# ---- block 1 ----
**Block 1: floorplan with the power grid**

The bar under the picture is 50 um long. Pins as bars on the die edge. Tap cells in grey.
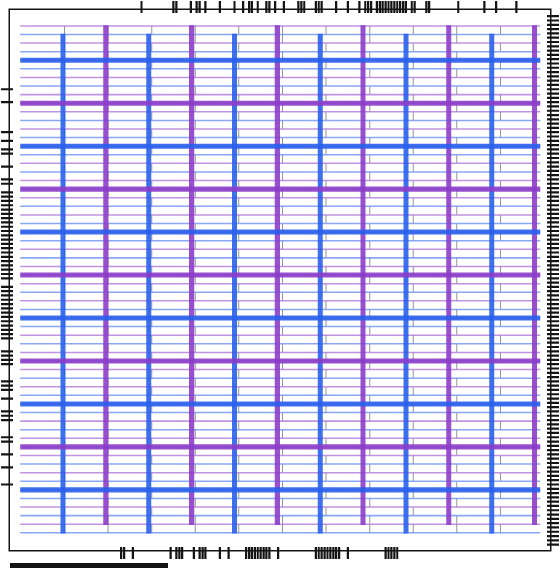
**Block 1: cells coloured by class**

The bar under the picture is 50 um long.
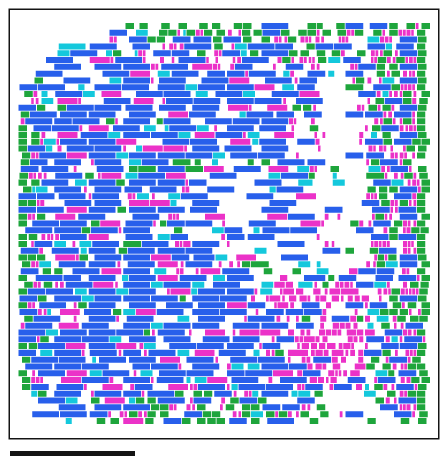
$ cat src/rtl/mult_dispatcher.sv
// Operand-pair FIFO front-end for the sequential shift-add multiplier: issues one pair at a
// time, waits for the result with a hang timeout, and returns products on a valid/ready stream.
module mult_dispatcher #(
  parameter int unsigned FIFO_DEPTH = 4,
  parameter int unsigned TIMEOUT    = 63
) (
  input  logic                          CLK,
  input  logic                          RST,
  input  logic                          IN_VALID_i,
  output logic                          IN_READY_o,
  input  logic [31:0]                   IN_A_i,
  input  logic [31:0]                   IN_B_i,
  output logic                          OUT_VALID_o,
  input  logic                          OUT_READY_i,
  output logic [63:0]                   OUT_PROD_o,
  output logic                          MUL_EN_o,
  output logic [31:0]                   MUL_DIN1_o,
  output logic [31:0]                   MUL_DIN2_o,
  input  logic                          MUL_BUSY_i,
  input  logic                          MUL_VALID_i,
  input  logic [63:0]                   MUL_DOUT_i,
  output logic [$clog2(FIFO_DEPTH):0]   LEVEL_o,
  output logic                          ERR_o
);

  localparam int unsigned AW      = $clog2(FIFO_DEPTH);
  localparam logic [AW:0] DEPTH_L = (AW + 1)'(FIFO_DEPTH);
  localparam logic [7:0]  TMO_L   = 8'(TIMEOUT);

  typedef enum logic [2:0] {StIdle, StIssue, StWaitBusy, StWaitDone, StOut} state_e;

  state_e        r_state;
  logic [31:0]   r_mem_a [FIFO_DEPTH];
  logic [31:0]   r_mem_b [FIFO_DEPTH];
  logic [AW-1:0] r_wptr;
  logic [AW-1:0] r_rptr;
  logic [AW:0]   r_level;
  logic [7:0]    r_tmo;
  logic [31:0]   r_din1;
  logic [31:0]   r_din2;
  logic          r_en;
  logic          r_out_valid;
  logic [63:0]   r_prod;
  logic          r_err;

  logic w_push;
  logic w_pop;

  assign IN_READY_o  = (r_level < DEPTH_L);
  assign w_push      = IN_VALID_i & IN_READY_o;
  assign w_pop       = (r_state == StIdle) && (r_level != '0);

  assign LEVEL_o     = r_level;
  assign MUL_EN_o    = r_en;
  assign MUL_DIN1_o  = r_din1;
  assign MUL_DIN2_o  = r_din2;
  assign OUT_VALID_o = r_out_valid;
  assign OUT_PROD_o  = r_prod;
  assign ERR_o       = r_err;

  always_ff @(posedge CLK) begin
    if (RST) begin
      r_wptr  <= '0;
      r_rptr  <= '0;
      r_level <= '0;
    end else begin
      if (w_push) r_wptr <= r_wptr + 1'b1;
      if (w_pop)  r_rptr <= r_rptr + 1'b1;
      if (w_push && !w_pop) begin
        r_level <= r_level + 1'b1;
      end else if (!w_push && w_pop) begin
        r_level <= r_level - 1'b1;
      end
    end
  end

  // Storage needs no reset: only entries below the level are ever read.
  always_ff @(posedge CLK) begin
    if (w_push) begin
      r_mem_a[r_wptr] <= IN_A_i;
      r_mem_b[r_wptr] <= IN_B_i;
    end
  end

  always_ff @(posedge CLK) begin
    if (RST) begin
      r_state     <= StIdle;
      r_en        <= 1'b0;
      r_din1      <= '0;
      r_din2      <= '0;
      r_tmo       <= '0;
      r_out_valid <= 1'b0;
      r_prod      <= '0;
      r_err       <= 1'b0;
    end else begin
      r_en <= 1'b0;
      unique case (r_state)
        StIdle: begin
          if (w_pop) begin
            r_din1  <= r_mem_a[r_rptr];
            r_din2  <= r_mem_b[r_rptr];
            r_en    <= 1'b1;
            r_state <= StIssue;
          end
        end
        StIssue: begin
          r_tmo   <= '0;
          r_state <= StWaitBusy;
        end
        // MUL_VALID_i is still high from the previous product here, so only BUSY matters.
        StWaitBusy: begin
          if (r_tmo == TMO_L) begin
            r_err   <= 1'b1;
            r_state <= StIdle;
          end else begin
            r_tmo <= r_tmo + 1'b1;
            if (MUL_BUSY_i) r_state <= StWaitDone;
          end
        end
        StWaitDone: begin
          if (MUL_VALID_i && !MUL_BUSY_i) begin
            r_prod      <= MUL_DOUT_i;
            r_out_valid <= 1'b1;
            r_state     <= StOut;
          end else if (r_tmo == TMO_L) begin
            r_err   <= 1'b1;
            r_state <= StIdle;
          end else begin
            r_tmo <= r_tmo + 1'b1;
          end
        end
        StOut: begin
          if (OUT_READY_i) begin
            r_out_valid <= 1'b0;
            r_state     <= StIdle;
          end
        end
        default: r_state <= StIdle;
      endcase
    end
  end

endmodule

$ cat config.mk
export PLATFORM = sky130hd
export DESIGN_NAME = mult_dispatcher
export DESIGN_NICKNAME = d
export VERILOG_FILES = /design/src/rtl/mult_dispatcher.sv
export SDC_FILE = /design/constraint.sdc
export NUM_CORES = 1
export LEC_CHECK = 0
export CORE_MARGIN = 3
export CORE_UTILIZATION = 54
export CTS_BUF_LIST = sky130_fd_sc_hd__clkbuf_4 sky130_fd_sc_hd__clkbuf_8
export DETAILED_ROUTE_END_ITERATION = 12
export HOLD_SLACK_MARGIN = 0.02
export PLACE_DENSITY = 0.82
export SKIP_CTS_REPAIR_TIMING = 1
export SYNTH_ARGS = -nofsm -noshare
export SYNTH_HDL_FRONTEND = slang
export SYNTH_SLANG_ARGS = --single-unit
$ cat constraint.sdc
create_clock -name CLK -period 3.9 [get_ports CLK]
set_clock_uncertainty 0.2 [all_clocks]
set_input_delay 0.585 -clock CLK [delete_from_list [all_inputs] [get_ports CLK]]
set_output_delay 0.585 -clock CLK [all_outputs]
set_load 0.005 [all_outputs]
==> flow_summary_export.csv <==
group,metric,value,unit
placed_design,dp_cells,1580,
worst_setup_path,crit_fanout,6,
logic_synthesis,synth_cells,1018,
logic_synthesis,synth-edff-count,256,
placed_design,place_hpwl,21600,um
clock_tree,clock_sinks,405,
routing,vias,9325,
logic_synthesis,synth.logic.top_family,"multiplexers",
placed_design,place_area,17800,sq um
min_path,hold_end,"MUL_DIN1_o[16]",
pwr,leakagePower,0.00633,uW
logic_synthesis,muxShareOfSynthArea,0.0988,
logic_synthesis,yosys-stat-area,14700,sq um
placed_design,gp_congestion,0.841,
layout,fin_nets,1449,
placed_design,io_buffers,268,
worst_setup_path,cp-startpoint,"LEVEL_o[2]",
pwr,power.density,620,nW/um^2
logic_synthesis,synth_flop_count,405,
worst_setup_path,end_kind,"flop",
pwr,p_seq,5540,uW
logic_synthesis,synth_cell_types,50,
logic_synthesis,synthArstFlopShare,0,
routing,routed_via_density,5.50,
logic_synthesis,largest_area_cell,"edfxtp_1",
layout,layout_top_cells_excl_fill_tap,"clkdlybuf4s50_1, nand2_1, edfxtp_1, dfxtp_1, a21oi_1",
clock_tree,clock_latency,0.61,ns
outcome,status,"completed",
clock_tree,path_clk_slew,0.06,ns
routing,wl_per_cell,19.8,um
timing,drv_slew,0,
Notes on 'floorplan with the power grid' of block 1 above:
Key: purple = VDD; blue = VSS
11 straps on met5. The core has 59 rows. 12 straps on met4. 335 tap cells. 269 signal pins sit on the boundary.
maximum vdd ir drop: 0.000674 V
die width: 171 um
Die Y-Extent: 171 um
core box area: 26,400 sq um

Notes on 'cells coloured by class' of block 1 above:
Key: magenta = all other logic [cells 553, share of their area 20%]; green = other buffers and delay cells [cells 287, share of their area 16%]; blue = flops [cells 405, share of their area 57%]; cyan = clock drivers and dummy loads [cells 115, share of their area 7.1%]
utilization after layout: 0.723
fraction of area in registers: 0.559
fin area: 19,100 sq um

==> area by class of cell <==
| cell class | count | area, sq um |
|---|---|---|
| antenna | 1 | 2.50 |
| clock buffer | 102 | 1220 |
| clock inverter | 13 | 109 |
| fill | 1719 | 7330 |
| inverter | 5 | 18.8 |
| multi-input combinational | 548 | 3740 |
| sequential | 405 | 10700 |
| tap | 335 | 419 |
| timing repair buffer | 287 | 2910 |
==> tightest hold or removal path: stages (launching register included) <==
cell and delay, ns:
dfxtp_1 0.31, nand2_1 0.05, a21oi_1 0.05

# ---- block 2 ----
--- src/rtl/omem_readback_streamer_pkg.sv ---
// Shared constants and FSM encoding for the O-Memory readback streamer.
package omem_readback_streamer_pkg;

  localparam int unsigned WbWidth     = 32;
  localparam int unsigned MaxCores    = 4;
  localparam int unsigned MaxCoreBits = 2;

  typedef enum logic [1:0] {
    StIdle   = 2'd0,
    StIssue  = 2'd1,
    StDrain  = 2'd2,
    StFinish = 2'd3
  } omrb_state_e;

endpackage

--- src/rtl/omem_rb_fifo.sv ---
// First-word fall-through FIFO with occupancy count; simultaneous push/pop legal when full.
module omem_rb_fifo #(
  parameter int unsigned Width = 34,
  parameter int unsigned Depth = 4
) (
  input  logic                       clk_i,
  input  logic                       rst_i,
  input  logic                       push_i,
  input  logic [Width-1:0]           wdata_i,
  input  logic                       pop_i,
  output logic [Width-1:0]           rdata_o,
  output logic                       empty_o,
  output logic [$clog2(Depth):0]     count_o
);
  localparam int unsigned PtrW = $clog2(Depth);
  localparam int unsigned CntW = PtrW + 1;

  logic [Width-1:0] mem_q [Depth];
  logic [PtrW-1:0]  wptr_q, rptr_q;
  logic [CntW-1:0]  count_q;
  logic             full, do_push, do_pop;

  assign empty_o = (count_q == '0);
  assign full    = (count_q == CntW'(Depth));
  assign do_pop  = pop_i && !empty_o;
  assign do_push = push_i && (!full || do_pop);
  assign rdata_o = mem_q[rptr_q];
  assign count_o = count_q;

  always_ff @(posedge clk_i or posedge rst_i) begin
    if (rst_i) begin
      wptr_q  <= '0;
      rptr_q  <= '0;
      count_q <= '0;
      for (int i = 0; i < Depth; i++) mem_q[i] <= '0;
    end else begin
      if (do_push) begin
        mem_q[wptr_q] <= wdata_i;
        wptr_q        <= wptr_q + PtrW'(1);
      end
      if (do_pop) rptr_q <= rptr_q + PtrW'(1);
      count_q <= count_q + CntW'(do_push) - CntW'(do_pop);
    end
  end

  // Upstream credit accounting must make this unreachable.
  push_on_full_a: assert property (@(posedge clk_i) disable iff (rst_i)
    !(push_i && full && !pop_i));

endmodule

--- src/rtl/omem_readback_streamer.sv ---
// Scans every core's O-Memory bank after a render and streams the words out with
// credit-based flow control so a stalled sink never causes a dropped word.
module omem_readback_streamer
  import omem_readback_streamer_pkg::*;
#(
  parameter int unsigned WB_WIDTH   = WbWidth,
  parameter int unsigned CORE_BITS  = MaxCoreBits,
  parameter int unsigned NUM_BANKS  = MaxCores,
  parameter int unsigned RD_LAT     = 1,
  parameter int unsigned FIFO_DEPTH = 4
) (
  input  logic                 Clock,
  input  logic                 Reset,
  input  logic                 iStart,
  input  logic [WB_WIDTH-1:0]  iWordsPerBank,
  output logic [CORE_BITS-1:0] oOMEMBankSelect,
  output logic [WB_WIDTH-1:0]  oOMEMReadAddress,
  input  logic [WB_WIDTH-1:0]  iOMEMData,
  output logic [WB_WIDTH-1:0]  oData,
  output logic [CORE_BITS-1:0] oBank,
  output logic                 oValid,
  input  logic                 iReady,
  output logic                 oBusy,
  output logic                 oDone
);
  localparam int unsigned CntW = $clog2(FIFO_DEPTH) + 1;
  localparam int unsigned SumW = $clog2(FIFO_DEPTH + RD_LAT + 1) + 1;
  localparam logic [CORE_BITS-1:0] LastBank = CORE_BITS'(NUM_BANKS - 1);

  omrb_state_e           state_q;
  logic [WB_WIDTH-1:0]   wpb_q, addr_q;
  logic [CORE_BITS-1:0]  bank_q;
  logic                  busy_q, done_q;
  logic [RD_LAT-1:0]     pipe_vld_q;
  logic [CORE_BITS-1:0]  pipe_bank_q [RD_LAT];

  logic [CntW-1:0]       fifo_count;
  logic                  fifo_empty, fifo_pop, can_issue, drain_done;
  logic [SumW-1:0]       inflight, used;

  assign fifo_pop = !fifo_empty && iReady;

  // Credits already spent: buffered words plus reads still in the memory pipe,
  // less the word leaving this cycle.
  always_comb begin
    inflight = '0;
    for (int i = 0; i < RD_LAT; i++) inflight = inflight + SumW'(pipe_vld_q[i]);
    used = SumW'(fifo_count) + inflight - SumW'(fifo_pop);
  end

  assign can_issue  = (state_q == StIssue) && (used < SumW'(FIFO_DEPTH));
  assign drain_done = (pipe_vld_q == '0) && (fifo_count == CntW'(fifo_pop));

  always_ff @(posedge Clock or posedge Reset) begin
    if (Reset) begin
      state_q <= StIdle;
      wpb_q   <= '0;
      addr_q  <= '0;
      bank_q  <= '0;
      busy_q  <= 1'b0;
      done_q  <= 1'b0;
    end else begin
      done_q <= 1'b0;
      unique case (state_q)
        StIdle: begin
          if (iStart) begin
            wpb_q  <= iWordsPerBank;
            addr_q <= '0;
            bank_q <= '0;
            busy_q <= 1'b1;
            if (iWordsPerBank == '0) begin
              state_q <= StFinish;
              done_q  <= 1'b1;
            end else begin
              state_q <= StIssue;
            end
          end
        end
        StIssue: begin
          if (can_issue) begin
            if (addr_q == wpb_q - WB_WIDTH'(1)) begin
              addr_q <= '0;
              if (bank_q == LastBank) begin
                bank_q  <= '0;
                state_q <= StDrain;
              end else begin
                bank_q <= bank_q + CORE_BITS'(1);
              end
            end else begin
              addr_q <= addr_q + WB_WIDTH'(1);
            end
          end
        end
        StDrain: begin
          if (drain_done) begin
            state_q <= StFinish;
            done_q  <= 1'b1;
          end
        end
        StFinish: begin
          state_q <= StIdle;
          busy_q  <= 1'b0;
        end
        default: state_q <= StIdle;
      endcase
    end
  end

  always_ff @(posedge Clock or posedge Reset) begin
    if (Reset) begin
      pipe_vld_q <= '0;
      for (int i = 0; i < RD_LAT; i++) pipe_bank_q[i] <= '0;
    end else begin
      pipe_vld_q[0]  <= can_issue;
      pipe_bank_q[0] <= bank_q;
      for (int i = 1; i < RD_LAT; i++) begin
        pipe_vld_q[i]  <= pipe_vld_q[i-1];
        pipe_bank_q[i] <= pipe_bank_q[i-1];
      end
    end
  end

  omem_rb_fifo #(
    .Width(WB_WIDTH + CORE_BITS),
    .Depth(FIFO_DEPTH)
  ) u_fifo (
    .clk_i  (Clock),
    .rst_i  (Reset),
    .push_i (pipe_vld_q[RD_LAT-1]),
    .wdata_i({pipe_bank_q[RD_LAT-1], iOMEMData}),
    .pop_i  (fifo_pop),
    .rdata_o({oBank, oData}),
    .empty_o(fifo_empty),
    .count_o(fifo_count)
  );

  assign oValid           = !fifo_empty;
  assign oBusy            = busy_q;
  assign oDone            = done_q;
  assign oOMEMBankSelect  = bank_q;
  assign oOMEMReadAddress = addr_q;

endmodule
--- config.mk ---
export PLATFORM = sky130hd
export DESIGN_NAME = omem_readback_streamer
export DESIGN_NICKNAME = d
export VERILOG_FILES = /design/src/rtl/omem_readback_streamer_pkg.sv /design/src/rtl/omem_rb_fifo.sv /design/src/rtl/omem_readback_streamer.sv
export SDC_FILE = /design/constraint.sdc
export NUM_CORES = 1
export LEC_CHECK = 0
export ABC_AREA = 1
export CAP_MARGIN = 0
export CORE_MARGIN = 4
export CORE_UTILIZATION = 57
export DETAILED_ROUTE_END_ITERATION = 7
export HOLD_SLACK_MARGIN = 0.05
export PLACE_DENSITY = 0.81
export SLEW_MARGIN = 5
export SYNTH_ARGS = -nofsm -noshare
export SYNTH_HDL_FRONTEND = slang
export SYNTH_SLANG_ARGS = --single-unit
export TNS_END_PERCENT = 10
--- constraint.sdc ---
create_clock -name Clock -period 8.9 [get_ports Clock]
set_input_delay 1.78 -clock Clock [delete_from_list [all_inputs] [get_ports Clock]]
set_output_delay 1.78 -clock Clock [all_outputs]
set_load 0.02 [all_outputs]
==> flow_summary_export.csv <==
group,metric,value,unit
outcome,status,"completed",
floorplan,n_tap_cell,265,
clock_tree,cts_buffer_depth,3,
worst_setup_path,crit_buf_inv,5,
layout,bufAreaShareNonClock,0.103,
logic_synthesis,yosys-stat-area,11500,sq um
routing,vias,9268,
clock_tree,holdBufCountCts,0,
placed_design,dpl_worst_slack,3.35,ns
floorplan,die_h,150,um
floorplan,initCoreUtil,0.585,
layout,fin_nets,1478,
logic_synthesis,flop_cell,"dfrtp_1",
worst_setup_path,r2r-start,"u_fifo.count_o[1]",
grt,grt_use_met2,0.439,
pwr,combPwrFrac,0.444,
logic_synthesis,synth-edff-count,0,
layout,syn2layout_area_growth,20.5,%
worst_setup_path,start_kind,"input pin",
routing,drc,0,
worst_setup_path,timing.rr.end,"oOMEMReadAddress[14]",
layout,antennaDiodeCount,0,
logic_synthesis,ys_cells,1274,
pwr,leakagePower,0.00606,uW
pwr,switching_power,1910,uW
timing,finalHoldViolations,0,
logic_synthesis,largest_area_cell,"dfrtp_1",
logic_synthesis,muxShareOfSynthArea,0.133,
layout,final_cells,1674,
logic_synthesis,top_cell_area_share,0.470,
worst_setup_path,r2r_slack,5.01,ns
worst_setup_path,cp-endpoint,"oOMEMReadAddress[14]",
worst_setup_path,reg2reg_depth,18,
worst_setup_path,slowest_delay,0.48,ns
worst_setup_path,worstPathArrival,5.47,ns
logic_synthesis,top_cells_by_count,"dfrtp_1, nand2_1, nor2_1",
layout,regArea,5410,sq um
floorplan,die_area,22500,sq um
routing,wl_met1,12000,um
placed_design,gp_congestion,0.920,
clock_tree,post_cts_buffers,0,
==> placed cells by master (no fill, tap or decap), drive strengths merged, types with 23 or more instances in the layout <==
| cell | count |
|---|---|
| a21oi | 29 |
| clkbuf | 33 |
| clkdlybuf4s50 | 138 |
| dfrtp | 216 |
| inv | 112 |
| mux2 | 136 |
| nand2 | 222 |
| nand3 | 38 |
| nand4 | 29 |
| nor2 | 174 |
| o21ai | 115 |
| o22ai | 37 |
| xnor2 | 23 |
| xor2 | 33 |
**Block 2: cells coloured by class**

The bar under the picture is 50 um long.
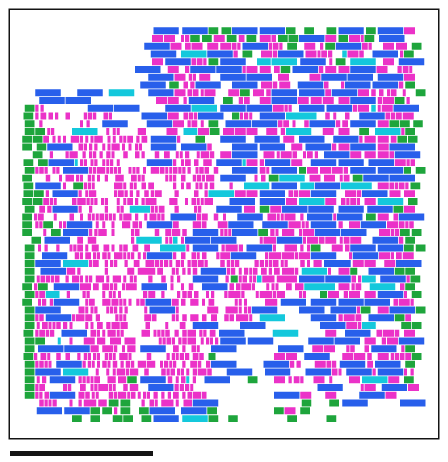
Key: blue = flops [cells 216, share of their area 40%]; green = other buffers and delay cells [cells 145, share of their area 11%]; cyan = clock drivers and dummy loads [cells 41, share of their area 5.9%]; magenta = all other logic [cells 1,007, share of their area 44%]
utilization after layout: 0.706
fraction of area in registers: 0.390

**Block 2: routing congestion map**

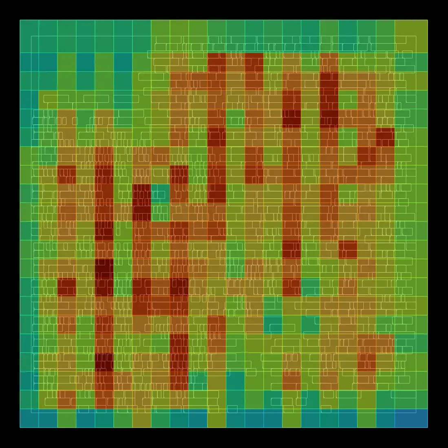
Tot GR Track Use: 0.255
WL/cell: 16.8 um
gr busiest metal: met2

**Block 2: clock wires, drivers and flops**

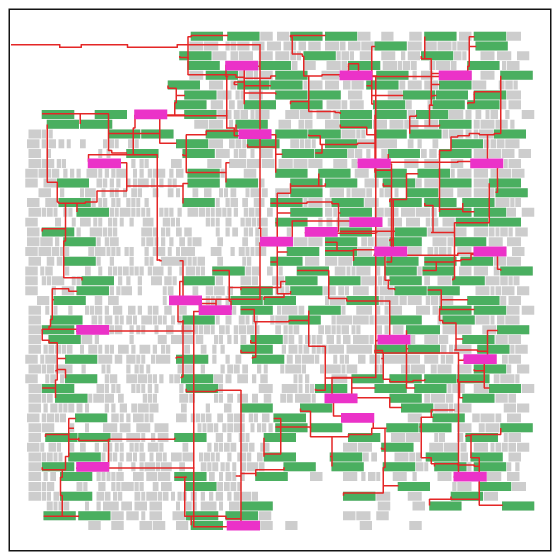
Key: green = flip-flops [count 216]; magenta = cells driving clock nets [count 23]; red = clock wires [length 2,590 um]
Position of the flops: all over the die. There are 24 routed clock nets.
Clock net power: 1010 uW
Worst Skew: 0.0101 ns
Clock Power Share: 0.207
clock latency on the worst-skew pair: 0.52 ns


# ---- block 3 ----
**config.mk**
```make
export PLATFORM = sky130hd
export DESIGN_NAME = mcdf_wrr_sched
export DESIGN_NICKNAME = d
export VERILOG_FILES = /design/src/rtl/mcdf_sched_pkg.sv /design/src/rtl/mcdf_rr_pick.sv /design/src/rtl/mcdf_wrr_sched.sv
export SDC_FILE = /design/constraint.sdc
export NUM_CORES = 1
export LEC_CHECK = 0
export ABC_CLOCK_PERIOD_IN_PS = 4200
export CAP_MARGIN = 0
export CELL_PAD_IN_SITES_DETAIL_PLACEMENT = 0
export CELL_PAD_IN_SITES_GLOBAL_PLACEMENT = 2
export CORE_UTILIZATION = 22
export CTS_BUF_LIST = sky130_fd_sc_hd__clkbuf_4
export DETAILED_ROUTE_END_ITERATION = 8
export PLACE_DENSITY = 0.88
export SLEW_MARGIN = 20
export SYNTH_ARGS = -nofsm -noshare
export SYNTH_HDL_FRONTEND = slang
export SYNTH_SLANG_ARGS = --single-unit
```
**constraint.sdc**
```tcl
create_clock -name clk_i -period 4.2 [get_ports clk_i]
set_input_delay 1.26 -clock clk_i [delete_from_list [all_inputs] [get_ports clk_i]]
set_output_delay 1.26 -clock clk_i [all_outputs]
set_load 0.005 [all_outputs]
```
**src/rtl/mcdf_sched_pkg.sv**
```systemverilog
// mcdf_sched_pkg: shared types, length codes and decode helper for the MCDF WRR scheduler
package mcdf_sched_pkg;
  typedef enum logic {IDLE, XFER} state_t;
  localparam int DEF_NUM_CH = 3;
  localparam logic [2:0] LEN_4W = 3'd0;
  localparam logic [2:0] LEN_8W = 3'd1;
  localparam logic [2:0] LEN_16W = 3'd2;
  localparam logic [2:0] LEN_32W = 3'd3;
  function automatic logic [5:0] pkglen_words(input logic [2:0] code);
    return code > LEN_32W ? 6'd32 : 6'd4 << code[1:0];
  endfunction
endpackage

```
**src/rtl/mcdf_rr_pick.sv**
```systemverilog
// mcdf_rr_pick: combinational rotating-priority finder, first set bit of elig at or after ptr
module mcdf_rr_pick #(
  parameter int N = 3
) (
  input  logic [N-1:0] elig,
  input  logic [1:0]   ptr,
  output logic         found,
  output logic [1:0]   idx
);
  // walk from farthest to nearest so the nearest eligible channel wins
  always_comb begin
    found = 1'b0;
    idx = '0;
    for (int k = N - 1; k >= 0; k--) begin
      if (elig[(int'(ptr) + k) % N]) begin
        found = 1'b1;
        idx = 2'((int'(ptr) + k) % N);
      end
    end
  end
endmodule

```
**src/rtl/mcdf_wrr_sched.sv**
```systemverilog
// mcdf_wrr_sched: weighted round-robin packet scheduler for the formatter; MCDF_SCHED_STAT_EN adds grant counters
module mcdf_wrr_sched
  import mcdf_sched_pkg::*;
#(
  parameter int NUM_CH = DEF_NUM_CH,
  parameter int DW = 32,
  parameter int WW = 3
) (
  input  logic                 clk_i,
  input  logic                 rstn_i,
  input  logic                 en_i,
  input  logic [NUM_CH*WW-1:0] weight_i,
  input  logic [NUM_CH*3-1:0]  pkglen_i,
  input  logic [NUM_CH-1:0]    req_i,
  input  logic [NUM_CH-1:0]    val_i,
  input  logic [NUM_CH*DW-1:0] data_i,
  output logic [NUM_CH-1:0]    ack_o,
  input  logic                 f2s_id_req_i,
  input  logic                 f2s_ack_i,
  output logic                 s2f_val_o,
  output logic [1:0]           s2f_id_o,
  output logic [DW-1:0]        s2f_data_o,
  output logic [2:0]           s2f_pkglen_sel_o
`ifdef MCDF_SCHED_STAT_EN
  ,
  output logic [NUM_CH*16-1:0] grant_cnt_o
`endif
);
  state_t state, state_nx;
  logic [WW-1:0] credit [NUM_CH];
  logic [WW-1:0] reload [NUM_CH];
  logic [NUM_CH-1:0] has_credit;
  logic [1:0] ptr, idx_c, idx_r, win, nxt_ch;
  logic [5:0] beat_cnt, len;
  logic [2:0] win_code;
  logic found_c, found_r, start, beat, last;
  genvar i;
  for (i = 0; i < NUM_CH; i++) begin : g_cr
    assign has_credit[i] = |credit[i];
    assign reload[i] = weight_i[i*WW +: WW] == '0 ? WW'(1) : weight_i[i*WW +: WW];
  end
  mcdf_rr_pick #(.N(NUM_CH)) u_pick_c (.elig(req_i & has_credit), .ptr(ptr), .found(found_c), .idx(idx_c));
  mcdf_rr_pick #(.N(NUM_CH)) u_pick_r (.elig(req_i), .ptr(ptr), .found(found_r), .idx(idx_r));
  assign win = found_c ? idx_c : idx_r;
  assign win_code = pkglen_i[int'(win)*3 +: 3];
  assign start = (state == IDLE) & en_i & f2s_id_req_i & found_r;
  assign beat = (state == XFER) & val_i[s2f_id_o] & f2s_ack_i;
  assign last = beat & (beat_cnt == len - 6'd1);
  assign nxt_ch = s2f_id_o == 2'(NUM_CH - 1) ? 2'd0 : s2f_id_o + 2'd1;
  assign s2f_val_o = (state == XFER) & val_i[s2f_id_o];
  assign s2f_data_o = state == XFER ? data_i[int'(s2f_id_o)*DW +: DW] : '0;
  assign ack_o = beat ? NUM_CH'(1) << s2f_id_o : '0;
  // next state: a grant opens a packet, its final beat closes it
  always_comb begin
    state_nx = start ? XFER : last ? IDLE : state;
  end
  // state register
  always_ff @(posedge clk_i or negedge rstn_i) begin
    if (!rstn_i) state <= IDLE;
    else state <= state_nx;
  end
  // grant capture, beat counting and credit/pointer bookkeeping
  always_ff @(posedge clk_i or negedge rstn_i) begin
    if (!rstn_i) begin
      ptr <= '0;
      beat_cnt <= '0;
      len <= '0;
      s2f_id_o <= '0;
      s2f_pkglen_sel_o <= '0;
      for (int k = 0; k < NUM_CH; k++) credit[k] <= '0;
    end else begin
      if (start) begin
        s2f_id_o <= win;
        s2f_pkglen_sel_o <= win_code;
        len <= pkglen_words(win_code);
        beat_cnt <= '0;
        if (!found_c) for (int k = 0; k < NUM_CH; k++) credit[k] <= reload[k];
      end
      if (beat) beat_cnt <= beat_cnt + 6'd1;
      if (last) begin
        if (credit[s2f_id_o] != '0) credit[s2f_id_o] <= credit[s2f_id_o] - WW'(1);
        ptr <= credit[s2f_id_o] > WW'(1) ? s2f_id_o : nxt_ch;
      end
    end
  end
`ifdef MCDF_SCHED_STAT_EN
  logic [15:0] gcnt [NUM_CH];
  // per-channel grant counters that hold at full scale
  always_ff @(posedge clk_i or negedge rstn_i) begin
    if (!rstn_i) for (int k = 0; k < NUM_CH; k++) gcnt[k] <= '0;
    else if (start && gcnt[win] != 16'hFFFF) gcnt[win] <= gcnt[win] + 16'd1;
  end
  for (i = 0; i < NUM_CH; i++) begin : g_stat
    assign grant_cnt_o[i*16 +: 16] = gcnt[i];
  end
`endif
endmodule

```
**Block 3: routing congestion map**

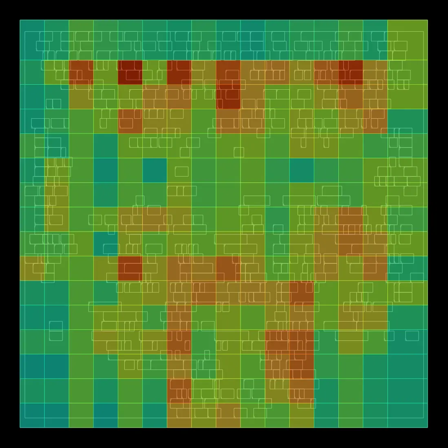
utilization after layout: 0.385
met2 usage: 0.268
Tot GR Track Use: 0.147
met1 Use GR: 0.188
WL/cell: 14.5 um

**Block 3: clock wires, drivers and flops**

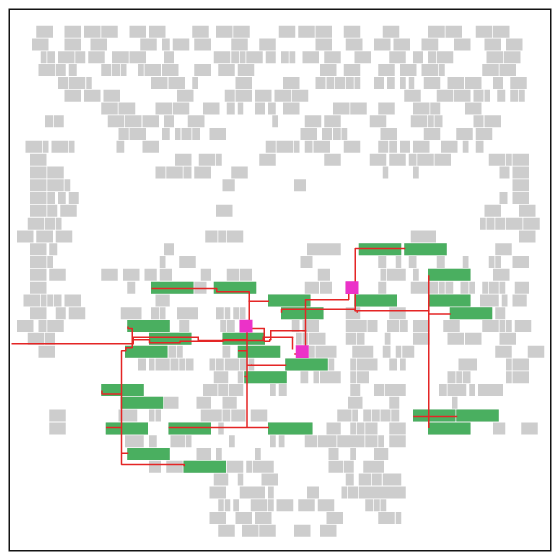
Key: magenta = cells driving clock nets [count 3]; red = clock wires [length 377 um]; green = flip-flops [count 27]
There are 4 routed clock nets.
Clock Power Share: 0.051
Clock net power: 124 uW
clock latency on the worst-skew pair: 0.34 ns
Worst Skew: 0.0166 ns

**Block 3: routed metal, one colour a layer**

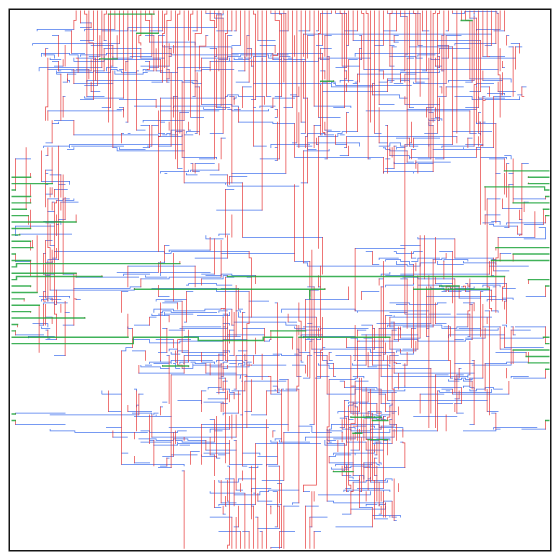
Key: red = met2 [wire length 5,130 um]; green = met3 [wire length 551 um]; blue = met1 [wire length 4,340 um]
routed vias: 3,099
final wirelength: 10,000 um

## synthesized netlist by cell type, types with 2 or more instances
cell type / number
a22o_1: 2
o32ai_1: 2
nand3_1: 3
buf_1: 2
xnor2_1: 6
clkbuf_1: 11
nand3b_1: 3
or2_2: 2
xor2_1: 2
nor3b_1: 2
ha_1: 7
mux2_2: 5
mux2_4: 2
and3_1: 3
nand2_1: 53
nor3_1: 6
buf_2: 6
nand2b_1: 7
o21a_1: 2
nor2b_1: 2
a21oi_1: 12
nor2_1: 34
mux2i_1: 43
inv_1: 10
buf_4: 2
o21ai_0: 47
dfrtp_1: 27
and2_1: 33
==> flow_summary_export.csv <==
group,metric,value,unit
outcome,status,"completed",
grt,grt_max_degree,36,
layout,sh_comb_area,0.421,
floorplan,n_tap_cell,168,
min_path,holdCritStartpoint,"s2f_pkglen_sel_o[2]",
pwr,switching_power,1030,uW
worst_setup_path,cp-startpoint,"val_i[0]",
layout,fillers,1297,
grt,grt_overflow,0,
timing,fmax,244,MHz
logic_synthesis,largest_area_cell,"dfrtp_1",
clock_tree,post_cts_buffers,2,
pwr,combPwrFrac,0.755,
layout,seq_cell_count,27,
timing,maxSlewHeadroom,0.637,
floorplan,die_width,115,um
logic_synthesis,synth.logic.top_family,"simple AND/OR/NAND/NOR gates",
layout,fin_nets,653,
floorplan,initCoreUtil,0.229,
min_path,hold_end,"s2f_pkglen_sel_o[2]",
logic_synthesis,synthArstFlopShare,1.00,
pwr,peakVddDrop,0.000169,V
floorplan,coreArea,12200,sq um
pwr,leakagePower,0.00192,uW
logic_synthesis,xor_share,0.0250,
worst_setup_path,timing.rr.end,"credit[3]",
logic_synthesis,flop_cell,"dfrtp_1",
pwr,p_sw_frac,0.420,
timing,drv_slew,0,
layout,seq-cell-share,0.144,

# ---- block 4 ----
### src/rtl/ir_prefetch_queue.sv
// Purpose: instruction register backed by a small prefetch FIFO of {instr, pc} pairs.
// Latency: a push at edge k is visible on IRInstruction/IRPC after edge k (1 cycle), with no bypass.
// Backpressure: fill_ready drops while the queue is full; the head holds while IRWre is low.
//
// Ports:
//   CLK, Reset                clock and asynchronous active-high reset
//   flush                     synchronous discard of every queued entry
//   fill_valid/fill_ready     fetch-side handshake carrying fill_instr/fill_pc
//   IRWre                     decode consumes the head entry
//   ir_valid, IRInstruction,  head entry; the data fields read as 0 while empty
//   IRPC
//   count                     occupancy, 0..DEPTH
module ir_prefetch_queue #(
  parameter  int DATA_W = 32,
  parameter  int PC_W   = 32,
  parameter  int DEPTH  = 4,
  localparam int CNT_W  = $clog2(DEPTH) + 1
) (
  input  logic              CLK,
  input  logic              Reset,
  input  logic              flush,
  input  logic              fill_valid,
  input  logic [DATA_W-1:0] fill_instr,
  input  logic [PC_W-1:0]   fill_pc,
  output logic              fill_ready,
  input  logic              IRWre,
  output logic              ir_valid,
  output logic [DATA_W-1:0] IRInstruction,
  output logic [PC_W-1:0]   IRPC,
  output logic [CNT_W-1:0]  count
);

  localparam int PTR_W = $clog2(DEPTH);

  typedef struct packed {
    logic [DATA_W-1:0] instr;
    logic [PC_W-1:0]   pc;
  } entry_t;

  entry_t             mem [DEPTH];
  logic [PTR_W-1:0]   rd_ptr;
  logic [PTR_W-1:0]   wr_ptr;
  logic               push;
  logic               pop;
  entry_t             head;

  // fill_ready depends on count alone, so a pop in the same cycle cannot
  // open a slot: a full queue never pushes through.
  assign fill_ready = (count != CNT_W'(DEPTH));
  assign ir_valid   = (count != '0);

  assign push = fill_valid & fill_ready & ~flush;
  assign pop  = IRWre & ir_valid & ~flush;

  // The data fields are gated by ir_valid so that stale storage is never visible.
  // count is reset asynchronously, so the outputs drop to 0 as soon as
  // Reset asserts, without waiting for an edge.
  assign head          = mem[rd_ptr];
  assign IRInstruction = ir_valid ? head.instr : '0;
  assign IRPC          = ir_valid ? head.pc    : '0;

  always_ff @(posedge CLK or posedge Reset) begin
    if (Reset) begin
      rd_ptr <= '0;
      wr_ptr <= '0;
      count  <= '0;
    end else if (flush) begin
      rd_ptr <= '0;
      wr_ptr <= '0;
      count  <= '0;
    end else begin
      if (push) wr_ptr <= wr_ptr + PTR_W'(1);
      if (pop)  rd_ptr <= rd_ptr + PTR_W'(1);
      count <= count + CNT_W'(push) - CNT_W'(pop);
    end
  end

  // Storage has no reset. A slot is written only when it is not the live
  // head of a non-empty queue, so the head stays stable while it is held.
  always_ff @(posedge CLK) begin
    if (push) mem[wr_ptr] <= '{instr: fill_instr, pc: fill_pc};
  end

endmodule

### config.mk
export PLATFORM = sky130hd
export DESIGN_NAME = ir_prefetch_queue
export DESIGN_NICKNAME = d
export VERILOG_FILES = /design/src/rtl/ir_prefetch_queue.sv
export SDC_FILE = /design/constraint.sdc
export NUM_CORES = 1
export LEC_CHECK = 0
export CAP_MARGIN = 20
export CORE_UTILIZATION = 40
export CTS_CLUSTER_DIAMETER = 120
export DETAILED_ROUTE_END_ITERATION = 16
export PLACE_DENSITY_LB_ADDON = 0.1
export SKIP_LAST_GASP = 1
export SLEW_MARGIN = 20
export SYNTH_ARGS = -nofsm -noshare
export SYNTH_HDL_FRONTEND = slang
export SYNTH_SLANG_ARGS = --single-unit
### constraint.sdc
create_clock -name CLK -period 2.7 [get_ports CLK]
set_clock_uncertainty 0.1 [all_clocks]
set_input_delay 0.27 -clock CLK [delete_from_list [all_inputs] [get_ports CLK]]
set_output_delay 0.27 -clock CLK [all_outputs]
set_load 0.01 [all_outputs]
**Block 4: routing congestion map**

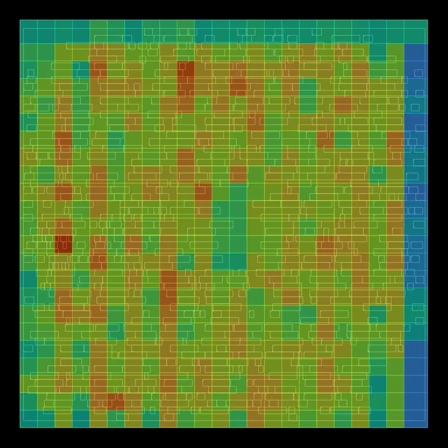
grt met3 use: 0.0336
WL/cell: 20.8 um

==> flow_summary_export.csv <==
group,metric,value,unit
logic_synthesis,synth-edff-count,256,
timing,grt_setup_unrepaired,"true",
timing,setup_slack,-0.0118,ns
layout,comb_area,2130,sq um
timing,worst_pin_slew,0.379,ns
grt,grt_max_degree,39,
layout,clkCellAreaFrac,0.0658,
pwr,switching_power,3220,uW
routing,wl_met2,10300,um
floorplan,die_width,161,um
logic_synthesis,muxShareOfSynthArea,0.143,
timing,layout_min_cycle_time,2.71,ns
timing,finalHoldViolations,0,
floorplan,n_tap_cell,324,
worst_setup_path,cp-endpoint,"IRInstruction[30]",
logic_synthesis,xor_share,0.00260,
worst_setup_path,path_cells,"buf_4 > buf_12 > buf_16 > mux4_2 > and2_1 > dlygate4sd2_1",
worst_setup_path,cpMaxStageDelayCell,"dfrtp_4",
run,drv_cap,0,
logic_synthesis,top_cells_by_count,"edfxtp_1, and2_1, mux4_2",
pwr,p_seq,4820,uW
logic_synthesis,synth-compound-area-share,0.00260,
timing,setup_viol,4,
grt,grtUsageTotal,0.161,
outcome,status,"finished with violations",
min_path,hold_end,"mem[2][20]",
routing,routed_via_density,4.97,
placed_design,gp_congestion,0.797,
pwr,p_sw_frac,0.263,
clock_tree,path_clk_slew,0.06,ns
logic_synthesis,yosys_warnings,0,
outcome,violations,"negative setup slack",
timing,hold_slack,0.278,ns
logic_synthesis,synth-adder-area-share,0.00939,
logic_synthesis,simple_gate_area_frac,0.0497,
worst_setup_path,cp-startpoint,"rd_ptr[0]",
pwr,pg_comb,3770,uW
layout,layout.cells.most_common,"edfxtp_1",
grt,use_met1,0.211,
grt,grt_use_met2,0.274,
routing,dr.first_iter.drc_count,222,
layout,fillers,1963,
routing,drt.antenna.violating_nets,0,
run,warning_count,31,
**Block 4: floorplan with the power grid**

The bar under the picture is 50 um long. Pins as bars on the die edge. Tap cells in grey.
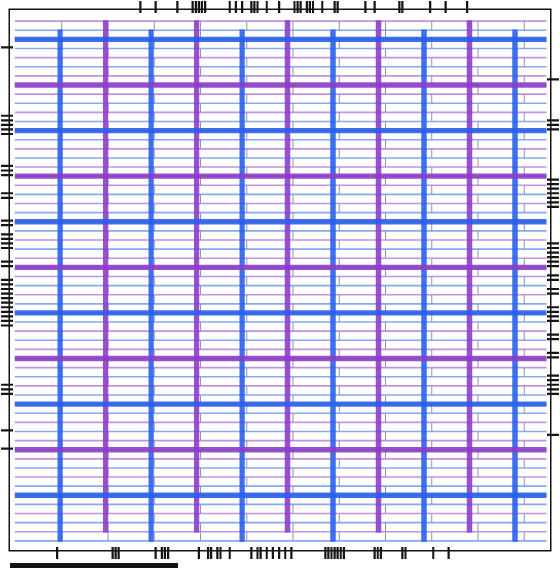
Key: blue = VSS; purple = VDD
58 met1 rails follow the rows. 11 straps on met5. 324 tap cells. 138 signal pins sit on the boundary. The core has 57 rows.
Die Y-Extent: 161 um
core box area: 24,600 sq um

timing repair:
| action | CTS | global route |
|---|---|---|
| hold buffers | 1 | 0 |
| buffers inserted | 4 | 15 |
| resized | 57 | 42 |
| hold endpoints to repair | 7 | 0 |
| setup endpoints to repair | 65 | 37 |
| cloned | 3 | 1 |
through the flow:
stage	worst slack [ns]	instances	instance area [sq um]
floorplan	0.225	455	10100
global placement	0.0713	913	12100
detailed placement	-0.116	913	12100
CTS	-0.197	970	13100
global route	-0.0938	986	13300
finish	-0.0118	987	13300
state kept, by name (all words and copies together) (netlist names):
name / cells
wr_ptr: 2
rd_ptr: 2
mem: 256
count: 3

# ---- block 5 ----
**Block 5: floorplan with the power grid**

The bar under the picture is 20 um long. Pins as bars on the die edge. Tap cells in grey.
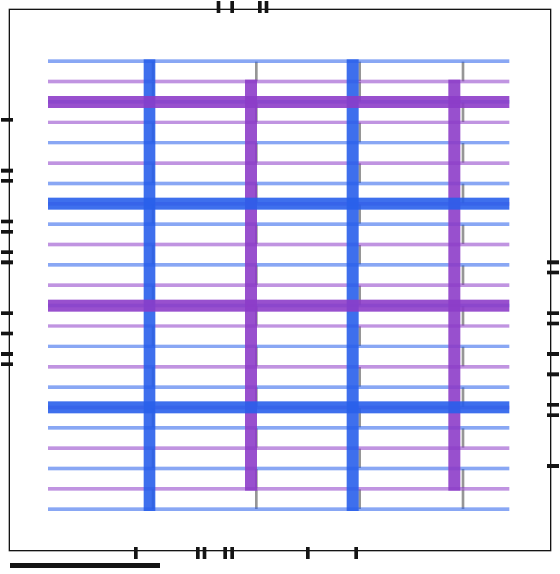
**Block 5: cells coloured by class**

The bar under the picture is 20 um long.
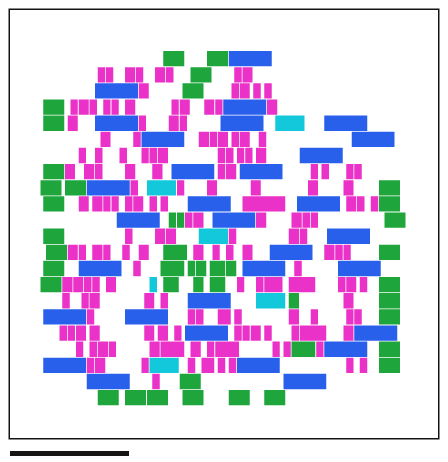
===== src/rtl/serial_add_ctrl_if.sv =====
// Request/result bundle between a requester and serial_add_ctrl.
// The ovf signal is present only when SERIAL_ADD_OVF_EN is defined.
interface serial_add_ctrl_if #(
    parameter int WIDTH = 8
);
    logic             start;
    logic [WIDTH-1:0] a;
    logic [WIDTH-1:0] b;
    logic             cin;
    logic             busy;
    logic             done;
    logic [WIDTH-1:0] sum;
    logic             cout;
`ifdef SERIAL_ADD_OVF_EN
    logic             ovf;

    modport master (output start, a, b, cin, input busy, done, sum, cout, ovf);
    modport slave  (input start, a, b, cin, output busy, done, sum, cout, ovf);
`else
    modport master (output start, a, b, cin, input busy, done, sum, cout);
    modport slave  (input start, a, b, cin, output busy, done, sum, cout);
`endif
endinterface


===== src/rtl/serial_add_ctrl.sv =====
// Bit-serial WIDTH-bit adder: one shared full_adder, one bit per clock, LSB first.
// Define SERIAL_ADD_OVF_EN to add the signed-overflow output bus.ovf.
module full_adder (
    input  logic a,
    input  logic b,
    input  logic c,
    output logic fsum,
    output logic fcarry
);
    assign fsum   = a ^ b ^ c;
    assign fcarry = (a & b) | (c & (a ^ b));
endmodule

module serial_add_ctrl #(
    parameter int WIDTH = 8
) (
    input  logic            clk,
    input  logic            rst_n,
    serial_add_ctrl_if.slave bus
);
    localparam int CNT_W = $clog2(WIDTH);

    typedef enum logic [1:0] {
        IDLE = 2'd0,
        RUN  = 2'd1,
        DONE = 2'd2
    } state_t;

    state_t           state_q, state_d;
    logic [WIDTH-1:0] opa_q, opb_q, sum_q;
    logic [CNT_W-1:0] cnt_q;
    logic             carry_q, cout_q;
    logic             fsum, fcarry;
    logic             accept, last_bit;
    logic             busy, done;

    full_adder u_fa (
        .a      (opa_q[0]),
        .b      (opb_q[0]),
        .c      (carry_q),
        .fsum   (fsum),
        .fcarry (fcarry)
    );

    assign accept   = (state_q == IDLE) && bus.start;
    assign last_bit = (state_q == RUN) && (cnt_q == CNT_W'(WIDTH - 1));

    // NOTE: sequential state uses non-blocking (<=) so every flop samples pre-edge values.
    always_ff @(posedge clk) begin
        if (!rst_n) state_q <= IDLE;
        else        state_q <= state_d;
    end

    // NOTE: every output of this block gets a default first, so no latch is inferred.
    always_comb begin
        state_d = state_q;
        busy    = 1'b0;
        done    = 1'b0;
        unique case (state_q)
            IDLE: if (bus.start) state_d = RUN;
            RUN: begin
                busy = 1'b1;
                if (last_bit) state_d = DONE;
            end
            DONE: begin
                done    = 1'b1;
                state_d = IDLE;
            end
            default: state_d = IDLE;
        endcase
    end

    always_ff @(posedge clk) begin
        if (!rst_n) begin
            opa_q   <= '0;
            opb_q   <= '0;
            sum_q   <= '0;
            cnt_q   <= '0;
            carry_q <= 1'b0;
            cout_q  <= 1'b0;
        end else if (accept) begin
            opa_q   <= bus.a;
            opb_q   <= bus.b;
            carry_q <= bus.cin;
            cnt_q   <= '0;
        end else if (state_q == RUN) begin
            // Sum fills from the top so the LSB lands in bit 0 after WIDTH shifts.
            sum_q   <= {fsum, sum_q[WIDTH-1:1]};
            opa_q   <= opa_q >> 1;
            opb_q   <= opb_q >> 1;
            carry_q <= fcarry;
            cnt_q   <= cnt_q + CNT_W'(1);
            if (last_bit) cout_q <= fcarry;
        end
    end

`ifdef SERIAL_ADD_OVF_EN
    logic ovf_q;

    // On the last bit carry_q is the carry into the MSB and fcarry the carry out of it.
    always_ff @(posedge clk) begin
        if (!rst_n)        ovf_q <= 1'b0;
        else if (last_bit) ovf_q <= carry_q ^ fcarry;
    end

    assign bus.ovf = ovf_q;
`endif

    assign bus.busy = busy;
    assign bus.done = done;
    assign bus.sum  = sum_q;
    assign bus.cout = cout_q;
endmodule


===== src/flat_wrapper.sv =====
// flat-port wrapper written by rule: the top's interface ports become plain ports
module serial_add_ctrl_flat 
#(
    parameter int WIDTH = 8
)
  (clk, rst_n, bus_start, bus_a, bus_b, bus_cin, bus_busy, bus_done, bus_sum, bus_cout);
  serial_add_ctrl_if #(.WIDTH(WIDTH)) bus_i ();
  input  logic clk;
  input  logic rst_n;
  input wire logic [$bits(bus_i.start)-1:0] bus_start;
  input wire logic [$bits(bus_i.a)-1:0] bus_a;
  input wire logic [$bits(bus_i.b)-1:0] bus_b;
  input wire logic [$bits(bus_i.cin)-1:0] bus_cin;
  output wire logic [$bits(bus_i.busy)-1:0] bus_busy;
  output wire logic [$bits(bus_i.done)-1:0] bus_done;
  output wire logic [$bits(bus_i.sum)-1:0] bus_sum;
  output wire logic [$bits(bus_i.cout)-1:0] bus_cout;
  assign bus_i.start = bus_start;
  assign bus_i.a = bus_a;
  assign bus_i.b = bus_b;
  assign bus_i.cin = bus_cin;
  assign bus_busy = bus_i.busy;
  assign bus_done = bus_i.done;
  assign bus_sum = bus_i.sum;
  assign bus_cout = bus_i.cout;
  serial_add_ctrl #(.WIDTH(WIDTH)) u_core (.clk(clk), .rst_n(rst_n), .bus(bus_i));
endmodule

===== config.mk =====
export PLATFORM = sky130hd
export DESIGN_NAME = serial_add_ctrl_flat
export DESIGN_NICKNAME = d
export VERILOG_FILES = /design/src/rtl/serial_add_ctrl_if.sv /design/src/rtl/serial_add_ctrl.sv /design/src/flat_wrapper.sv
export SDC_FILE = /design/constraint.sdc
export NUM_CORES = 1
export LEC_CHECK = 0
export ABC_AREA = 1
export CAP_MARGIN = 20
export CELL_PAD_IN_SITES_DETAIL_PLACEMENT = 0
export CELL_PAD_IN_SITES_GLOBAL_PLACEMENT = 1
export CORE_MARGIN = 5
export CORE_UTILIZATION = 38
export DETAILED_ROUTE_END_ITERATION = 8
export GPL_TIMING_DRIVEN = 0
export HOLD_SLACK_MARGIN = 0.02
export MAX_ROUTING_LAYER = met4
export PLACE_DENSITY = 0.87
export SYNTH_ARGS = -nofsm -noshare
export SYNTH_HDL_FRONTEND = slang
export SYNTH_SLANG_ARGS = --single-unit

===== constraint.sdc =====
create_clock -name clk -period 2.3 [get_ports clk]
set_input_delay 0.345 -clock clk [delete_from_list [all_inputs] [get_ports clk]]
set_output_delay 0.345 -clock clk [all_outputs]
set_load 0.02 [all_outputs]

==> flow_summary_export.csv <==
group,metric,value,unit
logic_synthesis,synthArstFlopShare,0,
outcome,status,"completed",
routing,drt-total-wl,3210,um
min_path,hold_class,"reg -> reg",
clock_tree,cts_buffer_depth,2,
layout,comb_area,679,sq um
layout,drive_gt1_frac,0.0854,
pwr,clockPowerShare,0.307,
clock_tree,htree_levels,2,
grt,grtUsageTotal,0.144,
logic_synthesis,top_cell_area_share,0.423,
placed_design,dpl_worst_slack,0.602,ns
logic_synthesis,synth-adder-area-share,0.0307,
layout,syn2layout_area_growth,29.5,%
grt,top_usage_layer,"met2",
grt,first_global_vias,1309,
placed_design,io_buffers,30,
timing,setup_slack,0.320,ns
worst_setup_path,end_kind,"output pin",
pwr,pg_comb,259,uW
logic_synthesis,largest_area_cell,"dfxtp_1",
timing,layout_min_cycle_time,1.98,ns
floorplan,ios,31,
layout,logic_gates,145,
Notes on 'floorplan with the power grid' of block 5 above:
Key: purple = VDD; blue = VSS
23 met1 rails follow the rows. 31 signal pins sit on the boundary.
maximum vdd ir drop: 0.000323 V
Die Y-Extent: 72.1 um
core box area: 3690 sq um
die width: 72.1 um

Notes on 'cells coloured by class' of block 5 above:
Key: green = other buffers and delay cells [cells 43, share of their area 21%]; magenta = all other logic [cells 166, share of their area 41%]; blue = flops [cells 31, share of their area 34%]; cyan = clock drivers and dummy loads [cells 6, share of their area 3.9%]
utilization after layout: 0.515
fraction of area in registers: 0.327
fin area: 1900 sq um

==> metrics by stage <==
step	utilization	total power [uW]	hold WS [ns]	area, sq um	cells
6_report	0.515	1240	0.470	1900	294
5_1_grt	0.515	1320	0.503	1900	294
4_1_cts	0.515	1270	0.475	1900	294
3_5_place_dp	0.495	878	0.466	1830	288
3_3_place_gp	0.495	876	0.459	1830	288
2_1_floorplan	-	779	0.447	1470	210
==> sequential cells by signal, indices dropped and copies added, names as in the netlist <==
signal           count
u_core.bus.sum       8
u_core.opa_q         8
u_core.state_q       2
u_core.opb_q         8
u_core.bus.cout      1
u_core.cnt_q         3
u_core.carry_q       1

# ---- block 6 ----
$ cat src/rtl/exu_oitf_ooo.sv
// ---------------------------------------------------------------------------
// exu_oitf_ooo
// Outstanding-instruction tracking FIFO for the EXU long-pipe path.
//
// Behaviour
//   Dispatch allocates one entry per long-pipe instruction and receives its
//   itag. Completions (itag + data) may arrive in any order. Entries retire
//   strictly in program order to the write-back arbiter. Dispatch also gets
//   RAW/WAW hazard matches against every entry that is still valid.
//
// Optional feature
//   Define OITF_FLUSH_EN to add the flush_req input. A flush clears every
//   entry and both pointers. Without the macro, entries leave only by
//   retiring.
//
// Ports
//   clk, rst_n                 clock; synchronous active-low reset
//   disp_*                     allocation handshake, itag out (dis_ptr),
//                              operand info used for hazard checks
//   oitfrd_match_disprs1/2/rd  combinational hazard matches
//   cmpl_valid/itag/data       completion strobe (no back-pressure)
//   cmpl_err                   registered pulse for a dropped completion
//   ret_*                      in-order retire handshake and head payload
//   oitf_empty/full/count      occupancy status
//   flush_req                  (OITF_FLUSH_EN only) clear all entries
// ---------------------------------------------------------------------------
module exu_oitf_ooo #(
  parameter int DEPTH   = 4,
  parameter int PTR_W   = 2,
  parameter int RFIDX_W = 5,
  parameter int XLEN    = 32
) (
  input  logic               clk,
  input  logic               rst_n,
`ifdef OITF_FLUSH_EN
  input  logic               flush_req,
`endif
  input  logic               disp_ena,
  output logic               disp_ready,
  output logic [PTR_W-1:0]   dis_ptr,
  input  logic               disp_i_rs1en,
  input  logic               disp_i_rs2en,
  input  logic               disp_i_rdwen,
  input  logic [RFIDX_W-1:0] disp_i_rs1idx,
  input  logic [RFIDX_W-1:0] disp_i_rs2idx,
  input  logic [RFIDX_W-1:0] disp_i_rdidx,
  output logic               oitfrd_match_disprs1,
  output logic               oitfrd_match_disprs2,
  output logic               oitfrd_match_disprd,
  input  logic               cmpl_valid,
  input  logic [PTR_W-1:0]   cmpl_itag,
  input  logic [XLEN-1:0]    cmpl_data,
  output logic               cmpl_err,
  output logic               ret_valid,
  input  logic               ret_ready,
  output logic [PTR_W-1:0]   ret_ptr,
  output logic               ret_rdwen,
  output logic [RFIDX_W-1:0] ret_rdidx,
  output logic [XLEN-1:0]    ret_data,
  output logic               oitf_empty,
  output logic               oitf_full,
  output logic [PTR_W:0]     oitf_count
);

  localparam logic [PTR_W:0] PTR_ONE = {{PTR_W{1'b0}}, 1'b1};

  logic [DEPTH-1:0]   r_vld;
  logic [DEPTH-1:0]   r_done;
  logic [DEPTH-1:0]   r_rdwen;
  logic [RFIDX_W-1:0] r_rdidx [DEPTH];
  logic [XLEN-1:0]    r_data  [DEPTH];
  // The top bit of each pointer is a wrap bit. It separates full from empty
  // when the two indices are equal.
  logic [PTR_W:0]     r_alcPtr;
  logic [PTR_W:0]     r_retPtr;
  logic               r_cmplErr;

  logic [PTR_W-1:0]   w_alcIdx;
  logic [PTR_W-1:0]   w_retIdx;
  logic               w_flush;
  logic               w_full;
  logic               w_alloc;
  logic               w_retire;
  logic               w_cmplOk;
  logic               w_hitRs1;
  logic               w_hitRs2;
  logic               w_hitRd;

`ifdef OITF_FLUSH_EN
  assign w_flush = flush_req;
`else
  assign w_flush = 1'b0;
`endif

  assign w_alcIdx = r_alcPtr[PTR_W-1:0];
  assign w_retIdx = r_retPtr[PTR_W-1:0];
  assign w_full   = (w_alcIdx == w_retIdx) && (r_alcPtr[PTR_W] != r_retPtr[PTR_W]);

  // Full blocks allocation even when a retire happens in the same cycle.
  // This keeps disp_ready a function of registered state only.
  assign disp_ready = !w_full && !w_flush;
  assign w_alloc    = disp_ena && disp_ready;
  assign dis_ptr    = w_alcIdx;

  assign ret_valid = r_vld[w_retIdx] && r_done[w_retIdx] && !w_flush;
  assign w_retire  = ret_valid && ret_ready;
  assign ret_ptr   = w_retIdx;
  assign ret_rdwen = r_rdwen[w_retIdx];
  assign ret_rdidx = r_rdidx[w_retIdx];
  assign ret_data  = r_data[w_retIdx];

  // A completion is accepted only for an entry that is in flight and not yet
  // done. The entry being allocated is still invalid this cycle, so a
  // completion aimed at it is dropped.
  assign w_cmplOk = cmpl_valid && r_vld[cmpl_itag] && !r_done[cmpl_itag];
  assign cmpl_err = r_cmplErr;

  assign oitf_empty = (r_alcPtr == r_retPtr);
  assign oitf_full  = w_full;
  assign oitf_count = r_alcPtr - r_retPtr;

  // Control state: valid/done bits, the two pointers and the error pulse.
  // Retire and completion never touch the same entry, because retire needs
  // done=1 and completion needs done=0. Allocation never aliases the head
  // because allocation is blocked when the FIFO is full.
  always_ff @(posedge clk) begin
    if (!rst_n || w_flush) begin
      r_vld     <= '0;
      r_done    <= '0;
      r_alcPtr  <= '0;
      r_retPtr  <= '0;
      r_cmplErr <= 1'b0;
    end else begin
      r_cmplErr <= cmpl_valid && !w_cmplOk;
      if (w_retire) begin
        r_vld[w_retIdx]  <= 1'b0;
        r_done[w_retIdx] <= 1'b0;
        r_retPtr         <= r_retPtr + PTR_ONE;
      end
      if (w_cmplOk) begin
        r_done[cmpl_itag] <= 1'b1;
      end
      if (w_alloc) begin
        r_vld[w_alcIdx]  <= 1'b1;
        r_done[w_alcIdx] <= 1'b0;
        r_alcPtr         <= r_alcPtr + PTR_ONE;
      end
    end
  end

  // Payload storage has no reset. It is only observed through entries whose
  // valid bit is set, and that bit is always rewritten before use.
  always_ff @(posedge clk) begin
    if (w_alloc) begin
      r_rdwen[w_alcIdx] <= disp_i_rdwen;
      r_rdidx[w_alcIdx] <= disp_i_rdidx;
    end
    if (w_cmplOk && !w_flush) begin
      r_data[cmpl_itag] <= cmpl_data;
    end
  end

  // Hazard search over every valid entry that writes a register. Done but
  // unretired entries still match, because their result has not reached the
  // register file yet.
  always_comb begin
    w_hitRs1 = 1'b0;
    w_hitRs2 = 1'b0;
    w_hitRd  = 1'b0;
    for (int i = 0; i < DEPTH; i++) begin
      if (r_vld[i] && r_rdwen[i]) begin
        if (r_rdidx[i] == disp_i_rs1idx) w_hitRs1 = 1'b1;
        if (r_rdidx[i] == disp_i_rs2idx) w_hitRs2 = 1'b1;
        if (r_rdidx[i] == disp_i_rdidx)  w_hitRd  = 1'b1;
      end
    end
  end

  // x0 is hardwired, so an operand of index 0 never creates a hazard.
  assign oitfrd_match_disprs1 = disp_i_rs1en && (disp_i_rs1idx != '0) && w_hitRs1;
  assign oitfrd_match_disprs2 = disp_i_rs2en && (disp_i_rs2idx != '0) && w_hitRs2;
  assign oitfrd_match_disprd  = disp_i_rdwen && (disp_i_rdidx  != '0) && w_hitRd;

endmodule
$ cat config.mk
export PLATFORM = sky130hd
export DESIGN_NAME = exu_oitf_ooo
export DESIGN_NICKNAME = d
export VERILOG_FILES = /design/src/rtl/exu_oitf_ooo.sv
export SDC_FILE = /design/constraint.sdc
export NUM_CORES = 1
export LEC_CHECK = 0
export CORE_ASPECT_RATIO = 0.9
export CORE_MARGIN = 2
export CORE_UTILIZATION = 25
export CTS_BUF_LIST = sky130_fd_sc_hd__clkbuf_4
export DETAILED_ROUTE_END_ITERATION = 8
export GPL_ROUTABILITY_DRIVEN = 0
export PLACE_DENSITY = 0.54
export SLEW_MARGIN = 20
export SYNTH_ARGS = -nofsm -noshare
export SYNTH_HDL_FRONTEND = slang
export SYNTH_SLANG_ARGS = --single-unit
$ cat constraint.sdc
create_clock -name clk -period 3.85 [get_ports clk]
set_input_delay 0.385 -clock clk [delete_from_list [all_inputs] [get_ports clk]]
set_output_delay 0.385 -clock clk [all_outputs]
set_load 0.005 [all_outputs]
**Block 6: floorplan with the power grid**

The bar under the picture is 50 um long. Pins as bars on the die edge. Tap cells in grey.
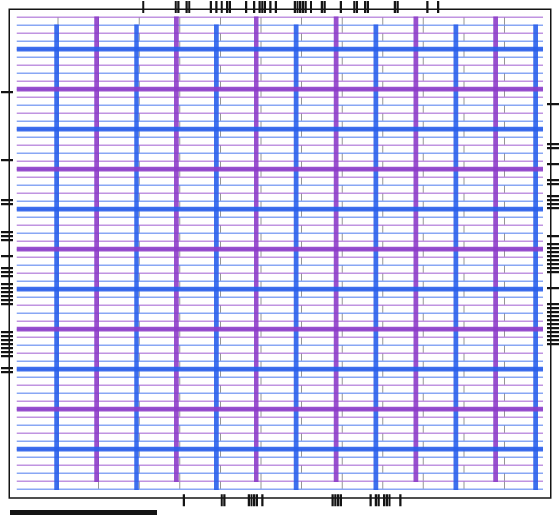
Key: blue = VSS; purple = VDD
13 straps on met4. 110 signal pins sit on the boundary.
Die Y-Extent: 166 um
maximum vdd ir drop: 0.000152 V
core box area: 28,700 sq um
die width: 184 um

**Block 6: cells coloured by class**

The bar under the picture is 50 um long.
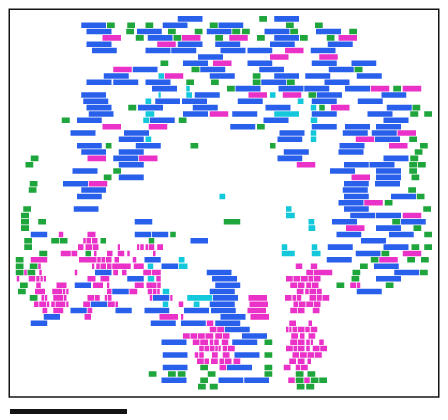
Key: green = other buffers and delay cells [cells 117, share of their area 13%]; cyan = clock drivers and dummy loads [cells 32, share of their area 3.6%]; magenta = all other logic [cells 226, share of their area 26%]; blue = flops [cells 169, share of their area 57%]
fraction of area in registers: 0.540
# rows: 59
fin area: 9080 sq um

**Block 6: clock wires, drivers and flops**

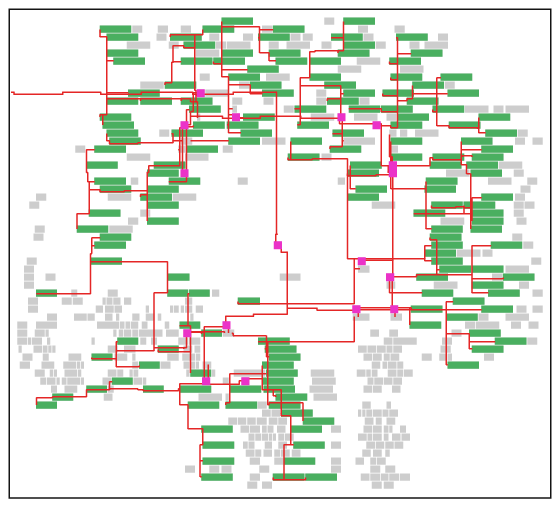
Key: magenta = cells driving clock nets [count 17]; red = clock wires [length 2,240 um]; green = flip-flops [count 169]
There are 18 routed clock nets. Position of the flops: all over the die.
Clock Power Share: 0.326
Worst Skew: 0.0243 ns
clock latency on the worst-skew pair: 0.55 ns
Clock net power: 1110 uW

-- area by class of cell --
type	instances	share of cell area
Clock buffer	17	0.0140
Clock inverter	15	0.0198
Inverter	18	0.00744
Multi-Input combinational cell	208	0.240
Sequential cell	169	0.540
Tap cell	366	0.0504
Timing Repair Buffer	117	0.128
-- flip-flops by register name, summed over array words and instances (netlist names), named ones only --
| register | cells |
|---|---|
| r_done | 4 |
| r_vld | 4 |
| r_rdwen | 4 |
| r_retPtr | 3 |
| r_alcPtr | 3 |
| r_data | 128 |
| r_rdidx | 20 |
| cmpl_err | 1 |
==> flow_summary_export.csv <==
group,metric,value,unit
grt,grt_overflow,0,
pwr,combPwrFrac,0.071,
pwr,p_seq_frac,0.603,
logic_synthesis,syn-num-nets,490,
pwr,p_seq,2060,uW
outcome,status,"completed",
timing,fin_tns_setup,0,ns
worst_setup_path,path_depth,3,
routing,drt.antenna.violating_nets,0,
grt,first_global_vias,4621,
logic_synthesis,synth-edff-count,152,
logic_synthesis,synth_area,7260,sq um
clock_tree,cts.repair.resized,0,
routing,wl_met2,8160,um
worst_setup_path,cp_top_family,"buffers and inverters",
pwr,switching_power,846,uW
routing,vias,4139,
logic_synthesis,flop_cell,"edfxtp_1",
routing,wl_met1,7930,um
logic_synthesis,simple_gate_area_frac,0.0484,
placed_design,dp_cells,878,
placed_design,dpl_worst_slack,0.938,ns
worst_setup_path,crit_buf_inv,2,
grt,grt_util_met3,0.0336,
layout,layout.cells.most_common,"edfxtp_1",
worst_setup_path,end_kind,"output pin",
layout,antennaDiodeCount,0,
grt,antenna_found_initial,0,
clock_tree,path_clk_slew,0.16,ns
logic_synthesis,ys_seq_share,0.676,
run,drv_cap,0,
layout,layout_top_cells_excl_fill_tap,"edfxtp_1, clkdlybuf4s50_1, mux4_2, xor2_1, xnor2_1",
logic_synthesis,synth_cell_types,41,
logic_synthesis,synth-adder-area-share,0.0200,
worst_setup_path,reg2reg_depth,8,
timing,hold_slack,0.452,ns
layout,fillers,2764,
layout,drive_gt1_frac,0.164,

# ---- block 7 ----
**Block 7: floorplan with the power grid**

The bar under the picture is 20 um long. Pins as bars on the die edge. Tap cells in grey.
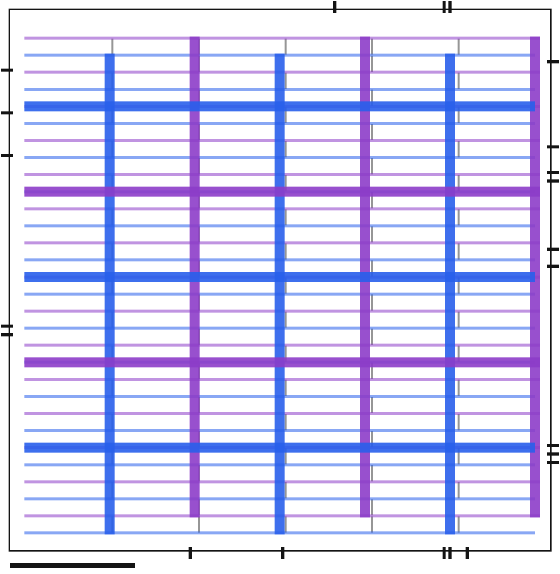
**Block 7: cells coloured by class**

The bar under the picture is 20 um long.
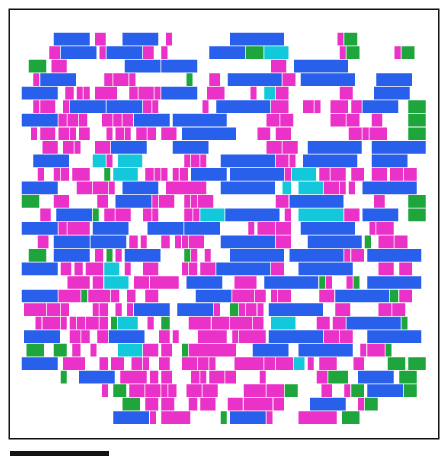
**Block 7: clock wires, drivers and flops**

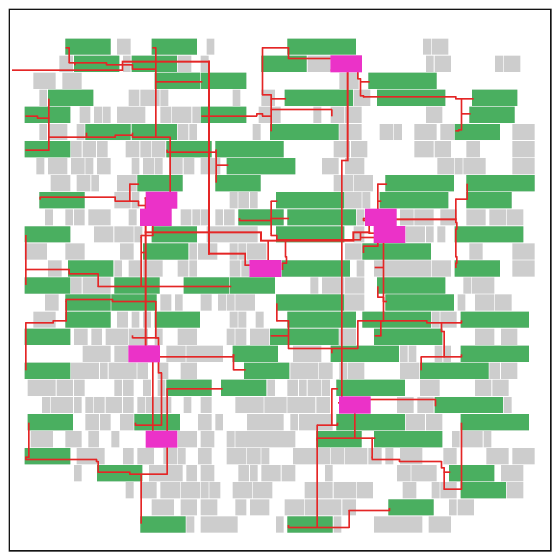
[src/rtl/ps2_pkg.sv]
// Shared types and constants for the PS/2 keyboard receiver.
package ps2_pkg;

    typedef enum logic [1:0] {
        IDLE   = 2'd0,
        DATA   = 2'd1,
        PARITY = 2'd2,
        STOP   = 2'd3
    } ps2_state_e;

    localparam int unsigned VALID_BIT = 15;
    localparam int unsigned OVF_BIT   = 14;
    localparam int unsigned ERR_BIT   = 13;
    localparam int unsigned FRAME_LEN = 11;

    // PS/2 uses odd parity over the 8 data bits plus the parity bit
    function automatic logic odd_weight(input logic [8:0] bits);
        return ^bits;
    endfunction

endpackage

[src/rtl/ps2_sync_edge.sv]
// Two-flop synchroniser for the PS/2 pins plus a registered falling-edge detector.
module ps2_sync_edge (
    input  logic clk,
    input  logic rst,
    input  logic data_clk,
    input  logic data,
    output logic data_sync,
    output logic fall
);

    logic [1:0] clk_meta;
    logic [1:0] data_meta;
    logic       clk_prev;

    // Sync both pins, compare against the previous synced clock, align data with fall
    always_ff @(posedge clk) begin
        if (rst) begin
            clk_meta  <= 2'b11;
            data_meta <= 2'b11;
            clk_prev  <= 1'b1;
            fall      <= 1'b0;
            data_sync <= 1'b1;
        end else begin
            clk_meta  <= {clk_meta[0], data_clk};
            data_meta <= {data_meta[0], data};
            clk_prev  <= clk_meta[1];
            fall      <= clk_prev & ~clk_meta[1];
            data_sync <= data_meta[1];
        end
    end

endmodule

[src/rtl/ps2_keyboard_rx.sv]
// PS/2 keyboard receiver: deframes 11-bit frames, checks parity, buffers scan codes.
module ps2_keyboard_rx
    import ps2_pkg::*;
#(
    parameter int unsigned DEPTH   = 4,
    parameter int unsigned TIMEOUT = 5000
) (
    input  logic        clk,
    input  logic        rst,
    input  logic        data_clk,
    input  logic        data,
    input  logic        rd,
    output logic [15:0] io_rdata,
    output logic        not_empty
);

    localparam int unsigned AW = $clog2(DEPTH);
    localparam int unsigned PW = AW + 1;
    localparam int unsigned CW = $clog2(TIMEOUT + 1);

    logic          data_s;
    logic          fall;
    ps2_state_e    state, state_n;
    logic [2:0]    bit_cnt;
    logic [7:0]    shift;
    logic          parity_bit;
    logic [CW-1:0] idle_cnt;
    logic [7:0]    mem [DEPTH];
    logic [PW-1:0] wr_ptr, rd_ptr, wr_ptr_n, rd_ptr_n;
    logic          ovf, ferr, ovf_n, ferr_n;
    logic [7:0]    head_n;
    logic          timeout_c, push_c, err_c, shift_c, par_c;
    logic          empty_c, full_c, pop_c, wr_en_c, ovf_set_c, empty_n_c;

    ps2_sync_edge u_sync (
        .clk      (clk),
        .rst      (rst),
        .data_clk (data_clk),
        .data     (data),
        .data_sync(data_s),
        .fall     (fall)
    );

    assign timeout_c = (state != IDLE) && !fall && (idle_cnt == CW'(TIMEOUT - 1));

    // FSM state register
    always_ff @(posedge clk) begin
        if (rst) state <= IDLE;
        else     state <= state_n;
    end

    // FSM next state and per-edge control strobes
    always_comb begin
        state_n = state;
        push_c  = 1'b0;
        err_c   = 1'b0;
        shift_c = 1'b0;
        par_c   = 1'b0;
        if (timeout_c) begin
            state_n = IDLE;
            err_c   = 1'b1;
        end else if (fall) begin
            case (state)
                IDLE: begin
                    if (!data_s) state_n = DATA;
                    else         err_c   = 1'b1;
                end
                DATA: begin
                    shift_c = 1'b1;
                    if (bit_cnt == 3'd7) state_n = PARITY;
                end
                PARITY: begin
                    par_c   = 1'b1;
                    state_n = STOP;
                end
                STOP: begin
                    state_n = IDLE;
                    if (data_s && odd_weight({parity_bit, shift})) push_c = 1'b1;
                    else                                           err_c  = 1'b1;
                end
                default: state_n = IDLE;
            endcase
        end
    end

    // Frame datapath: bit counter, shift register, parity capture, idle counter
    always_ff @(posedge clk) begin
        if (rst) begin
            bit_cnt    <= 3'd0;
            shift      <= 8'h00;
            parity_bit <= 1'b0;
            idle_cnt   <= '0;
        end else begin
            if (state == IDLE)  bit_cnt <= 3'd0;
            else if (shift_c)   bit_cnt <= bit_cnt + 3'd1;
            if (shift_c)        shift <= {data_s, shift[7:1]};
            if (par_c)          parity_bit <= data_s;
            if (state == IDLE || fall) idle_cnt <= '0;
            else                       idle_cnt <= idle_cnt + CW'(1);
        end
    end

    // FIFO control, sticky flags and the next value of the status word
    always_comb begin
        empty_c   = (rd_ptr == wr_ptr);
        full_c    = ((rd_ptr ^ wr_ptr) == {1'b1, {AW{1'b0}}});
        pop_c     = rd && !empty_c;
        wr_en_c   = push_c && (!full_c || pop_c);
        ovf_set_c = push_c && full_c && !pop_c;
        rd_ptr_n  = pop_c   ? rd_ptr + PW'(1) : rd_ptr;
        wr_ptr_n  = wr_en_c ? wr_ptr + PW'(1) : wr_ptr;
        ovf_n     = ovf_set_c | (ovf & ~rd);
        ferr_n    = err_c | (ferr & ~rd);
        empty_n_c = (rd_ptr_n == wr_ptr_n);
        if (empty_n_c)                          head_n = 8'h00;
        else if (wr_en_c && rd_ptr_n == wr_ptr) head_n = shift;
        else                                    head_n = mem[rd_ptr_n[AW-1:0]];
    end

    // FIFO storage
    always_ff @(posedge clk) begin
        if (wr_en_c) mem[wr_ptr[AW-1:0]] <= shift;
    end

    // Pointers, flags and registered status word
    always_ff @(posedge clk) begin
        if (rst) begin
            wr_ptr   <= '0;
            rd_ptr   <= '0;
            ovf      <= 1'b0;
            ferr     <= 1'b0;
            io_rdata <= 16'h0000;
        end else begin
            wr_ptr   <= wr_ptr_n;
            rd_ptr   <= rd_ptr_n;
            ovf      <= ovf_n;
            ferr     <= ferr_n;
            io_rdata <= {~empty_n_c, ovf_n, ferr_n, 5'b00000, head_n};
        end
    end

    assign not_empty = io_rdata[VALID_BIT];

endmodule

[config.mk]
export PLATFORM = sky130hd
export DESIGN_NAME = ps2_keyboard_rx
export DESIGN_NICKNAME = d
export VERILOG_FILES = /design/src/rtl/ps2_pkg.sv /design/src/rtl/ps2_sync_edge.sv /design/src/rtl/ps2_keyboard_rx.sv
export SDC_FILE = /design/constraint.sdc
export NUM_CORES = 1
export LEC_CHECK = 0
export CAP_MARGIN = 15
export CORE_MARGIN = 2
export CORE_UTILIZATION = 58
export DETAILED_ROUTE_END_ITERATION = 8
export GPL_TIMING_DRIVEN = 0
export HOLD_SLACK_MARGIN = 0.06
export PLACE_DENSITY_LB_ADDON = 0.2
export SYNTH_ARGS = -nofsm -noshare
export SYNTH_HDL_FRONTEND = slang
export SYNTH_SLANG_ARGS = --single-unit
export TNS_END_PERCENT = 100
[constraint.sdc]
create_clock -name clk -period 3 [get_ports clk]
set_input_delay 0.45 -clock clk [delete_from_list [all_inputs] [get_ports clk]]
set_output_delay 0.45 -clock clk [all_outputs]
set_load 0.005 [all_outputs]
==> flow_summary_export.csv <==
group,metric,value,unit
outcome,status,"completed",
routing,drc,0,
placed_design,place_hpwl,5150,um
worst_setup_path,worst-setup-path-type,"reg -> reg",
routing,dr.first_iter.drc_count,106,
timing,worst_pin_slew,0.827,ns
routing,dr_wl_met3,198,um
routing,vias,2672,
logic_synthesis,yosys_warnings,0,
timing,maxSlewHeadroom,0.449,
clock_tree,cts.repair.resized,0,
worst_setup_path,crit_fanout,8,
timing,drv_slew,0,
routing,wl_met2,3600,um
logic_synthesis,synthArstFlopShare,0,
layout,syn2layout_area_growth,11.7,%
worst_setup_path,reg2reg_depth,6,
timing,fmax,358,MHz
logic_synthesis,ys_cells,370,
clock_tree,clockRootBuffer,"clkbuf_8",
min_path,whs_path_depth,2,
layout,layout.cells.most_common,"dfxtp_1",
logic_synthesis,synth-compound-area-share,0.126,
placed_design,place_area,4170,sq um
routing,drt_pass1_iterations,4,
placed_design,dp_cells,466,
clock_tree,clock_sinks,83,
worst_setup_path,cp-startpoint,"shift[2]",
layout,drive_gt1_frac,0.111,
min_path,hold_class,"reg -> reg",
placed_design,gp_congestion,0.809,
logic_synthesis,xor_share,0.0781,
logic_synthesis,synth-adder-area-share,0.0384,
worst_setup_path,required,3.00,ns
logic_synthesis,post-synth-top-count-cell,"dfxtp_1",
logic_synthesis,synth_flop_count,83,
worst_setup_path,end_kind,"flop",
logic_synthesis,ys_seq_share,0.507,
Notes on 'floorplan with the power grid' of block 7 above:
Key: purple = VDD; blue = VSS
22 signal pins sit on the boundary. The core has 29 rows. 77 tap cells. 5 straps on met5.
maximum vdd ir drop: 0.000321 V
core box area: 6420 sq um
die width: 86.1 um
Die Y-Extent: 86.1 um

Notes on 'cells coloured by class' of block 7 above:
Key: blue = flops [cells 83, share of their area 46%]; green = other buffers and delay cells [cells 43, share of their area 7.0%]; cyan = clock drivers and dummy loads [cells 16, share of their area 4.5%]; magenta = all other logic [cells 263, share of their area 42%]
utilization after layout: 0.680
fraction of area in registers: 0.454
# rows: 29

Notes on 'clock wires, drivers and flops' of block 7 above:
Key: red = clock wires [length 920 um]; magenta = cells driving clock nets [count 9]; green = flip-flops [count 83]
There are 10 routed clock nets. Position of the flops: all over the die.
Clock net power: 778 uW
Worst Skew: 0.0115 ns
Clock Power Share: 0.394
clock latency on the worst-skew pair: 0.35 ns

==> metal layers <==
metal	vias up	track usage
li1	1342	-
met3	14	0.0356
met4	0	0.108
met1	1265	0.287
met2	51	0.364
met5	-	0
==> final cells by class <==
class                      count  area [sq um]
inverter                      25          93.8
buffer                        28           150
fill                         491          2060
sequential                    83          1980
clock buffer                  10           149
timing repair buffer          15           150
tap                           77          96.3
clock inverter                 6          45.0
multi-input combinational    238          1700
==> where the power goes <==
| part | internal, uW | switching, uW |
|---|---|---|
| Clock | 358 | 420 |
| Sequential | 1160 | 1.30 |
| Combinational | 13.5 | 16.5 |
| Total | 1530 | 438 |

# ---- block 8 ----
===== src/rtl/mst_chn_sched_pkg.sv =====
// Shared types and constants for the master-bus write-channel scheduler.
package mst_chn_sched_pkg;

  localparam int unsigned NCH           = 4;
  localparam int unsigned PW            = 2;
  localparam int unsigned CW_DEF        = 11;
  localparam int unsigned BURST_MAX_DEF = 1024;

  localparam logic [NCH-1:0] CH0_MASK = NCH'(1);

  typedef enum logic [2:0] {
    ST_IDLE,
    ST_ARB,
    ST_OFFER,
    ST_XFER,
    ST_DONE
  } state_t;

  typedef struct packed {
    logic          vld;
    logic [PW-1:0] chn;
    logic          last;
  } gnt_t;

endpackage


===== src/rtl/mst_chn_sched_if.sv =====
// Scheduler <-> FIFO-status / bus-FSM signal bundle.
interface mst_chn_sched_if
  import mst_chn_sched_pkg::*;
#(
  parameter int unsigned CW = CW_DEF
);
  logic           mltcn;
  logic [NCH-1:0] chn_nempt;
  logic [NCH-1:0] chn_rdy;
  logic           fsm_acc;
  logic           xfer_beat;
  logic           xfer_abort;
  logic           gnt_vld;
  logic [PW-1:0]  gnt_chn;
  logic           gnt_last;
  logic           busy;
  logic [CW-1:0]  beat_cnt;

  modport slave (
    input  mltcn, chn_nempt, chn_rdy, fsm_acc, xfer_beat, xfer_abort,
    output gnt_vld, gnt_chn, gnt_last, busy, beat_cnt
  );

  modport master (
    output mltcn, chn_nempt, chn_rdy, fsm_acc, xfer_beat, xfer_abort,
    input  gnt_vld, gnt_chn, gnt_last, busy, beat_cnt
  );
endinterface


===== src/rtl/mst_chn_sched_rr_pick.sv =====
// Combinational 4-way rotating-priority picker; search starts at i_ptr+1.
module mst_rr_pick
  import mst_chn_sched_pkg::*;
(
  input  logic [NCH-1:0] i_elig,
  input  logic [PW-1:0]  i_ptr,
  output logic           o_hit,
  output logic [PW-1:0]  o_idx
);

  logic [PW-1:0] w_cand;

  // Walk from farthest to nearest so the nearest eligible channel wins.
  always_comb begin
    o_hit  = |i_elig;
    o_idx  = '0;
    w_cand = '0;
    for (int k = int'(NCH); k >= 1; k--) begin
      w_cand = i_ptr + PW'(k);
      if (i_elig[w_cand]) o_idx = w_cand;
    end
  end

endmodule


===== src/rtl/mst_chn_sched.sv =====
// Round-robin write-channel scheduler with per-grant burst cap.
module mst_chn_sched
  import mst_chn_sched_pkg::*;
#(
  parameter int unsigned BURST_MAX = BURST_MAX_DEF,
  parameter int unsigned CW        = CW_DEF
)(
  input  logic           clk,
  input  logic           rst,
  mst_chn_sched_if.slave bus
);

  state_t         r_state, w_state_nxt;
  gnt_t           r_gnt, w_gnt_nxt;
  logic [PW-1:0]  r_ptr, w_ptr_nxt;
  logic [CW-1:0]  r_beat_cnt, w_cnt_nxt;
  logic           r_busy;
  logic [NCH-1:0] w_raw, w_elig;
  logic           w_hit;
  logic [PW-1:0]  w_idx;
  logic           w_end;

  assign w_raw  = bus.chn_nempt & bus.chn_rdy;
  assign w_elig = bus.mltcn ? w_raw : (w_raw & CH0_MASK);

  mst_rr_pick u_pick (
    .i_elig (w_elig),
    .i_ptr  (r_ptr),
    .o_hit  (w_hit),
    .o_idx  (w_idx)
  );

  always_ff @(posedge clk) begin
    if (rst) begin
      r_state    <= ST_IDLE;
      r_gnt      <= '0;
      r_ptr      <= PW'(NCH - 1);
      r_beat_cnt <= '0;
      r_busy     <= 1'b0;
    end else begin
      r_state    <= w_state_nxt;
      r_gnt      <= w_gnt_nxt;
      r_ptr      <= w_ptr_nxt;
      r_beat_cnt <= w_cnt_nxt;
      r_busy     <= (w_state_nxt != ST_IDLE);
    end
  end

  // Offer/drop checks use unmasked eligibility so a mode change never cuts a grant.
  always_comb begin
    w_state_nxt = r_state;
    w_gnt_nxt   = r_gnt;
    w_ptr_nxt   = r_ptr;
    w_cnt_nxt   = r_beat_cnt;
    w_end       = 1'b0;
    unique case (r_state)
      ST_IDLE: begin
        if (w_elig != '0) w_state_nxt = ST_ARB;
      end
      ST_ARB: begin
        if (!w_hit) begin
          w_state_nxt = ST_IDLE;
        end else begin
          w_state_nxt    = ST_OFFER;
          w_gnt_nxt.chn  = w_idx;
          w_gnt_nxt.vld  = 1'b1;
          w_gnt_nxt.last = (BURST_MAX == 1);
          w_cnt_nxt      = '0;
        end
      end
      ST_OFFER: begin
        if (!w_raw[r_gnt.chn]) begin
          w_state_nxt    = ST_IDLE;
          w_gnt_nxt.vld  = 1'b0;
          w_gnt_nxt.last = 1'b0;
        end else if (bus.fsm_acc) begin
          w_state_nxt = ST_XFER;
        end
      end
      ST_XFER: begin
        if (bus.xfer_beat && (r_beat_cnt < CW'(BURST_MAX)))
          w_cnt_nxt = r_beat_cnt + CW'(1);
        w_end = (bus.xfer_beat && r_gnt.last) || bus.xfer_abort ||
                !bus.chn_nempt[r_gnt.chn];
        if (w_end) begin
          w_state_nxt    = ST_DONE;
          w_gnt_nxt.vld  = 1'b0;
          w_gnt_nxt.last = 1'b0;
        end else begin
          w_gnt_nxt.last = (w_cnt_nxt == CW'(BURST_MAX - 1));
        end
      end
      ST_DONE: begin
        if (r_beat_cnt != '0) w_ptr_nxt = r_gnt.chn;
        w_state_nxt = ST_IDLE;
      end
      default: w_state_nxt = ST_IDLE;
    endcase
  end

  assign bus.gnt_vld  = r_gnt.vld;
  assign bus.gnt_chn  = r_gnt.chn;
  assign bus.gnt_last = r_gnt.last;
  assign bus.busy     = r_busy;
  assign bus.beat_cnt = r_beat_cnt;

endmodule


===== src/flat_wrapper.sv =====
// flat-port wrapper written by rule: the top's interface ports become plain ports
module mst_chn_sched_flat import mst_chn_sched_pkg::*;
#(
  parameter int unsigned BURST_MAX = BURST_MAX_DEF,
  parameter int unsigned CW        = CW_DEF
)
  (clk, rst, bus_mltcn, bus_chn_nempt, bus_chn_rdy, bus_fsm_acc, bus_xfer_beat, bus_xfer_abort, bus_gnt_vld, bus_gnt_chn, bus_gnt_last, bus_busy, bus_beat_cnt);
  mst_chn_sched_if #(.CW(CW)) bus_i ();
  input  logic clk;
  input  logic rst;
  input wire logic [$bits(bus_i.mltcn)-1:0] bus_mltcn;
  input wire logic [$bits(bus_i.chn_nempt)-1:0] bus_chn_nempt;
  input wire logic [$bits(bus_i.chn_rdy)-1:0] bus_chn_rdy;
  input wire logic [$bits(bus_i.fsm_acc)-1:0] bus_fsm_acc;
  input wire logic [$bits(bus_i.xfer_beat)-1:0] bus_xfer_beat;
  input wire logic [$bits(bus_i.xfer_abort)-1:0] bus_xfer_abort;
  output wire logic [$bits(bus_i.gnt_vld)-1:0] bus_gnt_vld;
  output wire logic [$bits(bus_i.gnt_chn)-1:0] bus_gnt_chn;
  output wire logic [$bits(bus_i.gnt_last)-1:0] bus_gnt_last;
  output wire logic [$bits(bus_i.busy)-1:0] bus_busy;
  output wire logic [$bits(bus_i.beat_cnt)-1:0] bus_beat_cnt;
  assign bus_i.mltcn = bus_mltcn;
  assign bus_i.chn_nempt = bus_chn_nempt;
  assign bus_i.chn_rdy = bus_chn_rdy;
  assign bus_i.fsm_acc = bus_fsm_acc;
  assign bus_i.xfer_beat = bus_xfer_beat;
  assign bus_i.xfer_abort = bus_xfer_abort;
  assign bus_gnt_vld = bus_i.gnt_vld;
  assign bus_gnt_chn = bus_i.gnt_chn;
  assign bus_gnt_last = bus_i.gnt_last;
  assign bus_busy = bus_i.busy;
  assign bus_beat_cnt = bus_i.beat_cnt;
  mst_chn_sched #(.BURST_MAX(BURST_MAX), .CW(CW)) u_core (.clk(clk), .rst(rst), .bus(bus_i));
endmodule

===== config.mk =====
export PLATFORM = sky130hd
export DESIGN_NAME = mst_chn_sched_flat
export DESIGN_NICKNAME = d
export VERILOG_FILES = /design/src/rtl/mst_chn_sched_pkg.sv /design/src/rtl/mst_chn_sched_if.sv /design/src/rtl/mst_chn_sched_rr_pick.sv /design/src/rtl/mst_chn_sched.sv /design/src/flat_wrapper.sv
export SDC_FILE = /design/constraint.sdc
export NUM_CORES = 1
export LEC_CHECK = 0
export CAP_MARGIN = 15
export CORE_MARGIN = 2
export CORE_UTILIZATION = 54
export CTS_CLUSTER_SIZE = 28
export DETAILED_ROUTE_END_ITERATION = 8
export PLACE_DENSITY = 0.88
export SYNTH_ARGS = -nofsm -noshare
export SYNTH_HDL_FRONTEND = slang
export SYNTH_SLANG_ARGS = --single-unit

===== constraint.sdc =====
create_clock -name clk -period 3.3 [get_ports clk]
set_input_delay 0.66 -clock clk [delete_from_list [all_inputs] [get_ports clk]]
set_output_delay 0.66 -clock clk [all_outputs]
set_load 0.005 [all_outputs]

**Block 8: floorplan with the power grid**

The bar under the picture is 20 um long. Pins as bars on the die edge. Tap cells in grey.
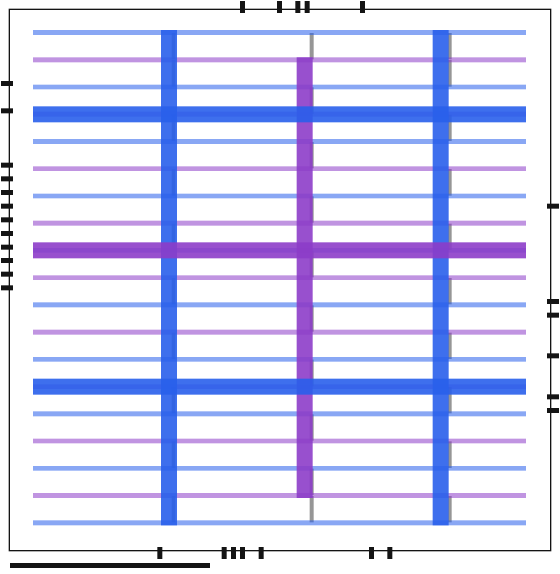
Key: purple = VDD; blue = VSS
3 straps on met4. The core has 18 rows. 30 signal pins sit on the boundary. 30 tap cells.
core box area: 2410 sq um
die width: 53.9 um
maximum vdd ir drop: 0.000235 V
Die Y-Extent: 53.9 um

==> flow_summary_export.csv <==
group,metric,value,unit
worst_setup_path,worst-setup-path-type,"in -> reg",
logic_synthesis,topCellsByArea,"dfxtp_1, nand2_1, a21oi_1",
worst_setup_path,cp-startpoint,"bus_chn_nempt[1]",
pwr,clockPowerShare,0.279,
timing,setup_viol,0,
layout,final_cells,223,
outcome,status,"completed",
worst_setup_path,cp-endpoint,"u_core.bus.beat_cnt[1]",
logic_synthesis,top_cells_by_count,"dfxtp_1, nand2_1, a21oi_1",
pwr,top_power_group,"sequential cells",
layout,fin_nets,210,
logic_synthesis,synth_cell_types,47,
timing,maxSlewHeadroom,0.689,
worst_setup_path,start_kind,"input pin",
logic_synthesis,largest_area_cell,"dfxtp_1",
logic_synthesis,yosys_warnings,0,
**Block 8: cells coloured by class**

The bar under the picture is 20 um long.
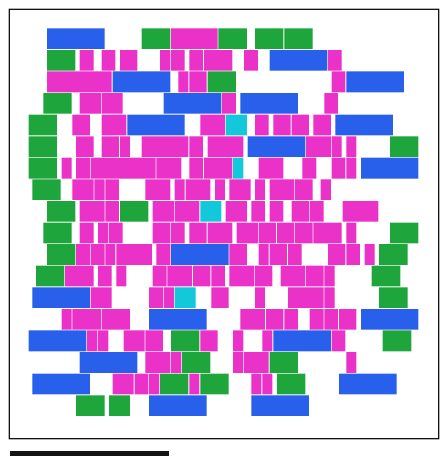
Key: magenta = all other logic [cells 138, share of their area 54%]; blue = flops [cells 21, share of their area 26%]; green = other buffers and delay cells [cells 30, share of their area 18%]; cyan = clock drivers and dummy loads [cells 4, share of their area 1.6%]
# rows: 18
utilization after layout: 0.693
fin area: 1670 sq um
fraction of area in registers: 0.252

-- per-layer routing --
layer,vias up,routed length [um],GRT usage,part of all wire
li1,687,-,-,-
met1,681,1490,0.318,0.42
met2,56,1840,0.500,0.52
met3,8,180,0.0361,0.050
met4,0,54,0.132,0.015
met5,-,0,0,0
-- final cells by class --
cell class,instances,area [sq um]
clock buffers,4,26.3
inverters,4,15.0
repair buffers,30,298
flip-flops and latches,21,420
multi-input cells,134,872
well taps,30,37.5
fillers,205,741

# ---- block 9 ----
==> src/rtl/seven_segs_pkg.sv <==
// seven_segs_pkg: shared segment patterns and helpers
// for the seven-segment display drivers.
package seven_segs_pkg;

  typedef logic [6:0] seg_t;

  localparam seg_t SEG_0 = 7'h3F;
  localparam seg_t SEG_1 = 7'h06;
  localparam seg_t SEG_2 = 7'h5B;
  localparam seg_t SEG_3 = 7'h4F;
  localparam seg_t SEG_4 = 7'h66;
  localparam seg_t SEG_5 = 7'h6D;
  localparam seg_t SEG_6 = 7'h7D;
  localparam seg_t SEG_7 = 7'h07;
  localparam seg_t SEG_8 = 7'h7F;
  localparam seg_t SEG_9 = 7'h6F;
  localparam seg_t SEG_A = 7'h77;
  localparam seg_t SEG_B = 7'h7C;
  localparam seg_t SEG_C = 7'h39;
  localparam seg_t SEG_D = 7'h5E;
  localparam seg_t SEG_E = 7'h79;
  localparam seg_t SEG_F = 7'h71;

  localparam seg_t SEGS_OFF = 7'h00;

  function automatic int idx_width(
    input int n
  );
    return (n <= 1) ? 1 : $clog2(n);
  endfunction

endpackage

==> src/rtl/hex_to_segs.sv <==
// hex_to_segs: combinational nibble to active-high
// {g,f,e,d,c,b,a} pattern.
module hex_to_segs
  import seven_segs_pkg::*;
(
  input  logic [3:0] i_nibble,
  output seg_t       o_segs
);

  always_comb begin
    o_segs = SEGS_OFF;
    unique case (i_nibble)
      4'h0: o_segs = SEG_0;
      4'h1: o_segs = SEG_1;
      4'h2: o_segs = SEG_2;
      4'h3: o_segs = SEG_3;
      4'h4: o_segs = SEG_4;
      4'h5: o_segs = SEG_5;
      4'h6: o_segs = SEG_6;
      4'h7: o_segs = SEG_7;
      4'h8: o_segs = SEG_8;
      4'h9: o_segs = SEG_9;
      4'hA: o_segs = SEG_A;
      4'hB: o_segs = SEG_B;
      4'hC: o_segs = SEG_C;
      4'hD: o_segs = SEG_D;
      4'hE: o_segs = SEG_E;
      4'hF: o_segs = SEG_F;
    endcase
  end

endmodule

==> src/rtl/seven_segs_scan.sv <==
// seven_segs_scan: time-multiplexed N-digit driver with
// frame snapshot, dead time, blank and output polarity.
module seven_segs_scan
  import seven_segs_pkg::*;
#(
  parameter int N_DIGITS       = 4,
  parameter int REFRESH_DIV    = 50000,
  parameter int DEAD_CYCLES    = 500,
  parameter int SEG_ACTIVE_LOW = 0,
  parameter int AN_ACTIVE_LOW  = 0
) (
  input  logic                  Clk,
  input  logic                  Rst,
  input  logic [4*N_DIGITS-1:0] Digits,
  input  logic [N_DIGITS-1:0]   DpIn,
  input  logic [N_DIGITS-1:0]   DigitEn,
  input  logic                  Blank,
  output logic [6:0]            Segs,
  output logic                  Dp,
  output logic [N_DIGITS-1:0]   An,
  output logic                  ScanTick
);

  localparam int CW = $clog2(REFRESH_DIV);
  localparam int IW = idx_width(N_DIGITS);

  localparam logic [CW-1:0] CNT_LAST =
    CW'(REFRESH_DIV - 1);
  localparam logic [CW-1:0] DEAD_L =
    CW'(DEAD_CYCLES);
  localparam logic [IW-1:0] IDX_LAST =
    IW'(N_DIGITS - 1);

  localparam seg_t SEG_INV =
    (SEG_ACTIVE_LOW != 0) ? 7'h7F : 7'h00;
  localparam logic DP_INV =
    (SEG_ACTIVE_LOW != 0);
  localparam logic [N_DIGITS-1:0] AN_INV =
    (AN_ACTIVE_LOW != 0) ? '1 : '0;

  generate
    if (N_DIGITS < 1 || N_DIGITS > 8) begin : g_bad_n
      $error("seven_segs_scan: N_DIGITS must be 1..8");
    end
    if (REFRESH_DIV < 2) begin : g_bad_div
      $error("seven_segs_scan: REFRESH_DIV must be >= 2");
    end
    if (DEAD_CYCLES < 0 ||
        DEAD_CYCLES >= REFRESH_DIV) begin : g_bad_dead
      $error("seven_segs_scan: bad DEAD_CYCLES");
    end
  endgenerate

  logic [CW-1:0]       r_cnt;
  logic [IW-1:0]       r_idx;
  logic [3:0]          r_snap_dig [N_DIGITS];
  logic [N_DIGITS-1:0] r_snap_dp;
  logic [N_DIGITS-1:0] r_snap_en;
  logic [N_DIGITS-1:0] r_an;
  seg_t                r_segs;
  logic                r_dp;
  logic                r_tick;

  logic                w_slot_end;
  logic                w_idx_last;
  logic                w_frame_end;
  logic                w_live;
  logic                w_lit;
  logic [3:0]          w_nibble;
  seg_t                w_dec;
  logic [N_DIGITS-1:0] w_an;
  seg_t                w_segs;
  logic                w_dp;

  assign w_slot_end  = (r_cnt == CNT_LAST);
  assign w_idx_last  = (r_idx == IDX_LAST);
  assign w_frame_end = w_slot_end && w_idx_last;

  // With no dead time every slot cycle is live.
  generate
    if (DEAD_CYCLES == 0) begin : g_no_dead
      assign w_live = 1'b1;
    end else begin : g_dead
      assign w_live = (r_cnt >= DEAD_L);
    end
  endgenerate

  assign w_lit = w_live && r_snap_en[r_idx] && !Blank;
  assign w_nibble = r_snap_dig[r_idx];

  hex_to_segs u_dec (
    .i_nibble (w_nibble),
    .o_segs   (w_dec)
  );

  always_comb begin
    w_an   = '0;
    w_segs = SEGS_OFF;
    w_dp   = 1'b0;
    if (w_lit) begin
      w_an   = N_DIGITS'(1) << r_idx;
      w_segs = w_dec;
      w_dp   = r_snap_dp[r_idx];
    end
  end

  always_ff @(posedge Clk) begin
    if (Rst) begin
      r_cnt  <= '0;
      r_idx  <= '0;
      for (int i = 0; i < N_DIGITS; i++) begin
        r_snap_dig[i] <= Digits[4*i +: 4];
      end
      r_snap_dp <= DpIn;
      r_snap_en <= DigitEn;
      r_an   <= AN_INV;
      r_segs <= SEG_INV;
      r_dp   <= DP_INV;
      r_tick <= 1'b0;
    end else begin
      r_cnt <= w_slot_end ? '0 : r_cnt + CW'(1);
      if (w_slot_end) begin
        r_idx <= w_idx_last ? '0 : r_idx + IW'(1);
      end
      if (w_frame_end) begin
        for (int i = 0; i < N_DIGITS; i++) begin
          r_snap_dig[i] <= Digits[4*i +: 4];
        end
        r_snap_dp <= DpIn;
        r_snap_en <= DigitEn;
      end
      r_an   <= w_an ^ AN_INV;
      r_segs <= w_segs ^ SEG_INV;
      r_dp   <= w_dp ^ DP_INV;
      r_tick <= w_frame_end;
    end
  end

  assign Segs     = r_segs;
  assign Dp       = r_dp;
  assign An       = r_an;
  assign ScanTick = r_tick;

endmodule

==> config.mk <==
export PLATFORM = sky130hd
export DESIGN_NAME = seven_segs_scan
export DESIGN_NICKNAME = d
export VERILOG_FILES = /design/src/rtl/seven_segs_pkg.sv /design/src/rtl/hex_to_segs.sv /design/src/rtl/seven_segs_scan.sv
export SDC_FILE = /design/constraint.sdc
export NUM_CORES = 1
export LEC_CHECK = 0
export CAP_MARGIN = 15
export CORE_ASPECT_RATIO = 1.4
export CORE_MARGIN = 1
export CORE_UTILIZATION = 55
export CTS_CLUSTER_SIZE = 25
export DETAILED_ROUTE_END_ITERATION = 7
export PLACE_DENSITY = 0.82
export SLEW_MARGIN = 40
export SYNTH_ARGS = -nofsm -noshare
export SYNTH_HDL_FRONTEND = slang
export SYNTH_SLANG_ARGS = --single-unit
==> constraint.sdc <==
create_clock -name Clk -period 3.6 [get_ports Clk]
set_input_delay 0.54 -clock Clk [delete_from_list [all_inputs] [get_ports Clk]]
set_output_delay 0.54 -clock Clk [all_outputs]
set_load 0.01 [all_outputs]
**Block 9: floorplan with the power grid**

The bar under the picture is 20 um long. Pins as bars on the die edge. Tap cells in grey.
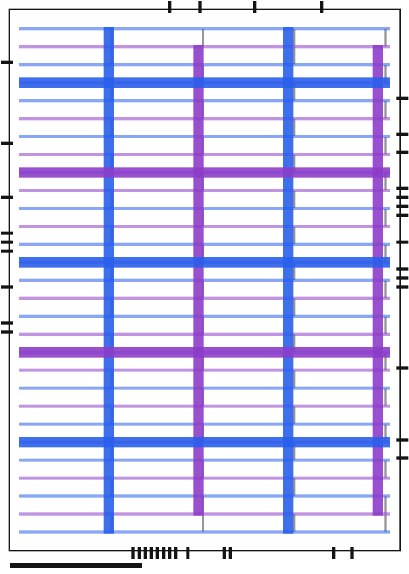
Key: purple = VDD; blue = VSS
The core has 28 rows. 4 straps on met4. 5 straps on met5.
maximum vdd ir drop: 0.000384 V
core box area: 4270 sq um

==> flow_summary_export.csv <==
group,metric,value,unit
grt,grt_overflow,0,
placed_design,place_hpwl,3440,um
floorplan,ios,40,
timing,grt_setup_unrepaired,"false",
layout,comb_area,1030,sq um
outcome,status,"completed",
logic_synthesis,synth_cells,208,
floorplan,initCoreUtil,0.584,
logic_synthesis,topCellsByArea,"edfxtp_1, dfxtp_1, ha_1",
placed_design,dpl_worst_slack,1.32,ns
worst_setup_path,reg2reg_depth,4,
logic_synthesis,syn-num-nets,245,
timing,setup_slack,1.28,ns
layout,final_cells,317,
clock_tree,path_clk_slew,0.07,ns
clock_tree,cts.repair.resized,0,
timing,setup_viol,0,
worst_setup_path,cp_top_family,"multiplexers",
pwr,switching_power,317,uW
timing,drv_slew,0,
**Block 9: cells coloured by class**

The bar under the picture is 20 um long.
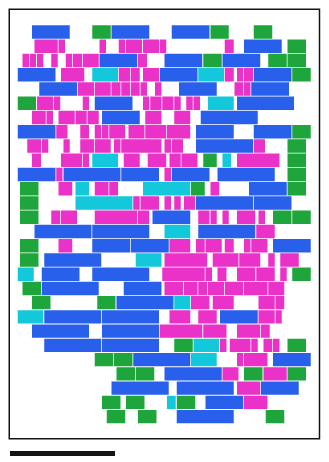
Key: blue = flops [cells 57, share of their area 45%]; magenta = all other logic [cells 143, share of their area 35%]; green = other buffers and delay cells [cells 41, share of their area 13%]; cyan = clock drivers and dummy loads [cells 16, share of their area 7.0%]
fin area: 3140 sq um
# rows: 28

## worst register-to-register path: cells and delay by family (launching register included)
| kind | cells | cell delay [ns] |
|---|---|---|
| DFF | 1 | 0.62 |
| AOI/OAI and AO/OA | 1 | 0.30 |
| muxes | 3 | 1.30 |
## cells in the final DEF (no fill, tap or decap), drive strengths merged, types with 10 or more instances in the layout
cell type | Yosys | routed
mux2i | 12 | 12
ha | 10 | 10
dfxtp | 33 | 33
nor2 | 24 | 24
clkbuf | 2 | 10
clkdlybuf4s50 | 0 | 39
inv | 10 | 10
nand2 | 10 | 10
nor3 | 11 | 11
edfxtp | 24 | 24

# ---- block 10 ----
===== src/rtl/ram_arbiter_if.sv =====
// ram_arbiter_if: requester, RAM and status signals shared by the RAM arbiter and its users
//   loader: ld_req/ld_we/ld_addr/ld_wdata in, ld_ack/ld_rdata out
//   data:   dt_req/dt_we/dt_addr/dt_wdata in, dt_ack/dt_rdata out
//   fetch:  if_req/if_addr in, if_ack/if_rdata out
//   RAM:    ram_en/ram_we/ram_addr/ram_wdata out, ram_rdata in
//   status: busy (access in flight), owner (0 none, 1 fetch, 2 data, 3 loader)
interface ram_arbiter_if #(
  parameter int ADDR_W = 8,
  parameter int DATA_W = 16
);
  logic ld_req, ld_we, ld_ack;
  logic [ADDR_W-1:0] ld_addr;
  logic [DATA_W-1:0] ld_wdata, ld_rdata;
  logic dt_req, dt_we, dt_ack;
  logic [ADDR_W-1:0] dt_addr;
  logic [DATA_W-1:0] dt_wdata, dt_rdata;
  logic if_req, if_ack;
  logic [ADDR_W-1:0] if_addr;
  logic [DATA_W-1:0] if_rdata;
  logic ram_en, ram_we;
  logic [ADDR_W-1:0] ram_addr;
  logic [DATA_W-1:0] ram_wdata, ram_rdata;
  logic busy;
  logic [1:0] owner;
  modport slave (
    input ld_req, ld_we, ld_addr, ld_wdata, dt_req, dt_we, dt_addr, dt_wdata,
          if_req, if_addr, ram_rdata,
    output ld_ack, ld_rdata, dt_ack, dt_rdata, if_ack, if_rdata,
           ram_en, ram_we, ram_addr, ram_wdata, busy, owner
  );
  modport master (
    output ld_req, ld_we, ld_addr, ld_wdata, dt_req, dt_we, dt_addr, dt_wdata,
           if_req, if_addr, ram_rdata,
    input ld_ack, ld_rdata, dt_ack, dt_rdata, if_ack, if_rdata,
          ram_en, ram_we, ram_addr, ram_wdata, busy, owner
  );
endinterface


===== src/rtl/ram_arbiter.sv =====
// ram_arbiter: serialises loader, data and fetch accesses onto one single-port synchronous RAM
//   clk, reset (sync, active high); bus: ram_arbiter_if.slave carrying all requester/RAM/status signals
//   Every access is IDLE (arbitrate) -> ISSUE (ram_en) -> RESP (capture); the ack is visible in the
//   following IDLE cycle. Priority: loader > starved fetch > data > fetch.
module ram_arbiter #(
  parameter int ADDR_W = 8,
  parameter int DATA_W = 16,
  parameter int MAX_WAIT = 4
) (
  input logic clk,
  input logic reset,
  ram_arbiter_if.slave bus
);
  localparam int CW = $clog2(MAX_WAIT + 1);
  localparam logic [CW-1:0] WMAX = CW'(MAX_WAIT);
  typedef enum logic [1:0] {IDLE, ISSUE, RESP} state_t;
  state_t state;
  logic [CW-1:0] wait_cnt;
  logic en_q, starved, w_we;
  logic [1:0] win;
  logic [ADDR_W-1:0] w_addr;
  logic [DATA_W-1:0] w_wdata;
  always_comb begin
    starved = wait_cnt >= WMAX;
    win = bus.ld_req ? 2'd3 : (bus.if_req && starved) ? 2'd1 : bus.dt_req ? 2'd2 :
          bus.if_req ? 2'd1 : 2'd0;
    w_we = win == 2'd3 ? bus.ld_we : win == 2'd2 ? bus.dt_we : 1'b0;
    w_addr = win == 2'd3 ? bus.ld_addr : win == 2'd2 ? bus.dt_addr : bus.if_addr;
    w_wdata = win == 2'd3 ? bus.ld_wdata : win == 2'd2 ? bus.dt_wdata : '0;
  end
  // Masking with reset keeps a write that is in ISSUE when reset arrives from committing.
  assign bus.ram_en = en_q & ~reset;
  always_ff @(posedge clk) begin
    if (reset) begin
      state <= IDLE;
      wait_cnt <= '0;
      en_q <= 1'b0;
      bus.ram_we <= 1'b0;
      bus.ram_addr <= '0;
      bus.ram_wdata <= '0;
      bus.busy <= 1'b0;
      bus.owner <= 2'd0;
      bus.ld_ack <= 1'b0;
      bus.dt_ack <= 1'b0;
      bus.if_ack <= 1'b0;
      bus.ld_rdata <= '0;
      bus.dt_rdata <= '0;
      bus.if_rdata <= '0;
    end else begin
      bus.ld_ack <= 1'b0;
      bus.dt_ack <= 1'b0;
      bus.if_ack <= 1'b0;
      case (state)
        IDLE: begin
          bus.owner <= win;
          if (win != 2'd0) begin
            state <= ISSUE;
            en_q <= 1'b1;
            bus.busy <= 1'b1;
            bus.ram_we <= w_we;
            bus.ram_addr <= w_addr;
            bus.ram_wdata <= w_wdata;
            wait_cnt <= win == 2'd1 ? '0 : (bus.if_req && !starved) ? wait_cnt + CW'(1) : wait_cnt;
          end
        end
        ISSUE: begin
          state <= RESP;
          en_q <= 1'b0;
          bus.ram_we <= 1'b0;
        end
        RESP: begin
          state <= IDLE;
          bus.busy <= 1'b0;
          if (bus.owner == 2'd3) begin
            bus.ld_ack <= 1'b1;
            bus.ld_rdata <= bus.ram_rdata;
          end
          if (bus.owner == 2'd2) begin
            bus.dt_ack <= 1'b1;
            bus.dt_rdata <= bus.ram_rdata;
          end
          if (bus.owner == 2'd1) begin
            bus.if_ack <= 1'b1;
            bus.if_rdata <= bus.ram_rdata;
          end
        end
        default: state <= IDLE;
      endcase
    end
  end
endmodule


===== src/flat_wrapper.sv =====
// flat-port wrapper written by rule: the top's interface ports become plain ports
module ram_arbiter_flat 
#(
  parameter int ADDR_W = 8,
  parameter int DATA_W = 16,
  parameter int MAX_WAIT = 4
)
  (clk, reset, bus_ld_req, bus_ld_we, bus_ld_addr, bus_ld_wdata, bus_dt_req, bus_dt_we, bus_dt_addr, bus_dt_wdata, bus_if_req, bus_if_addr, bus_ram_rdata, bus_ld_ack, bus_ld_rdata, bus_dt_ack, bus_dt_rdata, bus_if_ack, bus_if_rdata, bus_ram_en, bus_ram_we, bus_ram_addr, bus_ram_wdata, bus_busy, bus_owner);
  ram_arbiter_if #(.ADDR_W(ADDR_W), .DATA_W(DATA_W)) bus_i ();
  input logic clk;
  input logic reset;
  input wire logic [$bits(bus_i.ld_req)-1:0] bus_ld_req;
  input wire logic [$bits(bus_i.ld_we)-1:0] bus_ld_we;
  input wire logic [$bits(bus_i.ld_addr)-1:0] bus_ld_addr;
  input wire logic [$bits(bus_i.ld_wdata)-1:0] bus_ld_wdata;
  input wire logic [$bits(bus_i.dt_req)-1:0] bus_dt_req;
  input wire logic [$bits(bus_i.dt_we)-1:0] bus_dt_we;
  input wire logic [$bits(bus_i.dt_addr)-1:0] bus_dt_addr;
  input wire logic [$bits(bus_i.dt_wdata)-1:0] bus_dt_wdata;
  input wire logic [$bits(bus_i.if_req)-1:0] bus_if_req;
  input wire logic [$bits(bus_i.if_addr)-1:0] bus_if_addr;
  input wire logic [$bits(bus_i.ram_rdata)-1:0] bus_ram_rdata;
  output wire logic [$bits(bus_i.ld_ack)-1:0] bus_ld_ack;
  output wire logic [$bits(bus_i.ld_rdata)-1:0] bus_ld_rdata;
  output wire logic [$bits(bus_i.dt_ack)-1:0] bus_dt_ack;
  output wire logic [$bits(bus_i.dt_rdata)-1:0] bus_dt_rdata;
  output wire logic [$bits(bus_i.if_ack)-1:0] bus_if_ack;
  output wire logic [$bits(bus_i.if_rdata)-1:0] bus_if_rdata;
  output wire logic [$bits(bus_i.ram_en)-1:0] bus_ram_en;
  output wire logic [$bits(bus_i.ram_we)-1:0] bus_ram_we;
  output wire logic [$bits(bus_i.ram_addr)-1:0] bus_ram_addr;
  output wire logic [$bits(bus_i.ram_wdata)-1:0] bus_ram_wdata;
  output wire logic [$bits(bus_i.busy)-1:0] bus_busy;
  output wire logic [$bits(bus_i.owner)-1:0] bus_owner;
  assign bus_i.ld_req = bus_ld_req;
  assign bus_i.ld_we = bus_ld_we;
  assign bus_i.ld_addr = bus_ld_addr;
  assign bus_i.ld_wdata = bus_ld_wdata;
  assign bus_i.dt_req = bus_dt_req;
  assign bus_i.dt_we = bus_dt_we;
  assign bus_i.dt_addr = bus_dt_addr;
  assign bus_i.dt_wdata = bus_dt_wdata;
  assign bus_i.if_req = bus_if_req;
  assign bus_i.if_addr = bus_if_addr;
  assign bus_i.ram_rdata = bus_ram_rdata;
  assign bus_ld_ack = bus_i.ld_ack;
  assign bus_ld_rdata = bus_i.ld_rdata;
  assign bus_dt_ack = bus_i.dt_ack;
  assign bus_dt_rdata = bus_i.dt_rdata;
  assign bus_if_ack = bus_i.if_ack;
  assign bus_if_rdata = bus_i.if_rdata;
  assign bus_ram_en = bus_i.ram_en;
  assign bus_ram_we = bus_i.ram_we;
  assign bus_ram_addr = bus_i.ram_addr;
  assign bus_ram_wdata = bus_i.ram_wdata;
  assign bus_busy = bus_i.busy;
  assign bus_owner = bus_i.owner;
  ram_arbiter #(.ADDR_W(ADDR_W), .DATA_W(DATA_W), .MAX_WAIT(MAX_WAIT)) u_core (.clk(clk), .reset(reset), .bus(bus_i));
endmodule

===== config.mk =====
export PLATFORM = sky130hd
export DESIGN_NAME = ram_arbiter_flat
export DESIGN_NICKNAME = d
export VERILOG_FILES = /design/src/rtl/ram_arbiter_if.sv /design/src/rtl/ram_arbiter.sv /design/src/flat_wrapper.sv
export SDC_FILE = /design/constraint.sdc
export NUM_CORES = 1
export LEC_CHECK = 0
export ABC_AREA = 0
export CORE_MARGIN = 5
export CORE_UTILIZATION = 42
export DETAILED_ROUTE_END_ITERATION = 12
export MAX_ROUTING_LAYER = met4
export PLACE_DENSITY = 0.83
export SLEW_MARGIN = 20
export SYNTH_ARGS = -nofsm -noshare
export SYNTH_HDL_FRONTEND = slang
export SYNTH_SLANG_ARGS = --single-unit

===== constraint.sdc =====
create_clock -name clk -period 2.3 [get_ports clk]
set_clock_uncertainty 0.05 [all_clocks]
set_input_delay 0.69 -clock clk [delete_from_list [all_inputs] [get_ports clk]]
set_output_delay 0.69 -clock clk [all_outputs]
set_load 0.05 [all_outputs]

**Block 10: floorplan with the power grid**

The bar under the picture is 20 um long. Pins as bars on the die edge. Tap cells in grey.
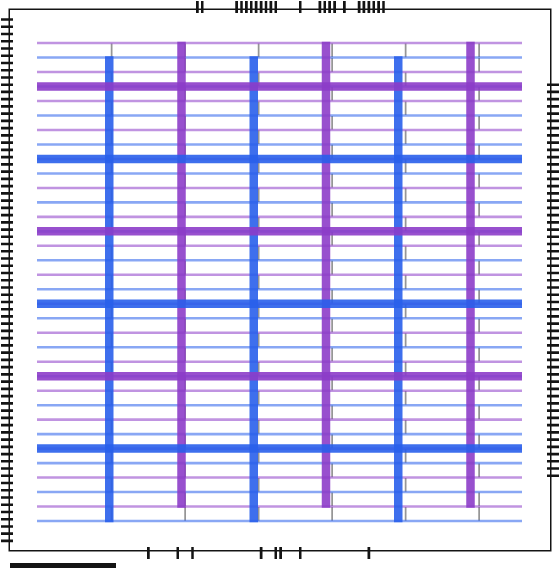
Key: purple = VDD; blue = VSS
6 straps on met5. 34 met1 rails follow the rows. The core has 33 rows.
Die Y-Extent: 101 um
die width: 101 um
maximum vdd ir drop: 0.000367 V
core box area: 8180 sq um

**Block 10: cells coloured by class**

The bar under the picture is 20 um long.
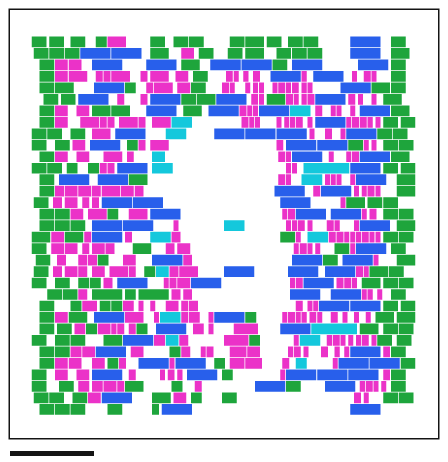
Key: blue = flops [cells 85, share of their area 32%]; magenta = all other logic [cells 281, share of their area 31%]; cyan = clock drivers and dummy loads [cells 16, share of their area 4.3%]; green = other buffers and delay cells [cells 173, share of their area 33%]
fin area: 5470 sq um
fraction of area in registers: 0.311
# rows: 33
utilization after layout: 0.669

==> flow_summary_export.csv <==
group,metric,value,unit
logic_synthesis,synth_flop_count,85,
routing,drt.antenna.violating_nets,0,
timing,fmax,443,MHz
worst_setup_path,path_cells,"clkdlybuf4s50_1",
worst_setup_path,end_kind,"output pin",
routing,drt-total-wl,10800,um
grt,grt_max_degree,60,
worst_setup_path,cpMaxStageDelayCell,"clkdlybuf4s50_1",
floorplan,die_area,10300,sq um
placed_design,place_hpwl,8010,um
layout,comb_area,1620,sq um
worst_setup_path,cp-startpoint,"u_core.bus.if_rdata[4]",
logic_synthesis,syn-num-nets,486,
routing,routed_via_density,5.41,
worst_setup_path,path_depth,1,
placed_design,dpl_worst_slack,-0.0390,ns
worst_setup_path,worstPathArrival,1.52,ns
logic_synthesis,ys_cells,406,
grt,top_usage_layer,"met2",
layout,layout.cells.most_common,"clkdlybuf4s50_1",
outcome,status,"completed",
logic_synthesis,synth_area,3510,sq um
[power breakdown]
part           total, uW  switching, uW  internal (uW)
clock network       1200            548            649
logic                843            499            344
registers           1600           52.2           1550
[cell usage after synthesis, types with 5 or more instances]
library cell,n,area (sq um)
nor2b_1,6,37.5
a21oi_1,73,365
nand2b_1,9,56.3
a211oi_2,16,200
nand2_1,101,379
a311oi_1,6,52.6
o32ai_1,5,43.8
clkbuf_1,26,97.6
buf_2,7,35.0
nor2_1,7,26.3
a32oi_1,20,175
dfxtp_1,85,1700
nand3b_1,5,37.5

# ---- block 11 ----
`src/rtl/tdm_if.sv`:
```
// TDM transmitter bus: frame control and parallel channel bits in, serial slot out.
// The transmitter takes the slave modport.
interface tdm_if #(
  parameter int N_CH  = 8,
  parameter int SEL_W = $clog2(N_CH)
);
  logic             EN;
  logic             START;
  logic [N_CH-1:0]  X;
  logic             D;
  logic [SEL_W-1:0] SEL;
  logic             VALID;
  logic             FRAME;
  logic             BUSY;
  logic             DONE;

  modport master (output EN, START, X, input D, SEL, VALID, FRAME, BUSY, DONE);
  modport slave  (input EN, START, X, output D, SEL, VALID, FRAME, BUSY, DONE);
endinterface

```
`src/rtl/tdm_mux.sv`:
```
// TDM transmitter: snapshots N_CH channel bits at launch and sends one per slot on D/SEL.
// Define TDM_MSB_FIRST_EN to transmit slots N_CH-1 down to 0 instead of 0 up to N_CH-1.
module tdm_mux #(
  parameter int N_CH  = 8,
  parameter int SEL_W = $clog2(N_CH)
) (
  input logic   CLK,
  input logic   N_RESET,
  tdm_if.slave  bus
);

`ifdef TDM_MSB_FIRST_EN
  localparam logic [SEL_W-1:0] FIRST = SEL_W'(N_CH - 1);
  localparam logic [SEL_W-1:0] LAST  = '0;
`else
  localparam logic [SEL_W-1:0] FIRST = '0;
  localparam logic [SEL_W-1:0] LAST  = SEL_W'(N_CH - 1);
`endif

  typedef enum logic {IDLE, SEND} state_t;

  state_t           state, state_n;
  logic [N_CH-1:0]  snap, snap_n;
  logic [SEL_W-1:0] sel, sel_n;
  logic             done, done_n;

  always_ff @(posedge CLK or negedge N_RESET) begin
    if (!N_RESET) begin
      state <= IDLE;
      snap  <= '0;
      sel   <= '0;
      done  <= 1'b0;
    end else begin
      state <= state_n;
      snap  <= snap_n;
      sel   <= sel_n;
      done  <= done_n;
    end
  end

  always_comb begin
    state_n = state;
    snap_n  = snap;
    sel_n   = sel;
    done_n  = 1'b0;
    unique case (state)
      IDLE: begin
        if (bus.START) begin
          state_n = SEND;
          snap_n  = bus.X;
          sel_n   = FIRST;
        end
      end
      SEND: begin
        if (bus.EN) begin
          if (sel == LAST) begin
            done_n = 1'b1;
            // START on the closing edge chains the next frame with no idle slot
            if (bus.START) begin
              snap_n = bus.X;
              sel_n  = FIRST;
            end else begin
              state_n = IDLE;
            end
          end else begin
`ifdef TDM_MSB_FIRST_EN
            sel_n = sel - 1'b1;
`else
            sel_n = sel + 1'b1;
`endif
          end
        end
      end
      default: state_n = IDLE;
    endcase
  end

  // Outputs decode straight from state so an async reset clears them at once
  assign bus.D     = (state == SEND) & snap[sel];
  assign bus.SEL   = sel;
  assign bus.VALID = (state == SEND);
  assign bus.BUSY  = (state == SEND);
  assign bus.FRAME = (state == SEND) && (sel == FIRST);
  assign bus.DONE  = done;

endmodule

```
`src/flat_wrapper.sv`:
```
// flat-port wrapper written by rule: the top's interface ports become plain ports
module tdm_mux_flat 
#(
  parameter int N_CH  = 8,
  parameter int SEL_W = $clog2(N_CH)
)
  (CLK, N_RESET, bus_EN, bus_START, bus_X, bus_D, bus_SEL, bus_VALID, bus_FRAME, bus_BUSY, bus_DONE);
  tdm_if #(.N_CH(N_CH), .SEL_W(SEL_W)) bus_i ();
  input logic CLK;
  input logic N_RESET;
  input wire logic [$bits(bus_i.EN)-1:0] bus_EN;
  input wire logic [$bits(bus_i.START)-1:0] bus_START;
  input wire logic [$bits(bus_i.X)-1:0] bus_X;
  output wire logic [$bits(bus_i.D)-1:0] bus_D;
  output wire logic [$bits(bus_i.SEL)-1:0] bus_SEL;
  output wire logic [$bits(bus_i.VALID)-1:0] bus_VALID;
  output wire logic [$bits(bus_i.FRAME)-1:0] bus_FRAME;
  output wire logic [$bits(bus_i.BUSY)-1:0] bus_BUSY;
  output wire logic [$bits(bus_i.DONE)-1:0] bus_DONE;
  assign bus_i.EN = bus_EN;
  assign bus_i.START = bus_START;
  assign bus_i.X = bus_X;
  assign bus_D = bus_i.D;
  assign bus_SEL = bus_i.SEL;
  assign bus_VALID = bus_i.VALID;
  assign bus_FRAME = bus_i.FRAME;
  assign bus_BUSY = bus_i.BUSY;
  assign bus_DONE = bus_i.DONE;
  tdm_mux #(.N_CH(N_CH), .SEL_W(SEL_W)) u_core (.CLK(CLK), .N_RESET(N_RESET), .bus(bus_i));
endmodule
```
`config.mk`:
```
export PLATFORM = sky130hd
export DESIGN_NAME = tdm_mux_flat
export DESIGN_NICKNAME = d
export VERILOG_FILES = /design/src/rtl/tdm_if.sv /design/src/rtl/tdm_mux.sv /design/src/flat_wrapper.sv
export SDC_FILE = /design/constraint.sdc
export NUM_CORES = 1
export LEC_CHECK = 0
export CAP_MARGIN = 40
export CORE_MARGIN = 2
export CORE_UTILIZATION = 44
export CTS_CLUSTER_SIZE = 40
export DETAILED_ROUTE_END_ITERATION = 8
export PLACE_DENSITY = 0.75
export SETUP_SLACK_MARGIN = 0.05
export SYNTH_ARGS = -nofsm -noshare
export SYNTH_HDL_FRONTEND = slang
export SYNTH_SLANG_ARGS = --single-unit
```
`constraint.sdc`:
```
create_clock -name CLK -period 1.9 [get_ports CLK]
set_input_delay 0.19 -clock CLK [delete_from_list [all_inputs] [get_ports CLK]]
set_output_delay 0.19 -clock CLK [all_outputs]
set_load 0.01 [all_outputs]
```
==> flow_summary_export.csv <==
group,metric,value,unit
routing,dr_wl_met3,91,um
routing,wl_met2,597,um
pwr,p_seq,489,uW
layout,comb_area,317,sq um
worst_setup_path,r2r_slack,0.12,ns
floorplan,die_area,1850,sq um
routing,wl_met1,574,um
layout,inverters,5,
routing,drt.antenna.violating_nets,0,
timing,hold_slack,0.270,ns
clock_tree,htree_levels,1,
run,drv_cap,0,
placed_design,dp_cells,89,
worst_setup_path,cp-endpoint,"u_core.snap[6]",
worst_setup_path,cp-startpoint,"u_core.bus.SEL[1]",
layout,n_all_buffers,21,
routing,top_layer_used,"met4",
worst_setup_path,crit_fanout,8,
logic_synthesis,ys_cells,53,
placed_design,place_area,886,sq um
logic_synthesis,syn_avg_cell_area,12.6,sq um
layout,drive_gt1_frac,0.273,
worst_setup_path,timing.rr.end,"u_core.snap[6]",
pwr,intPower,833,uW
floorplan,ios,20,
worst_setup_path,slowest_delay,0.45,ns
layout,seq_cell_count,13,
layout,fillers,114,
logic_synthesis,synth_cell_types,18,
pwr,leakagePower,0.000416,uW
layout,largest_cell_class,"sequential cells",
clock_tree,cts_tree,"built",
pwr,total_power,1250,uW
logic_synthesis,largest_area_cell,"dfrtp_1",
clock_tree,clock_sinks,13,
clock_tree,holdBufCountCts,0,
outcome,status,"completed",
layout,fin_nets,94,
clock_tree,numCtsBuffers,3,
routing,vias,482,
-- flip-flops by register name, summed over array words and instances (netlist names) --
signal / cells
u_core.bus.BUSY: 1
u_core.bus.DONE: 1
u_core.bus.SEL: 3
u_core.snap: 8
-- cell families (layout without fill, tap and decap cells) --
logic type                 after synthesis  after routing  share of synthesized area
AOI/OAI and AO/OA                       10             10                      0.127
adders and majority gates                4              4                     0.0749
buffers and inverters                    6             30                     0.0393
DFF                                     13             13                      0.487
muxes                                   10             10                      0.202
and+or+nand+nor                         10             10                     0.0693
**Block 11: floorplan with the power grid**

The bar under the picture is 10 um long. Pins as bars on the die edge. Tap cells in grey.
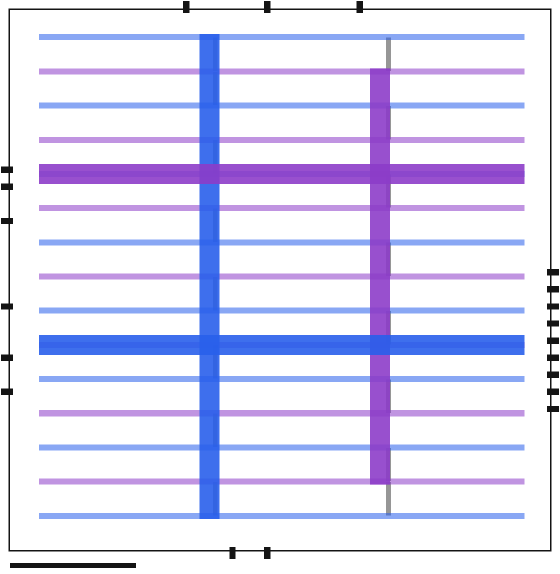
Key: purple = VDD; blue = VSS
20 signal pins sit on the boundary. 2 straps on met5.
Die Y-Extent: 43.0 um
core box area: 1470 sq um
die width: 43.0 um

**Block 11: cells coloured by class**

The bar under the picture is 10 um long.
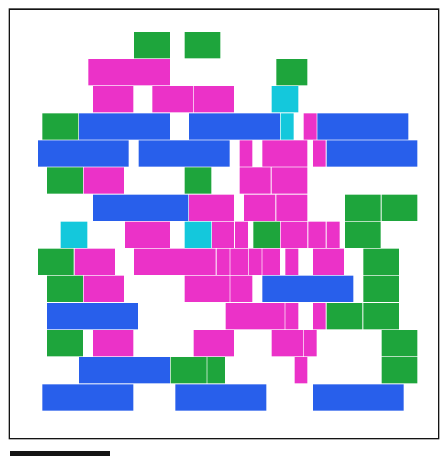
Key: magenta = all other logic [cells 39, share of their area 38%]; blue = flops [cells 13, share of their area 37%]; green = other buffers and delay cells [cells 21, share of their area 22%]; cyan = clock drivers and dummy loads [cells 4, share of their area 3.0%]
fraction of area in registers: 0.360
fin area: 907 sq um
utilization after layout: 0.616


# ---- block 12 ----
**Block 12: floorplan with the power grid**

The bar under the picture is 20 um long. Pins as bars on the die edge. Tap cells in grey.
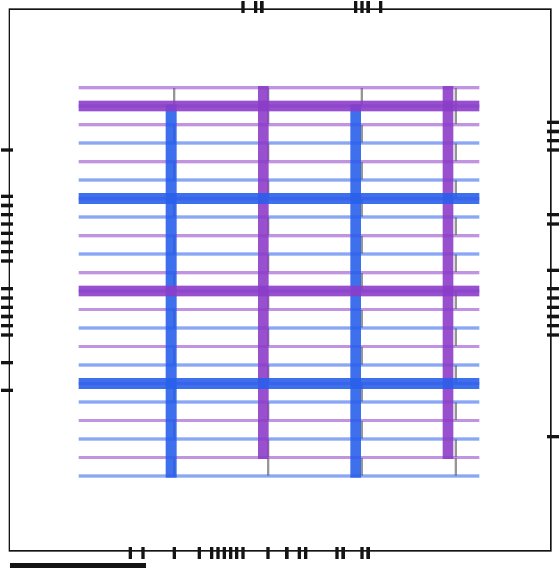
**Block 12: cells coloured by class**

The bar under the picture is 20 um long.
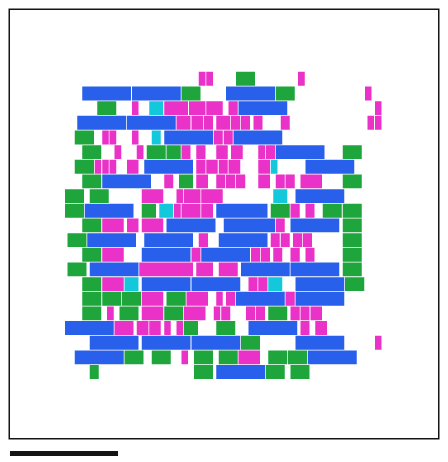
[src/rtl/pic_init_sequencer.sv]
// pic_init_sequencer: 8259A command-word sequencer.
// Edge-detects the decoded write strobes from the bus buffer. It tracks the
// ICW1 -> ICW2 -> [ICW3] -> [ICW4] initialization sequence and holds the
// configuration and mask registers. It also issues one-cycle OCW2 and poll
// pulses.
// Optional feature macro: PIC_CASCADE_EN. When it is defined, the ICW3 step
// exists and cascade_cfg is a register. When it is undefined, the device is
// forced to single mode and cascade_cfg is tied to 0.
module pic_init_sequencer #(
  parameter int unsigned VEC_BITS = 5
) (
  input  logic                clk,
  input  logic                rst_n,
  input  logic [7:0]          internal_data_bus,
  input  logic                ICW1,
  input  logic                ICW2_4,
  input  logic                OCW1,
  input  logic                OCW2,
  input  logic                OCW3,
  output logic                init_done,
  output logic                ltim,
  output logic                sngl,
  output logic                ic4,
  output logic [VEC_BITS-1:0] vector_base,
  output logic [7:0]          cascade_cfg,
  output logic                upm,
  output logic                aeoi,
  output logic                ms,
  output logic                buf_mode,
  output logic                sfnm,
  output logic [7:0]          imr,
  output logic                ocw2_valid,
  output logic [2:0]          ocw2_cmd,
  output logic [2:0]          ocw2_level,
  output logic                rotate_aeoi,
  output logic                smm,
  output logic                read_isr,
  output logic                poll_req
);

  typedef enum logic [2:0] {
    StUninit,
    StWaitIcw2,
    StWaitIcw3,
    StWaitIcw4,
    StReady
  } state_e;

  localparam logic [2:0] CmdRotAeoiSet = 3'b100;
  localparam logic [2:0] CmdRotAeoiClr = 3'b000;
  localparam logic [2:0] CmdNop        = 3'b010;

  state_e state_q, state_d;

  // Strobe bit order: {OCW3, OCW2, OCW1, ICW2_4, ICW1}
  logic [4:0] strobe_now;
  logic [4:0] strobe_q;
  logic [4:0] rise;

  logic icw1_edge, icw2_4_edge, ocw1_edge, ocw2_edge, ocw3_edge;
  logic sngl_eff;

  logic                ltim_q, ltim_d;
  logic                sngl_q, sngl_d;
  logic                ic4_q, ic4_d;
  logic [VEC_BITS-1:0] vector_base_q, vector_base_d;
  logic [4:0]          icw4_q, icw4_d;
  logic [7:0]          imr_q, imr_d;
  logic                ocw2_valid_q, ocw2_valid_d;
  logic [2:0]          ocw2_cmd_q, ocw2_cmd_d;
  logic [2:0]          ocw2_level_q, ocw2_level_d;
  logic                rotate_aeoi_q, rotate_aeoi_d;
  logic                smm_q, smm_d;
  logic                read_isr_q, read_isr_d;
  logic                poll_req_q, poll_req_d;
`ifdef PIC_CASCADE_EN
  logic [7:0]          cascade_q, cascade_d;
`endif

  assign strobe_now = {OCW3, OCW2, OCW1, ICW2_4, ICW1};
  assign rise       = strobe_now & ~strobe_q;

  // ICW1 pre-empts every other strobe edge in the same cycle
  assign icw1_edge   = rise[0];
  assign icw2_4_edge = rise[1] & ~icw1_edge;
  assign ocw1_edge   = rise[2] & ~icw1_edge & (state_q == StReady);
  assign ocw2_edge   = rise[3] & ~icw1_edge & (state_q == StReady);
  assign ocw3_edge   = rise[4] & ~icw1_edge & (state_q == StReady);

`ifdef PIC_CASCADE_EN
  assign sngl_eff = sngl_q;
`else
  // Without cascade support the ICW3 step never exists
  assign sngl_eff = 1'b1;
`endif

  // Next-state logic for the sequence FSM and every held register
  always_comb begin
    state_d       = state_q;
    ltim_d        = ltim_q;
    sngl_d        = sngl_q;
    ic4_d         = ic4_q;
    vector_base_d = vector_base_q;
    icw4_d        = icw4_q;
    imr_d         = imr_q;
    ocw2_valid_d  = 1'b0;
    ocw2_cmd_d    = ocw2_cmd_q;
    ocw2_level_d  = ocw2_level_q;
    rotate_aeoi_d = rotate_aeoi_q;
    smm_d         = smm_q;
    read_isr_d    = read_isr_q;
    poll_req_d    = 1'b0;
`ifdef PIC_CASCADE_EN
    cascade_d     = cascade_q;
`endif

    if (icw1_edge) begin
      ltim_d        = internal_data_bus[3];
      sngl_d        = internal_data_bus[1];
      ic4_d         = internal_data_bus[0];
      imr_d         = 8'h00;
      smm_d         = 1'b0;
      rotate_aeoi_d = 1'b0;
      read_isr_d    = 1'b0;
      icw4_d        = 5'b0;
      state_d       = StWaitIcw2;
    end else begin
      if (icw2_4_edge) begin
        unique case (state_q)
          StWaitIcw2: begin
            vector_base_d = internal_data_bus[7 -: VEC_BITS];
            if (!sngl_eff) begin
              state_d = StWaitIcw3;
            end else if (ic4_q) begin
              state_d = StWaitIcw4;
            end else begin
              state_d = StReady;
            end
          end
          StWaitIcw3: begin
`ifdef PIC_CASCADE_EN
            cascade_d = internal_data_bus;
`endif
            state_d = ic4_q ? StWaitIcw4 : StReady;
          end
          StWaitIcw4: begin
            icw4_d  = internal_data_bus[4:0];
            state_d = StReady;
          end
          default: ; // UNINIT and READY ignore ICW2_4
        endcase
      end

      if (ocw1_edge) begin
        imr_d = internal_data_bus;
      end

      if (ocw2_edge && (internal_data_bus[7:5] != CmdNop)) begin
        ocw2_valid_d = 1'b1;
        ocw2_cmd_d   = internal_data_bus[7:5];
        ocw2_level_d = internal_data_bus[2:0];
        if (internal_data_bus[7:5] == CmdRotAeoiSet) begin
          rotate_aeoi_d = 1'b1;
        end else if (internal_data_bus[7:5] == CmdRotAeoiClr) begin
          rotate_aeoi_d = 1'b0;
        end
      end

      if (ocw3_edge) begin
        if (internal_data_bus[6]) smm_d      = internal_data_bus[5];
        if (internal_data_bus[1]) read_isr_d = internal_data_bus[0];
        if (internal_data_bus[2]) poll_req_d = 1'b1;
      end
    end
  end

  // State, edge-history and configuration registers
  always_ff @(posedge clk or negedge rst_n) begin
    if (!rst_n) begin
      state_q       <= StUninit;
      strobe_q      <= 5'b0;
      ltim_q        <= 1'b0;
      sngl_q        <= 1'b0;
      ic4_q         <= 1'b0;
      vector_base_q <= '0;
      icw4_q        <= 5'b0;
      imr_q         <= 8'h00;
      ocw2_valid_q  <= 1'b0;
      ocw2_cmd_q    <= 3'b0;
      ocw2_level_q  <= 3'b0;
      rotate_aeoi_q <= 1'b0;
      smm_q         <= 1'b0;
      read_isr_q    <= 1'b0;
      poll_req_q    <= 1'b0;
    end else begin
      state_q       <= state_d;
      strobe_q      <= strobe_now;
      ltim_q        <= ltim_d;
      sngl_q        <= sngl_d;
      ic4_q         <= ic4_d;
      vector_base_q <= vector_base_d;
      icw4_q        <= icw4_d;
      imr_q         <= imr_d;
      ocw2_valid_q  <= ocw2_valid_d;
      ocw2_cmd_q    <= ocw2_cmd_d;
      ocw2_level_q  <= ocw2_level_d;
      rotate_aeoi_q <= rotate_aeoi_d;
      smm_q         <= smm_d;
      read_isr_q    <= read_isr_d;
      poll_req_q    <= poll_req_d;
    end
  end

`ifdef PIC_CASCADE_EN
  // ICW3 cascade configuration register
  always_ff @(posedge clk or negedge rst_n) begin
    if (!rst_n) begin
      cascade_q <= 8'h00;
    end else begin
      cascade_q <= cascade_d;
    end
  end

  assign cascade_cfg = cascade_q;
`else
  assign cascade_cfg = 8'h00;
`endif

  assign init_done   = (state_q == StReady);
  assign ltim        = ltim_q;
  assign sngl        = sngl_q;
  assign ic4         = ic4_q;
  assign vector_base = vector_base_q;
  assign upm         = icw4_q[0];
  assign aeoi        = icw4_q[1];
  assign ms          = icw4_q[2];
  assign buf_mode    = icw4_q[3];
  assign sfnm        = icw4_q[4];
  assign imr         = imr_q;
  assign ocw2_valid  = ocw2_valid_q;
  assign ocw2_cmd    = ocw2_cmd_q;
  assign ocw2_level  = ocw2_level_q;
  assign rotate_aeoi = rotate_aeoi_q;
  assign smm         = smm_q;
  assign read_isr    = read_isr_q;
  assign poll_req    = poll_req_q;

endmodule

[config.mk]
export PLATFORM = sky130hd
export DESIGN_NAME = pic_init_sequencer
export DESIGN_NICKNAME = d
export VERILOG_FILES = /design/src/rtl/pic_init_sequencer.sv
export SDC_FILE = /design/constraint.sdc
export NUM_CORES = 1
export LEC_CHECK = 0
export ABC_CLOCK_PERIOD_IN_PS = 2600
export CORE_MARGIN = 10
export CORE_UTILIZATION = 49
export DETAILED_ROUTE_END_ITERATION = 10
export PLACE_DENSITY = 0.84
export SKIP_LAST_GASP = 1
export SLEW_MARGIN = 20
export SYNTH_ARGS = -nofsm -noshare
export SYNTH_HDL_FRONTEND = slang
export SYNTH_SLANG_ARGS = --single-unit
[constraint.sdc]
create_clock -name clk -period 2.6 [get_ports clk]
set_input_delay 0.52 -clock clk [delete_from_list [all_inputs] [get_ports clk]]
set_output_delay 0.52 -clock clk [all_outputs]
set_load 0.01 [all_outputs]
==> flow_summary_export.csv <==
group,metric,value,unit
logic_synthesis,xor_share,0,
layout,antennaDiodeCount,0,
placed_design,io_buffers,47,
logic_synthesis,synthArstFlopShare,1.00,
worst_setup_path,cp-endpoint,"init_done",
logic_synthesis,ys_seq_share,0.579,
placed_design,dpl_worst_slack,0.251,ns
worst_setup_path,path_cells,"or3b_4 > inv_1 > clkdlybuf4s50_1",
pwr,intPower,1090,uW
clock_tree,clock_sinks,40,
outcome,status,"completed",
grt,grt_overflow,0,
run,drv_cap,0,
logic_synthesis,top_cell_area_share,0.579,
pwr,p_seq,795,uW
clock_tree,numCtsBuffers,5,
layout,largest_reg_flops,8,
layout,n_all_buffers,51,
logic_synthesis,synth_cells,156,
pwr,top_power_group,"sequential cells",
worst_setup_path,reg2reg_depth,3,
clock_tree,clock_latency,0.34,ns
layout,clkCellAreaFrac,0.0204,
timing,grt_setup_unrepaired,"false",
clock_tree,cts_tree,"built",
worst_setup_path,path_depth,3,
layout,regArea,1000,sq um
About 'floorplan with the power grid' of block 12:
Key: purple = VDD; blue = VSS
4 straps on met5. 56 signal pins sit on the boundary. 4 straps on met4. 46 tap cells. The core has 21 rows.
maximum vdd ir drop: 0.000517 V
core box area: 3360 sq um
Die Y-Extent: 79.4 um
die width: 79.4 um

About 'cells coloured by class' of block 12:
Key: green = other buffers and delay cells [cells 51, share of their area 22%]; magenta = all other logic [cells 107, share of their area 30%]; blue = flops [cells 40, share of their area 45%]; cyan = clock drivers and dummy loads [cells 7, share of their area 2.1%]
fraction of area in registers: 0.443
fin area: 2260 sq um
utilization after layout: 0.673
# rows: 21

-- what timing repair did --
item                       4_1_cts  5_1_grt
setup endpoints to repair        0        1
gates resized                    0        2
setup buffers                    0        0
-- worst min-delay path by stage --
| stage | slack (ns) | to | start |
|---|---|---|---|
| floorplan | 0.22 | ic4 | rst_n |
| global placement | 0.43 | poll_req | strobe_q[4] |
| detailed placement | 0.44 | poll_req | strobe_q[4] |
| CTS | 0.30 | ocw2_valid | rst_n |
| global route | 0.32 | read_isr | rst_n |
| finish | 0.28 | ocw2_valid | rst_n |

# ---- block 13 ----
**Block 13: floorplan with the power grid**

The bar under the picture is 20 um long. Pins as bars on the die edge. Tap cells in grey.
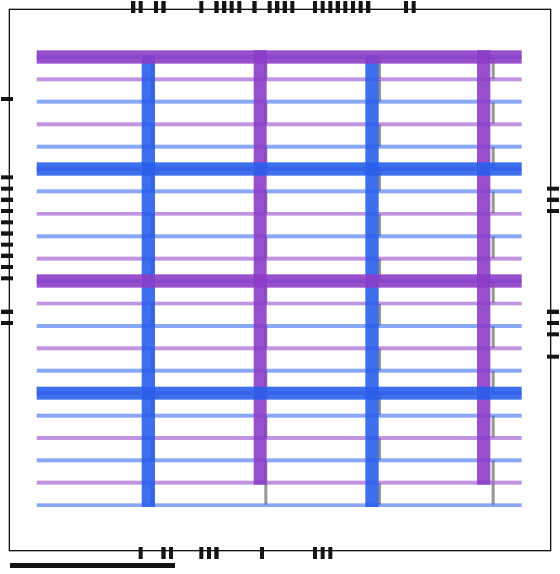
**Block 13: cells coloured by class**

The bar under the picture is 20 um long.
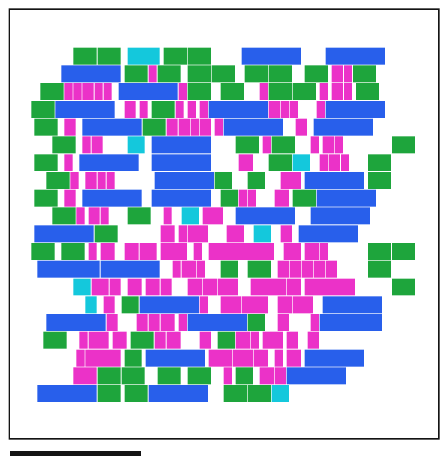
==> config.mk <==
export PLATFORM = sky130hd
export DESIGN_NAME = count_chk_err_log
export DESIGN_NICKNAME = d
export VERILOG_FILES = /design/src/rtl/count_chk_pkg.sv /design/src/rtl/count_chk_err_log.sv
export SDC_FILE = /design/constraint.sdc
export NUM_CORES = 1
export LEC_CHECK = 0
export CAP_MARGIN = 20
export CORE_MARGIN = 3
export CORE_UTILIZATION = 45
export CTS_CLUSTER_SIZE = 28
export DETAILED_ROUTE_END_ITERATION = 12
export PLACE_DENSITY = 0.83
export SYNTH_ARGS = -nofsm -noshare
export SYNTH_HDL_FRONTEND = slang
export SYNTH_SLANG_ARGS = --single-unit
export TNS_END_PERCENT = 5
==> constraint.sdc <==
create_clock -name clk -period 2.1 [get_ports clk]
set_input_delay 0.63 -clock clk [delete_from_list [all_inputs] [get_ports clk]]
set_output_delay 0.63 -clock clk [all_outputs]
set_load 0.01 [all_outputs]
==> src/rtl/count_chk_pkg.sv <==
// Shared types and helpers for the count-stream checker.
// Holds the FSM state type, the counter next-value rule and the error saturation constant.
package count_chk_pkg;

  typedef enum logic [1:0] {IDLE, SYNC, TRACK, HALT} chk_state_t;

  localparam int unsigned CNT_MAXW = 32;
  localparam int unsigned ERRW_DEF = 16;
  // Wide all-ones; users cast down to their own error-counter width (up to 64 bits).
  localparam logic [63:0] ERR_SAT  = '1;

  // Counter next-state rule: sync reset beats load, otherwise increment with wrap at 'width'.
  function automatic logic [CNT_MAXW-1:0] cnt_next(input logic                rst_l,
                                                   input logic                load,
                                                   input logic [CNT_MAXW-1:0] ldata,
                                                   input logic [CNT_MAXW-1:0] cur,
                                                   input int unsigned         width);
    logic [CNT_MAXW-1:0] mask;
    logic [CNT_MAXW-1:0] res;
    mask = {CNT_MAXW{1'b1}} >> (CNT_MAXW - width);
    if (!rst_l) begin
      res = '0;
    end else if (load) begin
      res = ldata;
    end else begin
      res = cur + CNT_MAXW'(1);
    end
    return res & mask;
  endfunction

endpackage

==> src/rtl/count_chk_err_log.sv <==
// Saturating mismatch counter, one-cycle mismatch pulse and first-error capture.
// A clear wins over a same-cycle hit for the count and log, but the pulse still fires.
module count_chk_err_log
  import count_chk_pkg::*;
#(
  parameter int unsigned WIDTH = 8,
  parameter int unsigned ERRW  = ERRW_DEF
) (
  input  logic             clk,
  input  logic             reset_l,
  input  logic             clr_i,
  input  logic             hit_i,
  input  logic [WIDTH-1:0] exp_i,
  input  logic [WIDTH-1:0] got_i,
  output logic             mismatch_o,
  output logic [ERRW-1:0]  err_count_o,
  output logic             first_valid_o,
  output logic [WIDTH-1:0] first_exp_o,
  output logic [WIDTH-1:0] first_got_o
);

  localparam logic [ERRW-1:0] Sat = ERRW'(ERR_SAT);

  logic             mis_q, mis_d;
  logic [ERRW-1:0]  cnt_q, cnt_d;
  logic             fv_q, fv_d;
  logic [WIDTH-1:0] fexp_q, fexp_d;
  logic [WIDTH-1:0] fgot_q, fgot_d;

  always_comb begin
    mis_d  = hit_i;
    cnt_d  = cnt_q;
    fv_d   = fv_q;
    fexp_d = fexp_q;
    fgot_d = fgot_q;
    if (clr_i) begin
      cnt_d  = '0;
      fv_d   = 1'b0;
      fexp_d = '0;
      fgot_d = '0;
    end else if (hit_i) begin
      if (cnt_q != Sat) begin
        cnt_d = cnt_q + ERRW'(1);
      end
      if (!fv_q) begin
        fv_d   = 1'b1;
        fexp_d = exp_i;
        fgot_d = got_i;
      end
    end
  end

  always_ff @(posedge clk or negedge reset_l) begin
    if (!reset_l) begin
      mis_q  <= 1'b0;
      cnt_q  <= '0;
      fv_q   <= 1'b0;
      fexp_q <= '0;
      fgot_q <= '0;
    end else begin
      mis_q  <= mis_d;
      cnt_q  <= cnt_d;
      fv_q   <= fv_d;
      fexp_q <= fexp_d;
      fgot_q <= fgot_d;
    end
  end

  assign mismatch_o    = mis_q;
  assign err_count_o   = cnt_q;
  assign first_valid_o = fv_q;
  assign first_exp_o   = fexp_q;
  assign first_got_o   = fgot_q;

endmodule

==> flow_summary_export.csv <==
group,metric,value,unit
worst_setup_path,timing.rr.end,"err_count_o[1]",
layout,clockBufferCount,6,
logic_synthesis,synth_cells,166,
worst_setup_path,path_cells,"clkdlybuf4s50_1",
layout,comb_area,694,sq um
worst_setup_path,end_kind,"output pin",
grt,grtUsageTotal,0.209,
clock_tree,clockRootBuffer,"clkbuf_4",
logic_synthesis,synth_flop_count,34,
run,drv_cap,0,
pwr,leakagePower,0.000934,uW
timing,hold_slack,0.525,ns
timing,grt_setup_unrepaired,"true",
layout,seq_cell_count,34,
grt,antenna_found_initial,0,
routing,drt-total-wl,3940,um
placed_design,dp_cells,263,
clock_tree,clock_latency,0.33,ns
timing,layout_min_cycle_time,2.05,ns
logic_synthesis,syn_avg_cell_area,9.61,sq um
timing,setup_viol,0,
layout,clkCellAreaFrac,0.0280,
layout,inverters,3,
layout,final_cells,271,
placed_design,place_area,2210,sq um
grt,grt_max_degree,35,
min_path,holdCritStartpoint,"first_exp_o[5]",
layout,largest_cell_class,"sequential cells",
logic_synthesis,simple_gate_area_frac,0.242,
clock_tree,path_clk_slew,0.11,ns
layout,syn2layout_area_growth,42.7,%
clock_tree,cts_tree,"built",
worst_setup_path,slowest_delay,0.59,ns
pwr,peakVddDrop,0.000402,V
routing,dr.first_iter.drc_count,81,
outcome,status,"completed",
About 'floorplan with the power grid' of block 13:
Key: blue = VSS; purple = VDD
54 signal pins sit on the boundary. 44 tap cells. The core has 20 rows. 21 met1 rails follow the rows. 4 straps on met4.
die width: 65.5 um
Die Y-Extent: 65.5 um
core box area: 3200 sq um

About 'cells coloured by class' of block 13:
Key: cyan = clock drivers and dummy loads [cells 8, share of their area 2.9%]; green = other buffers and delay cells [cells 62, share of their area 27%]; magenta = all other logic [cells 123, share of their area 32%]; blue = flops [cells 34, share of their area 38%]
fraction of area in registers: 0.375
fin area: 2280 sq um
utilization after layout: 0.711
# rows: 20

==> repair_timing <==
item / 4_1_cts / 5_1_grt
setup endpoints to repair: 0 / 6
endpoints found under the hold margin: 0 / 0
resized: 0 / 3
==> routing by layer <==
layer / vias to the layer above / wire (um) / track usage
met1: 703 / 1670 / 0.262
met4: 0 / 54 / 0.0570
met5: - / 0 / 0
li1: 705 / - / -
met3: 7 / 205 / 0.0650
met2: 36 / 2010 / 0.349
==> power by group <==
part	internal [uW]	switching [uW]
Clock	161	223
Combinational	98.2	84.2
Sequential	677	14.8
Total	936	322

# ---- block 14 ----
--- config.mk ---
export PLATFORM = sky130hd
export DESIGN_NAME = enc424j600_reg_access
export DESIGN_NICKNAME = d
export VERILOG_FILES = /design/src/rtl/enc424j600_pkg.sv /design/src/rtl/enc424j600_reg_access.sv
export SDC_FILE = /design/constraint.sdc
export NUM_CORES = 1
export LEC_CHECK = 0
export CAP_MARGIN = 20
export CORE_MARGIN = 2
export CORE_UTILIZATION = 40
export DETAILED_ROUTE_END_ITERATION = 6
export PLACE_DENSITY = 0.86
export SLEW_MARGIN = 20
export SYNTH_ARGS = -nofsm -noshare
export SYNTH_HDL_FRONTEND = slang
export SYNTH_SLANG_ARGS = --single-unit
--- constraint.sdc ---
create_clock -name clk -period 1.5 [get_ports clk]
set_input_delay 0.3 -clock clk [delete_from_list [all_inputs] [get_ports clk]]
set_output_delay 0.3 -clock clk [all_outputs]
set_load 0.005 [all_outputs]
--- src/rtl/enc424j600_pkg.sv ---
// Shared opcodes, SFR bound and FSM encoding for
// the ENC424J600 unbanked register access block.
package enc424j600_pkg;

  localparam logic [7:0] OPC_RCRU = 8'h20;
  localparam logic [7:0] OPC_WCRU = 8'h22;
  localparam logic [7:0] OPC_BFSU = 8'h24;
  localparam logic [7:0] OPC_BFCU = 8'h26;

  localparam logic [7:0]  SFR_LIMIT = 8'hA0;
  localparam logic [1:0]  OP_RD     = 2'd0;
  localparam logic [10:0] NBYTES    = 11'd3;

  typedef enum logic [2:0] {
    ST_IDLE,
    ST_ISSUE,
    ST_DATA,
    ST_WAIT_DONE,
    ST_RESP
  } state_t;

  function automatic logic [7:0] opcode_of(
    input logic [1:0] op
  );
    logic [7:0] opc;
    unique case (op)
      2'd0:    opc = OPC_RCRU;
      2'd1:    opc = OPC_WCRU;
      2'd2:    opc = OPC_BFSU;
      default: opc = OPC_BFCU;
    endcase
    return opc;
  endfunction

endpackage

--- src/rtl/enc424j600_reg_access.sv ---
// Unbanked SFR read/write/bit-op sequencer for an SPI master.
// ENC424J600_REG_TIMEOUT_EN adds a txn_done watchdog.
import enc424j600_pkg::*;

module enc424j600_reg_access #(
  parameter int TIMEOUT_CYCLES = 4096
) (
  input  logic        clk,
  input  logic        rst_n,
  input  logic        req_valid,
  output logic        req_ready,
  input  logic [1:0]  req_op,
  input  logic [7:0]  req_addr,
  input  logic [15:0] req_wdata,
  output logic        rsp_valid,
  output logic [15:0] rsp_rdata,
  output logic        rsp_err,
  output logic [15:0] opbyte,
  output logic        opbyte_valid,
  output logic [10:0] nbyte_num,
  output logic [7:0]  wrdat_byte,
  output logic        wrdat_valid,
  input  logic        wrdat_ready,
  input  logic [7:0]  rddat_byte,
  input  logic        rddat_valid,
  input  logic        txn_done
);

  state_t      state_q, state_d;
  logic [1:0]  op_q, op_d;
  logic [7:0]  addr_q, addr_d;
  logic [15:0] wdata_q, wdata_d;
  logic [15:0] rdata_q, rdata_d;
  logic        err_q, err_d;
  logic [1:0]  cnt_q, cnt_d;

  logic is_rd;
  logic xfer;
  logic last;

  assign is_rd = (op_q == OP_RD);

`ifdef ENC424J600_REG_TIMEOUT_EN
  localparam int TW = $clog2(TIMEOUT_CYCLES) + 1;
  localparam logic [TW-1:0] TMO_LAST =
    TW'(TIMEOUT_CYCLES - 1);

  logic [TW-1:0] tmo_q, tmo_d;
  logic          busy;

  assign busy = (state_q == ST_ISSUE) ||
                (state_q == ST_DATA) ||
                (state_q == ST_WAIT_DONE);
`else
  logic [31:0] unused_tmo;
  assign unused_tmo = 32'(TIMEOUT_CYCLES);
`endif

  always_comb begin
    state_d = state_q;
    op_d    = op_q;
    addr_d  = addr_q;
    wdata_d = wdata_q;
    rdata_d = rdata_q;
    err_d   = err_q;
    cnt_d   = cnt_q;
    xfer    = 1'b0;
    last    = 1'b0;
    unique case (state_q)
      ST_IDLE: begin
        if (req_valid) begin
          op_d    = req_op;
          addr_d  = req_addr;
          wdata_d = req_wdata;
          rdata_d = '0;
          cnt_d   = '0;
          if (req_addr >= SFR_LIMIT) begin
            err_d   = 1'b1;
            state_d = ST_RESP;
          end else begin
            err_d   = 1'b0;
            state_d = ST_ISSUE;
          end
        end
      end
      ST_ISSUE: state_d = ST_DATA;
      ST_DATA: begin
        xfer = is_rd ? rddat_valid : wrdat_ready;
        last = xfer && cnt_q[0];
        if (xfer) begin
          cnt_d = cnt_q + 2'd1;
          if (is_rd && cnt_q[0])
            rdata_d[15:8] = rddat_byte;
          else if (is_rd)
            rdata_d[7:0] = rddat_byte;
        end
        // early done means the master dropped bytes
        if (txn_done) begin
          state_d = ST_RESP;
          err_d   = !last;
        end else if (last) begin
          state_d = ST_WAIT_DONE;
        end
      end
      ST_WAIT_DONE: begin
        if (txn_done) state_d = ST_RESP;
      end
      ST_RESP: state_d = ST_IDLE;
      default: state_d = ST_IDLE;
    endcase
`ifdef ENC424J600_REG_TIMEOUT_EN
    tmo_d = busy ? tmo_q + 1'b1 : '0;
    if (busy && tmo_q == TMO_LAST &&
        state_d != ST_RESP) begin
      state_d = ST_RESP;
      err_d   = 1'b1;
    end
`endif
  end

  always_ff @(posedge clk or negedge rst_n) begin
    if (!rst_n) begin
      state_q <= ST_IDLE;
      op_q    <= '0;
      addr_q  <= '0;
      wdata_q <= '0;
      rdata_q <= '0;
      err_q   <= 1'b0;
      cnt_q   <= '0;
    end else begin
      state_q <= state_d;
      op_q    <= op_d;
      addr_q  <= addr_d;
      wdata_q <= wdata_d;
      rdata_q <= rdata_d;
      err_q   <= err_d;
      cnt_q   <= cnt_d;
    end
  end

`ifdef ENC424J600_REG_TIMEOUT_EN
  always_ff @(posedge clk or negedge rst_n) begin
    if (!rst_n) tmo_q <= '0;
    else        tmo_q <= tmo_d;
  end
`endif

  assign req_ready    = rst_n && (state_q == ST_IDLE);
  assign opbyte_valid = (state_q == ST_ISSUE);
  assign opbyte       = opbyte_valid ?
                        {addr_q, opcode_of(op_q)} : '0;
  assign nbyte_num    = opbyte_valid ? NBYTES : '0;
  assign wrdat_valid  = (state_q == ST_DATA) && !is_rd;
  assign wrdat_byte   = !wrdat_valid ? '0 :
                        cnt_q[0] ? wdata_q[15:8] :
                                   wdata_q[7:0];
  assign rsp_valid    = (state_q == ST_RESP);
  assign rsp_rdata    = rsp_valid ? rdata_q : '0;
  assign rsp_err      = rsp_valid && err_q;

endmodule

**Block 14: floorplan with the power grid**

The bar under the picture is 20 um long. Pins as bars on the die edge. Tap cells in grey.
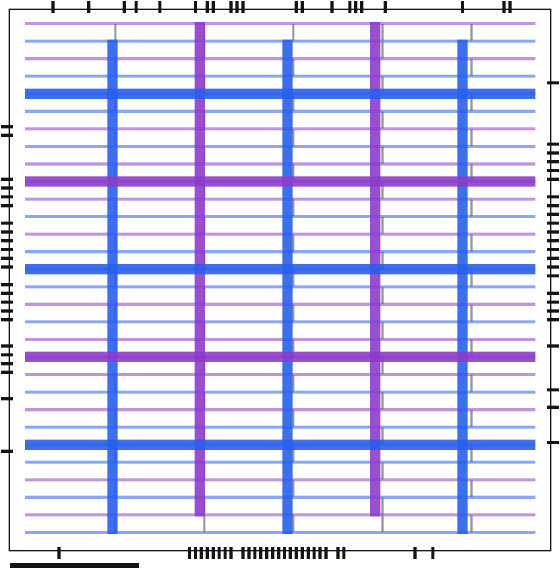
Key: blue = VSS; purple = VDD
96 signal pins sit on the boundary. 30 met1 rails follow the rows.
die width: 83.7 um
core box area: 6240 sq um

==> flow_summary_export.csv <==
group,metric,value,unit
routing,routed_via_density,5.30,
outcome,violations,"negative setup slack",
worst_setup_path,worstPathArrival,1.71,ns
clock_tree,numCtsBuffers,5,
clock_tree,holdBufCountCts,0,
grt,grtUsageTotal,0.213,
clock_tree,cts_buffer_depth,2,
floorplan,initCoreUtil,0.407,
grt,antenna_found_initial,0,
worst_setup_path,start_kind,"flop",
layout,reg_top3,"rdata_q x16, wdata_q x16, addr_q x8",
outcome,status,"finished with violations",
timing,setup_viol,87,
timing,grt_setup_unrepaired,"true",
pwr,total_power,7890,uW
floorplan,ios,96,
logic_synthesis,syn_avg_cell_area,9.08,sq um
worst_setup_path,r2r-start,"state_q[2]",
clock_tree,clockRootBuffer,"clkbuf_8",
timing,setup_slack,-0.515,ns
logic_synthesis,synth_cells,280,
**Block 14: cells coloured by class**

The bar under the picture is 20 um long.
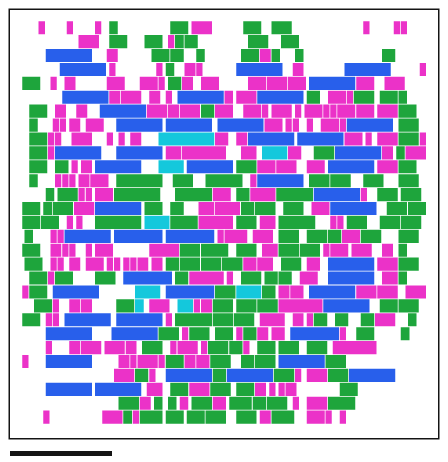
Key: magenta = all other logic [cells 210, share of their area 34%]; blue = flops [cells 47, share of their area 27%]; green = other buffers and delay cells [cells 159, share of their area 37%]; cyan = clock drivers and dummy loads [cells 8, share of their area 2.5%]
utilization after layout: 0.726
# rows: 29
fraction of area in registers: 0.261
fin area: 4530 sq um

## cell type report
| class | count | area share |
|---|---|---|
| Clock buffer | 5 | 0.0152 |
| Tap cell | 77 | 0.0213 |
| Sequential cell | 47 | 0.261 |
| Multi-Input combinational cell | 207 | 0.330 |
| Timing Repair Buffer | 159 | 0.358 |
| Clock inverter | 3 | 0.00967 |
| Timing Repair inverter | 1 | 0.00166 |
| Inverter | 2 | 0.00249 |
## metal layers
metal  up-vias  routed length (um)  global-route usage
li1       1199                   -                   -
met4         0                 323              0.0499
met1      1308                3550               0.265
met3        24                 500              0.0406
met5         -                   0                   0
met2       124                5080               0.381

# ---- block 15 ----
**Block 15: floorplan with the power grid**

The bar under the picture is 10 um long. Pins as bars on the die edge. Tap cells in grey.
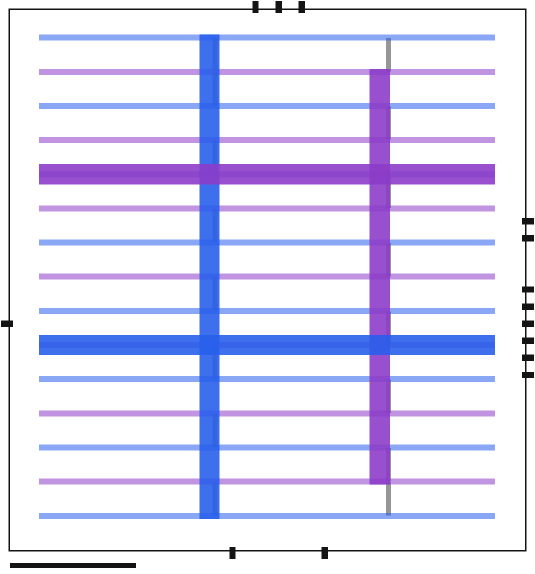
**Block 15: cells coloured by class**

The bar under the picture is 10 um long.
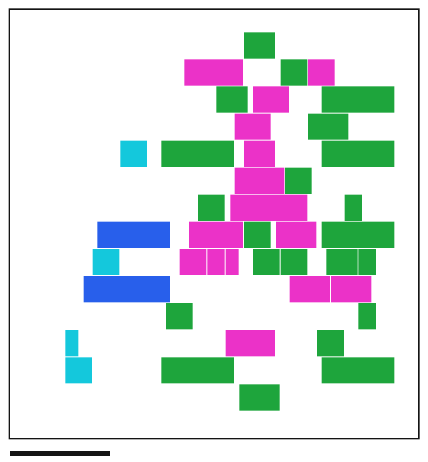
### src/rtl/fifo_enq_arbiter.sv
// fifo_enq_arbiter
//   Round-robin arbiter that shares one FIFO enqueue port (D_IN/ENQ/FULL_N/CLR)
//   among NREQ producers. Each cycle at most one valid requester is granted, and
//   its data slice is steered to the FIFO. When BURST > 1, a winner may hold the
//   port for up to BURST consecutive grants before the pointer rotates.
//
// Parameters
//   width  data width per requester and of FIFO_D_IN
//   NREQ   number of requesters (>= 2)
//   BURST  max consecutive grants to one owner (>= 1, 1 = pure round-robin)
//
// Ports
//   CLK, RST          clock; synchronous active-high reset
//   CLR               synchronous clear of arbiter state, forwarded as FIFO_CLR
//   REQ_VALID[i]      requester i has data; its data is REQ_DATA[i*width +: width]
//   REQ_READY[i]      one-hot (or zero) grant, combinational in the request cycle
//   FIFO_D_IN         granted slice, zero when nothing is granted
//   FIFO_ENQ          |REQ_READY
//   FIFO_FULL_N       FIFO can accept data
//   FIFO_CLR          equal to CLR
//   DBG_STATE         arbiter FSM state (0 = IDLE, 1 = LOCK)
//   STAT_SEL/STAT_CNT only with FIFO_ARB_STATS_EN defined: per-requester
//                     saturating 16-bit enqueue counters, read combinationally
//
// Handshake: a transfer from requester i happens in exactly the cycles where
//   REQ_VALID[i] & REQ_READY[i] is high at the rising edge of CLK. READY never
//   depends on a registered copy of VALID, so the handshake has zero latency.

module fifo_enq_arbiter #(
    parameter int width = 1,
    parameter int NREQ  = 2,
    parameter int BURST = 1
) (
    input  logic                  CLK,
    input  logic                  RST,
    input  logic                  CLR,
    input  logic [NREQ-1:0]       REQ_VALID,
    input  logic [NREQ*width-1:0] REQ_DATA,
    output logic [NREQ-1:0]       REQ_READY,
    output logic [width-1:0]      FIFO_D_IN,
    output logic                  FIFO_ENQ,
    input  logic                  FIFO_FULL_N,
    output logic                  FIFO_CLR,
    output logic                  DBG_STATE
`ifdef FIFO_ARB_STATS_EN
    ,
    input  logic [((NREQ > 1) ? $clog2(NREQ) : 1)-1:0] STAT_SEL,
    output logic [15:0]                                STAT_CNT
`endif
);

    localparam int PW = (NREQ > 1) ? $clog2(NREQ) : 1;
    localparam int BW = $clog2(BURST + 1);

    localparam logic [0:0] ST_IDLE = 1'b0;
    localparam logic [0:0] ST_LOCK = 1'b1;

    localparam logic [BW-1:0] BURST_C = BW'(BURST);

    logic [0:0]    state;
    logic [PW-1:0] ptr;
    logic [PW-1:0] owner;
    logic [BW-1:0] bcnt;
    logic [BW-1:0] bcnt_inc;

    logic          blocked;
    logic          srch_found;
    logic [PW-1:0] srch_idx;
    logic          gnt_any;
    logic [PW-1:0] gnt_idx;

    // (base + k) mod NREQ without relying on NREQ being a power of two.
    function automatic logic [PW-1:0] wrap_add(input logic [PW-1:0] base, input int k);
        int s;
        s = int'(base) + k;
        if (s >= NREQ) s = s - NREQ;
        return PW'(s);
    endfunction

    function automatic logic [PW-1:0] next_idx(input logic [PW-1:0] i);
        return (int'(i) == NREQ - 1) ? '0 : i + 1'b1;
    endfunction

    assign blocked  = RST | CLR | ~FIFO_FULL_N;
    assign bcnt_inc = bcnt + 1'b1;
    assign FIFO_CLR  = CLR;
    assign DBG_STATE = state[0];

    // Round-robin search from ptr. Scanning the offsets downward lets the
    // smallest offset (closest to ptr) overwrite any later candidate.
    always_comb begin
        srch_found = 1'b0;
        srch_idx   = '0;
        for (int k = NREQ - 1; k >= 0; k--) begin
            if (REQ_VALID[wrap_add(ptr, k)]) begin
                srch_found = 1'b1;
                srch_idx   = wrap_add(ptr, k);
            end
        end
    end

    always_comb begin
        gnt_any = 1'b0;
        gnt_idx = '0;
        if (!blocked) begin
            if (state == ST_IDLE) begin
                gnt_any = srch_found;
                gnt_idx = srch_idx;
            end else begin
                // A locked owner never yields to others mid-burst.
                gnt_any = REQ_VALID[owner];
                gnt_idx = owner;
            end
        end
    end

    always_comb begin
        REQ_READY = '0;
        FIFO_D_IN = '0;
        if (gnt_any) begin
            REQ_READY = {{(NREQ-1){1'b0}}, 1'b1} << gnt_idx;
            FIFO_D_IN = REQ_DATA[int'(gnt_idx)*width +: width];
        end
    end

    assign FIFO_ENQ = |REQ_READY;

    always_ff @(posedge CLK) begin
        if (RST) begin
            state <= ST_IDLE;
            ptr   <= '0;
            owner <= '0;
            bcnt  <= '0;
        end else if (CLR) begin
            state <= ST_IDLE;
            ptr   <= '0;
            bcnt  <= '0;
        end else if (state == ST_IDLE) begin
            if (gnt_any) begin
                if (BURST == 1) begin
                    ptr <= next_idx(gnt_idx);
                end else begin
                    state <= ST_LOCK;
                    owner <= gnt_idx;
                    bcnt  <= BW'(1);
                end
            end
        end else if (FIFO_FULL_N) begin
            // With FULL_N low everything holds, so back-pressure cannot
            // shorten a burst.
            if (REQ_VALID[owner]) begin
                if (bcnt_inc == BURST_C) begin
                    state <= ST_IDLE;
                    bcnt  <= '0;
                    ptr   <= next_idx(owner);
                end else begin
                    bcnt <= bcnt_inc;
                end
            end else begin
                // Owner dropped out: release the port this cycle without granting.
                state <= ST_IDLE;
                bcnt  <= '0;
                ptr   <= next_idx(owner);
            end
        end
    end

`ifdef FIFO_ARB_STATS_EN
    logic [15:0] stat_q [NREQ];

    always_ff @(posedge CLK) begin
        for (int i = 0; i < NREQ; i++) begin
            if (RST || CLR) begin
                stat_q[i] <= '0;
            end else if (REQ_VALID[i] && REQ_READY[i] && (stat_q[i] != 16'hFFFF)) begin
                stat_q[i] <= stat_q[i] + 16'd1;
            end
        end
    end

    always_comb begin
        STAT_CNT = '0;
        if (int'(STAT_SEL) < NREQ) STAT_CNT = stat_q[STAT_SEL];
    end
`endif

`ifndef SYNTHESIS
    a_no_enq_when_full: assert property (@(posedge CLK) !(FIFO_ENQ && !FIFO_FULL_N));
    a_ready_onehot0:    assert property (@(posedge CLK) $onehot0(REQ_READY));
`endif

endmodule
### config.mk
export PLATFORM = sky130hd
export DESIGN_NAME = fifo_enq_arbiter
export DESIGN_NICKNAME = d
export VERILOG_FILES = /design/src/rtl/fifo_enq_arbiter.sv
export SDC_FILE = /design/constraint.sdc
export NUM_CORES = 1
export LEC_CHECK = 0
export CAP_MARGIN = 10
export CORE_AREA = 2 2 39 41
export DETAILED_ROUTE_END_ITERATION = 7
export DIE_AREA = 0 0 41 43
export SETUP_SLACK_MARGIN = 0.2
export SYNTH_ARGS = -nofsm -noshare
export SYNTH_HDL_FRONTEND = slang
export SYNTH_SLANG_ARGS = --single-unit
### constraint.sdc
create_clock -name CLK -period 1.8 [get_ports CLK]
set_input_delay 0.45 -clock CLK [delete_from_list [all_inputs] [get_ports CLK]]
set_output_delay 0.45 -clock CLK [all_outputs]
set_load 0.1 [all_outputs]
==> flow_summary_export.csv <==
group,metric,value,unit
floorplan,n_tap_cell,16,
worst_setup_path,path_depth,5,
routing,drt.antenna.violating_nets,0,
clock_tree,post_cts_buffers,3,
pwr,power.density,500,nW/um^2
logic_synthesis,muxShareOfSynthArea,0,
grt,first_global_vias,219,
worst_setup_path,crit_buf_inv,2,
logic_synthesis,top_cell_area_share,0.262,
grt,top_usage_layer,"met2",
min_path,hold_class,"reg -> reg",
routing,dr_wl_met3,44,um
worst_setup_path,reg2reg_depth,5,
grt,grt_overflow,0,
worst_setup_path,r2r_slack,0.57,ns
timing,clock_skew,0.00782,ns
outcome,status,"completed",
worst_setup_path,start_kind,"flop",
pwr,pg_clk,112,uW
logic_synthesis,topCellsByArea,"dfxtp_1, a221oi_2, o211ai_2",
routing,vias,224,
clock_tree,cts_tree,"built",
run,warning_count,29,
worst_setup_path,cp_top_family,"flip-flops",
floorplan,die_area,1760,sq um
routing,wl_met2,287,um
pwr,pg_comb,94.9,uW
## Picture notes: 'floorplan with the power grid' of block 15
Key: blue = VSS; purple = VDD
14 signal pins sit on the boundary. 2 straps on met4.
core box area: 1380 sq um
maximum vdd ir drop: 0.000253 V
Die Y-Extent: 43 um

## Picture notes: 'cells coloured by class' of block 15
Key: green = other buffers and delay cells [cells 22, share of their area 51%]; blue = flops [cells 2, share of their area 9.1%]; magenta = all other logic [cells 15, share of their area 35%]; cyan = clock drivers and dummy loads [cells 4, share of their area 5.5%]
fin area: 500 sq um
# rows: 14
utilization after layout: 0.362

-- flip-flops by register name, summed over array words and instances (netlist names) --
register / flops
DBG_STATE: 1
ptr: 1
-- Yosys cell counts --
| library cell | n |
|---|---|
| a21oi_1 | 2 |
| dfxtp_1 | 2 |
| inv_1 | 2 |
| nor2_1 | 2 |
| a21bo_2 | 1 |
| a221oi_2 | 1 |
| and2_4 | 1 |
| and3_1 | 1 |
| buf_4 | 1 |
| nand2b_1 | 1 |
| nand3_1 | 1 |
| nor2b_2 | 1 |
| nor3b_1 | 1 |
| o211ai_2 | 1 |

# ---- block 16 ----
--- config.mk ---
export PLATFORM = sky130hd
export DESIGN_NAME = uart_rx_deframer
export DESIGN_NICKNAME = d
export VERILOG_FILES = /design/src/rtl/uart_pkg.sv /design/src/rtl/uart_sync2.sv /design/src/rtl/uart_rx_deframer.sv
export SDC_FILE = /design/constraint.sdc
export NUM_CORES = 1
export LEC_CHECK = 0
export ABC_AREA = 1
export ABC_CLOCK_PERIOD_IN_PS = 2000
export CAP_MARGIN = 30
export CELL_PAD_IN_SITES_DETAIL_PLACEMENT = 0
export CELL_PAD_IN_SITES_GLOBAL_PLACEMENT = 2
export CORE_MARGIN = 10
export CORE_UTILIZATION = 33
export CTS_BUF_LIST = sky130_fd_sc_hd__clkbuf_4 sky130_fd_sc_hd__clkbuf_8
export DETAILED_ROUTE_END_ITERATION = 8
export PLACE_DENSITY_LB_ADDON = 0.2
export SLEW_MARGIN = 20
export SYNTH_ARGS = -nofsm -noshare
export SYNTH_HDL_FRONTEND = slang
export SYNTH_SLANG_ARGS = --single-unit
--- constraint.sdc ---
create_clock -name clk -period 2 [get_ports clk]
set_clock_uncertainty 0.1 [all_clocks]
set_input_delay 0.3 -clock clk [delete_from_list [all_inputs] [get_ports clk]]
set_output_delay 0.3 -clock clk [all_outputs]
set_load 0.05 [all_outputs]
--- src/rtl/uart_pkg.sv ---
// Shared UART definitions: receiver state encoding, oversampling constants and legal stop-bit lengths.
// The PARITY state only exists when UART_RX_PARITY_EN is defined.
package uart_pkg;

   localparam int OVERSAMPLE = 16;
   localparam int START_MID  = 7;

   localparam int SB_TICK_1   = 16;
   localparam int SB_TICK_1P5 = 24;
   localparam int SB_TICK_2   = 32;

   typedef enum logic [2:0] {
      RX_IDLE,
      RX_START,
      RX_DATA,
`ifdef UART_RX_PARITY_EN
      RX_PARITY,
`endif
      RX_STOP,
      RX_BREAK
   } rx_state_e;

endpackage

--- src/rtl/uart_sync2.sv ---
// Two-flop synchronizer for a single asynchronous input; both flops reset to RESET_VAL.
// Reusable for any asynchronous pin that must enter the clk domain.
module uart_sync2 #(
   parameter logic RESET_VAL = 1'b1
) (
   input  logic clk,
   input  logic rst,
   input  logic d,
   output logic q
);

   logic [1:0] sync_q;
   logic [1:0] sync_d;

   always_comb begin
      sync_d = {sync_q[0], d};
   end

   always_ff @(posedge clk) begin
      if (rst) begin
         sync_q <= {2{RESET_VAL}};
      end else begin
         sync_q <= sync_d;
      end
   end

   assign q = sync_q[1];

endmodule

--- src/rtl/uart_rx_deframer.sv ---
// UART receive deframer: 16x-oversampled start/data/stop recovery with break protection.
// Optional even parity is compiled in with the UART_RX_PARITY_EN macro.
module uart_rx_deframer
   import uart_pkg::*;
#(
   parameter int DBIT    = 8,
   parameter int SB_TICK = SB_TICK_1
) (
   input  logic            clk,
   input  logic            rst,
   input  logic            s_tick,
   input  logic            rx,
   output logic [DBIT-1:0] dout,
   output logic            rx_done_tick,
   output logic            frame_err,
   output logic            parity_err,
   output logic            busy
);

   localparam int NW = $clog2(DBIT);

   localparam logic [5:0]    S_START_MID = 6'(START_MID);
   localparam logic [5:0]    S_BIT_LAST  = 6'(OVERSAMPLE - 1);
   localparam logic [NW-1:0] N_LAST      = NW'(DBIT - 1);
   // Unsupported SB_TICK values fall back to a single stop bit.
   localparam logic [5:0]    S_STOP_LAST =
      (SB_TICK == SB_TICK_2)   ? 6'(SB_TICK_2 - 1)   :
      (SB_TICK == SB_TICK_1P5) ? 6'(SB_TICK_1P5 - 1) :
                                 6'(SB_TICK_1 - 1);

   logic rx_s;

   rx_state_e       state_q,      state_d;
   logic [5:0]      s_q,          s_d;
   logic [NW-1:0]   n_q,          n_d;
   logic [DBIT-1:0] b_q,          b_d;
   logic [DBIT-1:0] dout_q,       dout_d;
   logic            frame_err_q,  frame_err_d;
   logic            rx_done_q,    rx_done_d;
`ifdef UART_RX_PARITY_EN
   logic            par_bad_q,    par_bad_d;
   logic            parity_err_q, parity_err_d;
`endif

   uart_sync2 #(
      .RESET_VAL(1'b1)
   ) u_rx_sync (
      .clk(clk),
      .rst(rst),
      .d  (rx),
      .q  (rx_s)
   );

   always_ff @(posedge clk) begin
      if (rst) begin
         state_q      <= RX_IDLE;
         s_q          <= '0;
         n_q          <= '0;
         b_q          <= '0;
         dout_q       <= '0;
         frame_err_q  <= 1'b0;
         rx_done_q    <= 1'b0;
`ifdef UART_RX_PARITY_EN
         par_bad_q    <= 1'b0;
         parity_err_q <= 1'b0;
`endif
      end else begin
         state_q      <= state_d;
         s_q          <= s_d;
         n_q          <= n_d;
         b_q          <= b_d;
         dout_q       <= dout_d;
         frame_err_q  <= frame_err_d;
         rx_done_q    <= rx_done_d;
`ifdef UART_RX_PARITY_EN
         par_bad_q    <= par_bad_d;
         parity_err_q <= parity_err_d;
`endif
      end
   end

   // A tick that coincides with a state change is consumed by that change, never counted again.
   always_comb begin
      state_d      = state_q;
      s_d          = s_q;
      n_d          = n_q;
      b_d          = b_q;
      dout_d       = dout_q;
      frame_err_d  = frame_err_q;
      rx_done_d    = 1'b0;
`ifdef UART_RX_PARITY_EN
      par_bad_d    = par_bad_q;
      parity_err_d = parity_err_q;
`endif

      case (state_q)
         RX_IDLE: begin
            if (!rx_s) begin
               state_d = RX_START;
               s_d     = '0;
            end
         end

         RX_START: begin
            if (s_tick) begin
               if (s_q == S_START_MID) begin
                  if (!rx_s) begin
                     state_d = RX_DATA;
                     s_d     = '0;
                     n_d     = '0;
                  end else begin
                     state_d = RX_IDLE;
                  end
               end else begin
                  s_d = s_q + 6'd1;
               end
            end
         end

         RX_DATA: begin
            if (s_tick) begin
               if (s_q == S_BIT_LAST) begin
                  s_d = '0;
                  b_d = {rx_s, b_q[DBIT-1:1]};
                  n_d = n_q + NW'(1);
                  if (n_q == N_LAST) begin
`ifdef UART_RX_PARITY_EN
                     state_d = RX_PARITY;
`else
                     state_d = RX_STOP;
`endif
                  end
               end else begin
                  s_d = s_q + 6'd1;
               end
            end
         end

`ifdef UART_RX_PARITY_EN
         RX_PARITY: begin
            if (s_tick) begin
               if (s_q == S_BIT_LAST) begin
                  par_bad_d = (^b_q) ^ rx_s;
                  s_d       = '0;
                  state_d   = RX_STOP;
               end else begin
                  s_d = s_q + 6'd1;
               end
            end
         end
`endif

         RX_STOP: begin
            if (s_tick) begin
               if (s_q == S_STOP_LAST) begin
                  dout_d      = b_q;
                  frame_err_d = ~rx_s;
                  rx_done_d   = 1'b1;
`ifdef UART_RX_PARITY_EN
                  parity_err_d = par_bad_q;
`endif
                  state_d = rx_s ? RX_IDLE : RX_BREAK;
               end else begin
                  s_d = s_q + 6'd1;
               end
            end
         end

         // A held-low line must go high before another start bit can be recognised.
         RX_BREAK: begin
            if (rx_s) begin
               state_d = RX_IDLE;
            end
         end

         default: begin
            state_d = RX_IDLE;
         end
      endcase
   end

   assign dout         = dout_q;
   assign rx_done_tick = rx_done_q;
   assign frame_err    = frame_err_q;
   assign busy         = (state_q != RX_IDLE);
`ifdef UART_RX_PARITY_EN
   assign parity_err   = parity_err_q;
`else
   assign parity_err   = 1'b0;
`endif

endmodule

**Block 16: floorplan with the power grid**

The bar under the picture is 20 um long. Pins as bars on the die edge. Tap cells in grey.
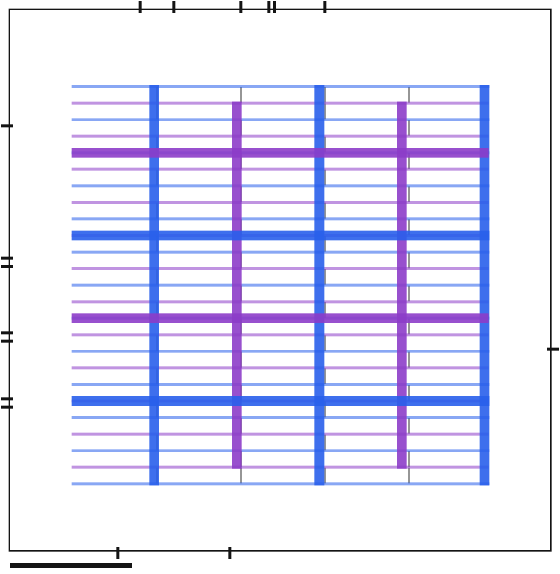
Key: purple = VDD; blue = VSS
16 signal pins sit on the boundary. 5 straps on met4. 25 met1 rails follow the rows. 4 straps on met5. The core has 24 rows.
die width: 88.7 um
Die Y-Extent: 88.7 um
core box area: 4470 sq um
maximum vdd ir drop: 0.000468 V

==> flow_summary_export.csv <==
group,metric,value,unit
floorplan,rows,24,
grt,grt_pass1_wl,6270,um
layout,fillers,457,
min_path,holdCritStartpoint,"u_rx_sync.sync_q[0]",
routing,vias,1424,
placed_design,dp_cells,283,
pwr,intPower,1340,uW
clock_tree,path_clk_slew,0.07,ns
min_path,hold_class,"reg -> reg",
worst_setup_path,crit_fanout,2,
logic_synthesis,simple_gate_area_frac,0.373,
pwr,switching_power,824,uW
routing,wl_met2,1800,um
grt,grt_use_met2,0.168,
run,drv_cap,0,
worst_setup_path,r2r-start,"s_q[0]",
logic_synthesis,ys_seq_share,0.411,
worst_setup_path,start_kind,"flop",
layout,n_all_buffers,16,
pwr,combPwrFrac,0.342,
routing,wl_met1,1550,um
routing,dr.first_iter.drc_count,51,
grt,use_met1,0.113,
outcome,status,"completed",
layout,bufAreaShareNonClock,0.0819,
pwr,p_seq,751,uW
logic_synthesis,syn-num-nets,229,
placed_design,io_buffers,14,
layout,fin_nets,245,
worst_setup_path,cpMaxStageDelayCell,"clkdlybuf4s50_1",
layout,logic_gates,162,
timing,finalHoldViolations,0,
clock_tree,cts_buffer_depth,2,
pwr,pg_comb,741,uW
grt,antenna_found_initial,0,
worst_setup_path,path_cells,"clkdlybuf4s50_1",
run,warning_count,26,
routing,wl_per_cell,12.5,um
**Block 16: clock wires, drivers and flops**

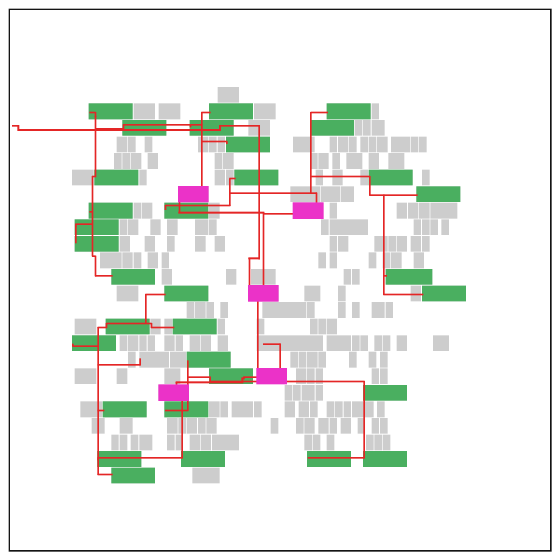
Key: green = flip-flops [count 32]; magenta = cells driving clock nets [count 5]; red = clock wires [length 466 um]
There are 6 routed clock nets.
Clock Power Share: 0.312
Clock net power: 675 uW

[stage by stage]
stage	instance area [sq um]	total power (uW)	setup WS [ns]	utilization	hold slack [ns]
finish	1860	2170	0.168	0.417	0.321
global route	1860	2350	0.0306	0.417	0.347
CTS	1860	2190	0.140	0.416	0.326
detailed placement	1730	1500	0.157	0.388	0.305
global placement	1730	1510	0.163	0.388	0.299
floorplan	1560	1330	0.374	-	0.289
[flip-flops by register name, indices dropped and copies added (netlist names)]
name and count:
rx_done_tick 1, dout 8, frame_err 1, u_rx_sync.sync_q 2, n_q 3, s_q 6, state_q 3, b_q 8

# ---- block 17 ----
**Block 17: floorplan with the power grid**

The bar under the picture is 50 um long. Pins as bars on the die edge. Tap cells in grey.
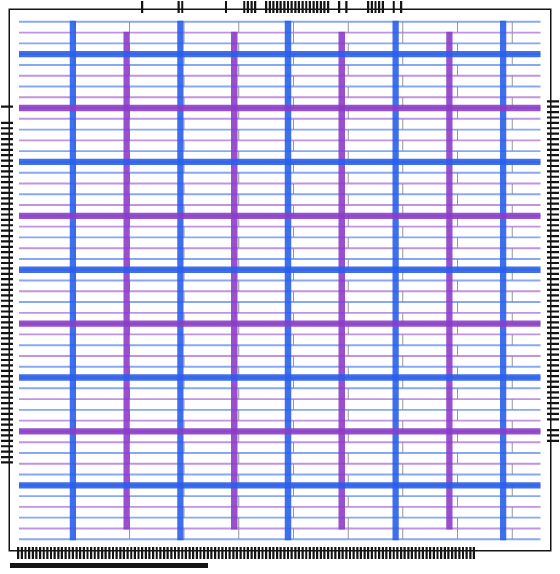
**Block 17: cells coloured by class**

The bar under the picture is 50 um long.
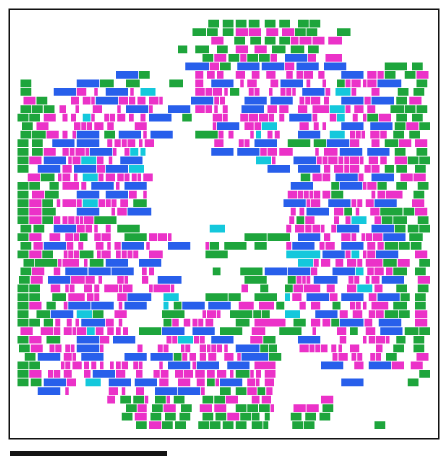
**Block 17: clock wires, drivers and flops**

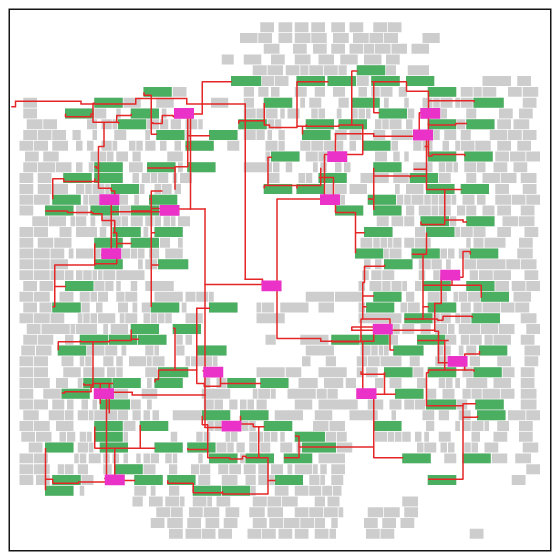
<file path="config.mk">
export PLATFORM = sky130hd
export DESIGN_NAME = operand_fwd_stage
export DESIGN_NICKNAME = d
export VERILOG_FILES = /design/src/rtl/operand_fwd_stage_pkg.sv /design/src/rtl/operand_fwd_stage_fwd_resolve.sv /design/src/rtl/operand_fwd_stage.sv
export SDC_FILE = /design/constraint.sdc
export NUM_CORES = 1
export LEC_CHECK = 0
export CAP_MARGIN = 20
export CORE_MARGIN = 2
export CORE_UTILIZATION = 41
export CTS_BUF_LIST = sky130_fd_sc_hd__clkbuf_2 sky130_fd_sc_hd__clkbuf_4 sky130_fd_sc_hd__clkbuf_8
export CTS_CLUSTER_DIAMETER = 200
export DETAILED_ROUTE_END_ITERATION = 6
export GPL_ROUTABILITY_DRIVEN = 0
export HOLD_SLACK_MARGIN = 0.1
export PLACE_DENSITY = 0.8
export SYNTH_ARGS = -nofsm -noshare
export SYNTH_HDL_FRONTEND = slang
export SYNTH_HIERARCHICAL = 1
export SYNTH_SLANG_ARGS = --single-unit
</file>
<file path="constraint.sdc">
create_clock -name i_clk -period 1.5 [get_ports i_clk]
set_input_delay 0.15 -clock i_clk [delete_from_list [all_inputs] [get_ports i_clk]]
set_output_delay 0.15 -clock i_clk [all_outputs]
set_load 0.005 [all_outputs]
</file>
<file path="src/rtl/operand_fwd_stage_pkg.sv">
// Shared types and constants for the operand forwarding stage: operand select
// codes, skid-buffer states and the PC increment constant.
package operand_fwd_stage_pkg;

    typedef enum logic [1:0] {
        OPA_RS1  = 2'd0,
        OPA_PC   = 2'd1,
        OPA_ZERO = 2'd2,
        OPA_RSVD = 2'd3
    } opa_sel_e;

    typedef enum logic [1:0] {
        OPB_RS2  = 2'd0,
        OPB_IMM  = 2'd1,
        OPB_FOUR = 2'd2,
        OPB_RSVD = 2'd3
    } opb_sel_e;

    typedef enum logic [1:0] {
        ST_EMPTY = 2'd0,
        ST_ONE   = 2'd1,
        ST_TWO   = 2'd2
    } skid_state_e;

    localparam int unsigned PC_INCR = 4;

endpackage

</file>
<file path="src/rtl/operand_fwd_stage_fwd_resolve.sv">
// Combinational priority match of one source register against the forwarding
// sources; forwarding is compiled in only when OPERAND_FWD_STAGE_FWD_EN is defined.
module fwd_resolve #(
    parameter int XLEN = 32,
    parameter int NFWD = 2
) (
    input  logic [4:0]           rs_addr,
    input  logic [XLEN-1:0]      rs_data,
    input  logic [NFWD-1:0]      fwd_valid,
    input  logic [5*NFWD-1:0]    fwd_addr,
    input  logic [XLEN*NFWD-1:0] fwd_data,
    output logic [XLEN-1:0]      resolved
);

`ifdef OPERAND_FWD_STAGE_FWD_EN
    logic [NFWD-1:0] match;

    // x0 is hard-wired zero in the register file, so it is never forwarded.
    for (genvar gi = 0; gi < NFWD; gi++) begin : g_match
        assign match[gi] = fwd_valid[gi] && (fwd_addr[gi*5 +: 5] == rs_addr)
                           && (rs_addr != 5'd0);
    end

    // Walk from the lowest priority upward so the lowest index wins.
    always_comb begin
        resolved = rs_data;
        for (int k = NFWD - 1; k >= 0; k--) begin
            if (match[k]) begin
                resolved = fwd_data[k*XLEN +: XLEN];
            end
        end
    end
`else
    logic unused_fwd;

    assign unused_fwd = ^{rs_addr, fwd_valid, fwd_addr, fwd_data};
    assign resolved   = rs_data;
`endif

endmodule

</file>
<file path="src/rtl/operand_fwd_stage.sv">
// Operand selection with register forwarding, buffered by a 2-entry skid buffer.
// Forwarding is enabled by defining OPERAND_FWD_STAGE_FWD_EN.
module operand_fwd_stage
    import operand_fwd_stage_pkg::*;
#(
    parameter int XLEN = 32,
    parameter int NFWD = 2
) (
    input  logic                 i_clk,
    input  logic                 i_reset,
    input  logic                 i_flush,
    input  logic                 i_in_valid,
    output logic                 o_in_ready,
    input  logic [1:0]           i_opa_sel,
    input  logic [1:0]           i_opb_sel,
    input  logic [XLEN-1:0]      i_pc,
    input  logic [XLEN-1:0]      i_rs1_data,
    input  logic [XLEN-1:0]      i_rs2_data,
    input  logic [XLEN-1:0]      i_imm,
    input  logic [4:0]           i_rs1_addr,
    input  logic [4:0]           i_rs2_addr,
    input  logic [NFWD-1:0]      i_fwd_valid,
    input  logic [5*NFWD-1:0]    i_fwd_addr,
    input  logic [XLEN*NFWD-1:0] i_fwd_data,
    output logic                 o_out_valid,
    input  logic                 i_out_ready,
    output logic [XLEN-1:0]      o_operand_a,
    output logic [XLEN-1:0]      o_operand_b
);

    logic [XLEN-1:0] rs1_res;
    logic [XLEN-1:0] rs2_res;
    logic [XLEN-1:0] opa_new;
    logic [XLEN-1:0] opb_new;

    skid_state_e     state_reg;
    skid_state_e     state_next;
    logic [XLEN-1:0] head_a_reg;
    logic [XLEN-1:0] head_b_reg;
    logic [XLEN-1:0] tail_a_reg;
    logic [XLEN-1:0] tail_b_reg;

    logic accept;
    logic drain;
    logic load_head_new;
    logic load_tail_new;
    logic shift_tail;

    fwd_resolve #(.XLEN(XLEN), .NFWD(NFWD)) u_rs1_resolve (
        .rs_addr   (i_rs1_addr),
        .rs_data   (i_rs1_data),
        .fwd_valid (i_fwd_valid),
        .fwd_addr  (i_fwd_addr),
        .fwd_data  (i_fwd_data),
        .resolved  (rs1_res)
    );

    fwd_resolve #(.XLEN(XLEN), .NFWD(NFWD)) u_rs2_resolve (
        .rs_addr   (i_rs2_addr),
        .rs_data   (i_rs2_data),
        .fwd_valid (i_fwd_valid),
        .fwd_addr  (i_fwd_addr),
        .fwd_data  (i_fwd_data),
        .resolved  (rs2_res)
    );

    always_comb begin
        opa_new = '0;
        case (opa_sel_e'(i_opa_sel))
            OPA_RS1: opa_new = rs1_res;
            OPA_PC:  opa_new = i_pc;
            default: opa_new = '0;
        endcase
    end

    always_comb begin
        opb_new = '0;
        case (opb_sel_e'(i_opb_sel))
            OPB_RS2:  opb_new = rs2_res;
            OPB_IMM:  opb_new = i_imm;
            OPB_FOUR: opb_new = XLEN'(PC_INCR);
            default:  opb_new = '0;
        endcase
    end

    // Ready and valid depend only on the registered state.
    assign o_in_ready  = (state_reg != ST_TWO);
    assign o_out_valid = (state_reg != ST_EMPTY);
    assign o_operand_a = head_a_reg;
    assign o_operand_b = head_b_reg;

    assign accept = i_in_valid && o_in_ready;
    assign drain  = o_out_valid && i_out_ready;

    always_ff @(posedge i_clk) begin
        if (i_reset) begin
            state_reg <= ST_EMPTY;
        end else begin
            state_reg <= state_next;
        end
    end

    always_comb begin
        state_next    = state_reg;
        load_head_new = 1'b0;
        load_tail_new = 1'b0;
        shift_tail    = 1'b0;
        case (state_reg)
            ST_EMPTY: begin
                if (accept) begin
                    state_next    = ST_ONE;
                    load_head_new = 1'b1;
                end
            end
            ST_ONE: begin
                if (accept && drain) begin
                    load_head_new = 1'b1;
                end else if (accept) begin
                    state_next    = ST_TWO;
                    load_tail_new = 1'b1;
                end else if (drain) begin
                    state_next = ST_EMPTY;
                end
            end
            ST_TWO: begin
                if (drain) begin
                    state_next = ST_ONE;
                    shift_tail = 1'b1;
                end
            end
            default: state_next = ST_EMPTY;
        endcase
        // Flush drops everything, including a request offered this cycle.
        if (i_flush) begin
            state_next    = ST_EMPTY;
            load_head_new = 1'b0;
            load_tail_new = 1'b0;
            shift_tail    = 1'b0;
        end
    end

    always_ff @(posedge i_clk) begin
        if (i_reset) begin
            head_a_reg <= '0;
            head_b_reg <= '0;
            tail_a_reg <= '0;
            tail_b_reg <= '0;
        end else begin
            if (load_head_new) begin
                head_a_reg <= opa_new;
                head_b_reg <= opb_new;
            end else if (shift_tail) begin
                head_a_reg <= tail_a_reg;
                head_b_reg <= tail_b_reg;
            end
            if (load_tail_new) begin
                tail_a_reg <= opa_new;
                tail_b_reg <= opb_new;
            end
        end
    end

endmodule
</file>
==> flow_summary_export.csv <==
group,metric,value,unit
min_path,hold_end,"state_reg[1]",
worst_setup_path,path_depth,7,
timing,setup_viol,23,
worst_setup_path,reg2reg_depth,7,
worst_setup_path,cpMaxStageDelayCell,"dfxtp_2",
timing,fin_crit_sh,1.03,
grt,grt_util_met3,0.0626,
outcome,violations,"negative setup slack",
routing,drt_pass1_iterations,5,
worst_setup_path,start_kind,"flop",
clock_tree,cts_buffer_depth,2,
pwr,total_power,8030,uW
clock_tree,numCtsBuffers,17,
layout,clockBufferCount,24,
logic_synthesis,syn_avg_cell_area,8.68,sq um
grt,grt_use_met2,0.352,
routing,wl_met1,8550,um
layout,syn2layout_area_growth,35.9,%
routing,routed_via_density,5.83,
timing,setup_slack,-0.0405,ns
worst_setup_path,worst-setup-path-type,"reg -> reg",
outcome,status,"finished with violations",
layout,clkCellAreaFrac,0.0366,
pwr,power.density,824,nW/um^2
grt,grt_max_degree,65,
timing,worst_pin_slew,0.382,ns
timing,finalHoldViolations,0,
min_path,hold_class,"in -> reg",
pwr,intPower,5970,uW
run,drv_cap,0,
Notes on 'floorplan with the power grid' of block 17 above:
Key: blue = VSS; purple = VDD
The core has 48 rows. 9 straps on met4. 49 met1 rails follow the rows.
Die Y-Extent: 136 um
maximum vdd ir drop: 0.000592 V

Notes on 'cells coloured by class' of block 17 above:
Key: green = other buffers and delay cells [cells 253, share of their area 29%]; blue = flops [cells 130, share of their area 28%]; magenta = all other logic [cells 533, share of their area 40%]; cyan = clock drivers and dummy loads [cells 30, share of their area 3.8%]
utilization after layout: 0.568
fin area: 9750 sq um
fraction of area in registers: 0.269
core box area: 17,200 sq um
# rows: 48

Notes on 'clock wires, drivers and flops' of block 17 above:
Key: red = clock wires [length 1,650 um]; green = flip-flops [count 130]; magenta = cells driving clock nets [count 17]
There are 18 routed clock nets. Position of the flops: all over the die.
Clock net power: 2760 uW
clock latency on the worst-skew pair: 0.45 ns
Clock Power Share: 0.344

power by group through the flow:
stage,logic [uW],clock network (uW),registers (uW)
finish,1610,2760,3660
global route,1730,2960,3670
CTS,1600,2810,3650
detailed placement,1590,0,3730
global placement,1570,0,3730
floorplan,819,0,3730
stage by stage:
stage / hold WS (ns) / setup TNS (ns) / util / area (sq um)
CTS: 0.421 / -0.170 / 0.558 / 9580
floorplan: 0.239 / -0.211 / - / 7170
detailed placement: 0.459 / -43.00 / 0.534 / 9170
global route: 0.436 / -4.17 / 0.568 / 9750
finish: 0.448 / -0.247 / 0.568 / 9750
global placement: 0.453 / -39.59 / 0.534 / 9170

# ---- block 18 ----
**config.mk**
```make
export PLATFORM = sky130hd
export DESIGN_NAME = dtw_trace_collector
export DESIGN_NICKNAME = d
export VERILOG_FILES = /design/src/rtl/dtw_pkg.sv /design/src/rtl/dtw_step_checker.sv /design/src/rtl/dtw_trace_collector.sv
export SDC_FILE = /design/constraint.sdc
export NUM_CORES = 1
export LEC_CHECK = 0
export CORE_ASPECT_RATIO = 1.4
export CORE_MARGIN = 2
export CORE_UTILIZATION = 45
export CTS_CLUSTER_SIZE = 16
export DETAILED_ROUTE_END_ITERATION = 16
export GPL_ROUTABILITY_DRIVEN = 0
export PLACE_DENSITY = 0.83
export SYNTH_ARGS = -nofsm -noshare
export SYNTH_HDL_FRONTEND = slang
export SYNTH_SLANG_ARGS = --single-unit
export TNS_END_PERCENT = 20
```
**constraint.sdc**
```tcl
create_clock -name clk -period 2.1 [get_ports clk]
set_clock_uncertainty 0.05 [all_clocks]
set_input_delay 0.42 -clock clk [delete_from_list [all_inputs] [get_ports clk]]
set_output_delay 0.42 -clock clk [all_outputs]
set_load 0.03 [all_outputs]
```
**src/rtl/dtw_pkg.sv**
```systemverilog
// dtw_pkg: shared definitions for the DTW array traceback path.
//   - state_e           : trace collector FSM states
//   - ERR_*             : collector error codes reported on o_err
//   - IDX_W             : width of one index coordinate (tindex or rindex)
//   - PATH*             : per-cell backtrack direction codes, shared with the score units
//   - T_LAST/R_LAST     : coordinates of the terminal cell (31 is reserved as invalid)
//   - MAX_STEPS         : longest legal path, T_LAST + R_LAST + 1 entries
package dtw_pkg;

    localparam int unsigned IDX_W = 5;

    // Backtrack direction stored by each cell; PATH_RST marks a cell that never scored.
    localparam logic [1:0] PATH_RST = 2'b00;
    localparam logic [1:0] PATH0    = 2'b01;  // diagonal (t-1, r-1)
    localparam logic [1:0] PATH1    = 2'b10;  // (t-1, r)
    localparam logic [1:0] PATH2    = 2'b11;  // (t, r-1)

    localparam logic [1:0] ERR_NONE     = 2'b00;
    localparam logic [1:0] ERR_BROKEN   = 2'b01;
    localparam logic [1:0] ERR_OVERFLOW = 2'b10;
    localparam logic [1:0] ERR_STEP     = 2'b11;

    localparam logic [IDX_W-1:0] T_LAST    = 5'd30;
    localparam logic [IDX_W-1:0] R_LAST    = 5'd30;
    localparam int unsigned      MAX_STEPS = 61;

    typedef enum logic [1:0] {
        StIdle,
        StKick,
        StCollect,
        StFin
    } state_e;

endpackage

```
**src/rtl/dtw_step_checker.sv**
```systemverilog
// dtw_step_checker: combinational legality check of one traceback step.
// Ports:
//   prev_idx  in  10  previously accepted index {tindex, rindex}
//   cur_idx   in  10  index currently on the bus
//   first     in  1   cur_idx is the first index of the path
//   ok        out 1   first: cur_idx is the terminal cell;
//                     otherwise: cur_idx = prev_idx - (1,1), (1,0) or (0,1) with no underflow
module dtw_step_checker
    import dtw_pkg::*;
(
    input  logic [2*IDX_W-1:0] prev_idx,
    input  logic [2*IDX_W-1:0] cur_idx,
    input  logic               first,
    output logic               ok
);

    logic [IDX_W:0] prev_t, prev_r, cur_t, cur_r;
    logic           t_dec, r_dec, t_same, r_same;

    // One extra bit so cur+1 cannot wrap; a decrement from 0 can then never match.
    assign prev_t = {1'b0, prev_idx[2*IDX_W-1:IDX_W]};
    assign prev_r = {1'b0, prev_idx[IDX_W-1:0]};
    assign cur_t  = {1'b0, cur_idx[2*IDX_W-1:IDX_W]};
    assign cur_r  = {1'b0, cur_idx[IDX_W-1:0]};

    assign t_dec  = prev_t == cur_t + 1'b1;
    assign r_dec  = prev_r == cur_r + 1'b1;
    assign t_same = prev_t == cur_t;
    assign r_same = prev_r == cur_r;

    always_comb begin
        if (first) begin
            ok = cur_idx == {T_LAST, R_LAST};
        end else begin
            ok = (t_dec && (r_dec || r_same)) || (t_same && r_dec);
        end
    end

endmodule

```
**src/rtl/dtw_trace_collector.sv**
```systemverilog
// dtw_trace_collector: collects the DTW backtrack path from the array and writes it,
// terminal cell first, into the path SRAM.
// Build option: define DTW_TRACE_CHECK_EN to check each step for legality (error code STEP).
// Ports:
//   clk            in  1   clock
//   nrst           in  1   asynchronous active-low reset
//   i_start        in  1   traceback request, honoured only when idle
//   i_trace_vld    in  1   some cell is driving the index bus
//   i_trace_index  in  10  {tindex, rindex} of the active cell
//   o_kick         out 1   enable into the terminal cell
//   o_busy         out 1   traceback in progress (kick through done)
//   o_we           out 1   path SRAM write strobe
//   o_waddr        out 6   path SRAM address, 0 = terminal cell
//   o_wdata        out 10  path SRAM data {tindex, rindex}
//   o_done         out 1   one-cycle completion pulse
//   o_len          out 6   entries written in the last traceback
//   o_err          out 2   00 none, 01 broken, 10 overflow, 11 step; sticky until next start
module dtw_trace_collector
    import dtw_pkg::*;
(
    input  logic               clk,
    input  logic               nrst,
    input  logic               i_start,
    input  logic               i_trace_vld,
    input  logic [2*IDX_W-1:0] i_trace_index,
    output logic               o_kick,
    output logic               o_busy,
    output logic               o_we,
    output logic [5:0]         o_waddr,
    output logic [2*IDX_W-1:0] o_wdata,
    output logic               o_done,
    output logic [5:0]         o_len,
    output logic [1:0]         o_err
);

    state_e state_q, state_d;

    logic [5:0]         addr_q;
    logic [1:0]         err_q;
    logic               we_q;
    logic [5:0]         waddr_q;
    logic [2*IDX_W-1:0] wdata_q;

    logic       capture;
    logic       step_ok;
    logic       wr_en;
    logic       finish;
    logic [1:0] err_d;
    logic       at_origin;
    logic       at_limit;

    // The terminal cell answers the kick combinationally, so KICK captures too.
    assign capture   = (state_q == StKick) || (state_q == StCollect);
    assign at_origin = i_trace_index == '0;
    assign at_limit  = ({1'b0, addr_q} + 7'd1) == 7'(MAX_STEPS);

`ifdef DTW_TRACE_CHECK_EN
    logic [2*IDX_W-1:0] prev_q;

    dtw_step_checker u_step_checker (
        .prev_idx (prev_q),
        .cur_idx  (i_trace_index),
        .first    (state_q == StKick),
        .ok       (step_ok)
    );

    always_ff @(posedge clk or negedge nrst) begin
        if (!nrst) begin
            prev_q <= '0;
        end else if (wr_en) begin
            prev_q <= i_trace_index;
        end
    end
`else
    assign step_ok = 1'b1;
`endif

    // Capture decision for the current bus value.
    always_comb begin
        wr_en  = 1'b0;
        finish = 1'b0;
        err_d  = ERR_NONE;
        if (capture) begin
            if (!i_trace_vld) begin
                err_d  = ERR_BROKEN;
                finish = 1'b1;
            end else if (!step_ok) begin
                err_d  = ERR_STEP;
                finish = 1'b1;
            end else begin
                wr_en = 1'b1;
                // Zero is the origin only because vld is high here.
                if (at_origin) begin
                    finish = 1'b1;
                end else if (at_limit) begin
                    err_d  = ERR_OVERFLOW;
                    finish = 1'b1;
                end
            end
        end
    end

    // FSM: state register.
    always_ff @(posedge clk or negedge nrst) begin
        if (!nrst) begin
            state_q <= StIdle;
        end else begin
            state_q <= state_d;
        end
    end

    // FSM: next state.
    always_comb begin
        state_d = state_q;
        unique case (state_q)
            StIdle:            if (i_start) state_d = StKick;
            StKick, StCollect: state_d = finish ? StFin : StCollect;
            StFin:             state_d = StIdle;
            default:           state_d = StIdle;
        endcase
    end

    // FSM: outputs decoded from the state register.
    always_comb begin
        o_kick = state_q == StKick;
        o_busy = state_q != StIdle;
        o_done = state_q == StFin;
    end

    // Registered SRAM write port, address counter and status.
    always_ff @(posedge clk or negedge nrst) begin
        if (!nrst) begin
            addr_q  <= '0;
            err_q   <= ERR_NONE;
            we_q    <= 1'b0;
            waddr_q <= '0;
            wdata_q <= '0;
        end else begin
            we_q <= wr_en;
            if (state_q == StIdle && i_start) begin
                addr_q <= '0;
                err_q  <= ERR_NONE;
            end else if (wr_en) begin
                waddr_q <= addr_q;
                wdata_q <= i_trace_index;
                addr_q  <= addr_q + 6'd1;
            end
            if (capture && err_d != ERR_NONE) begin
                err_q <= err_d;
            end
        end
    end

    assign o_we    = we_q;
    assign o_waddr = waddr_q;
    assign o_wdata = wdata_q;
    // The address counter doubles as the write count.
    assign o_len   = addr_q;
    assign o_err   = err_q;

endmodule

```
==> flow_summary_export.csv <==
group,metric,value,unit
logic_synthesis,top_cells_by_count,"dfrtp_1, mux2_4, inv_1, nand2_1",
logic_synthesis,muxShareOfSynthArea,0.170,
clock_tree,htree_levels,1,
layout,fillers,224,
logic_synthesis,xor_share,0.0410,
logic_synthesis,top_cell_area_share,0.527,
grt,grt_overflow,0,
layout,clockBufferCount,3,
clock_tree,numCtsBuffers,3,
layout,inverters,7,
layout,final_cells,178,
routing,drt_pass1_iterations,4,
timing,finalHoldViolations,0,
logic_synthesis,post-synth-top-count-cell,"dfrtp_1",
pwr,p_seq,887,uW
layout,seq-cell-share,0.390,
placed_design,dpl_worst_slack,0.128,ns
grt,grt_pass1_wl,4230,um
outcome,status,"completed",
layout,layout.cells.most_common,"clkdlybuf4s50_1",
worst_setup_path,worstPathArrival,1.53,ns
logic_synthesis,synth_flop_count,27,
timing,setup_slack,0.0977,ns
logic_synthesis,topCellsByArea,"dfrtp_1, mux2_4, mux2_2",
logic_synthesis,yosys-stat-area,1280,sq um
logic_synthesis,syn-num-nets,117,
routing,dr_wl_met3,66,um
timing,fin_crit_sh,0.953,
worst_setup_path,required,1.63,ns
floorplan,n_tap_cell,36,
worst max path at each step:
stage,end,depth (start not counted),from
after floorplan,o_waddr[1],6,state_q[0]
after global placement,o_wdata[9],4,i_trace_vld
after detailed placement,o_wdata[6],4,i_trace_vld
after CTS,o_len[2],1,o_len[2]
after global routing,o_busy,4,state_q[0]
final,o_len[3],1,o_len[3]
per-stage QoR:
stage                     hold slack (ns)  power [uW]  instance area (sq um)
after floorplan                    0.0744        2000                   1280
after global placement              0.441        2480                   1710
after detailed placement            0.446        2540                   1710
after CTS                           0.399        2740                   1730
after global routing                0.414        2870                   1730
final                               0.391        2700                   1730
**Block 18: floorplan with the power grid**

The bar under the picture is 10 um long. Pins as bars on the die edge. Tap cells in grey.
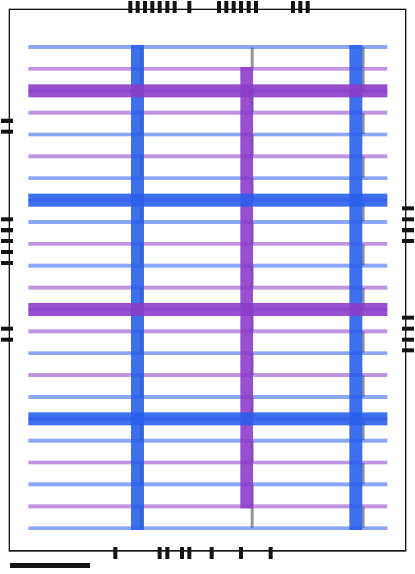
Key: blue = VSS; purple = VDD
42 signal pins sit on the boundary. The core has 22 rows. 36 tap cells. 4 straps on met5. 3 straps on met4.
Die Y-Extent: 67.2 um
core box area: 2670 sq um


# ---- block 19 ----
**config.mk**
```make
export PLATFORM = sky130hd
export DESIGN_NAME = sensor_alarm_ctrl
export DESIGN_NICKNAME = d
export VERILOG_FILES = /design/src/rtl/sensor_alarm_ctrl.sv
export SDC_FILE = /design/constraint.sdc
export NUM_CORES = 1
export LEC_CHECK = 0
export ABC_CLOCK_PERIOD_IN_PS = 3700
export CELL_PAD_IN_SITES_DETAIL_PLACEMENT = 0
export CELL_PAD_IN_SITES_GLOBAL_PLACEMENT = 1
export CORE_MARGIN = 3
export CORE_UTILIZATION = 48
export DETAILED_ROUTE_END_ITERATION = 7
export GPL_TIMING_DRIVEN = 0
export PLACE_DENSITY_LB_ADDON = 0.1
export SLEW_MARGIN = 40
export SYNTH_ARGS = -nofsm -noshare
export SYNTH_HDL_FRONTEND = slang
export SYNTH_SLANG_ARGS = --single-unit
```
**constraint.sdc**
```tcl
create_clock -name clk -period 3.7 [get_ports clk]
set_clock_uncertainty 0.2 [all_clocks]
set_input_delay 0.74 -clock clk [delete_from_list [all_inputs] [get_ports clk]]
set_output_delay 0.74 -clock clk [all_outputs]
set_load 0.005 [all_outputs]
```
**src/rtl/sensor_alarm_ctrl.sv**
```systemverilog
// sensor_alarm_ctrl
//   N-channel sensor alarm controller. The lowest-index active sensor is the
//   candidate; once it has won DEBOUNCE consecutive enabled samples a one-hot
//   buzzer is raised for HOLD enabled cycles, or until ack. A saturating
//   8-bit counter records how many alarms were raised.
//
//   Optional feature macro: ALARM_RETRIGGER_EN
//     defined     - the alarming sensor, still sampled high (without ack),
//                   restarts the hold time.
//     not defined - sensor inputs are ignored while an alarm is active.
module sensor_alarm_ctrl #(
   parameter  int NUM_CH   = 3,
   parameter  int DEBOUNCE = 100,
   parameter  int HOLD     = 100000000,
   localparam int ID_W     = (NUM_CH > 1) ? $clog2(NUM_CH) : 1,
   localparam int DB_W     = $clog2(DEBOUNCE + 1),
   localparam int HOLD_W   = (HOLD > 1) ? $clog2(HOLD) : 1
) (
   input  logic              clk,
   input  logic              rst_n,
   input  logic              ena,
   input  logic [NUM_CH-1:0] sensor,
   input  logic              ack,
   output logic [NUM_CH-1:0] buzzer,
   output logic              active,
   output logic [ID_W-1:0]   alarm_id,
   output logic [7:0]        alarm_cnt
);

   typedef enum logic {
      IDLE  = 1'b0,
      ALARM = 1'b1
   } state_t;

   localparam logic [NUM_CH-1:0] ONE_HOT0 = NUM_CH'(1);

   state_t            state;
   logic [DB_W-1:0]   db_cnt;
   logic [ID_W-1:0]   stored_cand;
   logic [HOLD_W-1:0] hold_cnt;

   logic              cand_valid;
   logic [ID_W-1:0]   cand;
   logic [DB_W-1:0]   db_next;
   logic [ID_W-1:0]   cand_next;
   logic              db_hit;

   // Priority encoder: lowest-index set sensor bit wins.
   always_comb begin
      // NOTE: every combinational output gets a default first so no path
      // leaves it unassigned, which would otherwise infer a latch.
      cand_valid = 1'b0;
      cand       = '0;
      for (int i = NUM_CH - 1; i >= 0; i--) begin
         if (sensor[i]) begin
            cand_valid = 1'b1;
            cand       = ID_W'(i);
         end
      end
   end

   // Next debounce count and stored candidate for an idle sample.
   always_comb begin
      db_next   = db_cnt;
      cand_next = stored_cand;
      if (!cand_valid) begin
         db_next = '0;
      end else if (cand == stored_cand && db_cnt != '0) begin
         db_next = db_cnt + DB_W'(1);
      end else begin
         cand_next = cand;
         db_next   = DB_W'(1);
      end
      db_hit = (db_next == DB_W'(DEBOUNCE));
   end

   // Controller state machine with registered outputs.
   always_ff @(posedge clk) begin
      // NOTE: reset is synchronous and sits outside the enable, so it acts
      // even while ena is low.
      if (!rst_n) begin
         // NOTE: state uses non-blocking assignments so every register
         // updates from the values present before the edge.
         state       <= IDLE;
         db_cnt      <= '0;
         stored_cand <= '0;
         hold_cnt    <= '0;
         buzzer      <= '0;
         active      <= 1'b0;
         alarm_id    <= '0;
         alarm_cnt   <= '0;
      end else if (ena) begin
         case (state)
            IDLE: begin
               stored_cand <= cand_next;
               if (db_hit) begin
                  state    <= ALARM;
                  buzzer   <= ONE_HOT0 << cand;
                  active   <= 1'b1;
                  alarm_id <= cand;
                  hold_cnt <= '0;
                  db_cnt   <= '0;
                  if (alarm_cnt != 8'hFF) begin
                     alarm_cnt <= alarm_cnt + 8'd1;
                  end
               end else begin
                  db_cnt <= db_next;
               end
            end

            ALARM: begin
               if (ack) begin
                  state  <= IDLE;
                  buzzer <= '0;
                  active <= 1'b0;
`ifdef ALARM_RETRIGGER_EN
               end else if (|(sensor & buzzer)) begin
                  // buzzer is one-hot on alarm_id, so this tests sensor[alarm_id]
                  hold_cnt <= '0;
`endif
               end else if (hold_cnt == HOLD_W'(HOLD - 1)) begin
                  state  <= IDLE;
                  buzzer <= '0;
                  active <= 1'b0;
               end else begin
                  hold_cnt <= hold_cnt + HOLD_W'(1);
               end
            end

            default: begin
               state  <= IDLE;
               buzzer <= '0;
               active <= 1'b0;
            end
         endcase
      end
   end

endmodule

```
**Block 19: floorplan with the power grid**

The bar under the picture is 20 um long. Pins as bars on the die edge. Tap cells in grey.
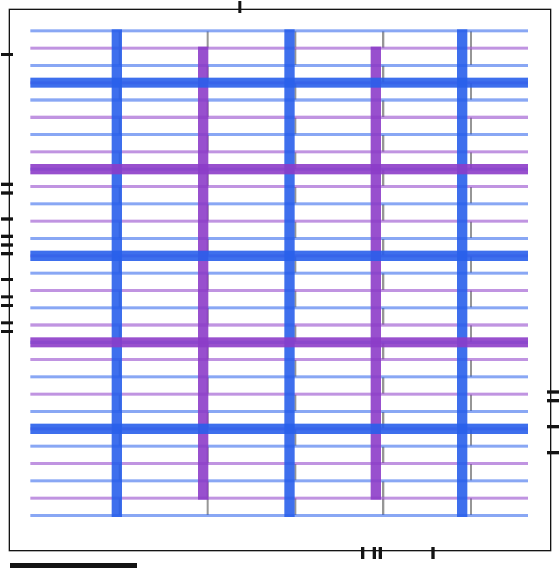
Key: purple = VDD; blue = VSS
5 straps on met5. The core has 28 rows. 29 met1 rails follow the rows.
core box area: 5960 sq um
Die Y-Extent: 84.9 um
maximum vdd ir drop: 0.000166 V
die width: 84.9 um

**Block 19: cells coloured by class**

The bar under the picture is 20 um long.
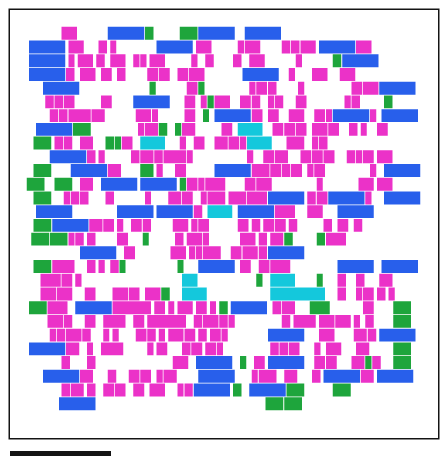
Key: blue = flops [cells 51, share of their area 31%]; green = other buffers and delay cells [cells 46, share of their area 9.7%]; magenta = all other logic [cells 290, share of their area 56%]; cyan = clock drivers and dummy loads [cells 8, share of their area 3.7%]
fraction of area in registers: 0.300
# rows: 28
utilization after layout: 0.571
fin area: 3400 sq um

==> flow_summary_export.csv <==
group,metric,value,unit
logic_synthesis,synthArstFlopShare,0,
timing,setup_slack,0.622,ns
clock_tree,holdBufCountCts,0,
grt,top_usage_layer,"met1",
pwr,p_seq,553,uW
logic_synthesis,muxShareOfSynthArea,0.00335,
layout,bufAreaShareNonClock,0.0946,
logic_synthesis,ys_seq_share,0.342,
layout,fin_nets,405,
placed_design,gp_congestion,0.871,
worst_setup_path,required,3.72,ns
placed_design,place_area,3280,sq um
run,drv_cap,0,
min_path,hold_class,"reg -> reg",
grt,grt_max_degree,17,
outcome,status,"completed",
pwr,pg_comb,52.6,uW
grt,first_global_vias,2901,
layout,comb_area,1810,sq um
worst_setup_path,cp_top_family,"AND-OR/OR-AND gates",
**Block 19: clock wires, drivers and flops**

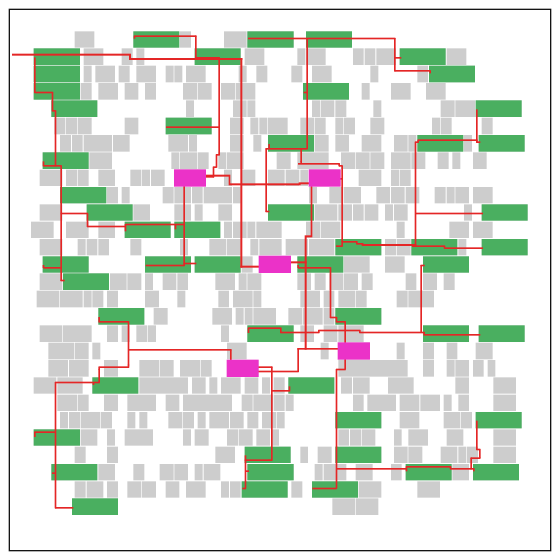
Key: green = flip-flops [count 51]; magenta = cells driving clock nets [count 5]; red = clock wires [length 689 um]
Position of the flops: all over the die.
Clock Power Share: 0.413
clock latency on the worst-skew pair: 0.32 ns
Clock net power: 426 uW

[sequential cells by signal, summed over array words and instances (netlist names)]
name         count
hold_cnt        27
alarm_cnt        8
db_cnt           7
buzzer           3
alarm_id         2
stored_cand      2
active           1
state            1
[cell usage in the layout (no fill, tap or decap), types with 11 or more instances in the layout]
cell type	count
and3_1	12
a311oi_1	12
dfxtp_1	51
a31oi_1	12
clkbuf_1	14
a21oi_1	27
nand2_1	38
o21ai_0	11
nor2_1	12
nand4_1	13
nand3_1	25
clkdlybuf4s50_1	20

# ---- block 20 ----
### config.mk
export PLATFORM = sky130hd
export DESIGN_NAME = program_result_monitor
export DESIGN_NICKNAME = d
export VERILOG_FILES = /design/src/rtl/program_result_monitor.sv
export SDC_FILE = /design/constraint.sdc
export NUM_CORES = 1
export LEC_CHECK = 0
export ABC_AREA = 1
export CORE_MARGIN = 2
export CORE_UTILIZATION = 30
export DETAILED_ROUTE_END_ITERATION = 6
export GPL_TIMING_DRIVEN = 0
export HOLD_SLACK_MARGIN = 0.12
export SYNTH_ARGS = -nofsm -noshare
export SYNTH_HDL_FRONTEND = slang
export SYNTH_SLANG_ARGS = --single-unit
### constraint.sdc
create_clock -name clk -period 2.5 [get_ports clk]
set_clock_uncertainty 0.2 [all_clocks]
set_input_delay 0.375 -clock clk [delete_from_list [all_inputs] [get_ports clk]]
set_output_delay 0.375 -clock clk [all_outputs]
set_load 0.02 [all_outputs]
### src/rtl/program_result_monitor.sv
// End-of-program monitor on the data-memory bus. It decides PASS/FAIL from the result-word store
// and also catches out-of-program fetches and watchdog expiry.
module program_result_monitor #(
    parameter int                XLEN           = 32,
    parameter logic [XLEN-1:0]   RESULT_ADR     = 'hC,
    parameter logic [XLEN-1:0]   EXPECTED_VALUE = 'h0F,
    parameter int                PROGRAM_WORDS  = 64,
    parameter int                MAX_CYCLES     = 10000,
    parameter int                COUNT_WIDTH    = 32
) (
    input  logic                   clk,
    input  logic                   reset,
    input  logic                   MemEn,
    input  logic                   MemWriteEn,
    input  logic [XLEN-1:0]        MemAdr,
    input  logic [XLEN-1:0]        MemWriteData,
    input  logic [XLEN-1:0]        InstrAdr,
    output logic [2:0]             Status,
    output logic                   Done,
    output logic                   Pass,
    output logic [XLEN-1:0]        ResultValue,
    output logic [XLEN-1:0]        FinalInstrAdr,
    output logic [COUNT_WIDTH-1:0] CycleCount,
    output logic [COUNT_WIDTH-1:0] StoreCount
);

    typedef enum logic [2:0] {
        ST_RUN     = 3'd0,
        ST_PASS    = 3'd1,
        ST_FAIL    = 3'd2,
        ST_TIMEOUT = 3'd3,
        ST_OOP     = 3'd4
    } status_e;

    // One extra bit so a fetch limit equal to 2**XLEN never wraps to zero.
    localparam longint            FETCH_BYTES = longint'(PROGRAM_WORDS) * 4;
    localparam logic [XLEN:0]     FETCH_LIMIT = (XLEN+1)'(FETCH_BYTES);
    localparam logic [COUNT_WIDTH-1:0] WDOG_LAST = COUNT_WIDTH'(MAX_CYCLES - 1);

    status_e                status_q, status_d;
    logic                   done_q, done_d;
    logic                   pass_q, pass_d;
    logic [XLEN-1:0]        result_q, result_d;
    logic [XLEN-1:0]        final_adr_q, final_adr_d;
    logic [COUNT_WIDTH-1:0] cycle_q, cycle_d;
    logic [COUNT_WIDTH-1:0] store_cnt_q, store_cnt_d;

    logic is_store, is_hit, is_oop, is_wdog;

    always_comb begin
        is_store = MemEn & MemWriteEn;
        is_hit   = is_store & (MemAdr == RESULT_ADR);
        is_oop   = ({1'b0, InstrAdr} >= FETCH_LIMIT);
        is_wdog  = (cycle_q == WDOG_LAST);
    end

    always_comb begin
        status_d    = status_q;
        result_d    = result_q;
        final_adr_d = final_adr_q;
        cycle_d     = cycle_q;
        store_cnt_d = store_cnt_q;

        // Terminal states hold everything; only RUN advances.
        if (status_q == ST_RUN) begin
            if (cycle_q != '1) begin
                cycle_d = cycle_q + COUNT_WIDTH'(1);
            end
            if (is_store && (store_cnt_q != '1)) begin
                store_cnt_d = store_cnt_q + COUNT_WIDTH'(1);
            end

            if (is_hit) begin
                result_d    = MemWriteData;
                final_adr_d = InstrAdr;
                status_d    = (MemWriteData == EXPECTED_VALUE) ? ST_PASS : ST_FAIL;
            end else if (is_oop) begin
                final_adr_d = InstrAdr;
                status_d    = ST_OOP;
            end else if (is_wdog) begin
                final_adr_d = InstrAdr;
                status_d    = ST_TIMEOUT;
            end
        end

        done_d = (status_d != ST_RUN);
        pass_d = (status_d == ST_PASS);
    end

    always_ff @(posedge clk) begin
        if (reset) begin
            status_q    <= ST_RUN;
            done_q      <= 1'b0;
            pass_q      <= 1'b0;
            result_q    <= '0;
            final_adr_q <= '0;
            cycle_q     <= '0;
            store_cnt_q <= '0;
        end else begin
            status_q    <= status_d;
            done_q      <= done_d;
            pass_q      <= pass_d;
            result_q    <= result_d;
            final_adr_q <= final_adr_d;
            cycle_q     <= cycle_d;
            store_cnt_q <= store_cnt_d;
        end
    end

    assign Status        = status_q;
    assign Done          = done_q;
    assign Pass          = pass_q;
    assign ResultValue   = result_q;
    assign FinalInstrAdr = final_adr_q;
    assign CycleCount    = cycle_q;
    assign StoreCount    = store_cnt_q;

endmodule

==> flow_summary_export.csv <==
group,metric,value,unit
outcome,status,"completed",
worst_setup_path,reg2reg_depth,11,
grt,grt_max_degree,17,
logic_synthesis,synth-compound-area-share,0.0907,
worst_setup_path,r2r-start,"StoreCount[1]",
layout,syn2layout_area_growth,48.0,%
pwr,total_power,5520,uW
timing,finalHoldViolations,0,
clock_tree,holdBufCountCts,0,
floorplan,die_area,24100,sq um
pwr,p_seq_frac,0.400,
routing,wl_met2,10600,um
worst_setup_path,r2r_slack,0.17,ns
logic_synthesis,yosys-stat-area,6850,sq um
clock_tree,cts_tree,"built",
pwr,p_sw_frac,0.260,
logic_synthesis,syn_avg_cell_area,6.57,sq um
layout,drive_gt1_frac,0.0582,
grt,grt_overflow,0,
worst_setup_path,path_cells,"ha_2 > nand2_1 > nor2_1 > nand2_1 > nor2_2 > nand2_1 > nand3_2 > inv_2 > buf_1 > nand2_1 > a21oi_1",
timing,maxSlewHeadroom,0.486,
routing,top_layer_used,"met4",
pwr,peakVddDrop,0.000370,V
routing,drc,0,
worst_setup_path,slowest_delay,0.41,ns
run,warning_count,27,
placed_design,gp_congestion,0.909,
grt,top_usage_layer,"met2",
clock_tree,clock_sinks,133,
routing,dr.first_iter.drc_count,301,
timing,layout_min_cycle_time,2.33,ns
routing,wl_per_cell,14.5,um
pwr,leakagePower,0.00376,uW
cell type report:
class,instances,share of cell area
Multi-Input combinational cell,798,0.365
Timing Repair Buffer,231,0.228
Inverter,73,0.0271
Buffer,39,0.0215
Sequential cell,133,0.262
Clock buffer,17,0.0419
Tap cell,285,0.0351
Clock inverter,15,0.0190
sequential cells by signal (all words and copies together) (netlist names):
register,cells
Done,1
ResultValue,32
CycleCount,32
Status,3
Pass,1
StoreCount,32
FinalInstrAdr,32
**Block 20: floorplan with the power grid**

The bar under the picture is 50 um long. Pins as bars on the die edge. Tap cells in grey.
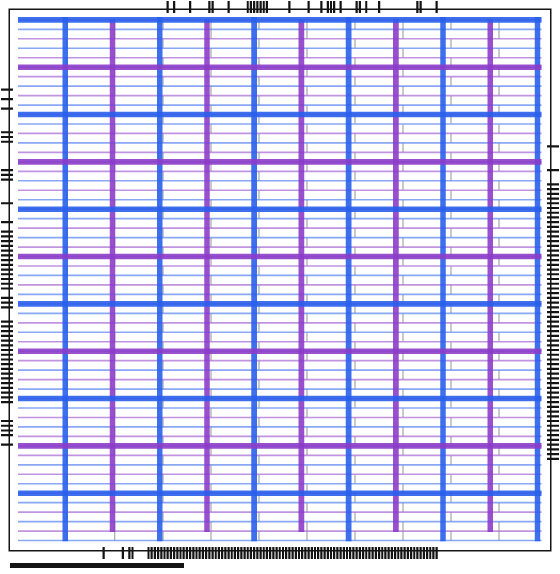
Key: blue = VSS; purple = VDD
11 straps on met4. 56 met1 rails follow the rows. 233 signal pins sit on the boundary. 11 straps on met5.
Die Y-Extent: 155 um
core box area: 22,500 sq um
die width: 155 um

**Block 20: cells coloured by class**

The bar under the picture is 50 um long.
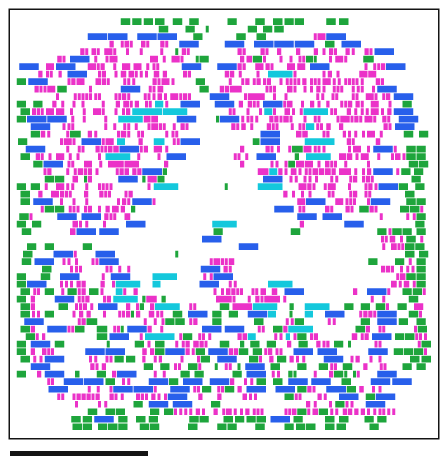
Key: blue = flops [cells 133, share of their area 27%]; magenta = all other logic [cells 871, share of their area 41%]; green = other buffers and delay cells [cells 270, share of their area 26%]; cyan = clock drivers and dummy loads [cells 32, share of their area 6.3%]
# rows: 55
fin area: 10,100 sq um
fraction of area in registers: 0.262
utilization after layout: 0.451

**Block 20: clock wires, drivers and flops**

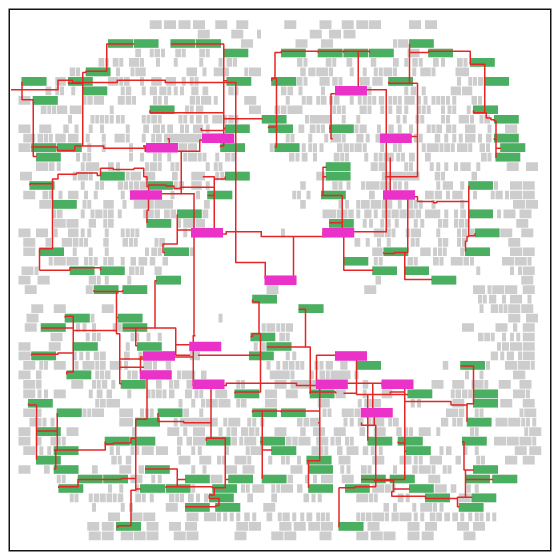
Key: magenta = cells driving clock nets [count 17]; red = clock wires [length 2,090 um]; green = flip-flops [count 133]
There are 18 routed clock nets. Position of the flops: all over the die.
Clock net power: 2670 uW
Clock Power Share: 0.483
clock latency on the worst-skew pair: 0.42 ns


# ---- block 21 ----
### src/rtl/clusterv_tile_sram_arbiter.sv
// Round-robin arbiter sharing one single-port tile SRAM among N_REQ requesters.
// The command launches combinationally in the grant cycle; read data returns one cycle later.
module clusterv_tile_sram_arbiter #(
    parameter int unsigned N_REQ      = 2,
    parameter int unsigned ADDR_WIDTH = 8,
    parameter int unsigned DATA_WIDTH = 32,
    localparam int unsigned BE_W      = DATA_WIDTH / 8
) (
    input  logic                          clock,
    input  logic                          reset,
    input  logic [N_REQ*ADDR_WIDTH-1:0]   req_addr,
    input  logic [N_REQ*DATA_WIDTH-1:0]   req_write_data,
    input  logic [N_REQ*BE_W-1:0]         req_byte_en,
    input  logic [N_REQ-1:0]              req_read_en,
    input  logic [N_REQ-1:0]              req_write_en,
    output logic [N_REQ-1:0]              req_gnt,
    output logic [N_REQ-1:0]              req_rvalid,
    output logic [DATA_WIDTH-1:0]         req_read_data,
    output logic [ADDR_WIDTH-1:0]         i_addr,
    output logic [DATA_WIDTH-1:0]         i_write_data,
    output logic [BE_W-1:0]               i_byte_en,
    output logic                          i_read_en,
    output logic                          i_write_en,
    input  logic [DATA_WIDTH-1:0]         i_read_data
);

    localparam int unsigned PTR_W  = (N_REQ > 1) ? $clog2(N_REQ) : 1;
    localparam int unsigned CAND_W = PTR_W + 1;

    logic [N_REQ-1:0]  active;
    logic [PTR_W-1:0]  ptr;
    logic [PTR_W-1:0]  ptr_nxt;
    logic [PTR_W-1:0]  win;
    logic              found;
    logic [CAND_W-1:0] cand;
    logic [N_REQ-1:0]  rd_owner;

    assign active = req_read_en | req_write_en;

    // First active requester scanning from ptr upward, wrapping mod N_REQ.
    always_comb begin : pick_winner
        found = 1'b0;
        win   = '0;
        cand  = '0;
        for (int unsigned j = 0; j < N_REQ; j++) begin
            cand = {1'b0, ptr} + CAND_W'(j);
            if (cand >= CAND_W'(N_REQ)) begin
                cand = cand - CAND_W'(N_REQ);
            end
            if (!found && active[cand[PTR_W-1:0]]) begin
                found = 1'b1;
                win   = cand[PTR_W-1:0];
            end
        end
    end

    // Winner's command onto the SRAM port; a write wins over a read from the same requester.
    always_comb begin : drive_sram
        req_gnt      = '0;
        i_addr       = '0;
        i_write_data = '0;
        i_byte_en    = '0;
        i_read_en    = 1'b0;
        i_write_en   = 1'b0;
        if (found) begin
            req_gnt[win] = 1'b1;
            i_write_en   = req_write_en[win];
            i_read_en    = req_read_en[win] & ~req_write_en[win];
            for (int unsigned i = 0; i < N_REQ; i++) begin
                if (PTR_W'(i) == win) begin
                    i_addr       = req_addr[i*ADDR_WIDTH +: ADDR_WIDTH];
                    i_write_data = req_write_data[i*DATA_WIDTH +: DATA_WIDTH];
                    i_byte_en    = req_byte_en[i*BE_W +: BE_W];
                end
            end
        end
    end

    always_comb begin : next_ptr
        ptr_nxt = ptr;
        if (found) begin
            ptr_nxt = (win == PTR_W'(N_REQ - 1)) ? '0 : win + PTR_W'(1);
        end
    end

    always_ff @(posedge clock or posedge reset) begin : state_reg
        if (reset) begin
            ptr      <= '0;
            rd_owner <= '0;
        end else begin
            ptr      <= ptr_nxt;
            rd_owner <= i_read_en ? req_gnt : '0;
        end
    end

    assign req_rvalid    = rd_owner;
    assign req_read_data = i_read_data;

endmodule
### config.mk
export PLATFORM = sky130hd
export DESIGN_NAME = clusterv_tile_sram_arbiter
export DESIGN_NICKNAME = d
export VERILOG_FILES = /design/src/rtl/clusterv_tile_sram_arbiter.sv
export SDC_FILE = /design/constraint.sdc
export NUM_CORES = 1
export LEC_CHECK = 0
export ABC_AREA = 1
export CORE_AREA = 2 2 80 82
export DETAILED_ROUTE_END_ITERATION = 10
export DIE_AREA = 0 0 82 84
export PLACE_DENSITY = 0.75
export REMOVE_ABC_BUFFERS = 1
export SYNTH_ARGS = -nofsm -noshare
export SYNTH_HDL_FRONTEND = slang
export SYNTH_SLANG_ARGS = --single-unit
### constraint.sdc
create_clock -name clock -period 1.39 [get_ports clock]
set_input_delay 0.139 -clock clock [delete_from_list [all_inputs] [get_ports clock]]
set_output_delay 0.139 -clock clock [all_outputs]
set_load 0.05 [all_outputs]
**Block 21: floorplan with the power grid**

The bar under the picture is 20 um long. Pins as bars on the die edge. Tap cells in grey.
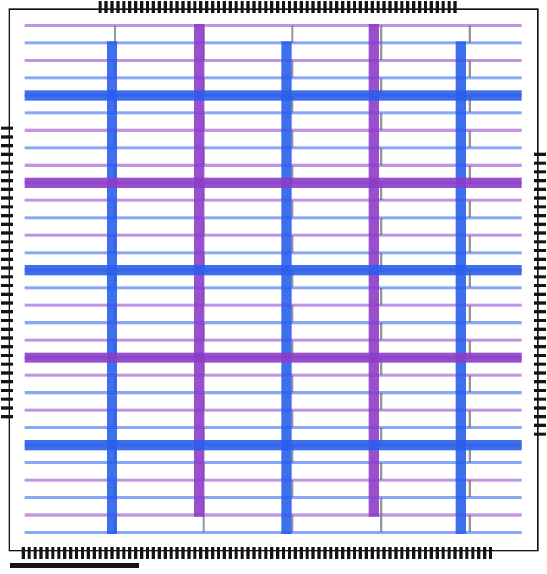
Key: purple = VDD; blue = VSS
5 straps on met5. 208 signal pins sit on the boundary. 77 tap cells.
core box area: 6100 sq um
maximum vdd ir drop: 0.000467 V
die width: 82 um
Die Y-Extent: 84 um

[where the power goes]
part	internal, uW	leakage (uW)	switching, uW
Sequential	97.8	0.0000379	5.28
Clock	196	0.0000228	60.2
Combinational	1270	0.00153	1460
[cell families (layout without fill, tap and decap cells)]
kind of cell / Yosys count / count (layout) / synth area share
flip-flops: 3 / 3 / 0.0689
AND/OR/NAND/NOR: 145 / 146 / 0.563
buffers and inverters: 47 / 171 / 0.344
AND-OR/OR-AND: 3 / 3 / 0.0241
[sequential cells by signal, indices dropped and copies added (netlist names)]
register	cells
req_rvalid	2
ptr	1
==> flow_summary_export.csv <==
group,metric,value,unit
outcome,status,"finished with violations",
outcome,violations,"negative setup slack",
layout,fillers,532,
placed_design,place_area,2840,sq um
clock_tree,htree_levels,1,
timing,setup_viol,48,
layout,seq_cell_count,3,
routing,dr.first_iter.drc_count,53,
grt,antenna_found_initial,0,
pwr,total_power,3080,uW
logic_synthesis,synth_cell_types,17,
timing,setup_slack,-0.203,ns
worst_setup_path,cp_top_family,"simple AND/OR/NAND/NOR gates",
layout,antennaDiodeCount,0,
clock_tree,clock_sinks,3,
placed_design,dpl_worst_slack,-0.330,ns
placed_design,place_hpwl,4560,um
worst_setup_path,worst-setup-path-type,"reg -> out",
layout,final_util,0.557,

# ---- block 22 ----
**Block 22: cells coloured by class**

The bar under the picture is 20 um long.
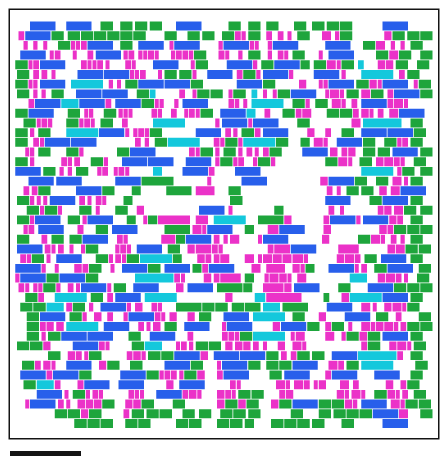
**Block 22: routing congestion map**

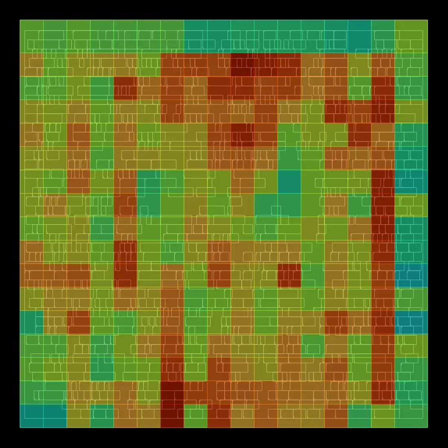
### src/rtl/mem_port_arbiter.sv
`default_nettype none
// ============================================================================
//  Module   : mem_port_arbiter
//  Purpose  : Shares one external memory bus between the instruction-fetch
//             (IF) port and the data-access (MEM) port of the MIPS core.
//             MEM has priority, with a starvation limit that forces an IF
//             grant. Every bus transaction is registered, and each
//             transaction is followed by one IDLE turnaround cycle.
//  Options  : define ARB_TIMEOUT_EN to abort a bus cycle after TIMEOUT
//             cycles without bus_ack (pulses bus_err, returns rdata = 0).
//  Revision : 1.0  initial release
// ============================================================================
module mem_port_arbiter #(
   parameter int ADDR_W     = 32,
   parameter int DATA_W     = 32,
   parameter int STARVE_MAX = 2,
   parameter int TIMEOUT    = 16
) (
   input  logic                clk,
   input  logic                rst,
   // instruction fetch port
   input  logic                if_req,
   input  logic [ADDR_W-1:0]   if_addr,
   output logic [DATA_W-1:0]   if_rdata,
   output logic                if_ready,
   // data access port
   input  logic                mem_req,
   input  logic                mem_we,
   input  logic [DATA_W/8-1:0] mem_sel,
   input  logic [ADDR_W-1:0]   mem_addr,
   input  logic [DATA_W-1:0]   mem_wdata,
   output logic [DATA_W-1:0]   mem_rdata,
   output logic                mem_ready,
   // external memory bus
   output logic                bus_req,
   output logic                bus_we,
   output logic [DATA_W/8-1:0] bus_sel,
   output logic [ADDR_W-1:0]   bus_addr,
   output logic [DATA_W-1:0]   bus_wdata,
   input  logic [DATA_W-1:0]   bus_rdata,
   input  logic                bus_ack,
   // pipeline control
   output logic                stall_if,
   output logic                stall_mem,
   output logic                bus_err
);

   localparam int          SEL_W      = DATA_W / 8;
   localparam logic [3:0]  STARVE_LIM = 4'(STARVE_MAX);

   typedef enum logic [1:0] {
      IDLE    = 2'd0,
      GNT_IF  = 2'd1,
      GNT_MEM = 2'd2
   } state_t;

   state_t              state_q,     state_d;
   logic [3:0]          starve_q,    starve_d;
   logic                bus_req_q,   bus_req_d;
   logic                bus_we_q,    bus_we_d;
   logic [SEL_W-1:0]    bus_sel_q,   bus_sel_d;
   logic [ADDR_W-1:0]   bus_addr_q,  bus_addr_d;
   logic [DATA_W-1:0]   bus_wdata_q, bus_wdata_d;
   logic [DATA_W-1:0]   if_rdata_q,  if_rdata_d;
   logic [DATA_W-1:0]   mem_rdata_q, mem_rdata_d;
   logic                if_ready_q,  if_ready_d;
   logic                mem_ready_q, mem_ready_d;

   // Transaction ends either by bus_ack or, when enabled, by timeout abort.
   logic                done_ack;
   logic                done_abort;

`ifdef ARB_TIMEOUT_EN
   localparam int          TMO_W    = (TIMEOUT > 1) ? $clog2(TIMEOUT + 1) : 1;
   localparam logic [TMO_W-1:0] TMO_LAST = TMO_W'(TIMEOUT - 1);

   logic [TMO_W-1:0]    tmo_q,       tmo_d;
   logic                bus_err_q,   bus_err_d;

   // Abort when the cycle counter has reached its last value without ack.
   always_comb begin
      done_abort = (state_q != IDLE) && !bus_ack && (tmo_q == TMO_LAST);
   end
`else
   always_comb begin
      done_abort = 1'b0;
   end
`endif

   // Next-state, arbitration and bus-output computation.
   always_comb begin
      state_d     = state_q;
      starve_d    = starve_q;
      bus_req_d   = bus_req_q;
      bus_we_d    = bus_we_q;
      bus_sel_d   = bus_sel_q;
      bus_addr_d  = bus_addr_q;
      bus_wdata_d = bus_wdata_q;
      if_rdata_d  = if_rdata_q;
      mem_rdata_d = mem_rdata_q;
      if_ready_d  = 1'b0;
      mem_ready_d = 1'b0;
      done_ack    = 1'b0;
`ifdef ARB_TIMEOUT_EN
      tmo_d       = tmo_q;
      bus_err_d   = 1'b0;
`endif

      case (state_q)
         IDLE: begin
            // MEM wins unless IF has waited through STARVE_MAX MEM grants.
            if (mem_req && !(if_req && (starve_q == STARVE_LIM))) begin
               state_d     = GNT_MEM;
               bus_req_d   = 1'b1;
               bus_we_d    = mem_we;
               bus_sel_d   = mem_sel;
               bus_addr_d  = mem_addr;
               bus_wdata_d = mem_wdata;
               if (if_req && (starve_q < STARVE_LIM)) begin
                  starve_d = starve_q + 4'd1;
               end
`ifdef ARB_TIMEOUT_EN
               tmo_d = '0;
`endif
            end else if (if_req) begin
               state_d     = GNT_IF;
               bus_req_d   = 1'b1;
               bus_we_d    = 1'b0;
               bus_sel_d   = {SEL_W{1'b1}};
               bus_addr_d  = if_addr;
               bus_wdata_d = '0;
               starve_d    = 4'd0;
`ifdef ARB_TIMEOUT_EN
               tmo_d = '0;
`endif
            end
         end

         GNT_IF, GNT_MEM: begin
            if (bus_ack) begin
               done_ack = 1'b1;
            end
`ifdef ARB_TIMEOUT_EN
            else if (!done_abort) begin
               tmo_d = tmo_q + 1'b1;
            end
`endif
            if (done_ack || done_abort) begin
               state_d   = IDLE;
               bus_req_d = 1'b0;
               if (state_q == GNT_IF) begin
                  if_ready_d = 1'b1;
                  if_rdata_d = done_abort ? '0 : bus_rdata;
               end else begin
                  mem_ready_d = 1'b1;
                  if (done_abort) begin
                     mem_rdata_d = '0;
                  end else if (!bus_we_q) begin
                     mem_rdata_d = bus_rdata;
                  end
               end
`ifdef ARB_TIMEOUT_EN
               bus_err_d = done_abort;
`endif
            end
         end

         default: begin
            state_d   = IDLE;
            bus_req_d = 1'b0;
         end
      endcase
   end

   // State and registered outputs; reset wins even mid-transaction.
   always_ff @(posedge clk) begin
      if (rst) begin
         state_q     <= IDLE;
         starve_q    <= 4'd0;
         bus_req_q   <= 1'b0;
         bus_we_q    <= 1'b0;
         bus_sel_q   <= '0;
         bus_addr_q  <= '0;
         bus_wdata_q <= '0;
         if_rdata_q  <= '0;
         mem_rdata_q <= '0;
         if_ready_q  <= 1'b0;
         mem_ready_q <= 1'b0;
`ifdef ARB_TIMEOUT_EN
         tmo_q       <= '0;
         bus_err_q   <= 1'b0;
`endif
      end else begin
         state_q     <= state_d;
         starve_q    <= starve_d;
         bus_req_q   <= bus_req_d;
         bus_we_q    <= bus_we_d;
         bus_sel_q   <= bus_sel_d;
         bus_addr_q  <= bus_addr_d;
         bus_wdata_q <= bus_wdata_d;
         if_rdata_q  <= if_rdata_d;
         mem_rdata_q <= mem_rdata_d;
         if_ready_q  <= if_ready_d;
         mem_ready_q <= mem_ready_d;
`ifdef ARB_TIMEOUT_EN
         tmo_q       <= tmo_d;
         bus_err_q   <= bus_err_d;
`endif
      end
   end

   assign bus_req   = bus_req_q;
   assign bus_we    = bus_we_q;
   assign bus_sel   = bus_sel_q;
   assign bus_addr  = bus_addr_q;
   assign bus_wdata = bus_wdata_q;
   assign if_rdata  = if_rdata_q;
   assign if_ready  = if_ready_q;
   assign mem_rdata = mem_rdata_q;
   assign mem_ready = mem_ready_q;

   // Stalls release in the same cycle the registered ready pulse appears.
   assign stall_if  = if_req  & ~if_ready_q;
   assign stall_mem = mem_req & ~mem_ready_q;

`ifdef ARB_TIMEOUT_EN
   assign bus_err = bus_err_q;
`else
   assign bus_err = 1'b0;
`endif

endmodule
`default_nettype wire

### config.mk
export PLATFORM = sky130hd
export DESIGN_NAME = mem_port_arbiter
export DESIGN_NICKNAME = d
export VERILOG_FILES = /design/src/rtl/mem_port_arbiter.sv
export SDC_FILE = /design/constraint.sdc
export NUM_CORES = 1
export LEC_CHECK = 0
export CORE_UTILIZATION = 40
export CTS_CLUSTER_SIZE = 40
export DETAILED_ROUTE_END_ITERATION = 10
export GPL_ROUTABILITY_DRIVEN = 0
export PLACE_DENSITY_LB_ADDON = 0.08
export SETUP_SLACK_MARGIN = 0.3
export SYNTH_ARGS = -nofsm -noshare
export SYNTH_HDL_FRONTEND = slang
export SYNTH_SLANG_ARGS = --single-unit
### constraint.sdc
create_clock -name clk -period 2.05 [get_ports clk]
set_input_delay 0.205 -clock clk [delete_from_list [all_inputs] [get_ports clk]]
set_output_delay 0.205 -clock clk [all_outputs]
set_load 0.005 [all_outputs]
==> flow_summary_export.csv <==
group,metric,value,unit
worst_setup_path,required,2.40,ns
layout,largest_cell_class,"buffers",
layout,logic_gates,477,
logic_synthesis,yosys_warnings,0,
floorplan,ios,277,
grt,grt_util_met3,0.0903,
timing,grt_setup_unrepaired,"true",
layout,bufAreaShareNonClock,0.326,
layout,inverters,6,
logic_synthesis,muxShareOfSynthArea,0,
layout,seq_cell_count,142,
worst_setup_path,cp-startpoint,"starve_q[0]",
routing,drt.antenna.violating_nets,0,
worst_setup_path,end_kind,"flop",
timing,finalHoldViolations,0,
worst_setup_path,path_depth,5,
clock_tree,htree_levels,4,
outcome,status,"completed",
Notes on 'cells coloured by class' of block 22 above:
Key: cyan = clock drivers and dummy loads [cells 32, share of their area 7.1%]; blue = flops [cells 142, share of their area 32%]; magenta = all other logic [cells 483, share of their area 28%]; green = other buffers and delay cells [cells 296, share of their area 33%]
# rows: 42
utilization after layout: 0.685
core box area: 13,400 sq um
fraction of area in registers: 0.309

Notes on 'routing congestion map' of block 22 above:
met1 Use GR: 0.295
WL/cell: 16.8 um

[state kept, by name, indices dropped and copies added (netlist names)]
register   flops
bus_we         1
mem_ready      1
starve_q       4
bus_sel        4
if_rdata      32
bus_addr      32
bus_req        1
mem_rdata     32
if_ready       1
bus_wdata     32
state_q        2
[kinds of logic (layout without fill, tap and decap cells)]
| family | count (synthesis) | in the layout |
|---|---|---|
| buf+inv | 75 | 334 |
| compound gates | 212 | 212 |
| simple gates | 259 | 260 |
| fa+ha+maj | 4 | 4 |
| flops | 142 | 142 |
| other cells | 1 | 1 |

# ---- block 23 ----
**Block 23: clock wires, drivers and flops**

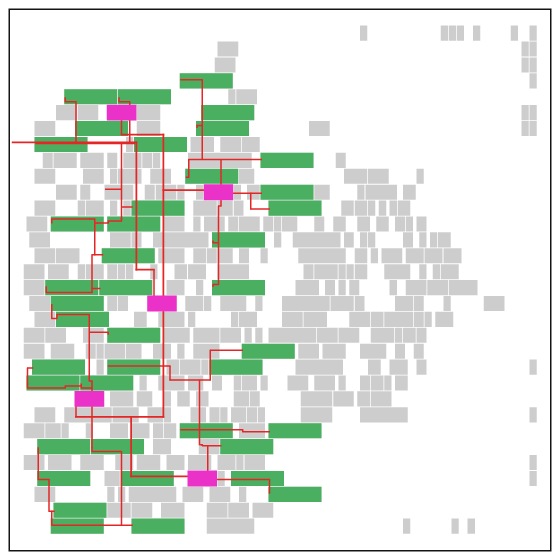
**Block 23: routing congestion map**

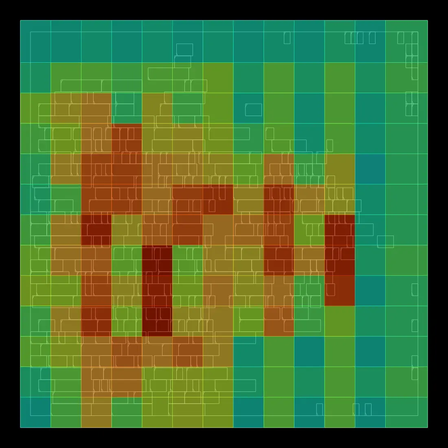
**Block 23: routed metal, one colour a layer**

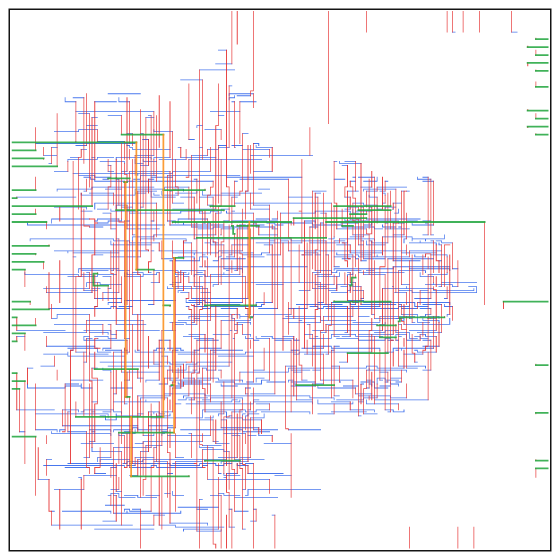
### config.mk
export PLATFORM = sky130hd
export DESIGN_NAME = irq_arbiter
export DESIGN_NICKNAME = d
export VERILOG_FILES = /design/src/rtl/irq_arbiter_pkg.sv /design/src/rtl/irq_arbiter_rr_picker.sv /design/src/rtl/irq_arbiter.sv
export SDC_FILE = /design/constraint.sdc
export NUM_CORES = 1
export LEC_CHECK = 0
export CORE_MARGIN = 2
export CORE_UTILIZATION = 40
export DETAILED_ROUTE_END_ITERATION = 10
export HOLD_SLACK_MARGIN = 0.08
export PLACE_DENSITY = 0.78
export SLEW_MARGIN = 10
export SYNTH_ARGS = -nofsm -noshare
export SYNTH_HDL_FRONTEND = slang
export SYNTH_HIERARCHICAL = 1
export SYNTH_SLANG_ARGS = --single-unit
### constraint.sdc
create_clock -name clk -period 10.9 [get_ports clk]
set_clock_uncertainty 0.1 [all_clocks]
set_input_delay 1.09 -clock clk [delete_from_list [all_inputs] [get_ports clk]]
set_output_delay 1.09 -clock clk [all_outputs]
set_load 0.05 [all_outputs]
### src/rtl/irq_arbiter_pkg.sv
// Shared definitions for the external-interrupt arbiter: register offsets,
// FSM state encoding and the machine-external-interrupt cause value.
package irq_pkg;

  localparam logic [3:0] REG_ENABLE  = 4'h0;
  localparam logic [3:0] REG_EDGE    = 4'h4;
  localparam logic [3:0] REG_PENDING = 4'h8;
  localparam logic [3:0] REG_CLAIM   = 4'hC;

  typedef enum logic [1:0] {
    IDLE,
    ASSERT,
    SERVICE
  } irq_state_e;

  localparam logic [31:0] MCAUSE_MEI = 32'h8000_000B;

endpackage

### src/rtl/irq_arbiter_rr_picker.sv
// Combinational round-robin priority encoder: first set request at or above
// ptr, wrapping from NUM_SRC-1 back to 0.
module rr_picker #(
  parameter int unsigned NUM_SRC = 8,
  parameter int unsigned ID_W    = $clog2(NUM_SRC)
) (
  input  logic [NUM_SRC-1:0] req,
  input  logic [ID_W-1:0]    ptr,
  output logic               valid,
  output logic [ID_W-1:0]    id
);

  int unsigned      idx;
  logic [ID_W-1:0]  idx_w;

  always_comb begin
    valid = 1'b0;
    id    = '0;
    idx   = 0;
    idx_w = '0;
    for (int unsigned off = 0; off < NUM_SRC; off++) begin
      idx = int'(ptr) + off;
      if (idx >= NUM_SRC) idx = idx - NUM_SRC;
      idx_w = ID_W'(idx);
      if (!valid && req[idx_w]) begin
        valid = 1'b1;
        id    = idx_w;
      end
    end
  end

endmodule

### src/rtl/irq_arbiter.sv
// Machine external-interrupt arbiter: level/edge pending capture, enable mask,
// round-robin selection and raise/ack/complete handshake with the core.
module irq_arbiter
  import irq_pkg::*;
#(
  parameter int unsigned NUM_SRC = 8,
  parameter int unsigned ID_W    = 3
) (
  input  logic               clk,
  input  logic               rst,
  input  logic [NUM_SRC-1:0] src_irq,
  output logic               irq_out,
  output logic [ID_W-1:0]    irq_id,
  input  logic               irq_ack,
  input  logic               irq_complete,
  input  logic               cfg_we,
  input  logic [3:0]         cfg_addr,
  input  logic [31:0]        cfg_wdata,
  output logic [31:0]        cfg_rdata
);

  logic [NUM_SRC-1:0] enable_q, edge_q, pending_q, pending_d, src_d_q;
  logic [NUM_SRC-1:0] id_onehot, in_service_mask, eligible, edge_set, edge_clr;
  logic [ID_W-1:0]    rr_ptr_q, rr_next, irq_id_q, pick_id;
  logic               pick_valid, irq_out_q;
  logic               wr_enable, wr_edge, wr_pending, wr_claim;
  logic               ack_take, complete_hit;
  irq_state_e         state_q;

  assign wr_enable  = cfg_we && (cfg_addr[3:2] == REG_ENABLE[3:2]);
  assign wr_edge    = cfg_we && (cfg_addr[3:2] == REG_EDGE[3:2]);
  assign wr_pending = cfg_we && (cfg_addr[3:2] == REG_PENDING[3:2]);
  assign wr_claim   = cfg_we && (cfg_addr[3:2] == REG_CLAIM[3:2]);

  always_comb begin
    id_onehot = '0;
    for (int unsigned i = 0; i < NUM_SRC; i++) begin
      id_onehot[i] = (irq_id_q == ID_W'(i));
    end
  end

  assign in_service_mask = (state_q == SERVICE) ? id_onehot : '0;
  assign eligible        = pending_q & enable_q & ~in_service_mask;
  assign ack_take        = (state_q == ASSERT) && irq_ack;
  assign complete_hit    = irq_complete ||
                           (wr_claim && (cfg_wdata[ID_W-1:0] == irq_id_q));
  assign rr_next         = (irq_id_q == ID_W'(NUM_SRC - 1)) ? '0 : irq_id_q + ID_W'(1);

  // Edge bits: a new rising edge overrides a same-cycle W1C or claim clear.
  assign edge_set  = src_irq & ~src_d_q;
  assign edge_clr  = (wr_pending ? cfg_wdata[NUM_SRC-1:0] : '0) |
                     (ack_take ? id_onehot : '0);
  assign pending_d = (edge_q & (edge_set | (pending_q & ~edge_clr))) |
                     (~edge_q & src_irq);

  rr_picker #(
    .NUM_SRC(NUM_SRC),
    .ID_W   (ID_W)
  ) u_picker (
    .req  (eligible),
    .ptr  (rr_ptr_q),
    .valid(pick_valid),
    .id   (pick_id)
  );

  always_ff @(posedge clk or negedge rst) begin
    if (!rst) begin
      enable_q  <= '0;
      edge_q    <= '0;
      pending_q <= '0;
      src_d_q   <= '0;
    end else begin
      pending_q <= pending_d;
      src_d_q   <= src_irq;
      if (wr_enable) enable_q <= cfg_wdata[NUM_SRC-1:0];
      if (wr_edge)   edge_q   <= cfg_wdata[NUM_SRC-1:0];
    end
  end

  always_ff @(posedge clk or negedge rst) begin
    if (!rst) begin
      state_q   <= IDLE;
      irq_out_q <= 1'b0;
      irq_id_q  <= '0;
      rr_ptr_q  <= '0;
    end else begin
      case (state_q)
        IDLE: begin
          if (pick_valid) begin
            irq_id_q  <= pick_id;
            irq_out_q <= 1'b1;
            state_q   <= ASSERT;
          end
        end
        ASSERT: begin
          if (irq_ack) begin
            irq_out_q <= 1'b0;
            rr_ptr_q  <= rr_next;
            state_q   <= SERVICE;
          end else if (!eligible[irq_id_q]) begin
            irq_out_q <= 1'b0;
            state_q   <= IDLE;
          end
        end
        SERVICE: begin
          if (complete_hit) state_q <= IDLE;
        end
        default: begin
          irq_out_q <= 1'b0;
          state_q   <= IDLE;
        end
      endcase
    end
  end

  always_comb begin
    cfg_rdata = '0;
    case (cfg_addr[3:2])
      REG_ENABLE[3:2]:  cfg_rdata[NUM_SRC-1:0] = enable_q;
      REG_EDGE[3:2]:    cfg_rdata[NUM_SRC-1:0] = edge_q;
      REG_PENDING[3:2]: cfg_rdata[NUM_SRC-1:0] = pending_q;
      default: begin
        cfg_rdata[31]       = (state_q != IDLE);
        cfg_rdata[ID_W-1:0] = irq_id_q;
      end
    endcase
  end

  assign irq_out = irq_out_q;
  assign irq_id  = irq_id_q;

  generate
    if (NUM_SRC < 32) begin : g_unused_hi
      logic unused_bits;
      assign unused_bits = ^{cfg_addr[1:0], cfg_wdata[31:NUM_SRC]};
    end else begin : g_unused_lo
      logic unused_bits;
      assign unused_bits = ^cfg_addr[1:0];
    end
  endgenerate

endmodule

==> flow_summary_export.csv <==
group,metric,value,unit
routing,dr.first_iter.drc_count,134,
layout,final_util,0.463,
placed_design,io_buffers,35,
timing,fmax,213,MHz
worst_setup_path,cp_top_family,"buffers and inverters",
layout,sh_comb_area,0.534,
pwr,total_power,987,uW
worst_setup_path,timing.rr.end,"state_q[0]",
layout,final_cells,448,
floorplan,die_h,92.4,um
placed_design,gp_congestion,0.882,
outcome,status,"completed",
layout,bufAreaShareNonClock,0.0975,
run,warning_count,57,
floorplan,ios,85,
logic_synthesis,flop_cell,"dfrtp_1",
Notes on 'clock wires, drivers and flops' of block 23 above:
Key: magenta = cells driving clock nets [count 5]; red = clock wires [length 505 um]; green = flip-flops [count 41]
There are 6 routed clock nets.
clock latency on the worst-skew pair: 0.30 ns
Clock Power Share: 0.131

Notes on 'routing congestion map' of block 23 above:
Tot GR Track Use: 0.179
gr busiest metal: met2

Notes on 'routed metal, one colour a layer' of block 23 above:
Key: blue = met1 [wire length 3,150 um]; orange = met4 [wire length 163 um]; red = met2 [wire length 3,620 um]; green = met3 [wire length 405 um]
routed vias: 2,532
WL/cell: 16.4 um
final wirelength: 7340 um

[logic make-up after synthesis]
family / count (synthesis) / synth area share
mux: 50 / 0.210
fa+ha+maj: 8 / 0.0321
flops: 41 / 0.329
other cells: 1 / 0.00120
simple gates: 109 / 0.181
compound gates: 57 / 0.135
buf+inv: 43 / 0.0921
xor+xnor: 7 / 0.0196
[where the power goes]
part	switching, uW	internal (uW)	total, uW
combinational	347	253	600
sequential	70.2	187	257
clock	54.7	74.5	129
total	472	514	987

# ---- block 24 ----
$ cat src/rtl/mips_loader_pkg.sv
// Shared loader types and constants: FSM state encoding, word geometry, default load address.
package mips_loader_pkg;

    localparam int          BYTES_PER_WORD    = 4;
    localparam logic [31:0] DEFAULT_BASE_ADDR = 32'h0000_0000;

    typedef enum logic [1:0] {
        LOAD  = 2'd0,
        WRITE = 2'd1,
        DONE  = 2'd2
    } ld_state_e;

endpackage

$ cat src/rtl/prog_loader_if.sv
// Byte-stream ingress plus instruction-memory write port of the program loader.
// master = byte source / memory observer side, slave = the loader.
interface prog_loader_if;
    logic        in_valid;
    logic [7:0]  in_byte;
    logic        in_last;
    logic        in_ready;
    logic        im_we;
    logic [31:0] im_addr;
    logic [31:0] im_wdata;

    modport master (
        output in_valid, in_byte, in_last,
        input  in_ready, im_we, im_addr, im_wdata
    );

    modport slave (
        input  in_valid, in_byte, in_last,
        output in_ready, im_we, im_addr, im_wdata
    );
endinterface

$ cat src/rtl/word_packer.sv
// Packs big-endian bytes into a 32-bit word, zero-padding the tail of a word cut short by last.
// Latency: word_o is valid the cycle after the completing byte; full_o is combinational with it.
// Backpressure: none of its own; the caller only strobes byte_vld_i when a byte is accepted.
module word_packer
    import mips_loader_pkg::*;
(
    input  logic        clk,
    input  logic        rst_n,
    input  logic        byte_vld_i,
    input  logic [7:0]  byte_dat_i,
    input  logic        byte_last_i,
    output logic [31:0] word_o,
    output logic        full_o
);

    logic [1:0]  idx_q, idx_d;
    logic [31:0] word_q, word_d;

    always_comb begin
        idx_d  = idx_q;
        word_d = word_q;
        full_o = 1'b0;
        if (byte_vld_i) begin
            // The first byte of a word clears the rest, which gives zero padding for free.
            case (idx_q)
                2'd0:    word_d = {byte_dat_i, 24'h0};
                2'd1:    word_d[23:16] = byte_dat_i;
                2'd2:    word_d[15:8]  = byte_dat_i;
                default: word_d[7:0]   = byte_dat_i;
            endcase
            full_o = byte_last_i || (idx_q == 2'(BYTES_PER_WORD - 1));
            idx_d  = full_o ? 2'd0 : idx_q + 2'd1;
        end
    end

    always_ff @(posedge clk or negedge rst_n) begin
        if (!rst_n) begin
            idx_q  <= 2'd0;
            word_q <= 32'h0;
        end else begin
            idx_q  <= idx_d;
            word_q <= word_d;
        end
    end

    assign word_o = word_q;

endmodule

$ cat src/rtl/prog_loader.sv
// Streams a big-endian byte image into instruction memory, then releases the CPU (csum gated by PROG_LOADER_CSUM_EN).
// Latency: im_we one cycle after the byte completing a word; peak one word per 5 cycles.
// Backpressure: in_ready drops during the write cycle and stays low once the image is done.
module prog_loader
    import mips_loader_pkg::*;
#(
    parameter int          IM_DEPTH  = 256,
    parameter logic [31:0] BASE_ADDR = DEFAULT_BASE_ADDR
) (
    input  logic        clk,
    input  logic        rst_n,
    prog_loader_if.slave bus,
    output logic        cpu_run,
    output logic [31:0] word_count,
    output logic        overflow,
    output logic [31:0] csum
);

    localparam logic [31:0] DEPTH_W = 32'(IM_DEPTH);

    ld_state_e   state_q;
    logic        in_ready_q;
    logic        im_we_q;
    logic [31:0] im_addr_q;
    logic        cpu_run_q;
    logic [31:0] cnt_q;
    logic        ovf_q;
    logic        last_q;

    logic        accept;
    logic        pk_full;
    logic [31:0] pk_word;

    assign accept = bus.in_valid && in_ready_q;

    word_packer u_packer (
        .clk        (clk),
        .rst_n      (rst_n),
        .byte_vld_i (accept),
        .byte_dat_i (bus.in_byte),
        .byte_last_i(bus.in_last),
        .word_o     (pk_word),
        .full_o     (pk_full)
    );

    always_ff @(posedge clk or negedge rst_n) begin
        if (!rst_n) begin
            state_q    <= LOAD;
            in_ready_q <= 1'b0;
            im_we_q    <= 1'b0;
            im_addr_q  <= 32'h0;
            cpu_run_q  <= 1'b0;
            cnt_q      <= 32'h0;
            ovf_q      <= 1'b0;
            last_q     <= 1'b0;
        end else begin
            case (state_q)
                LOAD: begin
                    if (pk_full) begin
                        state_q    <= WRITE;
                        in_ready_q <= 1'b0;
                        last_q     <= bus.in_last;
                        // A full memory still consumes the word so the image drains to its last byte.
                        if (cnt_q >= DEPTH_W) begin
                            ovf_q <= 1'b1;
                        end else begin
                            im_we_q   <= 1'b1;
                            im_addr_q <= BASE_ADDR + {cnt_q[29:0], 2'b00};
                        end
                    end else begin
                        in_ready_q <= 1'b1;
                    end
                end
                WRITE: begin
                    im_we_q <= 1'b0;
                    if (im_we_q) cnt_q <= cnt_q + 32'd1;
                    if (last_q) begin
                        state_q   <= DONE;
                        cpu_run_q <= 1'b1;
                    end else begin
                        state_q    <= LOAD;
                        in_ready_q <= 1'b1;
                    end
                end
                DONE: begin
                    in_ready_q <= 1'b0;
                end
                default: begin
                    state_q    <= LOAD;
                    in_ready_q <= 1'b0;
                end
            endcase
        end
    end

`ifdef PROG_LOADER_CSUM_EN
    logic [31:0] csum_q;

    always_ff @(posedge clk or negedge rst_n) begin
        if (!rst_n) begin
            csum_q <= 32'h0;
        end else if (state_q == WRITE && im_we_q) begin
            csum_q <= csum_q ^ pk_word;
        end
    end

    assign csum = csum_q;
`else
    assign csum = 32'h0;
`endif

    assign bus.in_ready = in_ready_q;
    assign bus.im_we    = im_we_q;
    assign bus.im_addr  = im_addr_q;
    assign bus.im_wdata = pk_word;
    assign cpu_run      = cpu_run_q;
    assign word_count   = cnt_q;
    assign overflow     = ovf_q;

endmodule

$ cat src/flat_wrapper.sv
// flat-port wrapper written by rule: the top's interface ports become plain ports
module prog_loader_flat import mips_loader_pkg::*;
#(
    parameter int          IM_DEPTH  = 256,
    parameter logic [31:0] BASE_ADDR = DEFAULT_BASE_ADDR
)
  (clk, rst_n, cpu_run, word_count, overflow, csum, bus_in_valid, bus_in_byte, bus_in_last, bus_in_ready, bus_im_we, bus_im_addr, bus_im_wdata);
  prog_loader_if bus_i ();
  input  logic clk;
  input  logic rst_n;
  output logic cpu_run;
  output logic [31:0] word_count;
  output logic overflow;
  output logic [31:0] csum;
  input wire logic [$bits(bus_i.in_valid)-1:0] bus_in_valid;
  input wire logic [$bits(bus_i.in_byte)-1:0] bus_in_byte;
  input wire logic [$bits(bus_i.in_last)-1:0] bus_in_last;
  output wire logic [$bits(bus_i.in_ready)-1:0] bus_in_ready;
  output wire logic [$bits(bus_i.im_we)-1:0] bus_im_we;
  output wire logic [$bits(bus_i.im_addr)-1:0] bus_im_addr;
  output wire logic [$bits(bus_i.im_wdata)-1:0] bus_im_wdata;
  assign bus_i.in_valid = bus_in_valid;
  assign bus_i.in_byte = bus_in_byte;
  assign bus_i.in_last = bus_in_last;
  assign bus_in_ready = bus_i.in_ready;
  assign bus_im_we = bus_i.im_we;
  assign bus_im_addr = bus_i.im_addr;
  assign bus_im_wdata = bus_i.im_wdata;
  prog_loader #(.IM_DEPTH(IM_DEPTH), .BASE_ADDR(BASE_ADDR)) u_core (.clk(clk), .rst_n(rst_n), .bus(bus_i), .cpu_run(cpu_run), .word_count(word_count), .overflow(overflow), .csum(csum));
endmodule
$ cat config.mk
export PLATFORM = sky130hd
export DESIGN_NAME = prog_loader_flat
export DESIGN_NICKNAME = d
export VERILOG_FILES = /design/src/rtl/mips_loader_pkg.sv /design/src/rtl/prog_loader_if.sv /design/src/rtl/word_packer.sv /design/src/rtl/prog_loader.sv /design/src/flat_wrapper.sv
export SDC_FILE = /design/constraint.sdc
export NUM_CORES = 1
export LEC_CHECK = 0
export CORE_ASPECT_RATIO = 1.5
export CORE_MARGIN = 2
export CORE_UTILIZATION = 30
export DETAILED_ROUTE_END_ITERATION = 7
export GPL_TIMING_DRIVEN = 0
export PLACE_DENSITY = 0.65
export RECOVER_POWER = 100
export SYNTH_ARGS = -nofsm -noshare
export SYNTH_HDL_FRONTEND = slang
export SYNTH_SLANG_ARGS = --single-unit
$ cat constraint.sdc
create_clock -name clk -period 2.3 [get_ports clk]
set_input_delay 0.23 -clock clk [delete_from_list [all_inputs] [get_ports clk]]
set_output_delay 0.23 -clock clk [all_outputs]
set_load 0.1 [all_outputs]
==> flow_summary_export.csv <==
group,metric,value,unit
outcome,status,"completed",
logic_synthesis,ys_seq_share,0.586,
grt,use_met1,0.163,
worst_setup_path,path_cells,"dlygate4sd3_1",
grt,first_global_vias,3168,
logic_synthesis,synth_flop_count,103,
grt,grt_pass1_wl,16500,um
layout,clkCellAreaFrac,0.0508,
layout,sh_comb_area,0.259,
clock_tree,clockRootBuffer,"clkbuf_16",
logic_synthesis,xor_share,0.0617,
placed_design,io_buffers,109,
layout,largest_cell_class,"sequential cells",
layout,bufAreaShareNonClock,0.230,
layout,fin_nets,531,
min_path,hold_end,"u_core.cpu_run",
worst_setup_path,cp-startpoint,"u_core.word_count[27]",
grt,grtUsageTotal,0.133,
grt,grt_use_met2,0.234,
run,warning_count,31,
logic_synthesis,synth-edff-count,0,
worst_setup_path,cp_top_family,"buffers and inverters",
logic_synthesis,syn_avg_cell_area,12.3,sq um
layout,seq_cell_count,103,
layout,inverters,7,
logic_synthesis,synth.logic.top_family,"simple AND/OR/NAND/NOR gates",
timing,setup_viol,0,
routing,top_layer_used,"met4",
clock_tree,clock_sinks,103,
layout,layout.cells.most_common,"dfrtp_1",
## repair_timing
| action | 4_1_cts | 5_1_grt |
|---|---|---|
| hold buffers | 1 | 0 |
| resized | 2 | 3 |
| hold endpoints to repair | 31 | 0 |
| setup endpoints to repair | 16 | 14 |
| setup buffers | 0 | 1 |
| pin swaps | 0 | 1 |
## power by group
part | internal [uW] | switching, uW
Combinational | 927 | 3430
Clock | 868 | 722
Sequential | 2200 | 284
**Block 24: floorplan with the power grid**

The bar under the picture is 20 um long. Pins as bars on the die edge. Tap cells in grey.
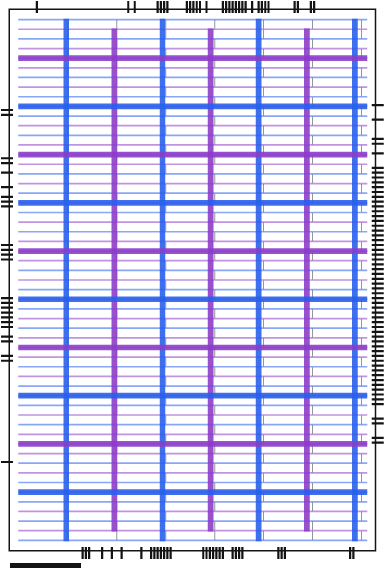
Key: purple = VDD; blue = VSS
The core has 54 rows. 10 straps on met5. 144 signal pins sit on the boundary. 196 tap cells.
maximum vdd ir drop: 0.000667 V
Die Y-Extent: 152 um
core box area: 14,500 sq um

**Block 24: cells coloured by class**

The bar under the picture is 20 um long.
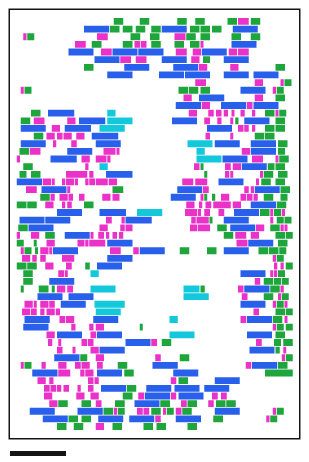
Key: magenta = all other logic [cells 241, share of their area 27%]; blue = flops [cells 103, share of their area 43%]; green = other buffers and delay cells [cells 158, share of their area 24%]; cyan = clock drivers and dummy loads [cells 16, share of their area 5.3%]
# rows: 54
fin area: 6210 sq um
fraction of area in registers: 0.417
utilization after layout: 0.429



==> layout pictures side by side <==
Cells coloured by class.
shot_01.png
The bar under the picture is 50 um long.
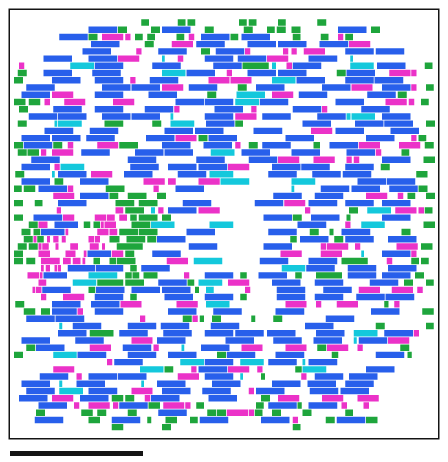
shot_02.png
The bar under the picture is 20 um long.
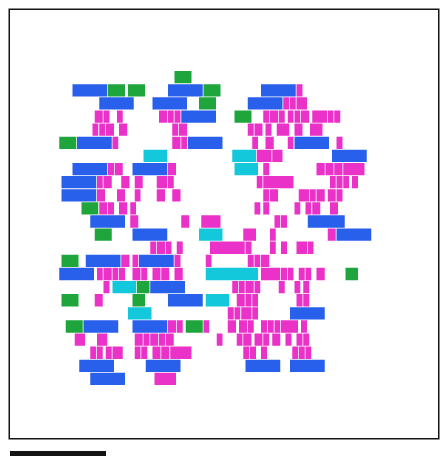
shot_03.png
The bar under the picture is 10 um long.
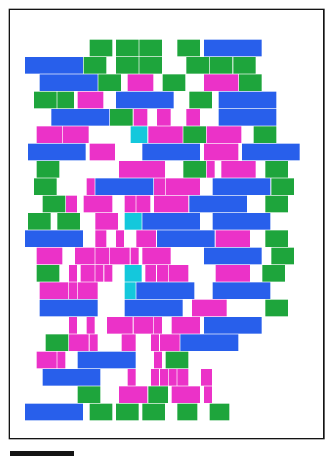
shot_04.png
The bar under the picture is 20 um long.
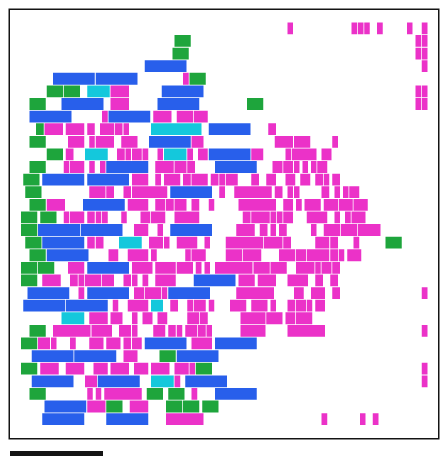
shot_05.png
The bar under the picture is 20 um long.
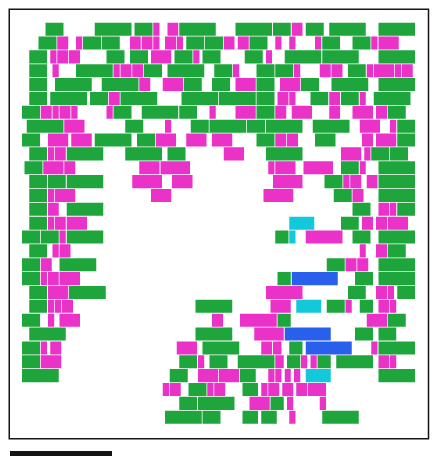
shot_06.png
The bar under the picture is 20 um long.
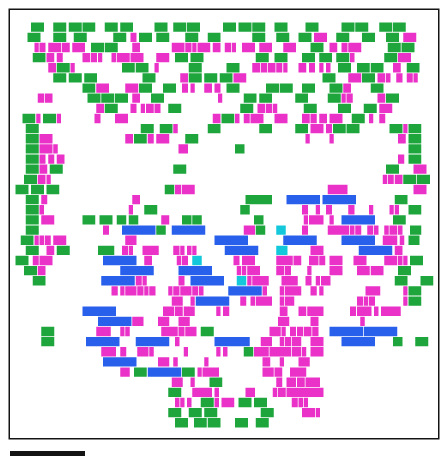
block 23 -> shot_04.png
block 3 -> shot_06.png
block 21 -> shot_05.png
block 18 -> shot_03.png
block 16 -> shot_02.png
block 4 -> shot_01.png
The one with the highest utilization is shot_03.png.
The one with the smallest die is shot_03.png.


==> gallery <==
Routing congestion map.
(a)
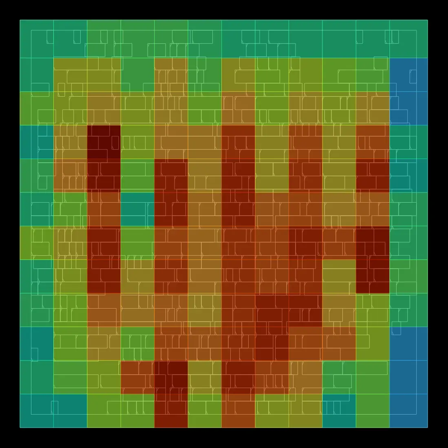
(b)
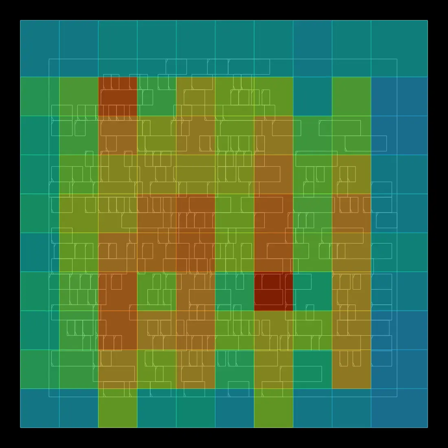
(c)
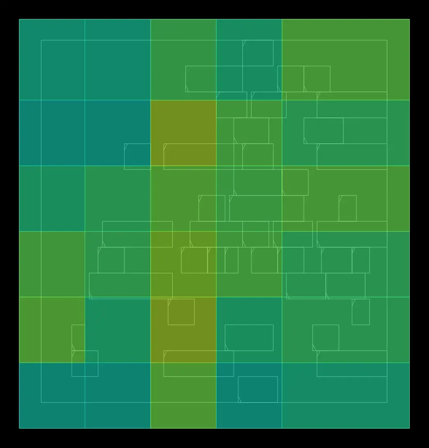
(d)
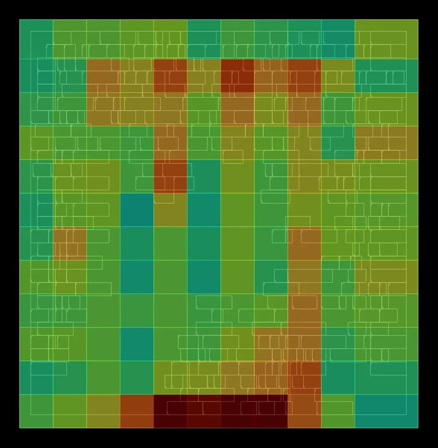
(e)
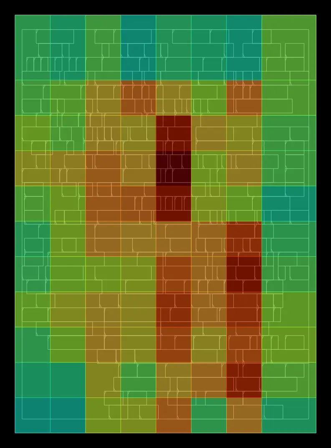
(f)
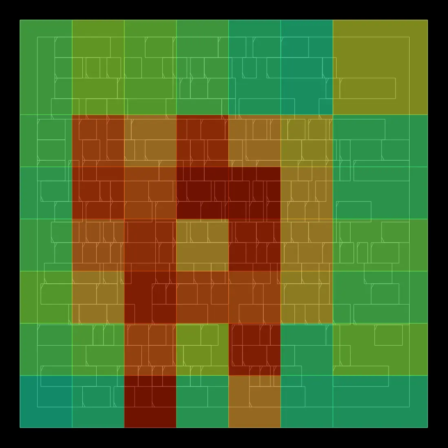
(a) -> block 14
(e) -> block 9
(d) -> block 21
(b) -> block 5
(f) -> block 8
(c) -> block 15
Of these, lowest utilization: (c)
Of these, least wire per cell: (c)

No activity file was given, so power comes from the tool's default toggle rates.
